# modexp_arbiter

## config.mk

```make
export PLATFORM = sky130hd
export DESIGN_NAME = modexp_arbiter
export DESIGN_NICKNAME = d
export VERILOG_FILES = /design/src/rtl/modexp_arbiter.sv
export SDC_FILE = /design/constraint.sdc
export NUM_CORES = 1
export LEC_CHECK = 0
export ABC_AREA = 1
export CORE_ASPECT_RATIO = 0.5
export CORE_MARGIN = 10
export CORE_UTILIZATION = 35
export DETAILED_ROUTE_END_ITERATION = 7
export PLACE_DENSITY = 0.81
export RECOVER_POWER = 50
export SLEW_MARGIN = 0
export SYNTH_ARGS = -nofsm -noshare
export SYNTH_HDL_FRONTEND = slang
export SYNTH_SLANG_ARGS = --single-unit
export TNS_END_PERCENT = 20
```

## constraint.sdc

```tcl
create_clock -name clk -period 2.1 [get_ports clk]
set_input_delay 0.42 -clock clk [delete_from_list [all_inputs] [get_ports clk]]
set_output_delay 0.42 -clock clk [all_outputs]
set_load 0.01 [all_outputs]
```

## src/rtl/modexp_arbiter.sv

```systemverilog
// modexp_arbiter: round-robin front end that shares one modexp engine among
// NREQ requesters. One job in flight; the result returns on a single tagged
// response channel.
module modexp_arbiter #(
    parameter int NREQ  = 4,
    parameter int WIDTH = 32,
    parameter int IDW   = 2
) (
    input  logic                  clk,
    input  logic                  rst_n,
    input  logic [NREQ-1:0]       req_valid,
    output logic [NREQ-1:0]       req_ready,
    input  logic [NREQ*WIDTH-1:0] req_base,
    input  logic [NREQ*WIDTH-1:0] req_exp,
    output logic                  resp_valid,
    input  logic                  resp_ready,
    output logic [IDW-1:0]        resp_id,
    output logic [WIDTH-1:0]      resp_data,
    output logic                  eng_start,
    output logic [WIDTH-1:0]      eng_base,
    output logic [WIDTH-1:0]      eng_exp,
    input  logic                  eng_done,
    input  logic [WIDTH-1:0]      eng_result,
    output logic                  busy,
    output logic [15:0]           job_count
);

    typedef enum logic [1:0] {ARB, RUN, RESP} state_t;

    state_t         state, state_nx;
    logic [IDW-1:0] ptr;
    logic [IDW-1:0] gnt_idx;
    logic           gnt_any;
    logic           grant;

    // Search for the first valid requester at or after ptr, wrapping at NREQ.
    always_comb begin
        int idx;
        idx     = 0;
        gnt_any = 1'b0;
        gnt_idx = '0;
        for (int k = 0; k < NREQ; k++) begin
            idx = int'(ptr) + k;
            if (idx >= NREQ) idx = idx - NREQ;
            if (!gnt_any && req_valid[idx]) begin
                gnt_any = 1'b1;
                gnt_idx = IDW'(idx);
            end
        end
    end

    // Grant only from ARB, and never while the engine is still clearing done.
    // Gated with rst_n so nothing is acknowledged while reset is held.
    assign grant = rst_n && (state == ARB) && !eng_done && gnt_any;

    // Next-state and handshake outputs.
    always_comb begin
        state_nx   = state;
        req_ready  = '0;
        eng_start  = 1'b0;
        resp_valid = 1'b0;
        busy       = (state != ARB);
        case (state)
            ARB: begin
                if (grant) begin
                    req_ready[gnt_idx] = 1'b1;
                    state_nx           = RUN;
                end
            end
            RUN: begin
                eng_start = 1'b1;
                if (eng_done) state_nx = RESP;
            end
            RESP: begin
                resp_valid = 1'b1;
                if (resp_ready) state_nx = ARB;
            end
            default: state_nx = ARB;
        endcase
    end

    // State register.
    always_ff @(posedge clk or negedge rst_n) begin
        if (!rst_n) state <= ARB;
        else        state <= state_nx;
    end

    // Job registers: operands and tag latched at grant, result at done,
    // pointer advances past the granted requester, count on response accept.
    always_ff @(posedge clk or negedge rst_n) begin
        if (!rst_n) begin
            ptr       <= '0;
            eng_base  <= '0;
            eng_exp   <= '0;
            resp_id   <= '0;
            resp_data <= '0;
            job_count <= '0;
        end else begin
            if (grant) begin
                eng_base <= req_base[gnt_idx*WIDTH +: WIDTH];
                eng_exp  <= req_exp[gnt_idx*WIDTH +: WIDTH];
                resp_id  <= gnt_idx;
                ptr      <= (gnt_idx == IDW'(NREQ-1)) ? '0 : gnt_idx + IDW'(1);
            end
            if (state == RUN && eng_done) resp_data <= eng_result;
            if (state == RESP && resp_ready) job_count <= job_count + 16'd1;
        end
    end

endmodule
```

# pipelined_adder

$ cat config.mk
export PLATFORM = sky130hd
export DESIGN_NAME = pipelined_adder
export DESIGN_NICKNAME = d
export VERILOG_FILES = /design/src/rtl/pipelined_adder.sv
export SDC_FILE = /design/constraint.sdc
export NUM_CORES = 2
export LEC_CHECK = 0
export CAP_MARGIN = 40
export CORE_MARGIN = 3
export CORE_UTILIZATION = 56
export CTS_CLUSTER_DIAMETER = 150
export DETAILED_ROUTE_END_ITERATION = 10
export HOLD_SLACK_MARGIN = 0.02
export PLACE_DENSITY = 0.88
export SLEW_MARGIN = 20
export SYNTH_ARGS = -nofsm -noshare
export SYNTH_HDL_FRONTEND = slang
export SYNTH_SLANG_ARGS = --single-unit
$ cat constraint.sdc
create_clock -name clock -period 4.77 [get_ports clock]
set_input_delay 0.477 -clock clock [delete_from_list [all_inputs] [get_ports clock]]
set_output_delay 0.477 -clock clock [all_outputs]
set_load 0.05 [all_outputs]
$ cat src/rtl/pipelined_adder.sv
// Pipelined W-bit add/subtract: operands split into STAGES chunks, carry ripples one
// chunk per stage, bubble-collapsing valid/ready flow with capacity STAGES beats.

module pipelined_adder_stage #(
  parameter int W = 128,
  parameter int C = 32,
  parameter int K = 0
) (
  input  logic         clock,
  input  logic         reset,
  input  logic         ld_i,
  input  logic         vld_i,
  input  logic [W-1:0] a_i,
  input  logic [W-1:0] b_i,
  input  logic [W-1:0] s_i,
  input  logic         c_i,
  output logic         vld_o,
  output logic [W-1:0] a_o,
  output logic [W-1:0] b_o,
  output logic [W-1:0] s_o,
  output logic         c_o,
  output logic         v_o
);
  logic [C:0]   sum;
  logic [W-1:0] s_d;
  logic         v_d;
  logic         vld_q, c_q, v_q;
  logic [W-1:0] a_q, b_q, s_q;

  assign sum = {1'b0, a_i[K*C +: C]} + {1'b0, b_i[K*C +: C]} + {{C{1'b0}}, c_i};

  always_comb begin
    s_d = s_i;
    s_d[K*C +: C] = sum[C-1:0];
  end

  // Carry into the chunk MSB is recovered from its sum bit; only the top stage's v is used.
  assign v_d = sum[C] ^ (sum[C-1] ^ a_i[K*C+C-1] ^ b_i[K*C+C-1]);

  always_ff @(posedge clock) begin
    if (reset) begin
      vld_q <= 1'b0;
      a_q   <= '0;
      b_q   <= '0;
      s_q   <= '0;
      c_q   <= 1'b0;
      v_q   <= 1'b0;
    end else if (ld_i) begin
      vld_q <= vld_i;
      if (vld_i) begin
        a_q <= a_i;
        b_q <= b_i;
        s_q <= s_d;
        c_q <= sum[C];
        v_q <= v_d;
      end
    end
  end

  assign vld_o = vld_q;
  assign a_o   = a_q;
  assign b_o   = b_q;
  assign s_o   = s_q;
  assign c_o   = c_q;
  assign v_o   = v_q;
endmodule

module pipelined_adder #(
  parameter int W      = 128,
  parameter int STAGES = 4
) (
  input  logic         clock,
  input  logic         reset,
  input  logic         io_in_valid,
  output logic         io_in_ready,
  input  logic [W-1:0] io_in_a,
  input  logic [W-1:0] io_in_b,
  input  logic         io_in_sub,
  output logic         io_out_valid,
  input  logic         io_out_ready,
  output logic [W-1:0] io_out_s,
  output logic         io_out_c,
  output logic         io_out_v
);
  localparam int C = W / STAGES;

  // Link k feeds stage k; link k+1 is stage k's registered output.
  logic [STAGES:0]        vld_l, c_l;
  logic [STAGES:0][W-1:0] a_l, b_l, s_l;
  logic [STAGES-1:0]      v_l;
  logic [STAGES-1:0]      ld;

  assign vld_l[0] = io_in_valid;
  assign a_l[0]   = io_in_a;
  assign b_l[0]   = io_in_sub ? ~io_in_b : io_in_b;
  assign s_l[0]   = '0;
  assign c_l[0]   = io_in_sub;

  // A stage loads when empty or when its successor loads; never depends on io_in_valid.
  always_comb begin
    ld = '0;
    ld[STAGES-1] = ~vld_l[STAGES] | io_out_ready;
    for (int k = STAGES - 2; k >= 0; k--)
      ld[k] = ~vld_l[k+1] | ld[k+1];
  end

  for (genvar k = 0; k < STAGES; k++) begin : g_stg
    pipelined_adder_stage #(.W(W), .C(C), .K(k)) u_stg (
      .clock (clock),
      .reset (reset),
      .ld_i  (ld[k]),
      .vld_i (vld_l[k]),
      .a_i   (a_l[k]),
      .b_i   (b_l[k]),
      .s_i   (s_l[k]),
      .c_i   (c_l[k]),
      .vld_o (vld_l[k+1]),
      .a_o   (a_l[k+1]),
      .b_o   (b_l[k+1]),
      .s_o   (s_l[k+1]),
      .c_o   (c_l[k+1]),
      .v_o   (v_l[k])
    );
  end

  assign io_in_ready  = ld[0];
  assign io_out_valid = vld_l[STAGES];
  assign io_out_s     = s_l[STAGES];
  assign io_out_c     = c_l[STAGES];
  assign io_out_v     = v_l[STAGES-1];
endmodule

Figure 1. Wire density map (pipelined_adder).
Scale: 1.5 px per um. 24 x 24 tiles, from dark blue (low) to red (high), scaled to the fullest tile. Values are wire area over tile area, all layers added.
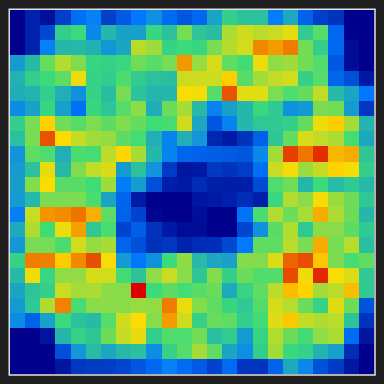
emptiest ninth of the die	middle
mean over tiles	0.24
tiles over half the peak	46%
nearly empty tiles	5.0%

==> datasheet_impl.txt, pipelined_adder <==
Table: implementation figures

Parameter                              Value

Synthesis
  Flip-flop cell with the highest count after synthesis    sky130_fd_sc_hd__dfxtp_1
  Commonest cells in the netlist    1185 x sky130_fd_sc_hd__nand2_1, 713 x sky130_fd_sc_hd__dfxtp_1, 657 x sky130_fd_sc_hd__a21oi_1
  Ys cells    3967

Pwr
  Switching power    3320 uW
  Largest voltage drop on the vdd net    about 0.00026 V
  P_clk    5580 uW

Drt
  Routed Antenna Nets    0

Floorplanning
  Core box area    about 55000 um^2
  X dimension of the die    between 200 and 250 um

Critical path
  Worst setup path startpoint    g_stg[0].u_stg.a_o[32]$_SDFFE_PP0P_
  Capture point of the worst reg-to-reg path    g_stg[1].u_stg.c_o$_SDFFE_PP0P_
  Arrival time of the worst setup path    ~4 ns
  Worst setup EP type    flip-flop

Final layout
  Count of flip-flops and latches    roughly 710
  Dominant kind of cell by area    combinational gates

Final timing
  Final critical delay including setup and external delays    between 3 and 4 ns

Outcome
  Status    completed
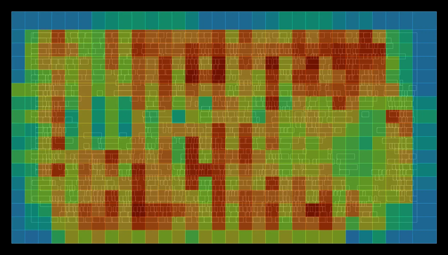
Figure 2: modexp_arbiter, routing congestion map.
most crowded layer after global routing: met2
met1 track utilization from global routing: 27.1%

==> datasheet_impl.txt, modexp_arbiter <==
Table: implementation figures

Parameter                              Value

Final layout
  Inverters    20
  Count of flip-flops and latches    118
  Final non-clock buffer share    a little under two fifths
  Number of combinational gates with multiple inputs    722

Final timing
  Final-report setup violation count    approximately 68
  Final WS setup    -0.474 ns

Drt
  Average wire per cell in the routed design    20.2 um
  Post-route DRC violation count    0

Synthesis
  Post-Synth AOI/OAI Area    0.611%
  Mux cell area share after synthesis    5.34%
  Chip area in the Yosys report    just under 7000 um^2
  Post-synth tally of flip-flops with integrated enable    0

CTS
  CTS tree    yes

Pwr
  Seq. pwr    approximately 3900 uW

Outcome
  Failing checks    negative setup slack
  Status    finished, violations left

Floorplanning
  Core box area    just under 20000 um^2
  TAP cells    roughly 270

# ibex_mac_seq

$ cat config.mk
export PLATFORM = sky130hd
export DESIGN_NAME = ibex_mac_seq
export DESIGN_NICKNAME = d
export VERILOG_FILES = /design/src/rtl/ibex_mac_seq.sv
export SDC_FILE = /design/constraint.sdc
export NUM_CORES = 1
export LEC_CHECK = 0
export ABC_CLOCK_PERIOD_IN_PS = 6150
export CAP_MARGIN = 25
export CORE_UTILIZATION = 45
export CTS_CLUSTER_SIZE = 8
export DETAILED_ROUTE_END_ITERATION = 8
export GPL_ROUTABILITY_DRIVEN = 1
export HOLD_SLACK_MARGIN = 0.03
export PLACE_DENSITY = 0.8
export RECOVER_POWER = 50
export SLEW_MARGIN = 20
export SYNTH_ARGS = -nofsm -noshare
export SYNTH_HDL_FRONTEND = slang
export SYNTH_SLANG_ARGS = --single-unit
$ cat constraint.sdc
create_clock -name clk_i -period 6.15 [get_ports clk_i]
set_clock_uncertainty 0.15 [all_clocks]
set_input_delay 1.23 -clock clk_i [delete_from_list [all_inputs] [get_ports clk_i]]
set_output_delay 1.23 -clock clk_i [all_outputs]
set_load 0.005 [all_outputs]
$ cat src/rtl/ibex_mac_seq.sv
// Sequential dot-product controller. It runs NUM_TAPS signed 8x8 products through an
// external MAC datapath, one tap per cycle, and accumulates them. It then presents the
// signed sum and an 8-bit clamped pixel until the consumer takes the result.
module ibex_mac_seq #(
  parameter int unsigned NUM_TAPS = 9,
  parameter int unsigned ACC_W    = 20,
  parameter int unsigned SHIFT    = 0
) (
  input  logic                      clk_i,
  input  logic                      rst_i,
  input  logic                      req_valid_i,
  output logic                      req_ready_o,
  input  logic [8*NUM_TAPS-1:0]     pixels_i,
  input  logic [8*NUM_TAPS-1:0]     coeffs_i,
  input  logic                      clear_i,
  output logic [7:0]                mac_operand_a_o,
  output logic [7:0]                mac_operand_b_o,
  output logic [3:0]                mac_operator_o,
  input  logic [15:0]               mac_result_i,
  output logic                      result_valid_o,
  input  logic                      result_ready_i,
  output logic signed [ACC_W-1:0]   result_acc_o,
  output logic [7:0]                result_pix_o,
  output logic                      busy_o
);

  localparam int unsigned IdxW = (NUM_TAPS > 1) ? $clog2(NUM_TAPS) : 1;
  localparam logic [3:0] OpMul = 4'b0010;
  localparam logic signed [ACC_W-1:0] PixMax = ACC_W'(255);

  // The accumulator must hold NUM_TAPS full-range 16-bit products without wrapping.
  if (ACC_W < 16 + $clog2(NUM_TAPS)) begin : g_acc_w_check
    $error("ibex_mac_seq: ACC_W is too narrow for NUM_TAPS products");
  end

  typedef enum logic [1:0] {StIdle, StRun, StDone} state_e;

  state_e                  state_q;
  logic [IdxW-1:0]         idx_q;
  logic signed [ACC_W-1:0] acc_q;
  logic [8*NUM_TAPS-1:0]   pixels_q;
  logic [8*NUM_TAPS-1:0]   coeffs_q;

  logic signed [ACC_W-1:0] prod_ext;
  logic signed [ACC_W-1:0] acc_shift;
  logic                    last_tap;

  assign prod_ext = ACC_W'($signed(mac_result_i));
  assign last_tap = (idx_q == IdxW'(NUM_TAPS - 1));

  // Control FSM with accumulator. clear_i overrides every transition, including acceptance.
  always_ff @(posedge clk_i or posedge rst_i) begin
    if (rst_i) begin
      state_q  <= StIdle;
      idx_q    <= '0;
      acc_q    <= '0;
      pixels_q <= '0;
      coeffs_q <= '0;
    end else if (clear_i) begin
      state_q <= StIdle;
      idx_q   <= '0;
      acc_q   <= '0;
    end else begin
      unique case (state_q)
        StIdle: begin
          if (req_valid_i) begin
            pixels_q <= pixels_i;
            coeffs_q <= coeffs_i;
            acc_q    <= '0;
            idx_q    <= '0;
            state_q  <= StRun;
          end
        end
        StRun: begin
          acc_q <= acc_q + prod_ext;
          if (last_tap) begin
            idx_q   <= '0;
            state_q <= StDone;
          end else begin
            idx_q <= idx_q + 1'b1;
          end
        end
        StDone: begin
          if (result_ready_i) begin
            state_q <= StIdle;
          end
        end
        default: state_q <= StIdle;
      endcase
    end
  end

  // MAC operand steering: the current tap only while running, zero otherwise.
  always_comb begin
    mac_operand_a_o = '0;
    mac_operand_b_o = '0;
    mac_operator_o  = '0;
    if (state_q == StRun) begin
      mac_operand_a_o = pixels_q[8*idx_q +: 8];
      mac_operand_b_o = coeffs_q[8*idx_q +: 8];
      mac_operator_o  = OpMul;
    end
  end

  assign acc_shift = acc_q >>> SHIFT;

  // Result presentation: outputs are masked to zero except while holding a result.
  always_comb begin
    result_valid_o = (state_q == StDone);
    result_acc_o   = '0;
    result_pix_o   = '0;
    if (state_q == StDone) begin
      result_acc_o = acc_q;
      if (acc_shift[ACC_W-1]) begin
        result_pix_o = 8'd0;
      end else if (acc_shift > PixMax) begin
        result_pix_o = 8'd255;
      end else begin
        result_pix_o = acc_shift[7:0];
      end
    end
  end

  assign busy_o      = (state_q != StIdle);
  // Gate with rst_i so ready drops as soon as reset asserts.
  assign req_ready_o = (state_q == StIdle) && !rst_i;

endmodule
# batch_error_stage

==> config.mk <==
export PLATFORM = sky130hd
export DESIGN_NAME = batch_error_stage
export DESIGN_NICKNAME = d
export VERILOG_FILES = /design/src/rtl/batch_error_stage.sv
export SDC_FILE = /design/constraint.sdc
export NUM_CORES = 1
export LEC_CHECK = 0
export ABC_AREA = 1
export CORE_ASPECT_RATIO = 1.5
export CORE_MARGIN = 1
export CORE_UTILIZATION = 45
export CTS_CLUSTER_SIZE = 30
export DETAILED_ROUTE_END_ITERATION = 8
export PLACE_DENSITY = 0.69
export SETUP_SLACK_MARGIN = 0.3
export SYNTH_ARGS = -nofsm -noshare
export SYNTH_HDL_FRONTEND = slang
export SYNTH_SLANG_ARGS = --single-unit
export TNS_END_PERCENT = 10
==> constraint.sdc <==
create_clock -name clk -period 6.8 [get_ports clk]
set_input_delay 0.68 -clock clk [delete_from_list [all_inputs] [get_ports clk]]
set_output_delay 0.68 -clock clk [all_outputs]
set_load 0.1 [all_outputs]
==> src/rtl/batch_error_stage.sv <==
// Batched Q-format error stage: accumulates (expected - out) over a batch
// and hands the saturated floor-mean to the neuron under valid/ready.
module batch_error_stage #(
    parameter int WIDTH      = 32,
    parameter int BATCH_LOG2 = 3
) (
    input  logic                    clk,
    input  logic                    rst,
    input  logic                    sample_valid,
    output logic                    sample_ready,
    input  logic signed [WIDTH-1:0] expected,
    input  logic signed [WIDTH-1:0] out,
    output logic                    err_valid,
    input  logic                    err_ready,
    output logic signed [WIDTH-1:0] backpropStart,
    output logic [BATCH_LOG2:0]     sample_count
);

    localparam int ACC_W = WIDTH + BATCH_LOG2 + 1;
    localparam int HI_W  = ACC_W - WIDTH + 1;

    localparam logic [BATCH_LOG2:0] LAST_IDX =
        (BATCH_LOG2+1)'((1 << BATCH_LOG2) - 1);

    localparam logic [WIDTH-1:0] SAT_MAX = {1'b0, {(WIDTH-1){1'b1}}};
    localparam logic [WIDTH-1:0] SAT_MIN = {1'b1, {(WIDTH-1){1'b0}}};

    typedef enum logic {
        ACCUM = 1'b0,
        HOLD  = 1'b1
    } state_t;

    state_t r_state;
    state_t w_state_nxt;

    logic signed [ACC_W-1:0] r_acc;
    logic [BATCH_LOG2:0]     r_count;
    logic [WIDTH-1:0]        r_bp;

    logic signed [WIDTH:0]   w_diff;
    logic signed [ACC_W-1:0] w_diff_ext;
    logic signed [ACC_W-1:0] w_sum;
    logic signed [ACC_W-1:0] w_mean;
    logic [HI_W-1:0]         w_mean_hi;
    logic                    w_fits;
    logic [WIDTH-1:0]        w_sat;
    logic                    w_accept;
    logic                    w_last;

    // Full-precision difference and running sum, so nothing wraps before the mean
    always_comb begin
        w_diff     = {expected[WIDTH-1], expected} - {out[WIDTH-1], out};
        w_diff_ext = {{(ACC_W-WIDTH-1){w_diff[WIDTH]}}, w_diff};
        w_sum      = r_acc + w_diff_ext;
        w_mean     = w_sum >>> BATCH_LOG2;
        w_mean_hi  = w_mean[ACC_W-1:WIDTH-1];
        w_fits     = (w_mean_hi == '0) || (w_mean_hi == '1);
        if (w_fits) begin
            w_sat = w_mean[WIDTH-1:0];
        end else if (w_mean[ACC_W-1]) begin
            w_sat = SAT_MIN;
        end else begin
            w_sat = SAT_MAX;
        end
    end

    assign w_accept = sample_valid && sample_ready;
    assign w_last   = (r_count == LAST_IDX);

    // State register
    always_ff @(posedge clk) begin
        if (rst) begin
            r_state <= ACCUM;
        end else begin
            r_state <= w_state_nxt;
        end
    end

    // Next state: batch completion enters HOLD, handshake releases it
    always_comb begin
        w_state_nxt = r_state;
        unique case (r_state)
            ACCUM: if (w_accept && w_last) w_state_nxt = HOLD;
            HOLD:  if (err_ready)          w_state_nxt = ACCUM;
            default: w_state_nxt = ACCUM;
        endcase
    end

    // Outputs decoded from state; ready also masked by reset
    always_comb begin
        sample_ready = (r_state == ACCUM) && !rst;
        err_valid    = (r_state == HOLD);
    end

    // Accumulator, sample counter and held result
    always_ff @(posedge clk) begin
        if (rst) begin
            r_acc   <= '0;
            r_count <= '0;
            r_bp    <= '0;
        end else if (w_accept) begin
            if (w_last) begin
                r_acc   <= '0;
                r_count <= '0;
                r_bp    <= w_sat;
            end else begin
                r_acc   <= w_sum;
                r_count <= r_count + 1'b1;
            end
        end
    end

    assign backpropStart = r_bp;
    assign sample_count  = r_count;

endmodule

# fetch_queue

===== src/rtl/fetch_queue_pkg.sv =====
// Shared fetch/issue structures and fetch queue sizing constants.
package fetch_queue_pkg;

    // Packet handed from fetch to issue; opaque to the queue.
    typedef struct packed {
        logic [31:0] pc;
        logic [31:0] instr;
        logic        prediction;
        logic [31:0] target;
    } pipe_in_t;

    localparam int FQ_DEPTH    = 4;
    localparam int FQ_AF_LEVEL = 3;

endpackage


===== src/rtl/fetch_queue.sv =====
// Decoupling FIFO between fetch and issue; no bypass, so an empty-queue
// enqueue shows up on deq_* one cycle later, like the old pipeline register.
module fetch_queue
    import fetch_queue_pkg::*;
#(
    parameter  int DEPTH    = FQ_DEPTH,
    parameter  int AF_LEVEL = FQ_AF_LEVEL,
    localparam int PTR_W    = $clog2(DEPTH)
) (
    input  logic           clk,
    input  logic           reset,
    input  logic           flush,
    input  logic           enq_valid,
    input  pipe_in_t       enq_pkt,
    output logic           enq_ready,
    output logic           deq_valid,
    output pipe_in_t       deq_pkt,
    input  logic           deq_ready,
    output logic [PTR_W:0] count,
    output logic           almost_full,
    output logic           empty
);

    localparam logic [PTR_W:0] PTR_ONE = (PTR_W + 1)'(1);
    localparam logic [PTR_W:0] AF_CNT  = (PTR_W + 1)'(AF_LEVEL);

    pipe_in_t       mem [DEPTH];
    logic [PTR_W:0] head;
    logic [PTR_W:0] tail;
    logic           full;
    logic           enq_fire;
    logic           deq_fire;

    // Extra wrap bit distinguishes full from empty when the indices match.
    assign full  = (head[PTR_W-1:0] == tail[PTR_W-1:0]) && (head[PTR_W] != tail[PTR_W]);
    assign empty = (head == tail);
    assign count = tail - head;

    assign enq_ready   = ~full;
    assign deq_valid   = ~empty;
    assign almost_full = (count >= AF_CNT);
    assign deq_pkt     = empty ? pipe_in_t'('0) : mem[head[PTR_W-1:0]];

    assign enq_fire = enq_valid & ~full;
    assign deq_fire = deq_ready & ~empty;

    always_ff @(posedge clk or posedge reset) begin
        if (reset) begin
            head <= '0;
            tail <= '0;
        end else if (flush) begin
            head <= '0;
            tail <= '0;
        end else begin
            if (enq_fire) tail <= tail + PTR_ONE;
            if (deq_fire) head <= head + PTR_ONE;
        end
    end

    // Storage is never cleared; stale entries are unreachable once pointers reset.
    always_ff @(posedge clk) begin
        if (enq_fire && !flush) mem[tail[PTR_W-1:0]] <= enq_pkt;
    end

endmodule

===== config.mk =====
export PLATFORM = sky130hd
export DESIGN_NAME = fetch_queue
export DESIGN_NICKNAME = d
export VERILOG_FILES = /design/src/rtl/fetch_queue_pkg.sv /design/src/rtl/fetch_queue.sv
export SDC_FILE = /design/constraint.sdc
export NUM_CORES = 1
export LEC_CHECK = 0
export CELL_PAD_IN_SITES_DETAIL_PLACEMENT = 2
export CELL_PAD_IN_SITES_GLOBAL_PLACEMENT = 2
export CORE_ASPECT_RATIO = 0.8
export CORE_MARGIN = 2
export CORE_UTILIZATION = 30
export CTS_CLUSTER_DIAMETER = 50
export DETAILED_ROUTE_END_ITERATION = 8
export PLACE_DENSITY_LB_ADDON = 0.1
export SLEW_MARGIN = 20
export SYNTH_ARGS = -nofsm -noshare
export SYNTH_HDL_FRONTEND = slang
export SYNTH_SLANG_ARGS = --single-unit
export TNS_END_PERCENT = 10

===== constraint.sdc =====
create_clock -name clk -period 10.3 [get_ports clk]
set_input_delay 2.575 -clock clk [delete_from_list [all_inputs] [get_ports clk]]
set_output_delay 2.575 -clock clk [all_outputs]
set_load 0.01 [all_outputs]

# fifo_level

$ cat src/rtl/fifo_level.sv
// fifo_level: synchronous FWFT FIFO with occupancy count, programmable
// almost-full/almost-empty thresholds, synchronous flush and sticky
// overflow/underflow flags.
module fifo_level #(
  parameter int unsigned B        = 8,
  parameter int unsigned W        = 4,
  parameter int unsigned AF_LEVEL = 2**W - 2,
  parameter int unsigned AE_LEVEL = 2
) (
  input  logic         clk,
  input  logic         reset,
  input  logic         clr,
  input  logic         wr,
  input  logic [B-1:0] w_data,
  input  logic         rd,
  output logic [B-1:0] r_data,
  output logic         empty,
  output logic         full,
  output logic         almost_empty,
  output logic         almost_full,
  output logic [W:0]   level,
  output logic         overflow,
  output logic         underflow
);

  localparam int unsigned D  = 2**W;
  localparam int unsigned LW = W + 1;

  // Threshold sanity: almost_empty must sit strictly below almost_full,
  // and almost_full must be reachable.
  if ((AE_LEVEL >= AF_LEVEL) || (AF_LEVEL > D)) begin : g_bad_thresholds
    $error("fifo_level: thresholds require AE_LEVEL < AF_LEVEL <= 2**W");
  end

  logic [B-1:0]  mem [D];
  logic [W-1:0]  w_ptr;
  logic [W-1:0]  r_ptr;

  logic          wr_acc;
  logic          rd_acc;
  logic [LW-1:0] level_nxt;

  // Accept decisions and next occupancy, all from the pre-edge state.
  // A write into a full FIFO is allowed when a pop frees the slot the same edge.
  always_comb begin
    wr_acc    = wr & (~full | rd);
    rd_acc    = rd & ~empty;
    level_nxt = level + LW'(wr_acc) - LW'(rd_acc);
  end

  // Pointers, level, registered flags and sticky errors; reset beats clr.
  always_ff @(posedge clk) begin
    if (reset || clr) begin
      w_ptr        <= '0;
      r_ptr        <= '0;
      level        <= '0;
      empty        <= 1'b1;
      full         <= 1'b0;
      almost_empty <= 1'b1;
      almost_full  <= 1'b0;
      overflow     <= 1'b0;
      underflow    <= 1'b0;
    end else begin
      if (wr_acc) w_ptr <= w_ptr + W'(1);
      if (rd_acc) r_ptr <= r_ptr + W'(1);
      level        <= level_nxt;
      empty        <= (level_nxt == LW'(0));
      full         <= (level_nxt == LW'(D));
      almost_empty <= (level_nxt <= LW'(AE_LEVEL));
      almost_full  <= (level_nxt >= LW'(AF_LEVEL));
      overflow     <= overflow  | (wr & full & ~rd);
      underflow    <= underflow | (rd & empty);
    end
  end

  // Storage write; contents survive reset/flush but no write lands that cycle.
  always_ff @(posedge clk) begin
    if (wr_acc && !reset && !clr) begin
      mem[w_ptr] <= w_data;
    end
  end

  // First-word-fall-through: head word is a combinational read.
  assign r_data = mem[r_ptr];

endmodule

$ cat config.mk
export PLATFORM = sky130hd
export DESIGN_NAME = fifo_level
export DESIGN_NICKNAME = d
export VERILOG_FILES = /design/src/rtl/fifo_level.sv
export SDC_FILE = /design/constraint.sdc
export NUM_CORES = 1
export LEC_CHECK = 0
export CAP_MARGIN = 40
export CORE_UTILIZATION = 61
export CTS_BUF_LIST = sky130_fd_sc_hd__clkbuf_2
export DETAILED_ROUTE_END_ITERATION = 8
export PLACE_DENSITY = 0.89
export SLEW_MARGIN = 30
export SYNTH_ARGS = -nofsm -noshare
export SYNTH_HDL_FRONTEND = slang
export SYNTH_SLANG_ARGS = --single-unit
export TNS_END_PERCENT = 100
$ cat constraint.sdc
create_clock -name clk -period 3.38 [get_ports clk]
set_input_delay 0.507 -clock clk [delete_from_list [all_inputs] [get_ports clk]]
set_output_delay 0.507 -clock clk [all_outputs]
set_load 0.05 [all_outputs]
# line_buffer_apb_master

## src/rtl/line_buffer_apb_master.sv

```systemverilog
// APB initiator: buffers valid/ready commands in a small FIFO and runs one APB
// SETUP/ACCESS transfer per command, with a pready timeout watchdog.
module line_buffer_apb_master #(
  parameter int unsigned AW         = 32,
  parameter int unsigned DW         = 32,
  parameter int unsigned FIFO_DEPTH = 4,
  parameter int unsigned TIMEOUT    = 255
) (
  input  logic          pclk,
  input  logic          preset,
  input  logic          cmd_valid,
  output logic          cmd_ready,
  input  logic          cmd_write,
  input  logic [AW-1:0] cmd_addr,
  input  logic [DW-1:0] cmd_wdata,
  output logic          rsp_valid,
  output logic [DW-1:0] rsp_rdata,
  output logic          rsp_err,
  output logic          rsp_tmo,
  output logic          busy,
  output logic          psel,
  output logic          penable,
  output logic          pwrite,
  output logic [AW-1:0] paddr,
  output logic [DW-1:0] pwdata,
  input  logic [DW-1:0] prdata,
  input  logic          pready,
  input  logic          pslverr
);

  localparam int unsigned PW = (FIFO_DEPTH > 2) ? $clog2(FIFO_DEPTH) : 1;
  localparam int unsigned TW = (TIMEOUT > 1) ? $clog2(TIMEOUT + 1) : 1;

  typedef struct packed {
    logic          write;
    logic [AW-1:0] addr;
    logic [DW-1:0] wdata;
  } cmd_t;

  typedef enum logic [1:0] {S_IDLE, S_SETUP, S_ACCESS} state_t;

  cmd_t          r_mem [FIFO_DEPTH];
  logic [PW:0]   r_wptr;
  logic [PW:0]   r_wptr_vis;
  logic [PW:0]   r_rptr;
  state_t        r_state;
  logic [TW-1:0] r_cnt;

  logic          w_full;
  logic          w_push;
  logic          w_avail;
  logic          w_pop;
  logic          w_tmo_hit;
  logic [TW-1:0] w_cnt_inc;
  cmd_t          w_head;

  assign w_full    = (r_wptr[PW] != r_rptr[PW]) && (r_wptr[PW-1:0] == r_rptr[PW-1:0]);
  assign cmd_ready = ~w_full & ~preset;
  assign w_push    = cmd_valid & cmd_ready;
  // The FSM sees pushes one cycle late through the delayed write pointer.
  assign w_avail   = (r_wptr_vis != r_rptr);
  assign w_head    = r_mem[r_rptr[PW-1:0]];
  assign w_cnt_inc = r_cnt + TW'(1);
  assign w_tmo_hit = (TIMEOUT != 0) && (w_cnt_inc == TW'(TIMEOUT));
  assign w_pop     = w_avail && ((r_state == S_IDLE) ||
                     ((r_state == S_ACCESS) && (pready || w_tmo_hit)));
  assign busy      = (r_state != S_IDLE) || (r_wptr != r_rptr);

  // Storage has no reset; validity is carried by the pointers.
  always_ff @(posedge pclk) begin
    if (w_push) begin
      r_mem[r_wptr[PW-1:0]] <= '{write: cmd_write, addr: cmd_addr, wdata: cmd_wdata};
    end
  end

  always_ff @(posedge pclk or posedge preset) begin
    if (preset) begin
      r_wptr     <= '0;
      r_wptr_vis <= '0;
      r_rptr     <= '0;
    end else begin
      if (w_push) r_wptr <= r_wptr + (PW+1)'(1);
      if (w_pop)  r_rptr <= r_rptr + (PW+1)'(1);
      r_wptr_vis <= r_wptr;
    end
  end

  // APB transfer FSM with registered bus and response outputs.
  always_ff @(posedge pclk or posedge preset) begin
    if (preset) begin
      r_state   <= S_IDLE;
      r_cnt     <= '0;
      psel      <= 1'b0;
      penable   <= 1'b0;
      pwrite    <= 1'b0;
      paddr     <= '0;
      pwdata    <= '0;
      rsp_valid <= 1'b0;
      rsp_rdata <= '0;
      rsp_err   <= 1'b0;
      rsp_tmo   <= 1'b0;
    end else begin
      rsp_valid <= 1'b0;
      case (r_state)
        S_IDLE: begin
          if (w_avail) begin
            paddr   <= w_head.addr;
            pwrite  <= w_head.write;
            if (w_head.write) pwdata <= w_head.wdata;
            psel    <= 1'b1;
            penable <= 1'b0;
            r_state <= S_SETUP;
          end
        end
        S_SETUP: begin
          penable <= 1'b1;
          r_cnt   <= '0;
          r_state <= S_ACCESS;
        end
        S_ACCESS: begin
          if (pready || w_tmo_hit) begin
            rsp_valid <= 1'b1;
            rsp_rdata <= (pready && !pwrite) ? prdata : '0;
            rsp_err   <= pready ? pslverr : 1'b1;
            rsp_tmo   <= ~pready;
            penable   <= 1'b0;
            if (w_avail) begin
              paddr   <= w_head.addr;
              pwrite  <= w_head.write;
              if (w_head.write) pwdata <= w_head.wdata;
              r_state <= S_SETUP;
            end else begin
              psel    <= 1'b0;
              r_state <= S_IDLE;
            end
          end else begin
            r_cnt <= w_cnt_inc;
          end
        end
        default: r_state <= S_IDLE;
      endcase
    end
  end

endmodule
```

## config.mk

```make
export PLATFORM = sky130hd
export DESIGN_NAME = line_buffer_apb_master
export DESIGN_NICKNAME = d
export VERILOG_FILES = /design/src/rtl/line_buffer_apb_master.sv
export SDC_FILE = /design/constraint.sdc
export NUM_CORES = 1
export LEC_CHECK = 0
export CORE_ASPECT_RATIO = 0.8
export CORE_UTILIZATION = 55
export DETAILED_ROUTE_END_ITERATION = 8
export PLACE_DENSITY = 0.8
export RECOVER_POWER = 50
export SLEW_MARGIN = 20
export SYNTH_ARGS = -nofsm -noshare
export SYNTH_HDL_FRONTEND = slang
export SYNTH_SLANG_ARGS = --single-unit
```

## constraint.sdc

```tcl
create_clock -name pclk -period 7.16 [get_ports pclk]
set_input_delay 1.074 -clock pclk [delete_from_list [all_inputs] [get_ports pclk]]
set_output_delay 1.074 -clock pclk [all_outputs]
set_load 0.01 [all_outputs]
```

Figure 3. The metal 3 layer (line_buffer_apb_master).
Scale: 2 px per um.
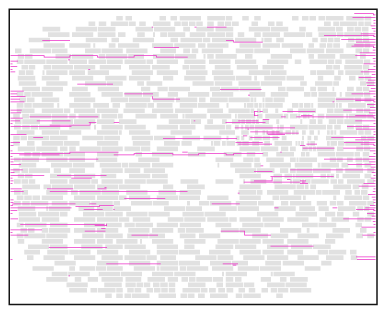
main direction	horizontal
nets with wire on the layer	170

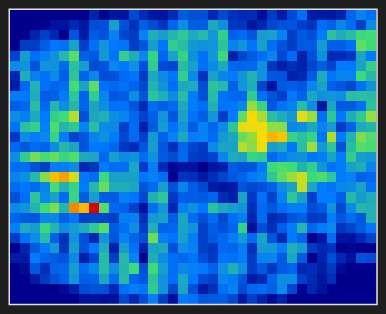
Figure 4: line_buffer_apb_master, wire density map.
Scale: 2 px per um. 37 x 29 tiles, from dark blue (low) to red (high), scaled to the fullest tile. Values are wire area over tile area, all layers added.
emptiest ninth of the die	bottom right
densest ninth of the die	right middle
nearly empty tiles	6.1%
tiles over half the peak	5.3%
mean over tiles	0.17
fullest tile	0.69

==> datasheet_impl.txt, line_buffer_apb_master <==
Table: implementation figures

Parameter                              Value

Synthesis
  Fraction of the mapped netlist area in simple logic gates    about 2.1%
  Cell Area, Synth    around 14000 um^2
  Flip-flop cell with the highest count after synthesis    sky130_fd_sc_hd__edfxtp_1
  Commonest cells in the netlist    260 x sky130_fd_sc_hd__edfxtp_1, 121 x sky130_fd_sc_hd__dfrtp_1, 65 x sky130_fd_sc_hd__mux4_2
  Adder-cell share of the synthesized area    less than 1%

Drt
  Vias    between 7000 and 8000
  Wl on met1    roughly 12 mm

Final layout
  Fraction of final layout cells sized beyond drive strength 1    between 20% and 30%
  Nonclk buf count    around 210
  Proportion of cell area occupied by registers    around 60%

Global route
  Antenna violations before repair    6

Floorplanning
  Initial Util    56.5%
  Die footprint    roughly 27000 um^2
  FP Rows    around 52

Final timing
  Final Max Slew Viols    roughly 160
  Final WS setup    2.53 ns

Outcome
  Status    finished, violations left
  Failing checks    max-capacitance violations, max-slew violations

Placed design
  Number of placed instances, taps included    roughly 1200
  Hpwl dp    approximately 17 mm

CTS
  Root buf cell    sky130_fd_sc_hd__clkbuf_16

Critical path
  Capture point of the worst reg-to-reg path    r_mem[3][64]$_DFFE_PP_

Pwr
  Comb group    about 2400 uW

Run
  Max_cap viols    3
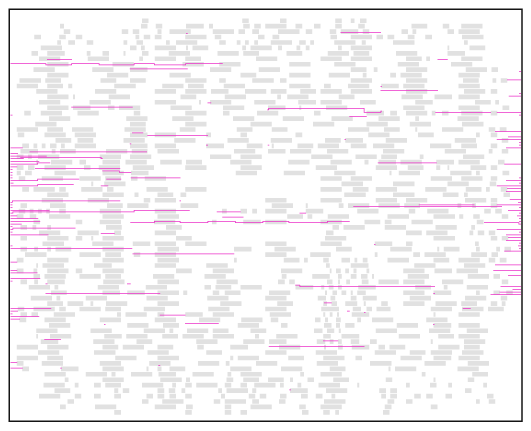
Figure 5: fetch_queue, the metal 3 layer.
Scale: 2 px per um.
main direction	horizontal
share of all routed wire	5.4%
longest straight run	74.1 um

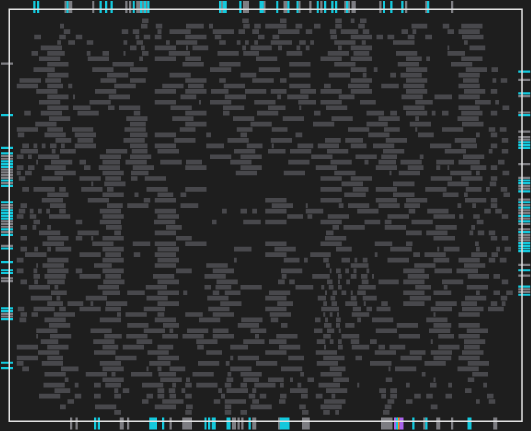
Figure 6: fetch_queue, ports around the boundary.
Scale: 2 px per um. Pins as bars across the die edge, other pins in grey.
colour	port	pins	direction	edge
purple	count	3	output	bottom
orange	almost_full	1	output	bottom
cyan	enq_pkt	97	input	28 top, 24 bottom, 24 left, 21 right

==> datasheet_impl.txt, fetch_queue <==
Table: implementation figures

Parameter                              Value

Pwr
  Largest voltage drop on the vdd net    around 0.00020 V
  Biggest consumer    combinational cells
  Flop pwr share    roughly 34%

Floorplanning
  TAP cells    around 680

Synthesis
  Area share, top type    between 70% and 80%
  Biggest combinational cell group after synthesis    multiplexers
  Commonest cells in the netlist    388 x sky130_fd_sc_hd__edfxtp_1, 97 x sky130_fd_sc_hd__and2_1, 97 x sky130_fd_sc_hd__mux4_2

Critical path
  Startpoint class of the critical path    flip-flop
  CP max FO    52
  Required arrival time at the worst endpoint    between 7 and 8 ns

Final timing
  Hold Fails Final Rpt    0
  Final-report setup violation count    0
  Max-slew headroom    36.1%

Placed design
  Number of placed instances, taps included    1534

Outcome
  Status    completed

Drt
  Ratio of routed vias to standard cells    between 4 and 5

Final layout
  Clock buffer instance count of the final layout    between 50 and 60
  Area growth from synthesis to final layout    28.3%
  Area taken by flip-flops and latches    ~12000 um^2

Global route
  Grt met2 use    a little under a quarter
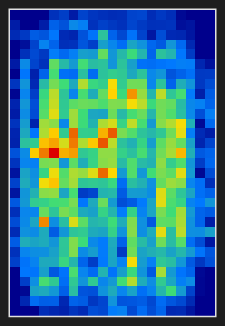
Figure 7: batch_error_stage, wire density map.
Scale: 2 px per um. 21 x 31 tiles, from dark blue (low) to red (high), scaled to the fullest tile. Values are wire area over tile area, all layers added.
mean over tiles	0.21
nearly empty tiles	6.3%
tiles over half the peak	23%
fullest tile	0.62

==> datasheet_impl.txt, batch_error_stage <==
Table: implementation figures

Parameter                              Value

Outcome
  Status    completed

Global route
  First-pass GRT wire length    about 32 mm

Synthesis
  Number of synthesis warnings    0
  Biggest combinational cell group after synthesis    simple AND/OR/NAND/NOR gates
  Syn Inst Count    around 1100
  Number of register bits inferred by synthesis    ~73
  Flip-flop cell with the highest count after synthesis    sky130_fd_sc_hd__dfxtp_1

Critical path
  Worst setup EP type    flip-flop
  Setup slack of the worst register-to-register path    2.72 ns

Final layout
  Number of combinational gates with multiple inputs    721
  Final-stage net count    approximately 1300
  Logic share of the area    between 50 and 60%

Run
  Number of logged tool warnings    28
  Max_cap viols    0

CTS
  Insertion delay of the later-clocked pin in the worst-skew pair    approximately 0.35 ns
  CTS tree    yes
  Post_cts resized    0

Final timing
  Worst slack on hold paths    0.464 ns

Placed design
  Placement-stage worst setup slack    approximately 1.9 ns

Floorplanning
  Die footprint    approximately 16000 um^2

Pwr
  Clock share of power    between 20% and 30%
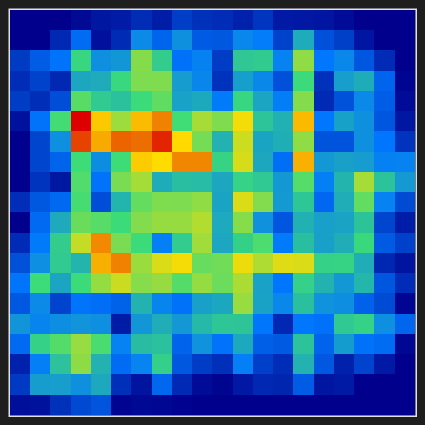
Figure 8: fifo_level, wire density map.
Scale: 4 px per um. 20 x 20 tiles, from dark blue (low) to red (high), scaled to the fullest tile. Values are wire area over tile area, all layers added.
densest ninth of the die	middle
emptiest ninth of the die	bottom right
tiles over half the peak	21%
mean over tiles	0.18

==> datasheet_impl.txt, fifo_level <==
Table: implementation figures

Parameter                              Value

Final layout
  Dominant kind of cell by area    sequential cells
  Fillers    around 550
  Number of combinational gates with multiple inputs    ~130
  Clock distribution area overhead in the final layout    4.47%

Outcome
  Status    completed

Global route
  First-pass GRT wire length    17.2 mm
  Global router's overall resource usage    24.8%

Floorplanning
  Core box area    between 9000 and 10000 um^2

Pwr
  P_clk    around 1200 uW
  Biggest consumer    registers
  Seq. pwr    2050 uW

CTS
  Post_cts resized    1
  Num CTS Buffers    17

Synthesis
  Chip area in the Yosys report    around 6000 um^2

Final timing
  Worst slack on hold paths    0.492 ns
  Hold Fails Final Rpt    0

Critical path
  Worst reg2reg path startpoint    full$_SDFF_PP0_
  Arrival time of the worst setup path    2.59 ns
  Crit path to    r_data[7]

Drt
  Post-route DRC violation count    0

Worst hold path
  Class of the worst hold path    in2reg
  Launch instance of the worst min-delay path    clr
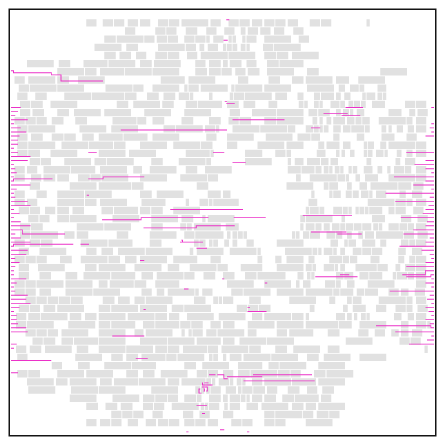
Figure 9: ibex_mac_seq, the metal 3 layer.
Scale: 3 px per um.
nets with wire on the layer	142
main direction	horizontal
longest straight run	35.2 um

==> datasheet_impl.txt, ibex_mac_seq <==
Table: implementation figures

Parameter                              Value

Synthesis
  Number of synthesis warnings    0
  Biggest combinational cell group after synthesis    multiplexers
  Cell variety after synth    about 54
  Ys async rst share    100%

Pwr
  Pwr dens    322 nW/um^2
  Comb group    roughly 990 uW
  Leakage power    approximately 0.0047 uW
  Switching power    between 1000 and 1500 uW
  Power consumption    3780 uW
  P_clk    ~1200 uW

Critical path
  CP max FO    roughly 130
  Instance count on the critical path    4
  Number of cell instances on the worst register-to-register path    4

Drt
  Ratio of routed vias to standard cells    between 5 and 6
  Routed Antenna Nets    0

Global route
  First-pass GRT wire length    34.3 mm
  Grt met2 use    35.9%

Outcome
  Failing checks    max-capacitance violations, max-slew violations
  Status    finished, violations left

Run
  Max_cap viols    2

Floorplanning
  Initial Util    between 40% and 50%
  Ports    roughly 220

Final layout
  Inverters    9
  Largest registers    coeffs_q x72, pixels_q x72, acc_q x20
  Final non-filler cell area    11700 um^2

CTS
  Hold_buf cts    0
  CTS clk-pin slew, worst paths    0.07 ns

Final timing
  Aggregate negative setup slack    0 ns
  Final Max Slew Viols    roughly 200

# serial_subtractor

Figure 10. The metal 3 layer (serial_subtractor).
Scale: 6 px per um.
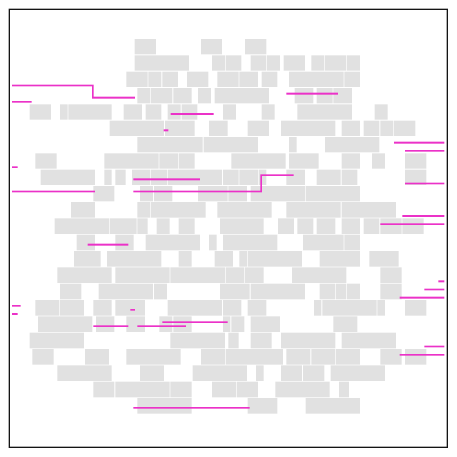

File: src/rtl/serial_sub_pkg.sv
// Shared definitions for the digit-serial subtractor: FSM states, default
// geometry and the digit-counter sizing helper.
package serial_sub_pkg;

  localparam int unsigned DEFAULT_WIDTH = 8;
  localparam int unsigned DEFAULT_DIGIT = 1;

  typedef enum logic [1:0] {
    IDLE = 2'd0,
    RUN  = 2'd1,
    FIN  = 2'd2
  } state_t;

  // Width of a counter that indexes width/digit digits; never narrower than 1 bit.
  function automatic int unsigned cnt_width(input int unsigned width,
                                            input int unsigned digit);
    int unsigned n;
    n = width / digit;
    return (n <= 1) ? 1 : $clog2(n);
  endfunction

endpackage

File: src/rtl/serial_subtractor_sub_digit.sv
// Combinational DIGIT-bit subtract cell: d = x - y - bin, built as a ripple
// of full-subtractor bits with the borrow propagating upward.
module sub_digit
  import serial_sub_pkg::*;
#(
  parameter int unsigned DIGIT = DEFAULT_DIGIT
) (
  input  logic [DIGIT-1:0] x,
  input  logic [DIGIT-1:0] y,
  input  logic             bin,
  output logic [DIGIT-1:0] d,
  output logic             bout
);

  logic [DIGIT:0] br;

  assign br[0] = bin;

  for (genvar i = 0; i < DIGIT; i++) begin : g_bit
    assign d[i]    = x[i] ^ y[i] ^ br[i];
    // Borrow out when y exceeds x, or when they match and a borrow arrives.
    assign br[i+1] = (~x[i] & y[i]) | (~(x[i] ^ y[i]) & br[i]);
  end

  assign bout = br[DIGIT];

endmodule

File: src/rtl/serial_subtractor.sv
// Digit-serial subtractor: diff = a - b, processed LSB digit first with the
// borrow held in a flop between cycles; start/busy/done handshake.
module serial_subtractor
  import serial_sub_pkg::*;
#(
  parameter int unsigned WIDTH = DEFAULT_WIDTH,
  parameter int unsigned DIGIT = DEFAULT_DIGIT
) (
  input  logic             clk,
  input  logic             rst,
  input  logic             start,
  input  logic [WIDTH-1:0] a,
  input  logic [WIDTH-1:0] b,
  output logic             busy,
  output logic             done,
  output logic [WIDTH-1:0] diff,
  output logic             borrow,
  output logic             overflow,
  output logic             zero
);

  localparam int unsigned NDIG = WIDTH / DIGIT;
  localparam int unsigned CW   = cnt_width(WIDTH, DIGIT);
  localparam logic [CW-1:0] LAST_DIGIT = CW'(NDIG - 1);

  if ((DIGIT == 0) || ((WIDTH % DIGIT) != 0)) begin : g_geometry_check
    $error("serial_subtractor: WIDTH must be a non-zero multiple of DIGIT");
  end

  state_t           state;
  logic [CW-1:0]    cnt;
  logic             bint;
  logic [WIDTH-1:0] a_sr;
  logic [WIDTH-1:0] b_sr;
  logic [WIDTH-1:0] r_sr;
  logic             a_msb;
  logic             b_msb;
  logic [DIGIT-1:0] cell_d;
  logic             cell_bout;

  sub_digit #(
    .DIGIT (DIGIT)
  ) u_cell (
    .x    (a_sr[DIGIT-1:0]),
    .y    (b_sr[DIGIT-1:0]),
    .bin  (bint),
    .d    (cell_d),
    .bout (cell_bout)
  );

  // NOTE: all state here is updated with non-blocking assignments so every
  // register samples pre-edge values; the shift registers are small flops, so
  // they are reset along with everything else.
  always_ff @(posedge clk or posedge rst) begin
    if (rst) begin
      state    <= IDLE;
      cnt      <= '0;
      bint     <= 1'b0;
      a_sr     <= '0;
      b_sr     <= '0;
      r_sr     <= '0;
      a_msb    <= 1'b0;
      b_msb    <= 1'b0;
      busy     <= 1'b0;
      done     <= 1'b0;
      diff     <= '0;
      borrow   <= 1'b0;
      overflow <= 1'b0;
      zero     <= 1'b1;
    end else begin
      done <= 1'b0;
      case (state)
        IDLE: begin
          // A start coinciding with done is refused, forcing an idle gap.
          if (start && !done) begin
            a_sr  <= a;
            b_sr  <= b;
            r_sr  <= '0;
            a_msb <= a[WIDTH-1];
            b_msb <= b[WIDTH-1];
            bint  <= 1'b0;
            cnt   <= '0;
            busy  <= 1'b1;
            state <= RUN;
          end
        end

        RUN: begin
          a_sr <= a_sr >> DIGIT;
          b_sr <= b_sr >> DIGIT;
          r_sr <= (r_sr >> DIGIT) | (WIDTH'(cell_d) << (WIDTH - DIGIT));
          bint <= cell_bout;
          cnt  <= cnt + CW'(1);
          if (cnt == LAST_DIGIT) begin
            state <= FIN;
          end
        end

        FIN: begin
          diff     <= r_sr;
          borrow   <= bint;
          overflow <= (a_msb != b_msb) && (r_sr[WIDTH-1] != a_msb);
          zero     <= (r_sr == '0);
          done     <= 1'b1;
          busy     <= 1'b0;
          state    <= IDLE;
        end

        default: begin
          state <= IDLE;
          busy  <= 1'b0;
        end
      endcase
    end
  end

endmodule

File: config.mk
export PLATFORM = sky130hd
export DESIGN_NAME = serial_subtractor
export DESIGN_NICKNAME = d
export VERILOG_FILES = /design/src/rtl/serial_sub_pkg.sv /design/src/rtl/serial_subtractor_sub_digit.sv /design/src/rtl/serial_subtractor.sv
export SDC_FILE = /design/constraint.sdc
export NUM_CORES = 1
export LEC_CHECK = 0
export CORE_MARGIN = 3
export CORE_UTILIZATION = 45
export CTS_CLUSTER_SIZE = 25
export DETAILED_ROUTE_END_ITERATION = 7
export PLACE_DENSITY_LB_ADDON = 0.2
export SYNTH_ARGS = -nofsm -noshare
export SYNTH_HDL_FRONTEND = slang
export SYNTH_HIERARCHICAL = 1
export SYNTH_SLANG_ARGS = --single-unit
File: constraint.sdc
create_clock -name clk -period 2.4 [get_ports clk]
set_input_delay 0.72 -clock clk [delete_from_list [all_inputs] [get_ports clk]]
set_output_delay 0.72 -clock clk [all_outputs]
set_load 0.01 [all_outputs]
# mem_bus_arbiter

## config.mk

```make
export PLATFORM = sky130hd
export DESIGN_NAME = mem_bus_arbiter
export DESIGN_NICKNAME = d
export VERILOG_FILES = /design/src/rtl/cpu_bus_pkg.sv /design/src/rtl/mem_bus_arbiter.sv
export SDC_FILE = /design/constraint.sdc
export NUM_CORES = 1
export LEC_CHECK = 0
export CORE_ASPECT_RATIO = 0.9
export CORE_MARGIN = 10
export CORE_UTILIZATION = 46
export CTS_CLUSTER_SIZE = 24
export DETAILED_ROUTE_END_ITERATION = 6
export GPL_TIMING_DRIVEN = 0
export PLACE_DENSITY = 0.85
export SLEW_MARGIN = 5
export SYNTH_ARGS = -nofsm -noshare
export SYNTH_HDL_FRONTEND = slang
export SYNTH_SLANG_ARGS = --single-unit
```

## constraint.sdc

```tcl
create_clock -name clk -period 3 [get_ports clk]
set_clock_uncertainty 0.1 [all_clocks]
set_input_delay 0.45 -clock clk [delete_from_list [all_inputs] [get_ports clk]]
set_output_delay 0.45 -clock clk [all_outputs]
set_load 0.01 [all_outputs]
```

## src/rtl/cpu_bus_pkg.sv

```systemverilog
// Shared encodings for the CPU memory/IO port arbiter.
//   state_t      : arbiter FSM states (idle, issue, wait, respond)
//   REQ_IF/REQ_DM: requester ids latched with each access
//   RW_*/SEL_*   : port direction and memory/IO select values
package cpu_bus_pkg;

    typedef enum logic [1:0] {
        ST_IDLE  = 2'd0,
        ST_ISSUE = 2'd1,
        ST_WAIT  = 2'd2,
        ST_RESP  = 2'd3
    } state_t;

    localparam logic REQ_IF   = 1'b0;
    localparam logic REQ_DM   = 1'b1;

    localparam logic RW_READ  = 1'b0;
    localparam logic RW_WRITE = 1'b1;

    localparam logic SEL_MEM  = 1'b0;
    localparam logic SEL_IO   = 1'b1;

endpackage

```

## src/rtl/mem_bus_arbiter.sv

```systemverilog
// Arbitrates the single memory/IO port between instruction fetch (IF) and the
// load/store/IO unit (DM). One access is in flight at a time: IDLE/RESP pick a
// winner, ISSUE pulses mem_en, WAIT covers the port read latency, RESP reports.
// Ports:
//   clk, rst_n                       clock, async active-low reset
//   if_req/if_addr                   fetch request (always a memory read)
//   if_gnt/if_rvalid/if_rdata        fetch accept pulse, data-valid pulse, data
//   dm_req/dm_rw/dm_memio/dm_addr/dm_wdata   data-side request and command
//   dm_gnt/dm_done/dm_rdata          data-side accept pulse, done pulse, read data
//   mem_en/mem_rw/mem_memio/mem_addr/mem_wdata  port command (mem_en one-cycle pulse)
//   mem_rdata                        port read data, valid MEM_LAT cycles after mem_en
module mem_bus_arbiter
    import cpu_bus_pkg::*;
#(
    parameter int unsigned ADDR_W     = 16,
    parameter int unsigned DATA_W     = 16,
    parameter int unsigned MEM_LAT    = 1,
    parameter int unsigned STARVE_MAX = 3
) (
    input  logic              clk,
    input  logic              rst_n,

    input  logic              if_req,
    input  logic [ADDR_W-1:0] if_addr,
    output logic              if_gnt,
    output logic              if_rvalid,
    output logic [DATA_W-1:0] if_rdata,

    input  logic              dm_req,
    input  logic              dm_rw,
    input  logic              dm_memio,
    input  logic [ADDR_W-1:0] dm_addr,
    input  logic [DATA_W-1:0] dm_wdata,
    output logic              dm_gnt,
    output logic              dm_done,
    output logic [DATA_W-1:0] dm_rdata,

    output logic              mem_en,
    output logic              mem_rw,
    output logic              mem_memio,
    output logic [ADDR_W-1:0] mem_addr,
    output logic [DATA_W-1:0] mem_wdata,
    input  logic [DATA_W-1:0] mem_rdata
);

    localparam int unsigned LAT_W = (MEM_LAT > 1) ? $clog2(MEM_LAT) : 1;
    localparam int unsigned STV_W = (STARVE_MAX > 0) ? $clog2(STARVE_MAX + 1) : 1;
    localparam logic [LAT_W-1:0] LAT_LOAD = LAT_W'(MEM_LAT - 1);
    localparam logic [STV_W-1:0] STV_MAX  = STV_W'(STARVE_MAX);

    typedef struct packed {
        logic              id;
        logic              rw;
        logic              memio;
        logic [ADDR_W-1:0] addr;
        logic [DATA_W-1:0] wdata;
    } cmd_t;

    state_t            state_q, state_nxt;
    logic [LAT_W-1:0]  lat_q, lat_nxt;
    logic [STV_W-1:0]  starve_q, starve_nxt;
    cmd_t              cmd_q, cmd_nxt;

    logic              mem_en_nxt;
    logic              if_gnt_nxt, dm_gnt_nxt;
    logic              if_rvalid_nxt, dm_done_nxt;
    logic [DATA_W-1:0] if_rdata_nxt, dm_rdata_nxt;
    logic              if_pick, dm_pick;

    // Port command comes straight from the latched command register, so it
    // holds its last value between accesses.
    assign mem_rw    = cmd_q.rw;
    assign mem_memio = cmd_q.memio;
    assign mem_addr  = cmd_q.addr;
    assign mem_wdata = cmd_q.wdata;

    // DM has priority unless IF has lost STARVE_MAX times in a row.
    assign if_pick = if_req && (!dm_req || (starve_q == STV_MAX));
    assign dm_pick = dm_req && !if_pick;

    // State and output registers.
    always_ff @(posedge clk or negedge rst_n) begin
        if (!rst_n) begin
            state_q   <= ST_IDLE;
            lat_q     <= '0;
            starve_q  <= '0;
            cmd_q     <= '0;
            mem_en    <= 1'b0;
            if_gnt    <= 1'b0;
            dm_gnt    <= 1'b0;
            if_rvalid <= 1'b0;
            dm_done   <= 1'b0;
            if_rdata  <= '0;
            dm_rdata  <= '0;
        end else begin
            state_q   <= state_nxt;
            lat_q     <= lat_nxt;
            starve_q  <= starve_nxt;
            cmd_q     <= cmd_nxt;
            mem_en    <= mem_en_nxt;
            if_gnt    <= if_gnt_nxt;
            dm_gnt    <= dm_gnt_nxt;
            if_rvalid <= if_rvalid_nxt;
            dm_done   <= dm_done_nxt;
            if_rdata  <= if_rdata_nxt;
            dm_rdata  <= dm_rdata_nxt;
        end
    end

    // Next-state, arbitration, latency count and response generation.
    always_comb begin
        state_nxt     = state_q;
        lat_nxt       = lat_q;
        starve_nxt    = starve_q;
        cmd_nxt       = cmd_q;
        mem_en_nxt    = 1'b0;
        if_gnt_nxt    = 1'b0;
        dm_gnt_nxt    = 1'b0;
        if_rvalid_nxt = 1'b0;
        dm_done_nxt   = 1'b0;
        if_rdata_nxt  = if_rdata;
        dm_rdata_nxt  = dm_rdata;

        case (state_q)
            ST_IDLE, ST_RESP: begin
                if (if_pick) begin
                    state_nxt     = ST_ISSUE;
                    mem_en_nxt    = 1'b1;
                    if_gnt_nxt    = 1'b1;
                    starve_nxt    = '0;
                    cmd_nxt.id    = REQ_IF;
                    cmd_nxt.rw    = RW_READ;
                    cmd_nxt.memio = SEL_MEM;
                    cmd_nxt.addr  = if_addr;
                    cmd_nxt.wdata = '0;
                end else if (dm_pick) begin
                    state_nxt     = ST_ISSUE;
                    mem_en_nxt    = 1'b1;
                    dm_gnt_nxt    = 1'b1;
                    cmd_nxt.id    = REQ_DM;
                    cmd_nxt.rw    = dm_rw;
                    cmd_nxt.memio = dm_memio;
                    cmd_nxt.addr  = dm_addr;
                    cmd_nxt.wdata = dm_wdata;
                    // Saturating count of IF losses.
                    if (if_req && (starve_q != STV_MAX)) begin
                        starve_nxt = starve_q + STV_W'(1);
                    end
                end else begin
                    state_nxt = ST_IDLE;
                end
            end

            ST_ISSUE: begin
                state_nxt = ST_WAIT;
                lat_nxt   = LAT_LOAD;
            end

            ST_WAIT: begin
                if (lat_q == '0) begin
                    state_nxt = ST_RESP;
                    if (cmd_q.id == REQ_IF) begin
                        if_rvalid_nxt = 1'b1;
                        if_rdata_nxt  = mem_rdata;
                    end else begin
                        dm_done_nxt = 1'b1;
                        if (cmd_q.rw == RW_READ) begin
                            dm_rdata_nxt = mem_rdata;
                        end
                    end
                end else begin
                    lat_nxt = lat_q - LAT_W'(1);
                end
            end

            default: begin
                state_nxt = ST_IDLE;
            end
        endcase
    end

endmodule

```

Figure 11. Met2 routing (mem_bus_arbiter).
Scale: 4 px per um.
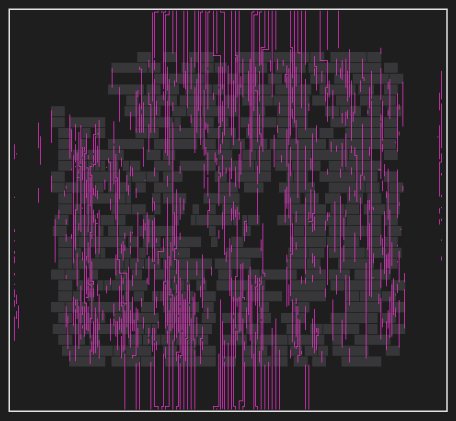
longest straight run	49.0 um
nets with wire on the layer	425
share of all routed wire	51%

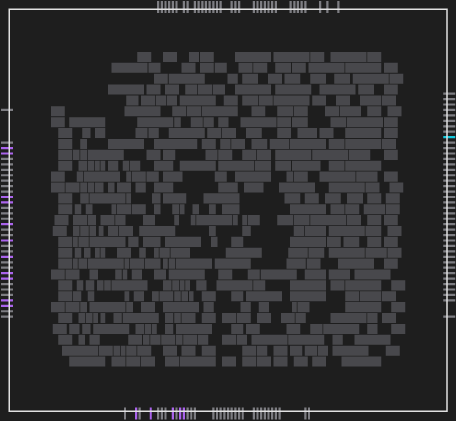
Figure 12: mem_bus_arbiter, ports around the boundary.
Scale: 4 px per um. Pins as bars across the die edge, other pins in grey.
colour	port	pins	direction	edge
cyan	if_rvalid	1	output	right
purple	if_addr	16	input	11 left, 5 bottom

==> datasheet_impl.txt, mem_bus_arbiter <==
Table: implementation figures

Parameter                              Value

Outcome
  Status    completed

Pwr
  Biggest consumer    combinational cells
  Switching share of total power    roughly a third

Run
  Number of logged tool warnings    26

CTS
  CTS Sinks    ~76

Synthesis
  Cell Area, Synth    3280 um^2
  Number of synthesis warnings    0

Critical path
  Capture point of the worst reg-to-reg path    mem_addr[8]$_DFFE_PN0P_
  Number of cell instances on the worst register-to-register path    5
  Worst setup path startpoint    mem_wdata[15]$_DFFE_PN0P_

Drt
  Post-route DRC violation count    0
  Sum of met2 wire segment lengths after detailed routing    4.45 mm

Final timing
  Final WS setup    ~1.1 ns

Final layout
  Most frequent logic cells in the routed design    139 x sky130_fd_sc_hd__clkdlybuf4s50_1, 76 x sky130_fd_sc_hd__dfrtp_1, 35 x sky130_fd_sc_hd__buf_4
  Proportion of cell area occupied by registers    roughly 38%

Global route
  Grt met2 use    27.7%
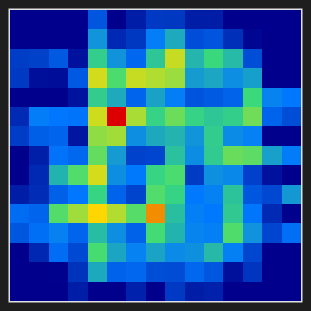
Figure 13: serial_subtractor, wire density map.
Scale: 4 px per um. 15 x 15 tiles, from dark blue (low) to red (high), scaled to the fullest tile. Values are wire area over tile area, all layers added.
densest ninth of the die	middle
fullest tile	0.46
mean over tiles	0.11
tiles over half the peak	13%
emptiest ninth of the die	top left
nearly empty tiles	21%

About Figure 10:
main direction	horizontal
nets with wire on the layer	21
share of all routed wire	5.6%
wire length on this layer	205 um

==> datasheet_impl.txt, serial_subtractor <==
Table: implementation figures

Parameter                              Value

Global route
  Most crowded layer after global routing    met2
  Global route total overflow    0

Critical path
  Capture point of the worst reg-to-reg path    cnt[0]$_DFFE_PP0P_
  Instance count on the critical path    1
  Startpoint class of the critical path    flip-flop

Pwr
  Largest voltage drop on the vdd net    approximately 0.0006 V
  Combinational fraction of design power    a little over a third
  Pwr dens    between 1000 and 1500 nW/um^2
  Clock share of power    between 20% and 30%

Final timing
  Final WS setup    around 0.32 ns

CTS
  Root buf cell    sky130_fd_sc_hd__clkbuf_8
  CTS Sinks    between 40 and 50
  H-tree depth    2
  Maximum buffer depth of the clock tree    2

Final layout
  Final non-filler cell area    about 2500 um^2
  Commonest Layout Cell    sky130_fd_sc_hd__dfrtp_1
  Dominant kind of cell by area    sequential cells
  Nonclk buf count    36

Outcome
  Status    completed

Floorplanning
  Core box area    about 4100 um^2
  TAP cells    around 50

Worst hold path
  Hold Path Sink    zero$_DFFE_PP1P_

Drt
  Ratio of routed vias to standard cells    between 5 and 6
  Wl on met1    1.63 mm

Placed design
  Post-detailed-placement cell area    about 2300 um^2

Synthesis
  Most repeated cell in the gate-level netlist after synthesis    sky130_fd_sc_hd__dfrtp_1

# crossing_monitor_flat

Figure 14. Ports around the boundary (crossing_monitor_flat).
Scale: 4 px per um. Pins as bars across the die edge, other pins in grey.
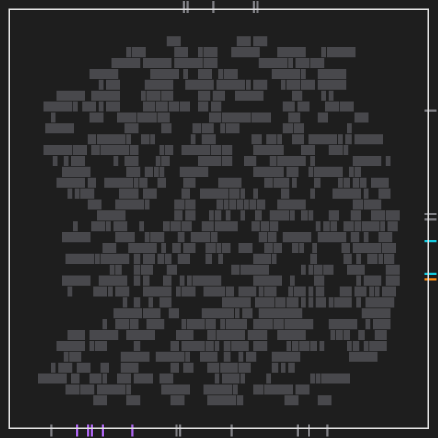

### config.mk
export PLATFORM = sky130hd
export DESIGN_NAME = crossing_monitor_flat
export DESIGN_NICKNAME = d
export VERILOG_FILES = /design/src/rtl/crossing_monitor_if.sv /design/src/rtl/crossing_monitor.sv /design/src/flat_wrapper.sv
export SDC_FILE = /design/constraint.sdc
export NUM_CORES = 1
export LEC_CHECK = 0
export CORE_MARGIN = 5
export CORE_UTILIZATION = 42
export DETAILED_ROUTE_END_ITERATION = 7
export GPL_ROUTABILITY_DRIVEN = 0
export PLACE_DENSITY = 0.58
export SKIP_CTS_REPAIR_TIMING = 1
export SYNTH_ARGS = -nofsm -noshare
export SYNTH_HDL_FRONTEND = slang
export SYNTH_SLANG_ARGS = --single-unit
### constraint.sdc
create_clock -name clk -period 5.8 [get_ports clk]
set_input_delay 1.16 -clock clk [delete_from_list [all_inputs] [get_ports clk]]
set_output_delay 1.16 -clock clk [all_outputs]
set_load 0.005 [all_outputs]
### src/rtl/crossing_monitor_if.sv
// Sample input and trace-drain handshake bundle for crossing_monitor.
// master drives samples and trace_ready; slave is the monitor.
interface crossing_monitor_if;
  logic       in_valid;
  logic [1:0] missionary_in;
  logic [1:0] cannibal_in;
  logic       direction_in;
  logic       trace_ready;
  logic       trace_valid;
  logic [4:0] trace_data;

  modport master (
    output in_valid, missionary_in, cannibal_in, direction_in,
    output trace_ready,
    input  trace_valid, trace_data
  );

  modport slave (
    input  in_valid, missionary_in, cannibal_in, direction_in,
    input  trace_ready,
    output trace_valid, trace_data
  );
endinterface

### src/rtl/crossing_monitor.sv
// River-crossing transition checker with trace FIFO and step counter.
// Define CROSSING_MONITOR_SAFETY_EN to include the bank-safety check.
module crossing_monitor #(
  parameter int DEPTH  = 8,
  parameter int STEP_W = 5
) (
  input  logic              clk,
  input  logic              reset,
  crossing_monitor_if.slave bus,
  output logic [STEP_W-1:0] step_count,
  output logic              finish,
  output logic              illegal,
  output logic              overflow
);

  localparam int PW = (DEPTH > 1) ? $clog2(DEPTH) : 1;
  localparam int CW = PW + 1;
  localparam logic [CW-1:0] FULL = CW'(DEPTH);

  typedef enum logic [1:0] {IDLE, RUN, DONE, ERROR} state_t;

  state_t state_q, state_d;
  logic [4:0] prev_q, prev_d;
  logic [STEP_W-1:0] step_q, step_d;
  logic fin_q, fin_d;
  logic ill_q, ill_d;
  logic ovf_q, ovf_d;
  logic [4:0] mem_q [DEPTH];
  logic [4:0] mem_d [DEPTH];
  logic [PW-1:0] wptr_q, wptr_d;
  logic [PW-1:0] rptr_q, rptr_d;
  logic [CW-1:0] cnt_q, cnt_d;
  logic valid_q, valid_d;
  logic [4:0] data_q, data_d;

  logic [4:0] smp;
  logic [1:0] m, c, pm, pc;
  logic d, pd;
  logic [1:0] dm, dc;
  logic [2:0] moved;
  logic mono, safe, legal;
  logic push, step_inc, fin_set, ill_set;
  logic pop, full, push_ok, drop;

  assign smp = {bus.direction_in, bus.missionary_in, bus.cannibal_in};
  assign d   = smp[4];
  assign m   = smp[3:2];
  assign c   = smp[1:0];
  assign pd  = prev_q[4];
  assign pm  = prev_q[3:2];
  assign pc  = prev_q[1:0];

  // Boat leaving the start bank removes people; returning adds them.
  always_comb begin
    mono = 1'b1;
    dm   = '0;
    dc   = '0;
    if (pd) begin
      mono = (m <= pm) && (c <= pc);
      dm   = pm - m;
      dc   = pc - c;
    end else begin
      mono = (m >= pm) && (c >= pc);
      dm   = m - pm;
      dc   = c - pc;
    end
    moved = {1'b0, dm} + {1'b0, dc};
  end

`ifdef CROSSING_MONITOR_SAFETY_EN
  logic [1:0] fm, fc;
  assign fm   = 2'd3 - m;
  assign fc   = 2'd3 - c;
  assign safe = ((m == 2'd0) || (m >= c)) &&
                ((fm == 2'd0) || (fm >= fc));
`else
  assign safe = 1'b1;
`endif

  assign legal = (d != pd) && mono && safe &&
                 ((moved == 3'd1) || (moved == 3'd2));

  always_comb begin
    state_d  = state_q;
    prev_d   = prev_q;
    push     = 1'b0;
    step_inc = 1'b0;
    fin_set  = 1'b0;
    ill_set  = 1'b0;
    case (state_q)
      IDLE: begin
        if (bus.in_valid) begin
          if (smp == 5'b1_11_11) begin
            prev_d  = smp;
            push    = 1'b1;
            state_d = RUN;
          end else begin
            ill_set = 1'b1;
            state_d = ERROR;
          end
        end
      end
      RUN: begin
        if (bus.in_valid) begin
          if (legal) begin
            prev_d   = smp;
            push     = 1'b1;
            step_inc = 1'b1;
            if (smp == 5'b0) begin
              fin_set = 1'b1;
              state_d = DONE;
            end
          end else begin
            ill_set = 1'b1;
            state_d = ERROR;
          end
        end
      end
      default: ;
    endcase
  end

  assign pop     = valid_q & bus.trace_ready;
  assign full    = (cnt_q == FULL);
  assign push_ok = push && (!full || pop);
  assign drop    = push && !push_ok;

  always_comb begin
    mem_d = mem_q;
    if (push_ok) mem_d[wptr_q] = smp;
    wptr_d  = wptr_q + PW'(push_ok);
    rptr_d  = rptr_q + PW'(pop);
    cnt_d   = cnt_q + CW'(push_ok) - CW'(pop);
    valid_d = (cnt_d != '0);
    data_d  = valid_d ? mem_d[rptr_d] : 5'd0;
    step_d  = (step_inc && (step_q != '1)) ? step_q + 1'b1 : step_q;
    fin_d   = fin_q | fin_set;
    ill_d   = ill_q | ill_set;
    ovf_d   = ovf_q | drop;
  end

  always_ff @(posedge clk) begin
    if (reset) begin
      state_q <= IDLE;
      prev_q  <= '0;
      step_q  <= '0;
      fin_q   <= 1'b0;
      ill_q   <= 1'b0;
      ovf_q   <= 1'b0;
      mem_q   <= '{default: '0};
      wptr_q  <= '0;
      rptr_q  <= '0;
      cnt_q   <= '0;
      valid_q <= 1'b0;
      data_q  <= '0;
    end else begin
      state_q <= state_d;
      prev_q  <= prev_d;
      step_q  <= step_d;
      fin_q   <= fin_d;
      ill_q   <= ill_d;
      ovf_q   <= ovf_d;
      mem_q   <= mem_d;
      wptr_q  <= wptr_d;
      rptr_q  <= rptr_d;
      cnt_q   <= cnt_d;
      valid_q <= valid_d;
      data_q  <= data_d;
    end
  end

  assign bus.trace_valid = valid_q;
  assign bus.trace_data  = data_q;
  assign step_count      = step_q;
  assign finish          = fin_q;
  assign illegal         = ill_q;
  assign overflow        = ovf_q;

endmodule
### src/flat_wrapper.sv
// flat-port wrapper written by rule: the top's interface ports become plain ports
module crossing_monitor_flat 
#(
  parameter int DEPTH  = 8,
  parameter int STEP_W = 5
)
  (clk, reset, step_count, finish, illegal, overflow, bus_in_valid, bus_missionary_in, bus_cannibal_in, bus_direction_in, bus_trace_ready, bus_trace_valid, bus_trace_data);
  crossing_monitor_if bus_i ();
  input  logic clk;
  input  logic reset;
  output logic [STEP_W-1:0] step_count;
  output logic finish;
  output logic illegal;
  output logic overflow;
  input wire logic [$bits(bus_i.in_valid)-1:0] bus_in_valid;
  input wire logic [$bits(bus_i.missionary_in)-1:0] bus_missionary_in;
  input wire logic [$bits(bus_i.cannibal_in)-1:0] bus_cannibal_in;
  input wire logic [$bits(bus_i.direction_in)-1:0] bus_direction_in;
  input wire logic [$bits(bus_i.trace_ready)-1:0] bus_trace_ready;
  output wire logic [$bits(bus_i.trace_valid)-1:0] bus_trace_valid;
  output wire logic [$bits(bus_i.trace_data)-1:0] bus_trace_data;
  assign bus_i.in_valid = bus_in_valid;
  assign bus_i.missionary_in = bus_missionary_in;
  assign bus_i.cannibal_in = bus_cannibal_in;
  assign bus_i.direction_in = bus_direction_in;
  assign bus_i.trace_ready = bus_trace_ready;
  assign bus_trace_valid = bus_i.trace_valid;
  assign bus_trace_data = bus_i.trace_data;
  crossing_monitor #(.DEPTH(DEPTH), .STEP_W(STEP_W)) u_core (.clk(clk), .reset(reset), .bus(bus_i), .step_count(step_count), .finish(finish), .illegal(illegal), .overflow(overflow));
endmodule
# max_pool_tx

**src/rtl/max_pool_tx.sv**
```systemverilog
// max_pool_tx: producer side of the pooled-feature interface.
// Max-pools five parallel conv channels over POOL samples and emits N_OUT
// pooled values per channel per frame, with max_k staggered k cycles behind
// out_val. o_0_val is the frame-active level the consumer uses as its
// cycle-counter enable; a restart drops it for exactly one cycle.
// Optional feature: define MAXPOOL_RELU_EN to clamp pooled values at zero.
module max_pool_tx #(
   parameter int unsigned DW    = 10,
   parameter int unsigned POOL  = 2,
   parameter int unsigned N_OUT = 27
) (
   input  logic                 clk,
   input  logic                 rst,
   input  logic                 frame_start,
   input  logic                 in_val,
   input  logic signed [DW-1:0] conv_0,
   input  logic signed [DW-1:0] conv_1,
   input  logic signed [DW-1:0] conv_2,
   input  logic signed [DW-1:0] conv_3,
   input  logic signed [DW-1:0] conv_4,
   output logic                 o_0_val,
   output logic                 out_val,
   output logic signed [DW-1:0] max_0,
   output logic signed [DW-1:0] max_1,
   output logic signed [DW-1:0] max_2,
   output logic signed [DW-1:0] max_3,
   output logic signed [DW-1:0] max_4,
   output logic                 frame_done,
   output logic [7:0]           drop_cnt
);

   localparam int unsigned NCH      = 5;
   localparam int unsigned WIN_W    = $clog2(POOL);
   localparam int unsigned OUT_W    = (N_OUT > 1) ? $clog2(N_OUT) : 1;
   localparam int unsigned DROP_W   = 8;
   localparam logic [DROP_W-1:0] DROP_MAX = '1;

   typedef enum logic [1:0] {
      S_IDLE = 2'd0,
      S_RUN  = 2'd1,
      S_HOLD = 2'd2,
      S_GAP  = 2'd3
   } state_t;

   state_t               r_state;
   state_t               w_next;

   logic                 w_accept;
   logic                 w_close;
   logic                 w_restart;
   logic                 w_drop;
   logic                 w_win_end;
   logic                 w_last;

   logic [WIN_W-1:0]     r_win_cnt;
   logic [OUT_W-1:0]     r_out_cnt;
   logic [DROP_W-1:0]    r_drop_cnt;
   logic                 r_o_0_val;
   logic                 r_out_val;
   logic                 r_frame_done;
   logic [3:1]           r_vld;

   logic signed [DW-1:0] w_conv    [NCH];
   logic signed [DW-1:0] w_pool    [NCH];
   logic signed [DW-1:0] w_pool_q  [NCH];
   logic signed [DW-1:0] r_run_max [NCH];
   logic signed [DW-1:0] r_max_out [NCH];

   // Per-channel delay lines; channel k needs k stages ahead of max_k.
   logic signed [DW-1:0] r_dl_1;
   logic signed [DW-1:0] r_dl_2 [2];
   logic signed [DW-1:0] r_dl_3 [3];
   logic signed [DW-1:0] r_dl_4 [4];

   assign w_conv[0] = conv_0;
   assign w_conv[1] = conv_1;
   assign w_conv[2] = conv_2;
   assign w_conv[3] = conv_3;
   assign w_conv[4] = conv_4;

   assign w_win_end = (r_win_cnt == WIN_W'(POOL - 1));
   assign w_last    = (r_out_cnt == OUT_W'(N_OUT - 1));

   assign o_0_val    = r_o_0_val;
   assign out_val    = r_out_val;
   assign frame_done = r_frame_done;
   assign drop_cnt   = r_drop_cnt;
   assign max_0      = r_max_out[0];
   assign max_1      = r_max_out[1];
   assign max_2      = r_max_out[2];
   assign max_3      = r_max_out[3];
   assign max_4      = r_max_out[4];

   // FSM state register
   always_ff @(posedge clk) begin
      if (rst) begin
         r_state <= S_IDLE;
      end else begin
         r_state <= w_next;
      end
   end

   // FSM next-state and per-cycle control strobes
   always_comb begin
      w_next    = r_state;
      w_accept  = 1'b0;
      w_close   = 1'b0;
      w_restart = 1'b0;
      w_drop    = 1'b0;
      unique case (r_state)
         S_IDLE: begin
            if (frame_start) begin
               w_next = S_RUN;
            end
         end
         S_RUN: begin
            if (frame_start) begin
               w_next    = S_GAP;
               w_restart = 1'b1;
            end else begin
               w_accept = in_val;
               w_close  = in_val & w_win_end;
               if (w_close && w_last) begin
                  w_next = S_HOLD;
               end
            end
         end
         S_HOLD: begin
            w_drop = in_val;
            if (frame_start) begin
               w_next    = S_GAP;
               w_restart = 1'b1;
            end
         end
         S_GAP: begin
            w_next = S_RUN;
         end
         default: begin
            w_next = S_IDLE;
         end
      endcase
   end

   // Running max including the current sample; first sample of a window loads
   always_comb begin
      for (int k = 0; k < NCH; k++) begin
         w_pool[k] = ((r_win_cnt == '0) || (w_conv[k] > r_run_max[k])) ?
                     w_conv[k] : r_run_max[k];
`ifdef MAXPOOL_RELU_EN
         w_pool_q[k] = w_pool[k][DW-1] ? '0 : w_pool[k];
`else
         w_pool_q[k] = w_pool[k];
`endif
      end
   end

   // Window position, running maxima and output count; a restart discards any partial window
   always_ff @(posedge clk) begin
      if (rst || w_restart) begin
         r_win_cnt <= '0;
         r_out_cnt <= '0;
         for (int k = 0; k < NCH; k++) begin
            r_run_max[k] <= '0;
         end
      end else if (w_accept) begin
         r_win_cnt <= w_close ? '0 : r_win_cnt + 1'b1;
         for (int k = 0; k < NCH; k++) begin
            r_run_max[k] <= w_pool[k];
         end
         if (w_close) begin
            r_out_cnt <= w_last ? '0 : r_out_cnt + 1'b1;
         end
      end
   end

   // Frame-active level and drop counter; a HOLD-state sample coincident with restart is charged to the new frame
   always_ff @(posedge clk) begin
      if (rst) begin
         r_o_0_val  <= 1'b0;
         r_drop_cnt <= '0;
      end else begin
         r_o_0_val <= (w_next == S_RUN) || (w_next == S_HOLD);
         if (w_restart) begin
            r_drop_cnt <= w_drop ? DROP_W'(1) : '0;
         end else if (w_drop && (r_drop_cnt != DROP_MAX)) begin
            r_drop_cnt <= r_drop_cnt + 1'b1;
         end
      end
   end

   // Output strobes, staggered delay lines and pooled output registers; in-flight results survive a restart
   always_ff @(posedge clk) begin
      if (rst) begin
         r_out_val    <= 1'b0;
         r_frame_done <= 1'b0;
         r_vld        <= '0;
         r_dl_1       <= '0;
         for (int k = 0; k < NCH; k++) begin
            r_max_out[k] <= '0;
         end
         for (int j = 0; j < 2; j++) begin
            r_dl_2[j] <= '0;
         end
         for (int j = 0; j < 3; j++) begin
            r_dl_3[j] <= '0;
         end
         for (int j = 0; j < 4; j++) begin
            r_dl_4[j] <= '0;
         end
      end else begin
         r_out_val    <= w_close;
         r_frame_done <= w_close & w_last;
         r_vld        <= {r_vld[2:1], r_out_val};

         if (w_close) begin
            r_max_out[0] <= w_pool_q[0];
            r_dl_1       <= w_pool_q[1];
            r_dl_2[0]    <= w_pool_q[2];
            r_dl_3[0]    <= w_pool_q[3];
            r_dl_4[0]    <= w_pool_q[4];
         end

         r_dl_2[1] <= r_dl_2[0];
         for (int j = 1; j < 3; j++) begin
            r_dl_3[j] <= r_dl_3[j-1];
         end
         for (int j = 1; j < 4; j++) begin
            r_dl_4[j] <= r_dl_4[j-1];
         end

         if (r_out_val) begin
            r_max_out[1] <= r_dl_1;
         end
         if (r_vld[1]) begin
            r_max_out[2] <= r_dl_2[1];
         end
         if (r_vld[2]) begin
            r_max_out[3] <= r_dl_3[2];
         end
         if (r_vld[3]) begin
            r_max_out[4] <= r_dl_4[3];
         end
      end
   end

endmodule

```
**config.mk**
```make
export PLATFORM = sky130hd
export DESIGN_NAME = max_pool_tx
export DESIGN_NICKNAME = d
export VERILOG_FILES = /design/src/rtl/max_pool_tx.sv
export SDC_FILE = /design/constraint.sdc
export NUM_CORES = 1
export LEC_CHECK = 0
export ABC_AREA = 0
export CAP_MARGIN = 20
export CORE_MARGIN = 5
export CORE_UTILIZATION = 50
export DETAILED_ROUTE_END_ITERATION = 10
export GPL_TIMING_DRIVEN = 0
export HOLD_SLACK_MARGIN = 0.15
export PLACE_DENSITY = 0.72
export SLEW_MARGIN = 20
export SYNTH_ARGS = -nofsm -noshare
export SYNTH_HDL_FRONTEND = slang
export SYNTH_SLANG_ARGS = --single-unit
export TNS_END_PERCENT = 20
```
**constraint.sdc**
```tcl
create_clock -name clk -period 4.8 [get_ports clk]
set_input_delay 0.96 -clock clk [delete_from_list [all_inputs] [get_ports clk]]
set_output_delay 0.96 -clock clk [all_outputs]
set_load 0.005 [all_outputs]
```
# cdb_arbiter

[src/rtl/cdb_arbiter.sv]
// Common data bus arbiter: round-robin grant among result sources, one registered broadcast per cycle.
// Build option: define CDB_ARB_FIXED_PRIO_EN for lowest-index-wins fixed priority instead of round-robin.

module cdb_arb_lane #(
  parameter int TAG_W = 4
) (
  input  logic             req,
  input  logic [TAG_W-1:0] tag,
  output logic             elig
);
  // tag 0 means "no result"; such a request is ignored entirely
  assign elig = req && (tag != '0);
endmodule

module cdb_arbiter #(
  parameter int NUM_REQ = 8,
  parameter int TAG_W   = 4,
  parameter int DATA_W  = 64,
  parameter int CNT_W   = 16
) (
  input  logic                      clk,
  input  logic                      rst,
  input  logic [NUM_REQ-1:0]        req,
  input  logic [NUM_REQ*TAG_W-1:0]  req_tag,
  input  logic [NUM_REQ*DATA_W-1:0] req_data,
  output logic [NUM_REQ-1:0]        grant,
  output logic [TAG_W-1:0]          cdb_id,
  output logic [DATA_W-1:0]         cdb_data,
  output logic                      cdb_valid,
  output logic [CNT_W-1:0]          conflict_cnt
);
  localparam int PTR_W = (NUM_REQ > 1) ? $clog2(NUM_REQ) : 1;

  logic [NUM_REQ-1:0] elig;
  logic               found;
  logic [PTR_W-1:0]   gidx;
  logic [PTR_W-1:0]   idx;
  logic               multi;

  for (genvar i = 0; i < NUM_REQ; i++) begin : g_lane
    cdb_arb_lane #(.TAG_W(TAG_W)) u_lane (
      .req  (req[i]),
      .tag  (req_tag[i*TAG_W +: TAG_W]),
      .elig (elig[i])
    );
  end

  // two or more eligible bits <=> clearing the lowest set bit leaves something
  assign multi = |(elig & (elig - 1'b1));

`ifdef CDB_ARB_FIXED_PRIO_EN
  always_comb begin
    found = 1'b0;
    gidx  = '0;
    idx   = '0;
    for (int k = 0; k < NUM_REQ; k++) begin
      idx = PTR_W'(k);
      if (!found && elig[idx]) begin
        found = 1'b1;
        gidx  = idx;
      end
    end
  end
`else
  logic [PTR_W-1:0] rr_ptr;
  logic [PTR_W:0]   sum;

  // scan rr_ptr, rr_ptr+1, ... with wrap; the extra sum bit absorbs the overflow
  always_comb begin
    found = 1'b0;
    gidx  = '0;
    idx   = '0;
    sum   = '0;
    for (int k = 0; k < NUM_REQ; k++) begin
      sum = {1'b0, rr_ptr} + (PTR_W+1)'(k);
      if (sum >= (PTR_W+1)'(NUM_REQ)) sum = sum - (PTR_W+1)'(NUM_REQ);
      idx = sum[PTR_W-1:0];
      if (!found && elig[idx]) begin
        found = 1'b1;
        gidx  = idx;
      end
    end
  end

  always_ff @(posedge clk) begin
    if (rst)
      rr_ptr <= '0;
    else if (found)
      rr_ptr <= (gidx == PTR_W'(NUM_REQ-1)) ? '0 : gidx + 1'b1;
  end
`endif

  always_comb begin
    grant = '0;
    if (found && !rst) grant = NUM_REQ'(1) << gidx;
  end

  always_ff @(posedge clk) begin
    if (rst) begin
      cdb_id       <= '0;
      cdb_data     <= '0;
      cdb_valid    <= 1'b0;
      conflict_cnt <= '0;
    end else begin
      if (found) begin
        cdb_id    <= req_tag[gidx*TAG_W +: TAG_W];
        cdb_data  <= req_data[gidx*DATA_W +: DATA_W];
        cdb_valid <= 1'b1;
      end else begin
        cdb_id    <= '0;
        cdb_data  <= '0;
        cdb_valid <= 1'b0;
      end
      if (multi && (conflict_cnt != '1)) conflict_cnt <= conflict_cnt + 1'b1;
    end
  end
endmodule

[config.mk]
export PLATFORM = sky130hd
export DESIGN_NAME = cdb_arbiter
export DESIGN_NICKNAME = d
export VERILOG_FILES = /design/src/rtl/cdb_arbiter.sv
export SDC_FILE = /design/constraint.sdc
export NUM_CORES = 1
export LEC_CHECK = 0
export ABC_AREA = 1
export ABC_CLOCK_PERIOD_IN_PS = 4650
export CAP_MARGIN = 20
export CORE_AREA = 8 8 246 248
export CTS_CLUSTER_DIAMETER = 120
export DETAILED_ROUTE_END_ITERATION = 8
export DIE_AREA = 0 0 254 256
export PLACE_DENSITY = 0.45
export SYNTH_ARGS = -nofsm -noshare
export SYNTH_HDL_FRONTEND = slang
export SYNTH_SLANG_ARGS = --single-unit
[constraint.sdc]
create_clock -name clk -period 4.65 [get_ports clk]
set_clock_uncertainty 0.05 [all_clocks]
set_input_delay 0.6975 -clock clk [delete_from_list [all_inputs] [get_ports clk]]
set_output_delay 0.6975 -clock clk [all_outputs]
set_load 0.01 [all_outputs]

==> layout pictures side by side <==
Routing congestion map.
picture 1
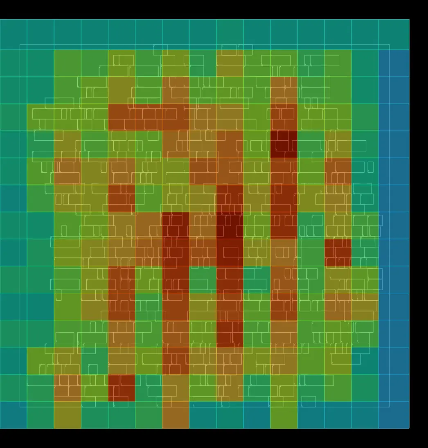
picture 2
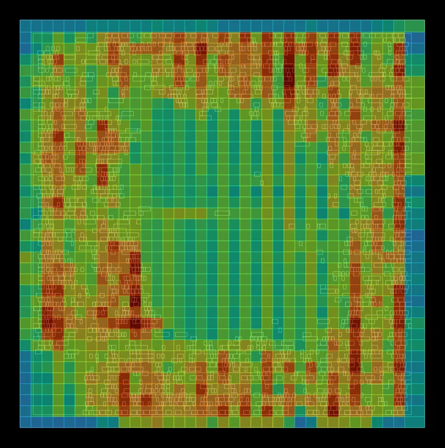
picture 3
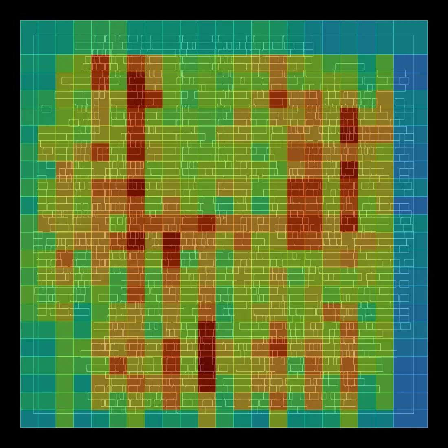
- cdb_arbiter = picture 2
- max_pool_tx = picture 3
- crossing_monitor_flat = picture 1

Figure 15. Met2 routing (crossing_monitor_flat).
Scale: 4 px per um.
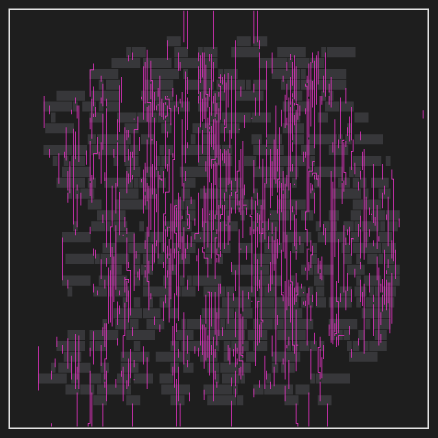
share of all routed wire	46%
nets with wire on the layer	381
longest straight run	42.8 um
main direction	vertical

About Figure 14:
colour	port	pins	direction	edge
orange	bus_in_valid	1	input	right
cyan	bus_missionary_in	2	input	right
purple	step_count	5	output	bottom
all pins by edge	12 bottom, 6 right, 5 top

==> datasheet_impl.txt, crossing_monitor_flat <==
Table: implementation figures

Parameter                              Value

Critical path
  Required arrival time at the worst endpoint    around 6.1 ns
  Instance count on the critical path    22
  Startpoint class of the critical path    input pin
  Arrival time of the worst setup path    about 5.9 ns

Floorplanning
  TAP cells    about 110
  Initial Util    a little over two fifths
  X dimension of the die    104 um

Final timing
  Aggregate negative setup slack    0 ns
  Worst slew pin tran    between 0.7 and 0.8 ns
  Worst slack on hold paths    0.479 ns
  Largest clock skew in the final design    between 0.007 and 0.008 ns
  Final critical delay including setup and external delays    roughly 5.6 ns

Synthesis
  Syn Inst Count    between 400 and 500
  Area share, top type    a little under two fifths
  Biggest combinational cell group after synthesis    simple AND/OR/NAND/NOR gates
  Xor and xnor area share after synthesis    2.81%
  Share of synthesized area occupied by flip-flops and latches    about 38%
  Flip-flop cell with the highest count after synthesis    sky130_fd_sc_hd__dfxtp_1

Pwr
  Combinational fraction of design power    roughly 37%

Drt
  Number of DRC markers in iteration 0    between 200 and 250
  Sum of met2 wire segment lengths after detailed routing    ~4.2 mm
  Number of iterations in the first detailed-routing pass    4

Outcome
  Status    completed

Global route
  Global-route track usage on met3    3.29%
  Antenna violations before repair    0

Final layout
  Inverters    20
  Fraction of final layout cells sized beyond drive strength 1    between 10% and 20%
  Logic share of the area    approximately 50%

CTS
  Maximum buffer depth of the clock tree    2
  Num CTS Buffers    9

Worst hold path
  Hold Path Cell Cnt    2
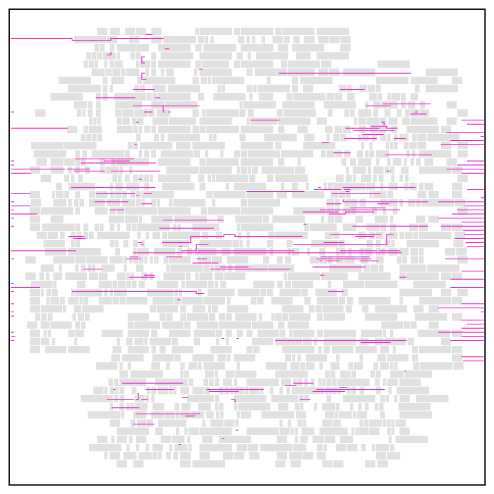
Figure 16: max_pool_tx, the metal 3 layer.
Scale: 3 px per um.
main direction	horizontal
share of all routed wire	7.1%
wire length on this layer	1790 um
longest straight run	89.2 um

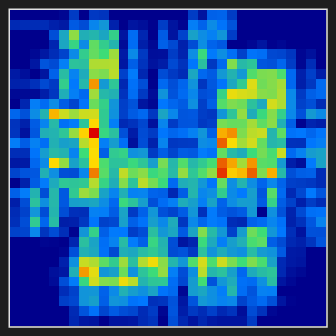
Figure 17: max_pool_tx, wire density map.
Scale: 2 px per um. 32 x 32 tiles, from dark blue (low) to red (high), scaled to the fullest tile. Values are wire area over tile area, all layers added.
nearly empty tiles	17%
mean over tiles	0.16
fullest tile	0.66
tiles over half the peak	13%

==> datasheet_impl.txt, max_pool_tx <==
Table: implementation figures

Parameter                              Value

Critical path
  Critical path buffers and inverters    3
  Capture point of the worst reg-to-reg path    r_run_max[0][39]$_SDFFCE_PN0P_
  Worst setup EP type    flip-flop

Final layout
  Clock distribution area overhead in the final layout    under 10%
  Area growth from synthesis to final layout    21.3%
  Final-stage net count    between 1000 and 1500
  Final non-clock buffer share    between 10% and 20%
  Fillers    1778
  Final non-filler cell total    around 1500

Synthesis
  Cell Area, Synth    11000 um^2
  Cell variety after synth    58
  Ys cells    about 1000
  Adder-cell share of the synthesized area    under 10%
  Share of synthesized area occupied by flip-flops and latches    around 54%

Worst hold path
  Hold Path Sink    r_dl_4[2][8]$_SDFF_PP0_

Floorplanning
  Core box area    21700 um^2
  TAP cells    between 200 and 300

Drt
  Routed Antenna Nets    0
  Sum of met2 wire segment lengths after detailed routing    between 10 and 15 mm

Pwr
  Switching share of total power    roughly 24%
  Internal power consumption    about 3300 uW
  Combinational fraction of design power    about an eighth
  Leakage power    a little under 0.005 uW
  Flop pwr share    roughly 50%
  Switching power    approximately 1100 uW

Final timing
  Largest clock skew in the final design    between 0.01 and 0.015 ns
  Final period util    between 60% and 70%
  Final Max Slew Viols    0
  Final critical delay including setup and external delays    3.08 ns

Global route
  Antenna violations before repair    0

Outcome
  Status    completed

CTS
  CTS clk-pin slew, worst paths    roughly 0.06 ns
  Maximum buffer depth of the clock tree    3
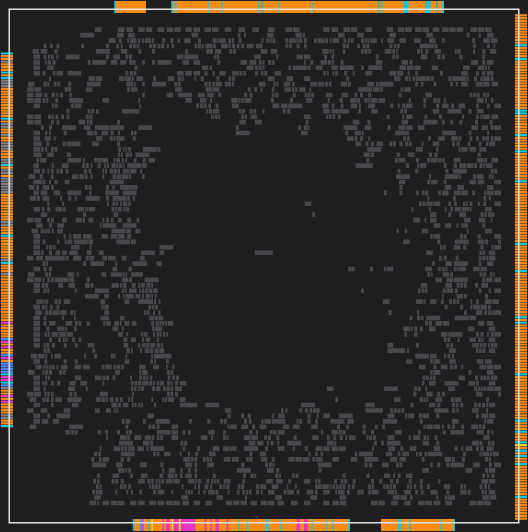
Figure 18: cdb_arbiter, ports around the boundary.
Scale: 2 px per um. Pins as bars across the die edge, other pins in grey.
colour	port	pins	direction	edge
magenta	req_tag	32	input	24 bottom, 8 left
yellow	cdb_id	4	output	3 bottom, 1 right
cyan	cdb_data	64	output	19 top, 19 right, 16 bottom, 10 left
blue	req	8	input	7 left, 1 bottom
orange	req_data	512	input	166 right, 146 top, 114 bottom, 86 left
all pins by edge	186 right, 165 top, 158 bottom, 138 left

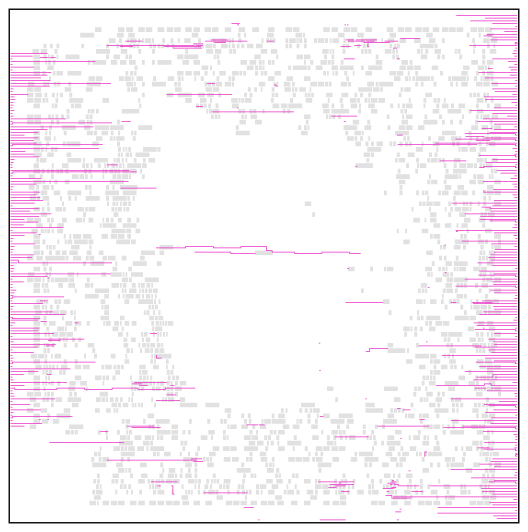
Figure 19: cdb_arbiter, the metal 3 layer.
Scale: 2 px per um.
nets with wire on the layer	403
share of all routed wire	8.3%
longest straight run	61.9 um
wire length on this layer	5270 um
main direction	horizontal

==> datasheet_impl.txt, cdb_arbiter <==
Table: implementation figures

Parameter                              Value

Outcome
  Status    completed

Floorplanning
  Core box area    between 50000 and 60000 um^2

Pwr
  Comb group    ~14000 uW
  Switching power    9420 uW
  Clock share of power    5.1%

CTS
  Buffers inserted by post-CTS timing repair    0

Synthesis
  Most repeated cell in the gate-level netlist after synthesis    sky130_fd_sc_hd__nand3_1
  Area contributors post-synth    sky130_fd_sc_hd__nand3_1 41%, sky130_fd_sc_hd__dfxtp_1 20%, sky130_fd_sc_hd__nand2_1 14%
  Mux cell area share after synthesis    0%
  Area share, top type    about two fifths

Final timing
  Hold Fails Final Rpt    0
  Worst slew pin tran    around 1.3 ns

Placed design
  Hpwl dp    between 40 and 50 mm
  Number of placed instances, taps included    about 2900

Drt
  Ratio of routed vias to standard cells    between 4 and 5
  Number of iterations in the first detailed-routing pass    7
  Routed Antenna Nets    0
  Met3 Wirelength    5.27 mm

Critical path
  Critical path buffers and inverters    5
  Crit path to    grant[4]
  Cell with the largest stage delay on the worst path    sky130_fd_sc_hd__clkdlybuf4s50_1

Global route
  Global route total overflow    0
  Most crowded layer after global routing    met2

Final layout
  Flip-flop count of the largest register, all copies and words added    about 64
  Fillers    6482

# cordic_rot_gain_comp

### src/rtl/cordic_rot_gain_comp.sv
// CORDIC gain compensation: scales x/y by 1/K with rounding and saturation,
// then buffers results in a small non-stalling output FIFO.
module cordic_rot_gain_comp #(
    parameter int unsigned data_width = 16,
    parameter int unsigned gain_q     = 19898,
    parameter int unsigned fifo_depth = 4
) (
    input  logic                          clk,
    input  logic                          nreset,
    input  logic                          enable,
    input  logic signed [data_width-1:0]  x_vec_in,
    input  logic signed [data_width-1:0]  y_vec_in,
    input  logic                          in_valid,
    output logic signed [data_width-1:0]  x_vec_out,
    output logic signed [data_width-1:0]  y_vec_out,
    output logic                          out_valid,
    input  logic                          out_ready,
    output logic [$clog2(fifo_depth):0]   fifo_count,
    output logic                          sat_flag,
    output logic                          overflow,
    input  logic                          flags_clr
);

    localparam int unsigned W  = data_width;
    localparam int unsigned PW = 2 * W + 1;
    localparam int unsigned SW = PW + 1;
    localparam int unsigned AW = $clog2(fifo_depth);
    localparam int unsigned CW = AW + 1;

    localparam logic signed [PW-1:0] GAIN = PW'(gain_q);
    localparam logic signed [SW-1:0] RND  = {{(SW-W+1){1'b0}}, 1'b1, {(W-2){1'b0}}};
    localparam logic signed [SW-1:0] MAXV = {{(SW-W+1){1'b0}}, {(W-1){1'b1}}};
    localparam logic signed [SW-1:0] MINV = {{(SW-W+1){1'b1}}, {(W-1){1'b0}}};

    // Round half-up, drop the Q fraction and clip; MSB of the result is the clip indicator.
    function automatic logic [W:0] f_round_sat(input logic signed [PW-1:0] p);
        logic signed [SW-1:0] v;
        logic [W:0]           res;
        v   = (SW'(p) + RND) >>> (W - 1);
        res = {1'b0, v[W-1:0]};
        if (v > MAXV) begin
            res = {1'b1, MAXV[W-1:0]};
        end else if (v < MINV) begin
            res = {1'b1, MINV[W-1:0]};
        end
        return res;
    endfunction

    logic                 w_capture;
    logic signed [PW-1:0] w_px, w_py;
    logic [W:0]           w_rx, w_ry;

    logic                 r_s1_valid;
    logic signed [PW-1:0] r_s1_px, r_s1_py;
    logic                 r_s2_valid, r_s2_sat;
    logic [W-1:0]         r_s2_x, r_s2_y;

    logic [W-1:0]  r_mem_x [fifo_depth];
    logic [W-1:0]  r_mem_y [fifo_depth];
    logic [AW-1:0] r_wr_ptr, r_rd_ptr;
    logic [CW-1:0] r_count;
    logic [W-1:0]  r_head_x, r_head_y;
    logic          r_out_valid, r_sat, r_ovf;

    logic          w_pop, w_full, w_push, w_drop;
    logic [AW-1:0] w_rd_next;
    logic [CW-1:0] w_count_next;
    logic [W-1:0]  w_head_x, w_head_y;

    assign w_capture = in_valid & enable;
    assign w_px      = PW'(x_vec_in) * GAIN;
    assign w_py      = PW'(y_vec_in) * GAIN;
    assign w_rx      = f_round_sat(r_s1_px);
    assign w_ry      = f_round_sat(r_s1_py);

    // Stage 1: capture and full-precision multiply.
    always_ff @(posedge clk or negedge nreset) begin
        if (!nreset) begin
            r_s1_valid <= 1'b0;
            r_s1_px    <= '0;
            r_s1_py    <= '0;
        end else begin
            r_s1_valid <= w_capture;
            if (w_capture) begin
                r_s1_px <= w_px;
                r_s1_py <= w_py;
            end
        end
    end

    // Stage 2: rounded, shifted and saturated result.
    always_ff @(posedge clk or negedge nreset) begin
        if (!nreset) begin
            r_s2_valid <= 1'b0;
            r_s2_sat   <= 1'b0;
            r_s2_x     <= '0;
            r_s2_y     <= '0;
        end else begin
            r_s2_valid <= r_s1_valid;
            if (r_s1_valid) begin
                r_s2_x   <= w_rx[W-1:0];
                r_s2_y   <= w_ry[W-1:0];
                r_s2_sat <= w_rx[W] | w_ry[W];
            end
        end
    end

    assign w_pop     = (r_count != '0) && out_ready;
    assign w_full    = (r_count == CW'(fifo_depth));
    assign w_push    = r_s2_valid && (!w_full || w_pop);
    assign w_drop    = r_s2_valid && w_full && !w_pop;
    assign w_rd_next = w_pop ? (r_rd_ptr + AW'(1)) : r_rd_ptr;

    // Next occupancy and next head entry (bypass when the push lands at the head slot).
    always_comb begin
        w_count_next = r_count;
        w_head_x     = '0;
        w_head_y     = '0;
        if (w_push && !w_pop) begin
            w_count_next = r_count + CW'(1);
        end else if (!w_push && w_pop) begin
            w_count_next = r_count - CW'(1);
        end
        if (w_count_next != '0) begin
            if (w_push && (r_wr_ptr == w_rd_next)) begin
                w_head_x = r_s2_x;
                w_head_y = r_s2_y;
            end else begin
                w_head_x = r_mem_x[w_rd_next];
                w_head_y = r_mem_y[w_rd_next];
            end
        end
    end

    // FIFO storage, pointers, registered head and sticky flags.
    always_ff @(posedge clk or negedge nreset) begin
        if (!nreset) begin
            for (int i = 0; i < int'(fifo_depth); i++) begin
                r_mem_x[i] <= '0;
                r_mem_y[i] <= '0;
            end
            r_wr_ptr    <= '0;
            r_rd_ptr    <= '0;
            r_count     <= '0;
            r_head_x    <= '0;
            r_head_y    <= '0;
            r_out_valid <= 1'b0;
            r_sat       <= 1'b0;
            r_ovf       <= 1'b0;
        end else begin
            if (w_push) begin
                r_mem_x[r_wr_ptr] <= r_s2_x;
                r_mem_y[r_wr_ptr] <= r_s2_y;
                r_wr_ptr          <= r_wr_ptr + AW'(1);
            end
            r_rd_ptr    <= w_rd_next;
            r_count     <= w_count_next;
            r_head_x    <= w_head_x;
            r_head_y    <= w_head_y;
            r_out_valid <= (w_count_next != '0);
            if (r_s2_valid && r_s2_sat) begin
                r_sat <= 1'b1;
            end else if (flags_clr) begin
                r_sat <= 1'b0;
            end
            if (w_drop) begin
                r_ovf <= 1'b1;
            end else if (flags_clr) begin
                r_ovf <= 1'b0;
            end
        end
    end

    assign x_vec_out  = r_head_x;
    assign y_vec_out  = r_head_y;
    assign out_valid  = r_out_valid;
    assign fifo_count = r_count;
    assign sat_flag   = r_sat;
    assign overflow   = r_ovf;

endmodule

### config.mk
export PLATFORM = sky130hd
export DESIGN_NAME = cordic_rot_gain_comp
export DESIGN_NICKNAME = d
export VERILOG_FILES = /design/src/rtl/cordic_rot_gain_comp.sv
export SDC_FILE = /design/constraint.sdc
export NUM_CORES = 1
export LEC_CHECK = 0
export ABC_AREA = 1
export CORE_AREA = 2 2 253 255
export CTS_BUF_LIST = sky130_fd_sc_hd__clkbuf_2 sky130_fd_sc_hd__clkbuf_4 sky130_fd_sc_hd__clkbuf_8
export CTS_CLUSTER_DIAMETER = 80
export DETAILED_ROUTE_END_ITERATION = 10
export DIE_AREA = 0 0 255 257
export PLACE_DENSITY_LB_ADDON = 0.05
export SLEW_MARGIN = 20
export SYNTH_ARGS = -nofsm -noshare
export SYNTH_HDL_FRONTEND = slang
export SYNTH_SLANG_ARGS = --single-unit
### constraint.sdc
create_clock -name clk -period 2.55 [get_ports clk]
set_input_delay 0.51 -clock clk [delete_from_list [all_inputs] [get_ports clk]]
set_output_delay 0.51 -clock clk [all_outputs]
set_load 0.01 [all_outputs]
# mc_control_fsm

**src/rtl/mc_ctrl_pkg.sv**
```systemverilog
// rtl/mc_ctrl_pkg.sv - shared encodings and control-word type for the multicycle control FSM
// State 14 (IFWAIT) is only reachable when MC_MEM_WAIT_EN is defined.
package mc_ctrl_pkg;

  typedef enum logic [3:0] {
    INIT     = 4'd0,
    FETCH    = 4'd1,
    DECODE   = 4'd2,
    MEMADDR  = 4'd3,
    MEMREAD  = 4'd4,
    MEMWB    = 4'd5,
    MEMWRITE = 4'd6,
    EXEC     = 4'd7,
    RCOMP    = 4'd8,
    BRANCH   = 4'd9,
    JUMP     = 4'd10,
    ADDIEX   = 4'd11,
    ADDIWB   = 4'd12,
    ILLEGAL  = 4'd13,
    IFWAIT   = 4'd14
  } state_t;

  localparam logic [5:0] OP_RTYPE = 6'h00;
  localparam logic [5:0] OP_LW    = 6'h23;
  localparam logic [5:0] OP_SW    = 6'h2B;
  localparam logic [5:0] OP_BEQ   = 6'h04;
  localparam logic [5:0] OP_J     = 6'h02;
  localparam logic [5:0] OP_ADDI  = 6'h08;

  localparam logic [1:0] ALUOP_ADD   = 2'b00;
  localparam logic [1:0] ALUOP_SUB   = 2'b01;
  localparam logic [1:0] ALUOP_FUNCT = 2'b10;

  localparam logic [1:0] SRCB_B       = 2'b00;
  localparam logic [1:0] SRCB_FOUR    = 2'b01;
  localparam logic [1:0] SRCB_IMM     = 2'b10;
  localparam logic [1:0] SRCB_IMM_SL2 = 2'b11;

  localparam logic [1:0] PCSRC_ALU    = 2'b00;
  localparam logic [1:0] PCSRC_ALUOUT = 2'b01;
  localparam logic [1:0] PCSRC_JUMP   = 2'b10;

  typedef struct packed {
    logic       pc_write;
    logic       pc_write_cond;
    logic       iord;
    logic       mem_read;
    logic       mem_write;
    logic       mem_to_reg;
    logic       ir_write;
    logic       reg_dst;
    logic       reg_write;
    logic       alu_src_a;
    logic [1:0] alu_src_b;
    logic [1:0] alu_op;
    logic [1:0] pc_source;
    logic       illegal_op;
  } ctrl_t;

  localparam ctrl_t CTRL_IDLE = '0;

endpackage

```
**src/rtl/mc_ctrl_decode.sv**
```systemverilog
// rtl/mc_ctrl_decode.sv - combinational state-to-control-word decode
// MC_MEM_WAIT_EN adds the IFWAIT decode; otherwise state 14 decodes to all zeros.
module mc_ctrl_decode
  import mc_ctrl_pkg::*;
(
  input  state_t state,
  output ctrl_t  ctrl
);

  always_comb begin
    ctrl = CTRL_IDLE;
    case (state)
      FETCH: begin
        ctrl.mem_read  = 1'b1;
        ctrl.ir_write  = 1'b1;
        ctrl.pc_write  = 1'b1;
        ctrl.alu_src_b = SRCB_FOUR;
        ctrl.alu_op    = ALUOP_ADD;
        ctrl.pc_source = PCSRC_ALU;
      end
      DECODE: begin
        ctrl.alu_src_b = SRCB_IMM_SL2;
        ctrl.alu_op    = ALUOP_ADD;
      end
      MEMADDR, ADDIEX: begin
        ctrl.alu_src_a = 1'b1;
        ctrl.alu_src_b = SRCB_IMM;
        ctrl.alu_op    = ALUOP_ADD;
      end
      MEMREAD: begin
        ctrl.mem_read = 1'b1;
        ctrl.iord     = 1'b1;
      end
      MEMWB: begin
        ctrl.reg_write  = 1'b1;
        ctrl.mem_to_reg = 1'b1;
      end
      MEMWRITE: begin
        ctrl.mem_write = 1'b1;
        ctrl.iord      = 1'b1;
      end
      EXEC: begin
        ctrl.alu_src_a = 1'b1;
        ctrl.alu_src_b = SRCB_B;
        ctrl.alu_op    = ALUOP_FUNCT;
      end
      RCOMP: begin
        ctrl.reg_write = 1'b1;
        ctrl.reg_dst   = 1'b1;
      end
      BRANCH: begin
        ctrl.alu_src_a     = 1'b1;
        ctrl.alu_src_b     = SRCB_B;
        ctrl.alu_op        = ALUOP_SUB;
        ctrl.pc_write_cond = 1'b1;
        ctrl.pc_source     = PCSRC_ALUOUT;
      end
      JUMP: begin
        ctrl.pc_write  = 1'b1;
        ctrl.pc_source = PCSRC_JUMP;
      end
      ADDIWB: ctrl.reg_write = 1'b1;
      ILLEGAL: ctrl.illegal_op = 1'b1;
`ifdef MC_MEM_WAIT_EN
      IFWAIT: ctrl.mem_read = 1'b1;
`endif
      default: ;
    endcase
  end

endmodule

```
**src/rtl/mc_control_fsm.sv**
```systemverilog
// rtl/mc_control_fsm.sv - Moore multicycle CPU control unit with retired-fetch counter
// MC_MEM_WAIT_EN adds mem_ready and the IFWAIT state ahead of every FETCH.
module mc_control_fsm
  import mc_ctrl_pkg::*;
#(
  parameter int OPW  = 6,
  parameter int CNTW = 32
) (
  input  logic            clock,
  input  logic            reset_n,
  input  logic [OPW-1:0]  opcode,
`ifdef MC_MEM_WAIT_EN
  input  logic            mem_ready,
`endif
  output logic            PCWrite,
  output logic            PCWriteCond,
  output logic            IorD,
  output logic            MemRead,
  output logic            MemWrite,
  output logic            MemtoReg,
  output logic            IRWrite,
  output logic            RegDst,
  output logic            RegWrite,
  output logic            ALUSrcA,
  output logic [1:0]      ALUSrcB,
  output logic [1:0]      ALUOp,
  output logic [1:0]      PCSource,
  output logic            illegal_op,
  output logic [3:0]      state,
  output logic [CNTW-1:0] instr_count
);

`ifdef MC_MEM_WAIT_EN
  localparam state_t FETCH_ENTRY = IFWAIT;
  logic ready;
  assign ready = mem_ready;
`else
  localparam state_t FETCH_ENTRY = FETCH;
  logic ready;
  assign ready = 1'b1;
`endif

  state_t          state_q;
  state_t          state_d;
  logic [CNTW-1:0] count_q;
  ctrl_t           ctrl;

  // opcode only steers the DECODE and MEMADDR exits; everything else ignores it
  always_comb begin
    state_d = FETCH_ENTRY;
    case (state_q)
      FETCH:   state_d = DECODE;
      DECODE: begin
        if (opcode == OPW'(OP_LW) || opcode == OPW'(OP_SW)) state_d = MEMADDR;
        else if (opcode == OPW'(OP_RTYPE))                   state_d = EXEC;
        else if (opcode == OPW'(OP_BEQ))                     state_d = BRANCH;
        else if (opcode == OPW'(OP_J))                       state_d = JUMP;
        else if (opcode == OPW'(OP_ADDI))                    state_d = ADDIEX;
        else                                                 state_d = ILLEGAL;
      end
      MEMADDR:  state_d = (opcode == OPW'(OP_LW)) ? MEMREAD : MEMWRITE;
      MEMREAD:  state_d = ready ? MEMWB : MEMREAD;
      MEMWRITE: state_d = ready ? FETCH_ENTRY : MEMWRITE;
      EXEC:     state_d = RCOMP;
      ADDIEX:   state_d = ADDIWB;
      IFWAIT:   state_d = ready ? FETCH : IFWAIT;
      default:  state_d = FETCH_ENTRY;
    endcase
  end

  always_ff @(posedge clock or negedge reset_n) begin
    if (!reset_n) begin
      state_q <= INIT;
      count_q <= '0;
    end else begin
      state_q <= state_d;
      if (state_d == FETCH) count_q <= count_q + CNTW'(1);
    end
  end

  mc_ctrl_decode u_decode (
    .state (state_q),
    .ctrl  (ctrl)
  );

  assign PCWrite     = ctrl.pc_write;
  assign PCWriteCond = ctrl.pc_write_cond;
  assign IorD        = ctrl.iord;
  assign MemRead     = ctrl.mem_read;
  assign MemWrite    = ctrl.mem_write;
  assign MemtoReg    = ctrl.mem_to_reg;
  assign IRWrite     = ctrl.ir_write;
  assign RegDst      = ctrl.reg_dst;
  assign RegWrite    = ctrl.reg_write;
  assign ALUSrcA     = ctrl.alu_src_a;
  assign ALUSrcB     = ctrl.alu_src_b;
  assign ALUOp       = ctrl.alu_op;
  assign PCSource    = ctrl.pc_source;
  assign illegal_op  = ctrl.illegal_op;
  assign state       = state_q;
  assign instr_count = count_q;

endmodule

```
**config.mk**
```make
export PLATFORM = sky130hd
export DESIGN_NAME = mc_control_fsm
export DESIGN_NICKNAME = d
export VERILOG_FILES = /design/src/rtl/mc_ctrl_pkg.sv /design/src/rtl/mc_ctrl_decode.sv /design/src/rtl/mc_control_fsm.sv
export SDC_FILE = /design/constraint.sdc
export NUM_CORES = 1
export LEC_CHECK = 0
export CAP_MARGIN = 10
export CELL_PAD_IN_SITES_DETAIL_PLACEMENT = 0
export CELL_PAD_IN_SITES_GLOBAL_PLACEMENT = 1
export CORE_MARGIN = 2
export CORE_UTILIZATION = 33
export CTS_CLUSTER_DIAMETER = 60
export CTS_CLUSTER_SIZE = 20
export DETAILED_ROUTE_END_ITERATION = 12
export HOLD_SLACK_MARGIN = 0.12
export PLACE_DENSITY_LB_ADDON = 0.1
export SLEW_MARGIN = 15
export SYNTH_ARGS = -nofsm -noshare
export SYNTH_HDL_FRONTEND = slang
export SYNTH_SLANG_ARGS = --single-unit
```
**constraint.sdc**
```tcl
create_clock -name clock -period 1.6 [get_ports clock]
set_clock_uncertainty 0.05 [all_clocks]
set_input_delay 0.32 -clock clock [delete_from_list [all_inputs] [get_ports clock]]
set_output_delay 0.32 -clock clock [all_outputs]
set_load 0.005 [all_outputs]
```
# button_debounce_repeat_flat

**src/rtl/button_debounce_repeat_if.sv**
```systemverilog
// Interface for one conditioned push-button channel.
// The button side drives the raw level; the conditioner returns the debounced
// level, the press/repeat pulse and the long-press flag.
interface button_debounce_repeat_if;
    logic i_button;
    logic o_button;
    logic o_pressed;
    logic o_long;

    modport master (output i_button, input o_button, o_pressed, o_long);
    modport slave  (input i_button, output o_button, o_pressed, o_long);
endinterface

```
**src/rtl/button_debounce_repeat.sv**
```systemverilog
// Push-button conditioner for the lamp-stand light FSM.
// 2-FF synchronizer -> counter debounce -> press FSM (IDLE/PRESS/REPEAT).
// One o_button pulse per press; holding the button past LONG_PRESS_CYCLES
// raises o_long and, when BTN_REPEAT_EN is defined, emits a pulse at the
// long-press point and every REPEAT_CYCLES afterwards.
// With BTN_REPEAT_EN undefined only the initial press pulse is produced.
// Reset i_reset is synchronous and active-low. All outputs are registered.
module button_debounce_repeat #(
    parameter int DEBOUNCE_CYCLES   = 1_000_000,
    parameter int LONG_PRESS_CYCLES = 50_000_000,
    parameter int REPEAT_CYCLES     = 10_000_000
) (
    input  logic                   i_clk,
    input  logic                   i_reset,
    button_debounce_repeat_if.slave btn
);
    localparam int SYNC_STAGES = 2;
    localparam int DEB_W    = $clog2(DEBOUNCE_CYCLES + 1);
    localparam int HOLD_MAX = (LONG_PRESS_CYCLES > REPEAT_CYCLES) ? LONG_PRESS_CYCLES : REPEAT_CYCLES;
    localparam int HOLD_W   = $clog2(HOLD_MAX + 1);

    localparam logic [DEB_W-1:0]  DEB_TERM  = DEB_W'(DEBOUNCE_CYCLES);
    localparam logic [DEB_W-1:0]  DEB_ONE   = DEB_W'(1);
    localparam logic [HOLD_W-1:0] LONG_TERM = HOLD_W'(LONG_PRESS_CYCLES);
    localparam logic [HOLD_W-1:0] REP_TERM  = HOLD_W'(REPEAT_CYCLES);
    localparam logic [HOLD_W-1:0] HOLD_ONE  = HOLD_W'(1);

`ifdef BTN_REPEAT_EN
    localparam logic REPEAT_EN = 1'b1;
`else
    localparam logic REPEAT_EN = 1'b0;
`endif

    typedef enum logic [1:0] {
        ST_IDLE   = 2'd0,
        ST_PRESS  = 2'd1,
        ST_REPEAT = 2'd2
    } state_t;

    // Synchronizer chain; stage 0 takes the raw pin, later stages the previous one.
    logic [SYNC_STAGES-1:0] sync_reg;
    logic [SYNC_STAGES-1:0] sync_d;
    logic                   sync_out;

    generate
        for (genvar gi = 0; gi < SYNC_STAGES; gi++) begin : g_sync
            if (gi == 0) begin : g_first
                assign sync_d[gi] = btn.i_button;
            end else begin : g_chain
                assign sync_d[gi] = sync_reg[gi-1];
            end
        end
    endgenerate

    assign sync_out = sync_reg[SYNC_STAGES-1];

    // Debounce state
    logic [DEB_W-1:0] deb_cnt_reg, deb_cnt_next, deb_inc;
    logic             stable_reg, stable_next;

    // Press FSM state
    state_t            state_reg, state_next;
    logic [HOLD_W-1:0] hold_reg, hold_next, hold_inc;
    logic              long_reg, long_next;
    logic              button_reg, button_next;
    logic              pulse_req;

    // Debounce: count consecutive cycles of disagreement, accept the new level at the terminal count.
    always_comb begin
        deb_cnt_next = '0;
        stable_next  = stable_reg;
        deb_inc      = (deb_cnt_reg == '1) ? deb_cnt_reg : deb_cnt_reg + DEB_ONE;
        if (sync_out != stable_reg) begin
            if (deb_inc == DEB_TERM) begin
                stable_next  = sync_out;
                deb_cnt_next = '0;
            end else begin
                deb_cnt_next = deb_inc;
            end
        end
    end

    // Press FSM: decisions use the level being accepted this cycle so the press pulse lines up with o_pressed.
    always_comb begin
        state_next = state_reg;
        hold_next  = hold_reg;
        long_next  = long_reg;
        pulse_req  = 1'b0;
        hold_inc   = (hold_reg == '1) ? hold_reg : hold_reg + HOLD_ONE;
        if (!stable_next) begin
            // Release always wins, including over a terminal count in the same cycle.
            state_next = ST_IDLE;
            hold_next  = '0;
            long_next  = 1'b0;
        end else begin
            case (state_reg)
                ST_IDLE: begin
                    pulse_req  = ~stable_reg;
                    hold_next  = '0;
                    state_next = ST_PRESS;
                end
                ST_PRESS: begin
                    if (hold_inc == LONG_TERM) begin
                        long_next  = 1'b1;
                        pulse_req  = REPEAT_EN;
                        hold_next  = '0;
                        state_next = ST_REPEAT;
                    end else begin
                        hold_next = hold_inc;
                    end
                end
                ST_REPEAT: begin
                    long_next = 1'b1;
                    if (hold_inc == REP_TERM) begin
                        pulse_req = REPEAT_EN;
                        hold_next = '0;
                    end else begin
                        hold_next = hold_inc;
                    end
                end
                default: begin
                    state_next = ST_IDLE;
                    hold_next  = '0;
                    long_next  = 1'b0;
                end
            endcase
        end
        // Never pulse on two consecutive cycles.
        button_next = pulse_req & ~button_reg;
    end

    // Input synchronizer and debounce registers.
    always_ff @(posedge i_clk) begin
        if (!i_reset) begin
            sync_reg    <= '0;
            deb_cnt_reg <= '0;
            stable_reg  <= 1'b0;
        end else begin
            sync_reg    <= sync_d;
            deb_cnt_reg <= deb_cnt_next;
            stable_reg  <= stable_next;
        end
    end

    // FSM state, hold counter and registered outputs.
    always_ff @(posedge i_clk) begin
        if (!i_reset) begin
            state_reg  <= ST_IDLE;
            hold_reg   <= '0;
            long_reg   <= 1'b0;
            button_reg <= 1'b0;
        end else begin
            state_reg  <= state_next;
            hold_reg   <= hold_next;
            long_reg   <= long_next;
            button_reg <= button_next;
        end
    end

    assign btn.o_button  = button_reg;
    assign btn.o_pressed = stable_reg;
    assign btn.o_long    = long_reg;

endmodule
```
**src/flat_wrapper.sv**
```systemverilog
// flat-port wrapper written by rule: the top's interface ports become plain ports
module button_debounce_repeat_flat 
#(
    parameter int DEBOUNCE_CYCLES   = 1_000_000,
    parameter int LONG_PRESS_CYCLES = 50_000_000,
    parameter int REPEAT_CYCLES     = 10_000_000
)
  (i_clk, i_reset, btn_i_button, btn_o_button, btn_o_pressed, btn_o_long);
  button_debounce_repeat_if btn_i ();
  input  logic i_clk;
  input  logic i_reset;
  input wire logic [$bits(btn_i.i_button)-1:0] btn_i_button;
  output wire logic [$bits(btn_i.o_button)-1:0] btn_o_button;
  output wire logic [$bits(btn_i.o_pressed)-1:0] btn_o_pressed;
  output wire logic [$bits(btn_i.o_long)-1:0] btn_o_long;
  assign btn_i.i_button = btn_i_button;
  assign btn_o_button = btn_i.o_button;
  assign btn_o_pressed = btn_i.o_pressed;
  assign btn_o_long = btn_i.o_long;
  button_debounce_repeat #(.DEBOUNCE_CYCLES(DEBOUNCE_CYCLES), .LONG_PRESS_CYCLES(LONG_PRESS_CYCLES), .REPEAT_CYCLES(REPEAT_CYCLES)) u_core (.i_clk(i_clk), .i_reset(i_reset), .btn(btn_i));
endmodule
```
**config.mk**
```make
export PLATFORM = sky130hd
export DESIGN_NAME = button_debounce_repeat_flat
export DESIGN_NICKNAME = d
export VERILOG_FILES = /design/src/rtl/button_debounce_repeat_if.sv /design/src/rtl/button_debounce_repeat.sv /design/src/flat_wrapper.sv
export SDC_FILE = /design/constraint.sdc
export NUM_CORES = 1
export LEC_CHECK = 0
export CORE_MARGIN = 2
export CORE_UTILIZATION = 25
export CTS_CLUSTER_SIZE = 14
export DETAILED_ROUTE_END_ITERATION = 8
export PLACE_DENSITY_LB_ADDON = 0.1
export SLEW_MARGIN = 10
export SYNTH_ARGS = -nofsm -noshare
export SYNTH_HDL_FRONTEND = slang
export SYNTH_SLANG_ARGS = --single-unit
```
**constraint.sdc**
```tcl
create_clock -name i_clk -period 4.1 [get_ports i_clk]
set_clock_uncertainty 0.05 [all_clocks]
set_input_delay 0.41 -clock i_clk [delete_from_list [all_inputs] [get_ports i_clk]]
set_output_delay 0.41 -clock i_clk [all_outputs]
set_load 0.01 [all_outputs]
```
# ttc_synchro_p

### src/rtl/ttc_synchro_p.sv
// ttc_synchro_p
// -----------------------------------------------------------------------------
// TTC/CCB command synchroniser. It decodes strobed CCB commands and keeps the
// bunch-crossing (BXN) counter and the orbit counter. It also runs the FMM
// trigger-enable state machine and checks BC0 alignment, keeping a saturating
// count of misaligned BC0s.
//
// Ports
//   clk               system clock; all state changes on the rising edge
//   hard_rst          synchronous active-high reset
//   ccb_cmd           CCB command code
//   ccb_cmd_strobe    command valid, one cycle per command
//   bxn_offset        value loaded into the BXN counter on BC0 / L1Reset
//   lhc_cycle_sel     orbit length select (1 = LEN_LONG, 0 = LEN_SHORT)
//   ttc_bc0 .. ttc_oc0  combinational command decodes (strobe-qualified)
//   bxn_counter       current bunch-crossing number, 0..len-1
//   bxn_before_reset  BXN value captured on the last BC0
//   orbit_counter     number of BC0s since the last OC0 or reset
//   l1a_cnt_reset     one-cycle pulse to clear the L1A counters
//   fmm_trig_stop     1 = triggers inhibited
//   fmm_state         FSM state code (0 STOPPED, 1 L1RST, 2 WAIT_BC0, 3 RUNNING)
//   bc0_err           one-cycle pulse on a misaligned BC0
//   bc0_err_cnt       saturating count of misaligned BC0s
//   bc0_locked        set once a BC0 has been seen since reset / L1Reset
// -----------------------------------------------------------------------------
module ttc_synchro_p #(
  parameter int BXN_W       = 12,
  parameter int ORB_W       = 16,
  parameter int CMD_W       = 6,
  parameter int LEN_LONG    = 3564,
  parameter int LEN_SHORT   = 924,
  parameter int CMD_BC0     = 1,
  parameter int CMD_L1RESET = 3,
  parameter int CMD_START   = 6,
  parameter int CMD_STOP    = 7,
  parameter int CMD_OC0     = 8,
  parameter int ERR_W       = 8
) (
  input  logic             clk,
  input  logic             hard_rst,
  input  logic [CMD_W-1:0] ccb_cmd,
  input  logic             ccb_cmd_strobe,
  input  logic [BXN_W-1:0] bxn_offset,
  input  logic             lhc_cycle_sel,
  output logic             ttc_bc0,
  output logic             ttc_l1reset,
  output logic             ttc_start_trigger,
  output logic             ttc_stop_trigger,
  output logic             ttc_oc0,
  output logic [BXN_W-1:0] bxn_counter,
  output logic [BXN_W-1:0] bxn_before_reset,
  output logic [ORB_W-1:0] orbit_counter,
  output logic             l1a_cnt_reset,
  output logic             fmm_trig_stop,
  output logic [1:0]       fmm_state,
  output logic             bc0_err,
  output logic [ERR_W-1:0] bc0_err_cnt,
  output logic             bc0_locked
);

  typedef enum logic [1:0] {
    ST_STOPPED  = 2'd0,
    ST_L1RST    = 2'd1,
    ST_WAIT_BC0 = 2'd2,
    ST_RUNNING  = 2'd3
  } fmm_state_e;

  fmm_state_e state_q;
  fmm_state_e state_next;

  // ---------------------------------------------------------------------------
  // Command decode: zero latency, only one code can match per strobe
  // ---------------------------------------------------------------------------
  assign ttc_bc0           = ccb_cmd_strobe && (ccb_cmd == CMD_W'(CMD_BC0));
  assign ttc_l1reset       = ccb_cmd_strobe && (ccb_cmd == CMD_W'(CMD_L1RESET));
  assign ttc_start_trigger = ccb_cmd_strobe && (ccb_cmd == CMD_W'(CMD_START));
  assign ttc_stop_trigger  = ccb_cmd_strobe && (ccb_cmd == CMD_W'(CMD_STOP));
  assign ttc_oc0           = ccb_cmd_strobe && (ccb_cmd == CMD_W'(CMD_OC0));

  // ---------------------------------------------------------------------------
  // Orbit geometry
  // ---------------------------------------------------------------------------
  logic [BXN_W-1:0] len;
  logic [BXN_W-1:0] len_m1;
  logic [BXN_W-1:0] off_eff;
  logic [BXN_W-1:0] bc0_expected;
  logic             bc0_misaligned;

  assign len     = lhc_cycle_sel ? BXN_W'(LEN_LONG) : BXN_W'(LEN_SHORT);
  assign len_m1  = len - BXN_W'(1);
  // An offset outside the current orbit would park the counter out of range.
  assign off_eff = (bxn_offset < len) ? bxn_offset : '0;

  // A BC0 is aligned when it lands on the last BX before the reload value.
  assign bc0_expected   = (off_eff == '0) ? len_m1 : (off_eff - BXN_W'(1));
  assign bc0_misaligned = ttc_bc0 && bc0_locked && (bxn_counter != bc0_expected);

  // ---------------------------------------------------------------------------
  // FMM state machine
  // ---------------------------------------------------------------------------
  always_comb begin
    // NOTE: default assigned first so no path leaves state_next unassigned,
    // which would otherwise infer a latch.
    state_next = state_q;
    case (state_q)
      ST_STOPPED: begin
        if (ttc_l1reset)            state_next = ST_L1RST;
        else if (ttc_start_trigger) state_next = ST_WAIT_BC0;
      end
      ST_L1RST: begin
        state_next = ST_WAIT_BC0;
      end
      ST_WAIT_BC0: begin
        if (ttc_bc0)               state_next = ST_RUNNING;
        else if (ttc_l1reset)      state_next = ST_L1RST;
        else if (ttc_stop_trigger) state_next = ST_STOPPED;
      end
      ST_RUNNING: begin
        if (ttc_stop_trigger) state_next = ST_STOPPED;
        else if (ttc_l1reset) state_next = ST_L1RST;
      end
      default: state_next = ST_STOPPED;
    endcase
  end

  // NOTE: all sequential state uses non-blocking assignments so every register
  // samples the pre-edge values of the others, independent of statement order.
  always_ff @(posedge clk) begin
    if (hard_rst) begin
      state_q       <= ST_STOPPED;
      fmm_trig_stop <= 1'b1;
      l1a_cnt_reset <= 1'b1;
    end else begin
      state_q       <= state_next;
      fmm_trig_stop <= (state_next != ST_RUNNING);
      // Registered from state_next so the pulse coincides with the L1RST cycle.
      l1a_cnt_reset <= (state_next == ST_L1RST);
    end
  end

  assign fmm_state = state_q;

  // ---------------------------------------------------------------------------
  // BXN counter
  // ---------------------------------------------------------------------------
  always_ff @(posedge clk) begin
    if (hard_rst) begin
      bxn_counter      <= off_eff;
      bxn_before_reset <= '0;
    end else if (ttc_bc0) begin
      bxn_before_reset <= bxn_counter;
      bxn_counter      <= off_eff;
    end else if (state_q == ST_L1RST) begin
      bxn_counter <= off_eff;
    end else if (bxn_counter >= len_m1) begin
      // >= rather than == so a switch to the short orbit from a high count
      // wraps immediately instead of running off the end.
      bxn_counter <= '0;
    end else begin
      bxn_counter <= bxn_counter + BXN_W'(1);
    end
  end

  // ---------------------------------------------------------------------------
  // Orbit counter: OC0 clear has priority over the BC0 increment
  // ---------------------------------------------------------------------------
  always_ff @(posedge clk) begin
    if (hard_rst || ttc_oc0) begin
      orbit_counter <= '0;
    end else if (ttc_bc0) begin
      orbit_counter <= orbit_counter + ORB_W'(1);
    end
  end

  // ---------------------------------------------------------------------------
  // BC0 alignment check
  // ---------------------------------------------------------------------------
  always_ff @(posedge clk) begin
    if (hard_rst) begin
      bc0_err     <= 1'b0;
      bc0_err_cnt <= '0;
      bc0_locked  <= 1'b0;
    end else begin
      bc0_err <= bc0_misaligned;
      if (ttc_l1reset) begin
        bc0_err_cnt <= '0;
        bc0_locked  <= 1'b0;
      end else begin
        if (bc0_misaligned && (bc0_err_cnt != '1)) begin
          bc0_err_cnt <= bc0_err_cnt + ERR_W'(1);
        end
        if (ttc_bc0) begin
          bc0_locked <= 1'b1;
        end
      end
    end
  end

endmodule

### config.mk
export PLATFORM = sky130hd
export DESIGN_NAME = ttc_synchro_p
export DESIGN_NICKNAME = d
export VERILOG_FILES = /design/src/rtl/ttc_synchro_p.sv
export SDC_FILE = /design/constraint.sdc
export NUM_CORES = 1
export LEC_CHECK = 0
export CELL_PAD_IN_SITES_DETAIL_PLACEMENT = 1
export CELL_PAD_IN_SITES_GLOBAL_PLACEMENT = 2
export CORE_ASPECT_RATIO = 0.9
export CORE_MARGIN = 2
export CORE_UTILIZATION = 28
export DETAILED_ROUTE_END_ITERATION = 7
export GPL_TIMING_DRIVEN = 0
export PLACE_DENSITY_LB_ADDON = 0.1
export SLEW_MARGIN = 15
export SYNTH_ARGS = -nofsm -noshare
export SYNTH_HDL_FRONTEND = slang
export SYNTH_SLANG_ARGS = --single-unit
### constraint.sdc
create_clock -name clk -period 7.2 [get_ports clk]
set_input_delay 2.16 -clock clk [delete_from_list [all_inputs] [get_ports clk]]
set_output_delay 2.16 -clock clk [all_outputs]
set_load 0.005 [all_outputs]
Figure 20. The metal 3 layer (button_debounce_repeat_flat).
Scale: 4 px per um.
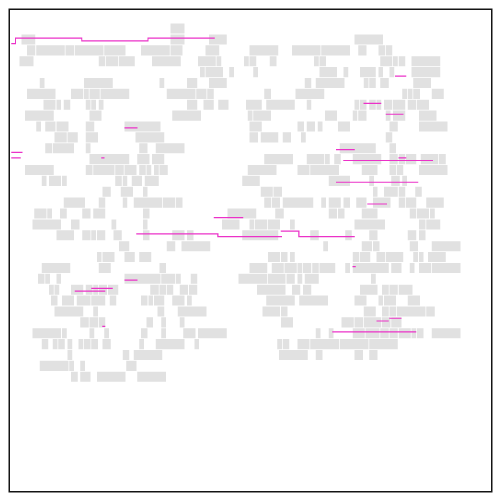
wire length on this layer	230 um
nets with wire on the layer	16
share of all routed wire	2.7%

==> datasheet_impl.txt, button_debounce_repeat_flat <==
Table: implementation figures

Parameter                              Value

Drt
  Highest Signal Layer    met4
  Number of DRC markers in iteration 0    ~180
  Met3 Wirelength    roughly 230 um

Final timing
  Max-slew headroom    36.9%

Critical path
  Worst reg2reg path startpoint    u_core.hold_reg[0]$_SDFF_PN0_

Synthesis
  Most repeated cell in the gate-level netlist after synthesis    sky130_fd_sc_hd__dfxtp_1
  Chip area in the Yosys report    roughly 3400 um^2
  Syn Inst Count    ~400
  Post-synth tally of flip-flops with integrated enable    0
  Area share, top type    around a third

Placed design
  Gp weighted congestion    between 0.7 and 0.8

Final layout
  Logic share of the area    just under 60%
  Inverters    9
  Number of combinational gates with multiple inputs    between 300 and 400
  Area growth from synthesis to final layout    9.41%
  MI comb area    roughly 2100 um^2

Global route
  Grt met2 use    ~22%
  Antenna violations before repair    0

Outcome
  Status    completed
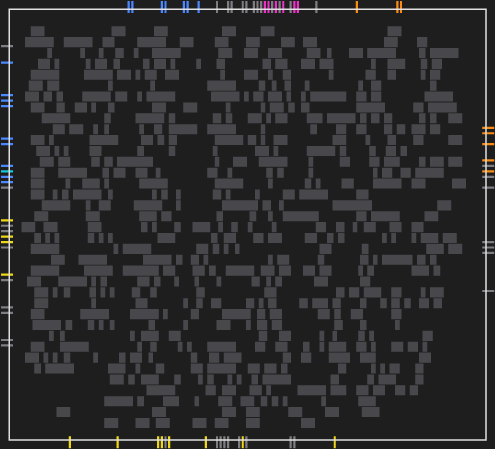
Figure 21: ttc_synchro_p, ports around the boundary.
Scale: 4 px per um. Pins as bars across the die edge, other pins in grey.
colour	port	pins	direction	edge
yellow	bxn_counter	12	output	8 bottom, 4 left
magenta	ccb_cmd	6	input	top
cyan	ttc_bc0	1	output	left
orange	bc0_err_cnt	8	output	5 right, 3 top
blue	orbit_counter	16	output	9 left, 7 top
all pins by edge	28 top, 24 left, 17 bottom, 12 right

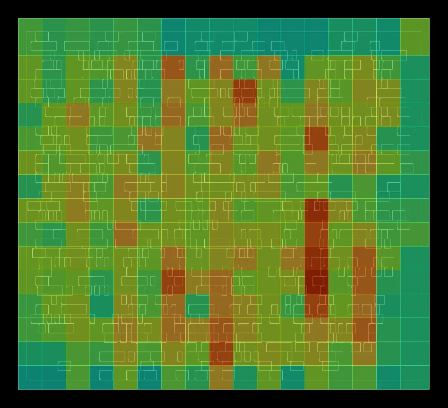
Figure 22: ttc_synchro_p, routing congestion map.
met1 track utilization from global routing: 25.0%
grt met2 use: 27.6%
global router's overall resource usage: 17.5%
average wire per cell in the routed design: 16.9 um
share of the core filled with cells in the final layout: 39.1%

==> datasheet_impl.txt, ttc_synchro_p <==
Table: implementation figures

Parameter                              Value

Outcome
  Status    completed

CTS
  Post_cts resized    6
  Root buf cell    sky130_fd_sc_hd__clkbuf_16
  Num CTS Buffers    5

Synthesis
  Cell Area, Synth    3320 um^2
  Floorplan Nets    ~460
  Number of register bits inferred by synthesis    about 54
  Flip-flop cell with the highest count after synthesis    sky130_fd_sc_hd__dfxtp_1
  Adder-cell share of the synthesized area    around 6.4%
  Chip area in the Yosys report    3320 um^2
  Average instance area after synthesis    7.91 um^2
  Post-synth tally of flip-flops with integrated enable    0
  Number of synthesis warnings    0
  Ys cells    ~420

Final layout
  Area taken by flip-flops and latches    1080 um^2
  Diodes inserted    0
  Largest registers    orbit_counter x16, bxn_before_reset x12, bxn_counter x12
  Final non-clock buffer share    20.7%
  Clock buffer instance count of the final layout    5
  Final-stage net count    approximately 550
  Fillers    1419

Drt
  Highest Signal Layer    met4
  Routed Antenna Nets    0
  Post-route DRC violation count    0

Floorplanning
  TAP cells    about 160
  Ports    ~81
  Initial Util    just under 30%
  Height of the die    107 um
  X dimension of the die    about 120 um

Final timing
  Aggregate negative setup slack    0 ns
  F_max    around 0.14 GHz
  Worst slack on hold paths    0.459 ns
  Largest clock skew in the final design    just under 0.005 ns
  Final period util    97.2%
  Final WS setup    0.200 ns
  Hold Fails Final Rpt    0

Global route
  Antenna violations before repair    0

Critical path
  Number of cell instances on the worst register-to-register path    12
  CP max FO    13
  Most frequent CP cell    sky130_fd_sc_hd__clkdlybuf4s50_1

Placed design
  Hpwl dp    between 8 and 9 mm

Worst hold path
  Hold Path Cell Cnt    2
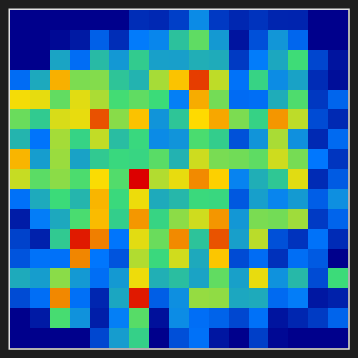
Figure 23: mc_control_fsm, wire density map.
Scale: 4 px per um. 17 x 17 tiles, from dark blue (low) to red (high), scaled to the fullest tile. Values are wire area over tile area, all layers added.
densest ninth of the die	middle
fullest tile	0.36
mean over tiles	0.13

==> datasheet_impl.txt, mc_control_fsm <==
Table: implementation figures

Parameter                              Value

Synthesis
  Area contributors post-synth    sky130_fd_sc_hd__dfrtp_1 42%, sky130_fd_sc_hd__xor2_1 10%, sky130_fd_sc_hd__nor4_2 5.3%
  Syn Inst Count    between 200 and 250
  Number of synthesis warnings    0
  Mux cell area share after synthesis    less than 1%

Final layout
  MI comb area    roughly 1300 um^2
  Dominant kind of cell by area    buffers
  Most frequent logic cells in the routed design    67 x sky130_fd_sc_hd__buf_4, 32 x sky130_fd_sc_hd__dfrtp_1, 26 x sky130_fd_sc_hd__buf_6
  Clock buffer instance count of the final layout    6
  Fraction of final layout cells sized beyond drive strength 1    48.3%
  Final non-clock buffer share    35.8%
  Logic share of the area    35.2%

Critical path
  Setup slack of the worst register-to-register path    -0.26 ns
  Cell family contributing the most delay on the critical path    simple AND/OR/NAND/NOR gates
  Number of cell instances on the worst register-to-register path    7
  Crit path to    PCWrite

Placed design
  Post-detailed-placement cell area    around 3200 um^2
  Number of placed instances, taps included    between 300 and 400
  Gp weighted congestion    approximately 0.76

Floorplanning
  X dimension of the die    84.6 um
  Ports    roughly 61

Final timing
  F_max    0.533 GHz
  Final period util    117%
  Final-report setup violation count    around 50
  Final Max Slew Viols    0
  Final WS setup    -0.275 ns

CTS
  CTS tree    yes
  Buffers inserted by post-CTS timing repair    21
  CTS clk-pin slew, worst paths    roughly 0.07 ns

Drt
  Post-route DRC violation count    0
  Wl on met1    between 2 and 3 mm

Outcome
  Failing checks    negative setup slack
  Status    finished, violations left

Global route
  Global route total overflow    0
  Via count of the first global-routing pass    2113
  Antenna violations before repair    0
  Met1 track utilization from global routing    between 20 and 25%
  Maximum number of pins on one net before global-route repair    37

Run
  Max_cap viols    0
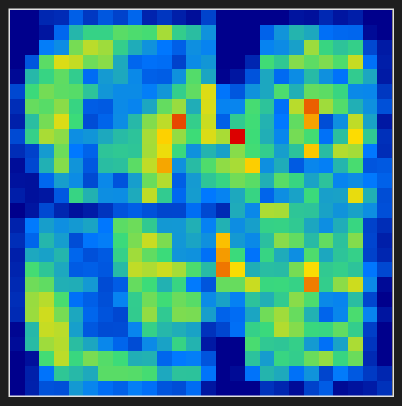
Figure 24: cordic_rot_gain_comp, wire density map.
Scale: 1.5 px per um. 26 x 26 tiles, from dark blue (low) to red (high), scaled to the fullest tile. Values are wire area over tile area, all layers added.
nearly empty tiles	6.2%
fullest tile	0.40
tiles over half the peak	24%
mean over tiles	0.14

==> datasheet_impl.txt, cordic_rot_gain_comp <==
Table: implementation figures

Parameter                              Value

Critical path
  Crit path to    r_s1_px[17]$_DFFE_PN0P_

Floorplanning
  Ports    about 76
  Core box area    approximately 63000 um^2
  X dimension of the die    255 um

Synthesis
  Number of synthesis warnings    0
  Commonest cells in the netlist    735 x sky130_fd_sc_hd__nand2_1, 537 x sky130_fd_sc_hd__inv_1, 241 x sky130_fd_sc_hd__dfrtp_1
  Floorplan Nets    between 3000 and 4000
  Cell Area, Synth    about 22000 um^2

Outcome
  Failing checks    negative setup slack
  Status    finished, violations left

CTS
  Buffers inserted by post-CTS timing repair    27
  CTS tree    yes
  Num CTS Buffers    approximately 41

Final timing
  Max-slew headroom    between 60 and 70%
  Final WS setup    -1.95 ns
  F_max    approximately 0.22 GHz
  Final-report setup violation count    36
  Final period util    176%
  RSZ-0062 raised after global routing    true

Final layout
  Fillers    roughly 6200

Placed design
  Port Buffers    ~75

Drt
  Number of iterations in the first detailed-routing pass    7

==> screenshots <==
Met2 routing.
image #1
Scale: 6 px per um.
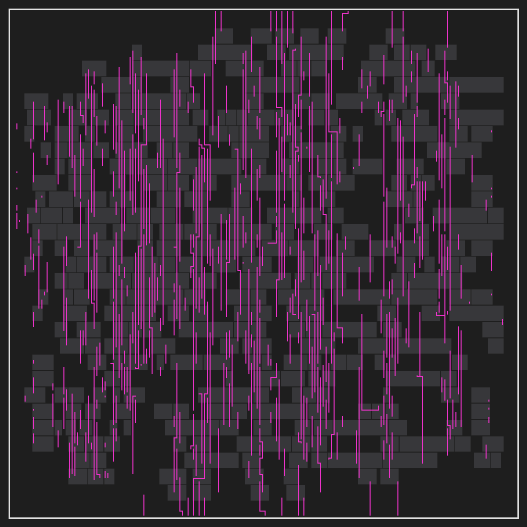
image #2
Scale: 4 px per um.
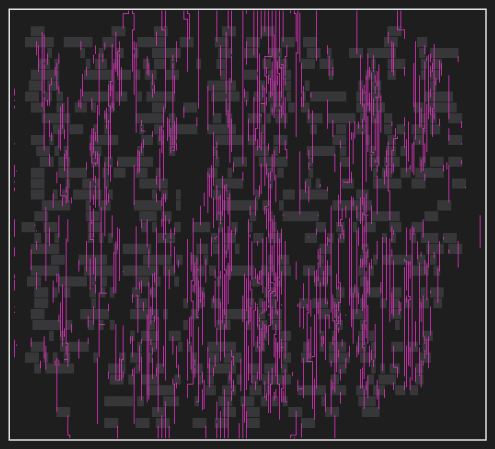
image #3
Scale: 2 px per um.
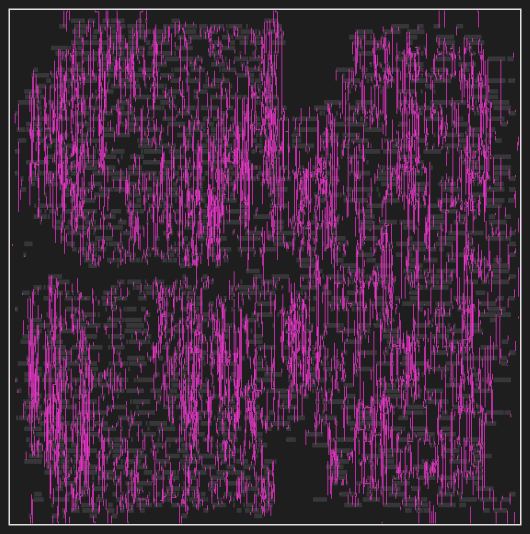
image #4
Scale: 4 px per um.
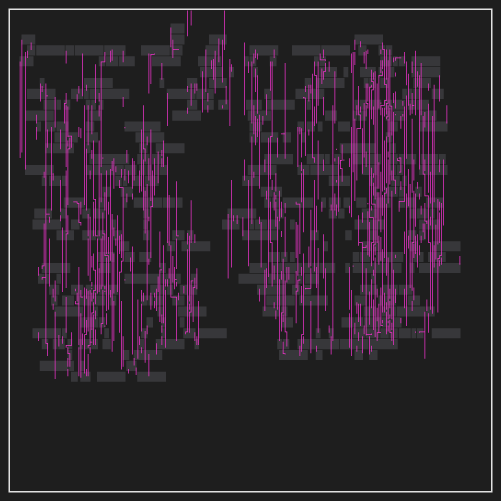
The one with the largest die is image #3.
Image #4 is button_debounce_repeat_flat.
Image #1 is mc_control_fsm.
Image #3 is cordic_rot_gain_comp.
Image #2 is ttc_synchro_p.

Key to image #3:
longest straight run	64.9 um
wire length on this layer	27.8 mm
nets with wire on the layer	2746
main direction	vertical



## Gallery

Ports around the boundary.
panel A
Scale: 3 px per um. Pins as bars across the die edge, other pins in grey.
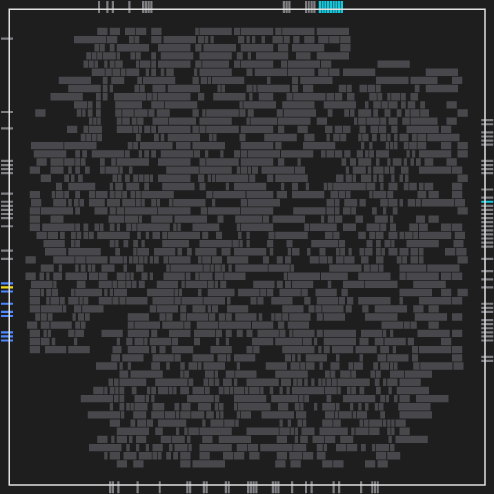
panel B
Scale: 3 px per um. Pins as bars across the die edge, other pins in grey.
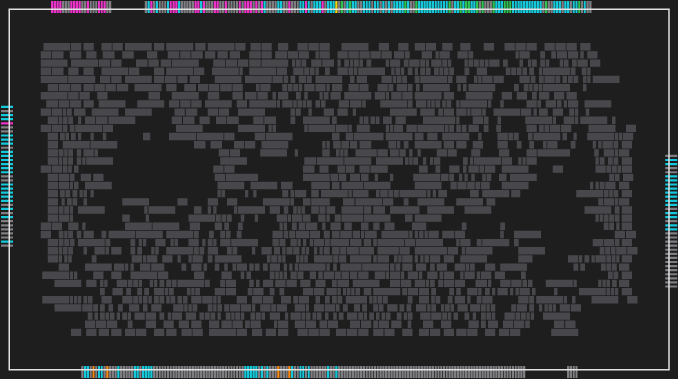
panel C
Scale: 2 px per um. Pins as bars across the die edge, other pins in grey.
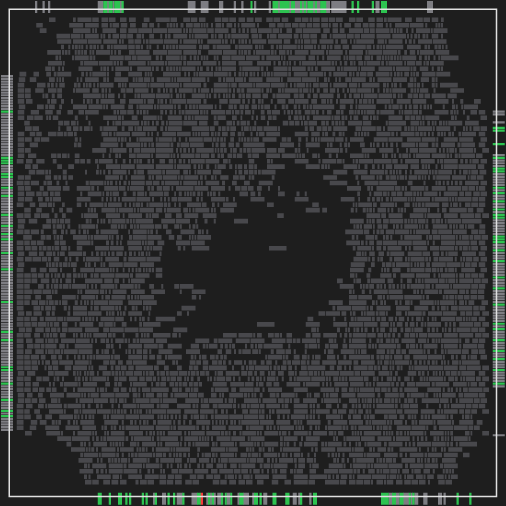
panel D
Scale: 2 px per um. Pins as bars across the die edge, other pins in grey.
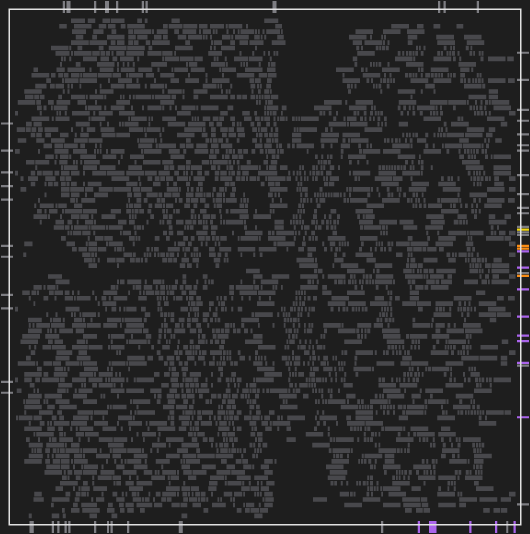
panel E
Scale: 4 px per um. Pins as bars across the die edge, other pins in grey.
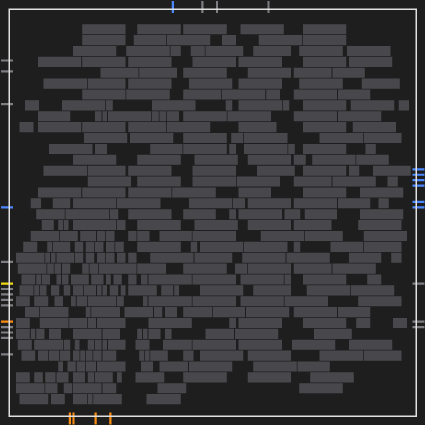
panel F
Scale: 3 px per um. Pins as bars across the die edge, other pins in grey.
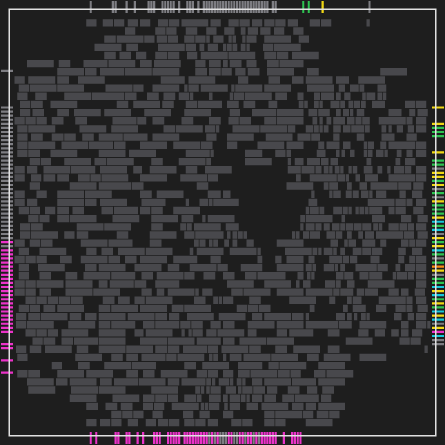
Of these, smallest die: panel E
| picture | from |
|---|---|
| panel B | modexp_arbiter |
| panel D | cordic_rot_gain_comp |
| panel C | pipelined_adder |
| panel F | ibex_mac_seq |
| panel A | max_pool_tx |
| panel E | fifo_level |


==> layout pictures side by side <==
Ports around the boundary.
Plate I
Scale: 2 px per um. Pins as bars across the die edge, other pins in grey.
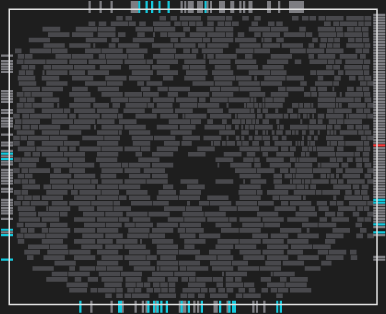
Plate II
Scale: 3 px per um. Pins as bars across the die edge, other pins in grey.
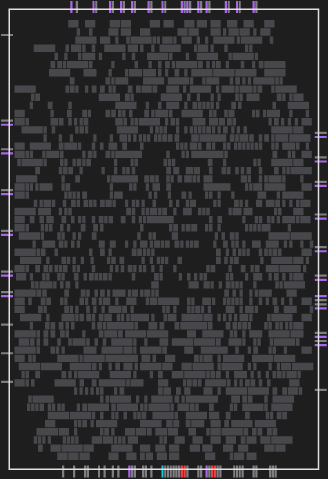
Plate III
Scale: 6 px per um. Pins as bars across the die edge, other pins in grey.
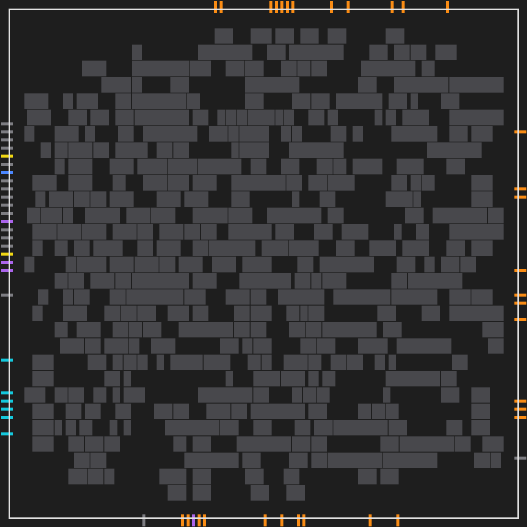
Plate IV
Scale: 6 px per um. Pins as bars across the die edge, other pins in grey.
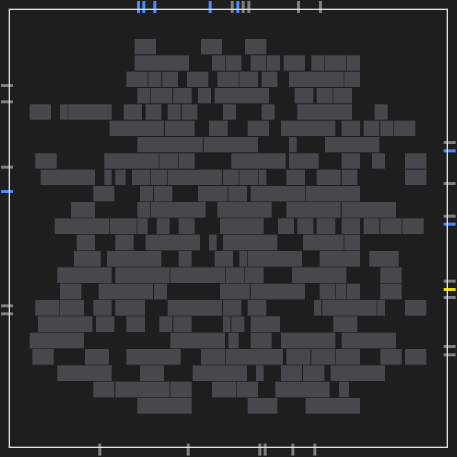
The one with the most pins is Plate I.
The one with the largest die is Plate I.
- serial_subtractor = Plate IV
- line_buffer_apb_master = Plate I
- batch_error_stage = Plate II
- mc_control_fsm = Plate III

Key to Plate III:
colour	port	pins	direction	edge
cyan	opcode	6	input	left
orange	instr_count	32	output	12 top, 10 bottom, 10 right
purple	state	4	output	3 left, 1 bottom
yellow	ALUSrcB	2	output	left
blue	RegDst	1	output	left

Power and IR drop assume default switching activity.
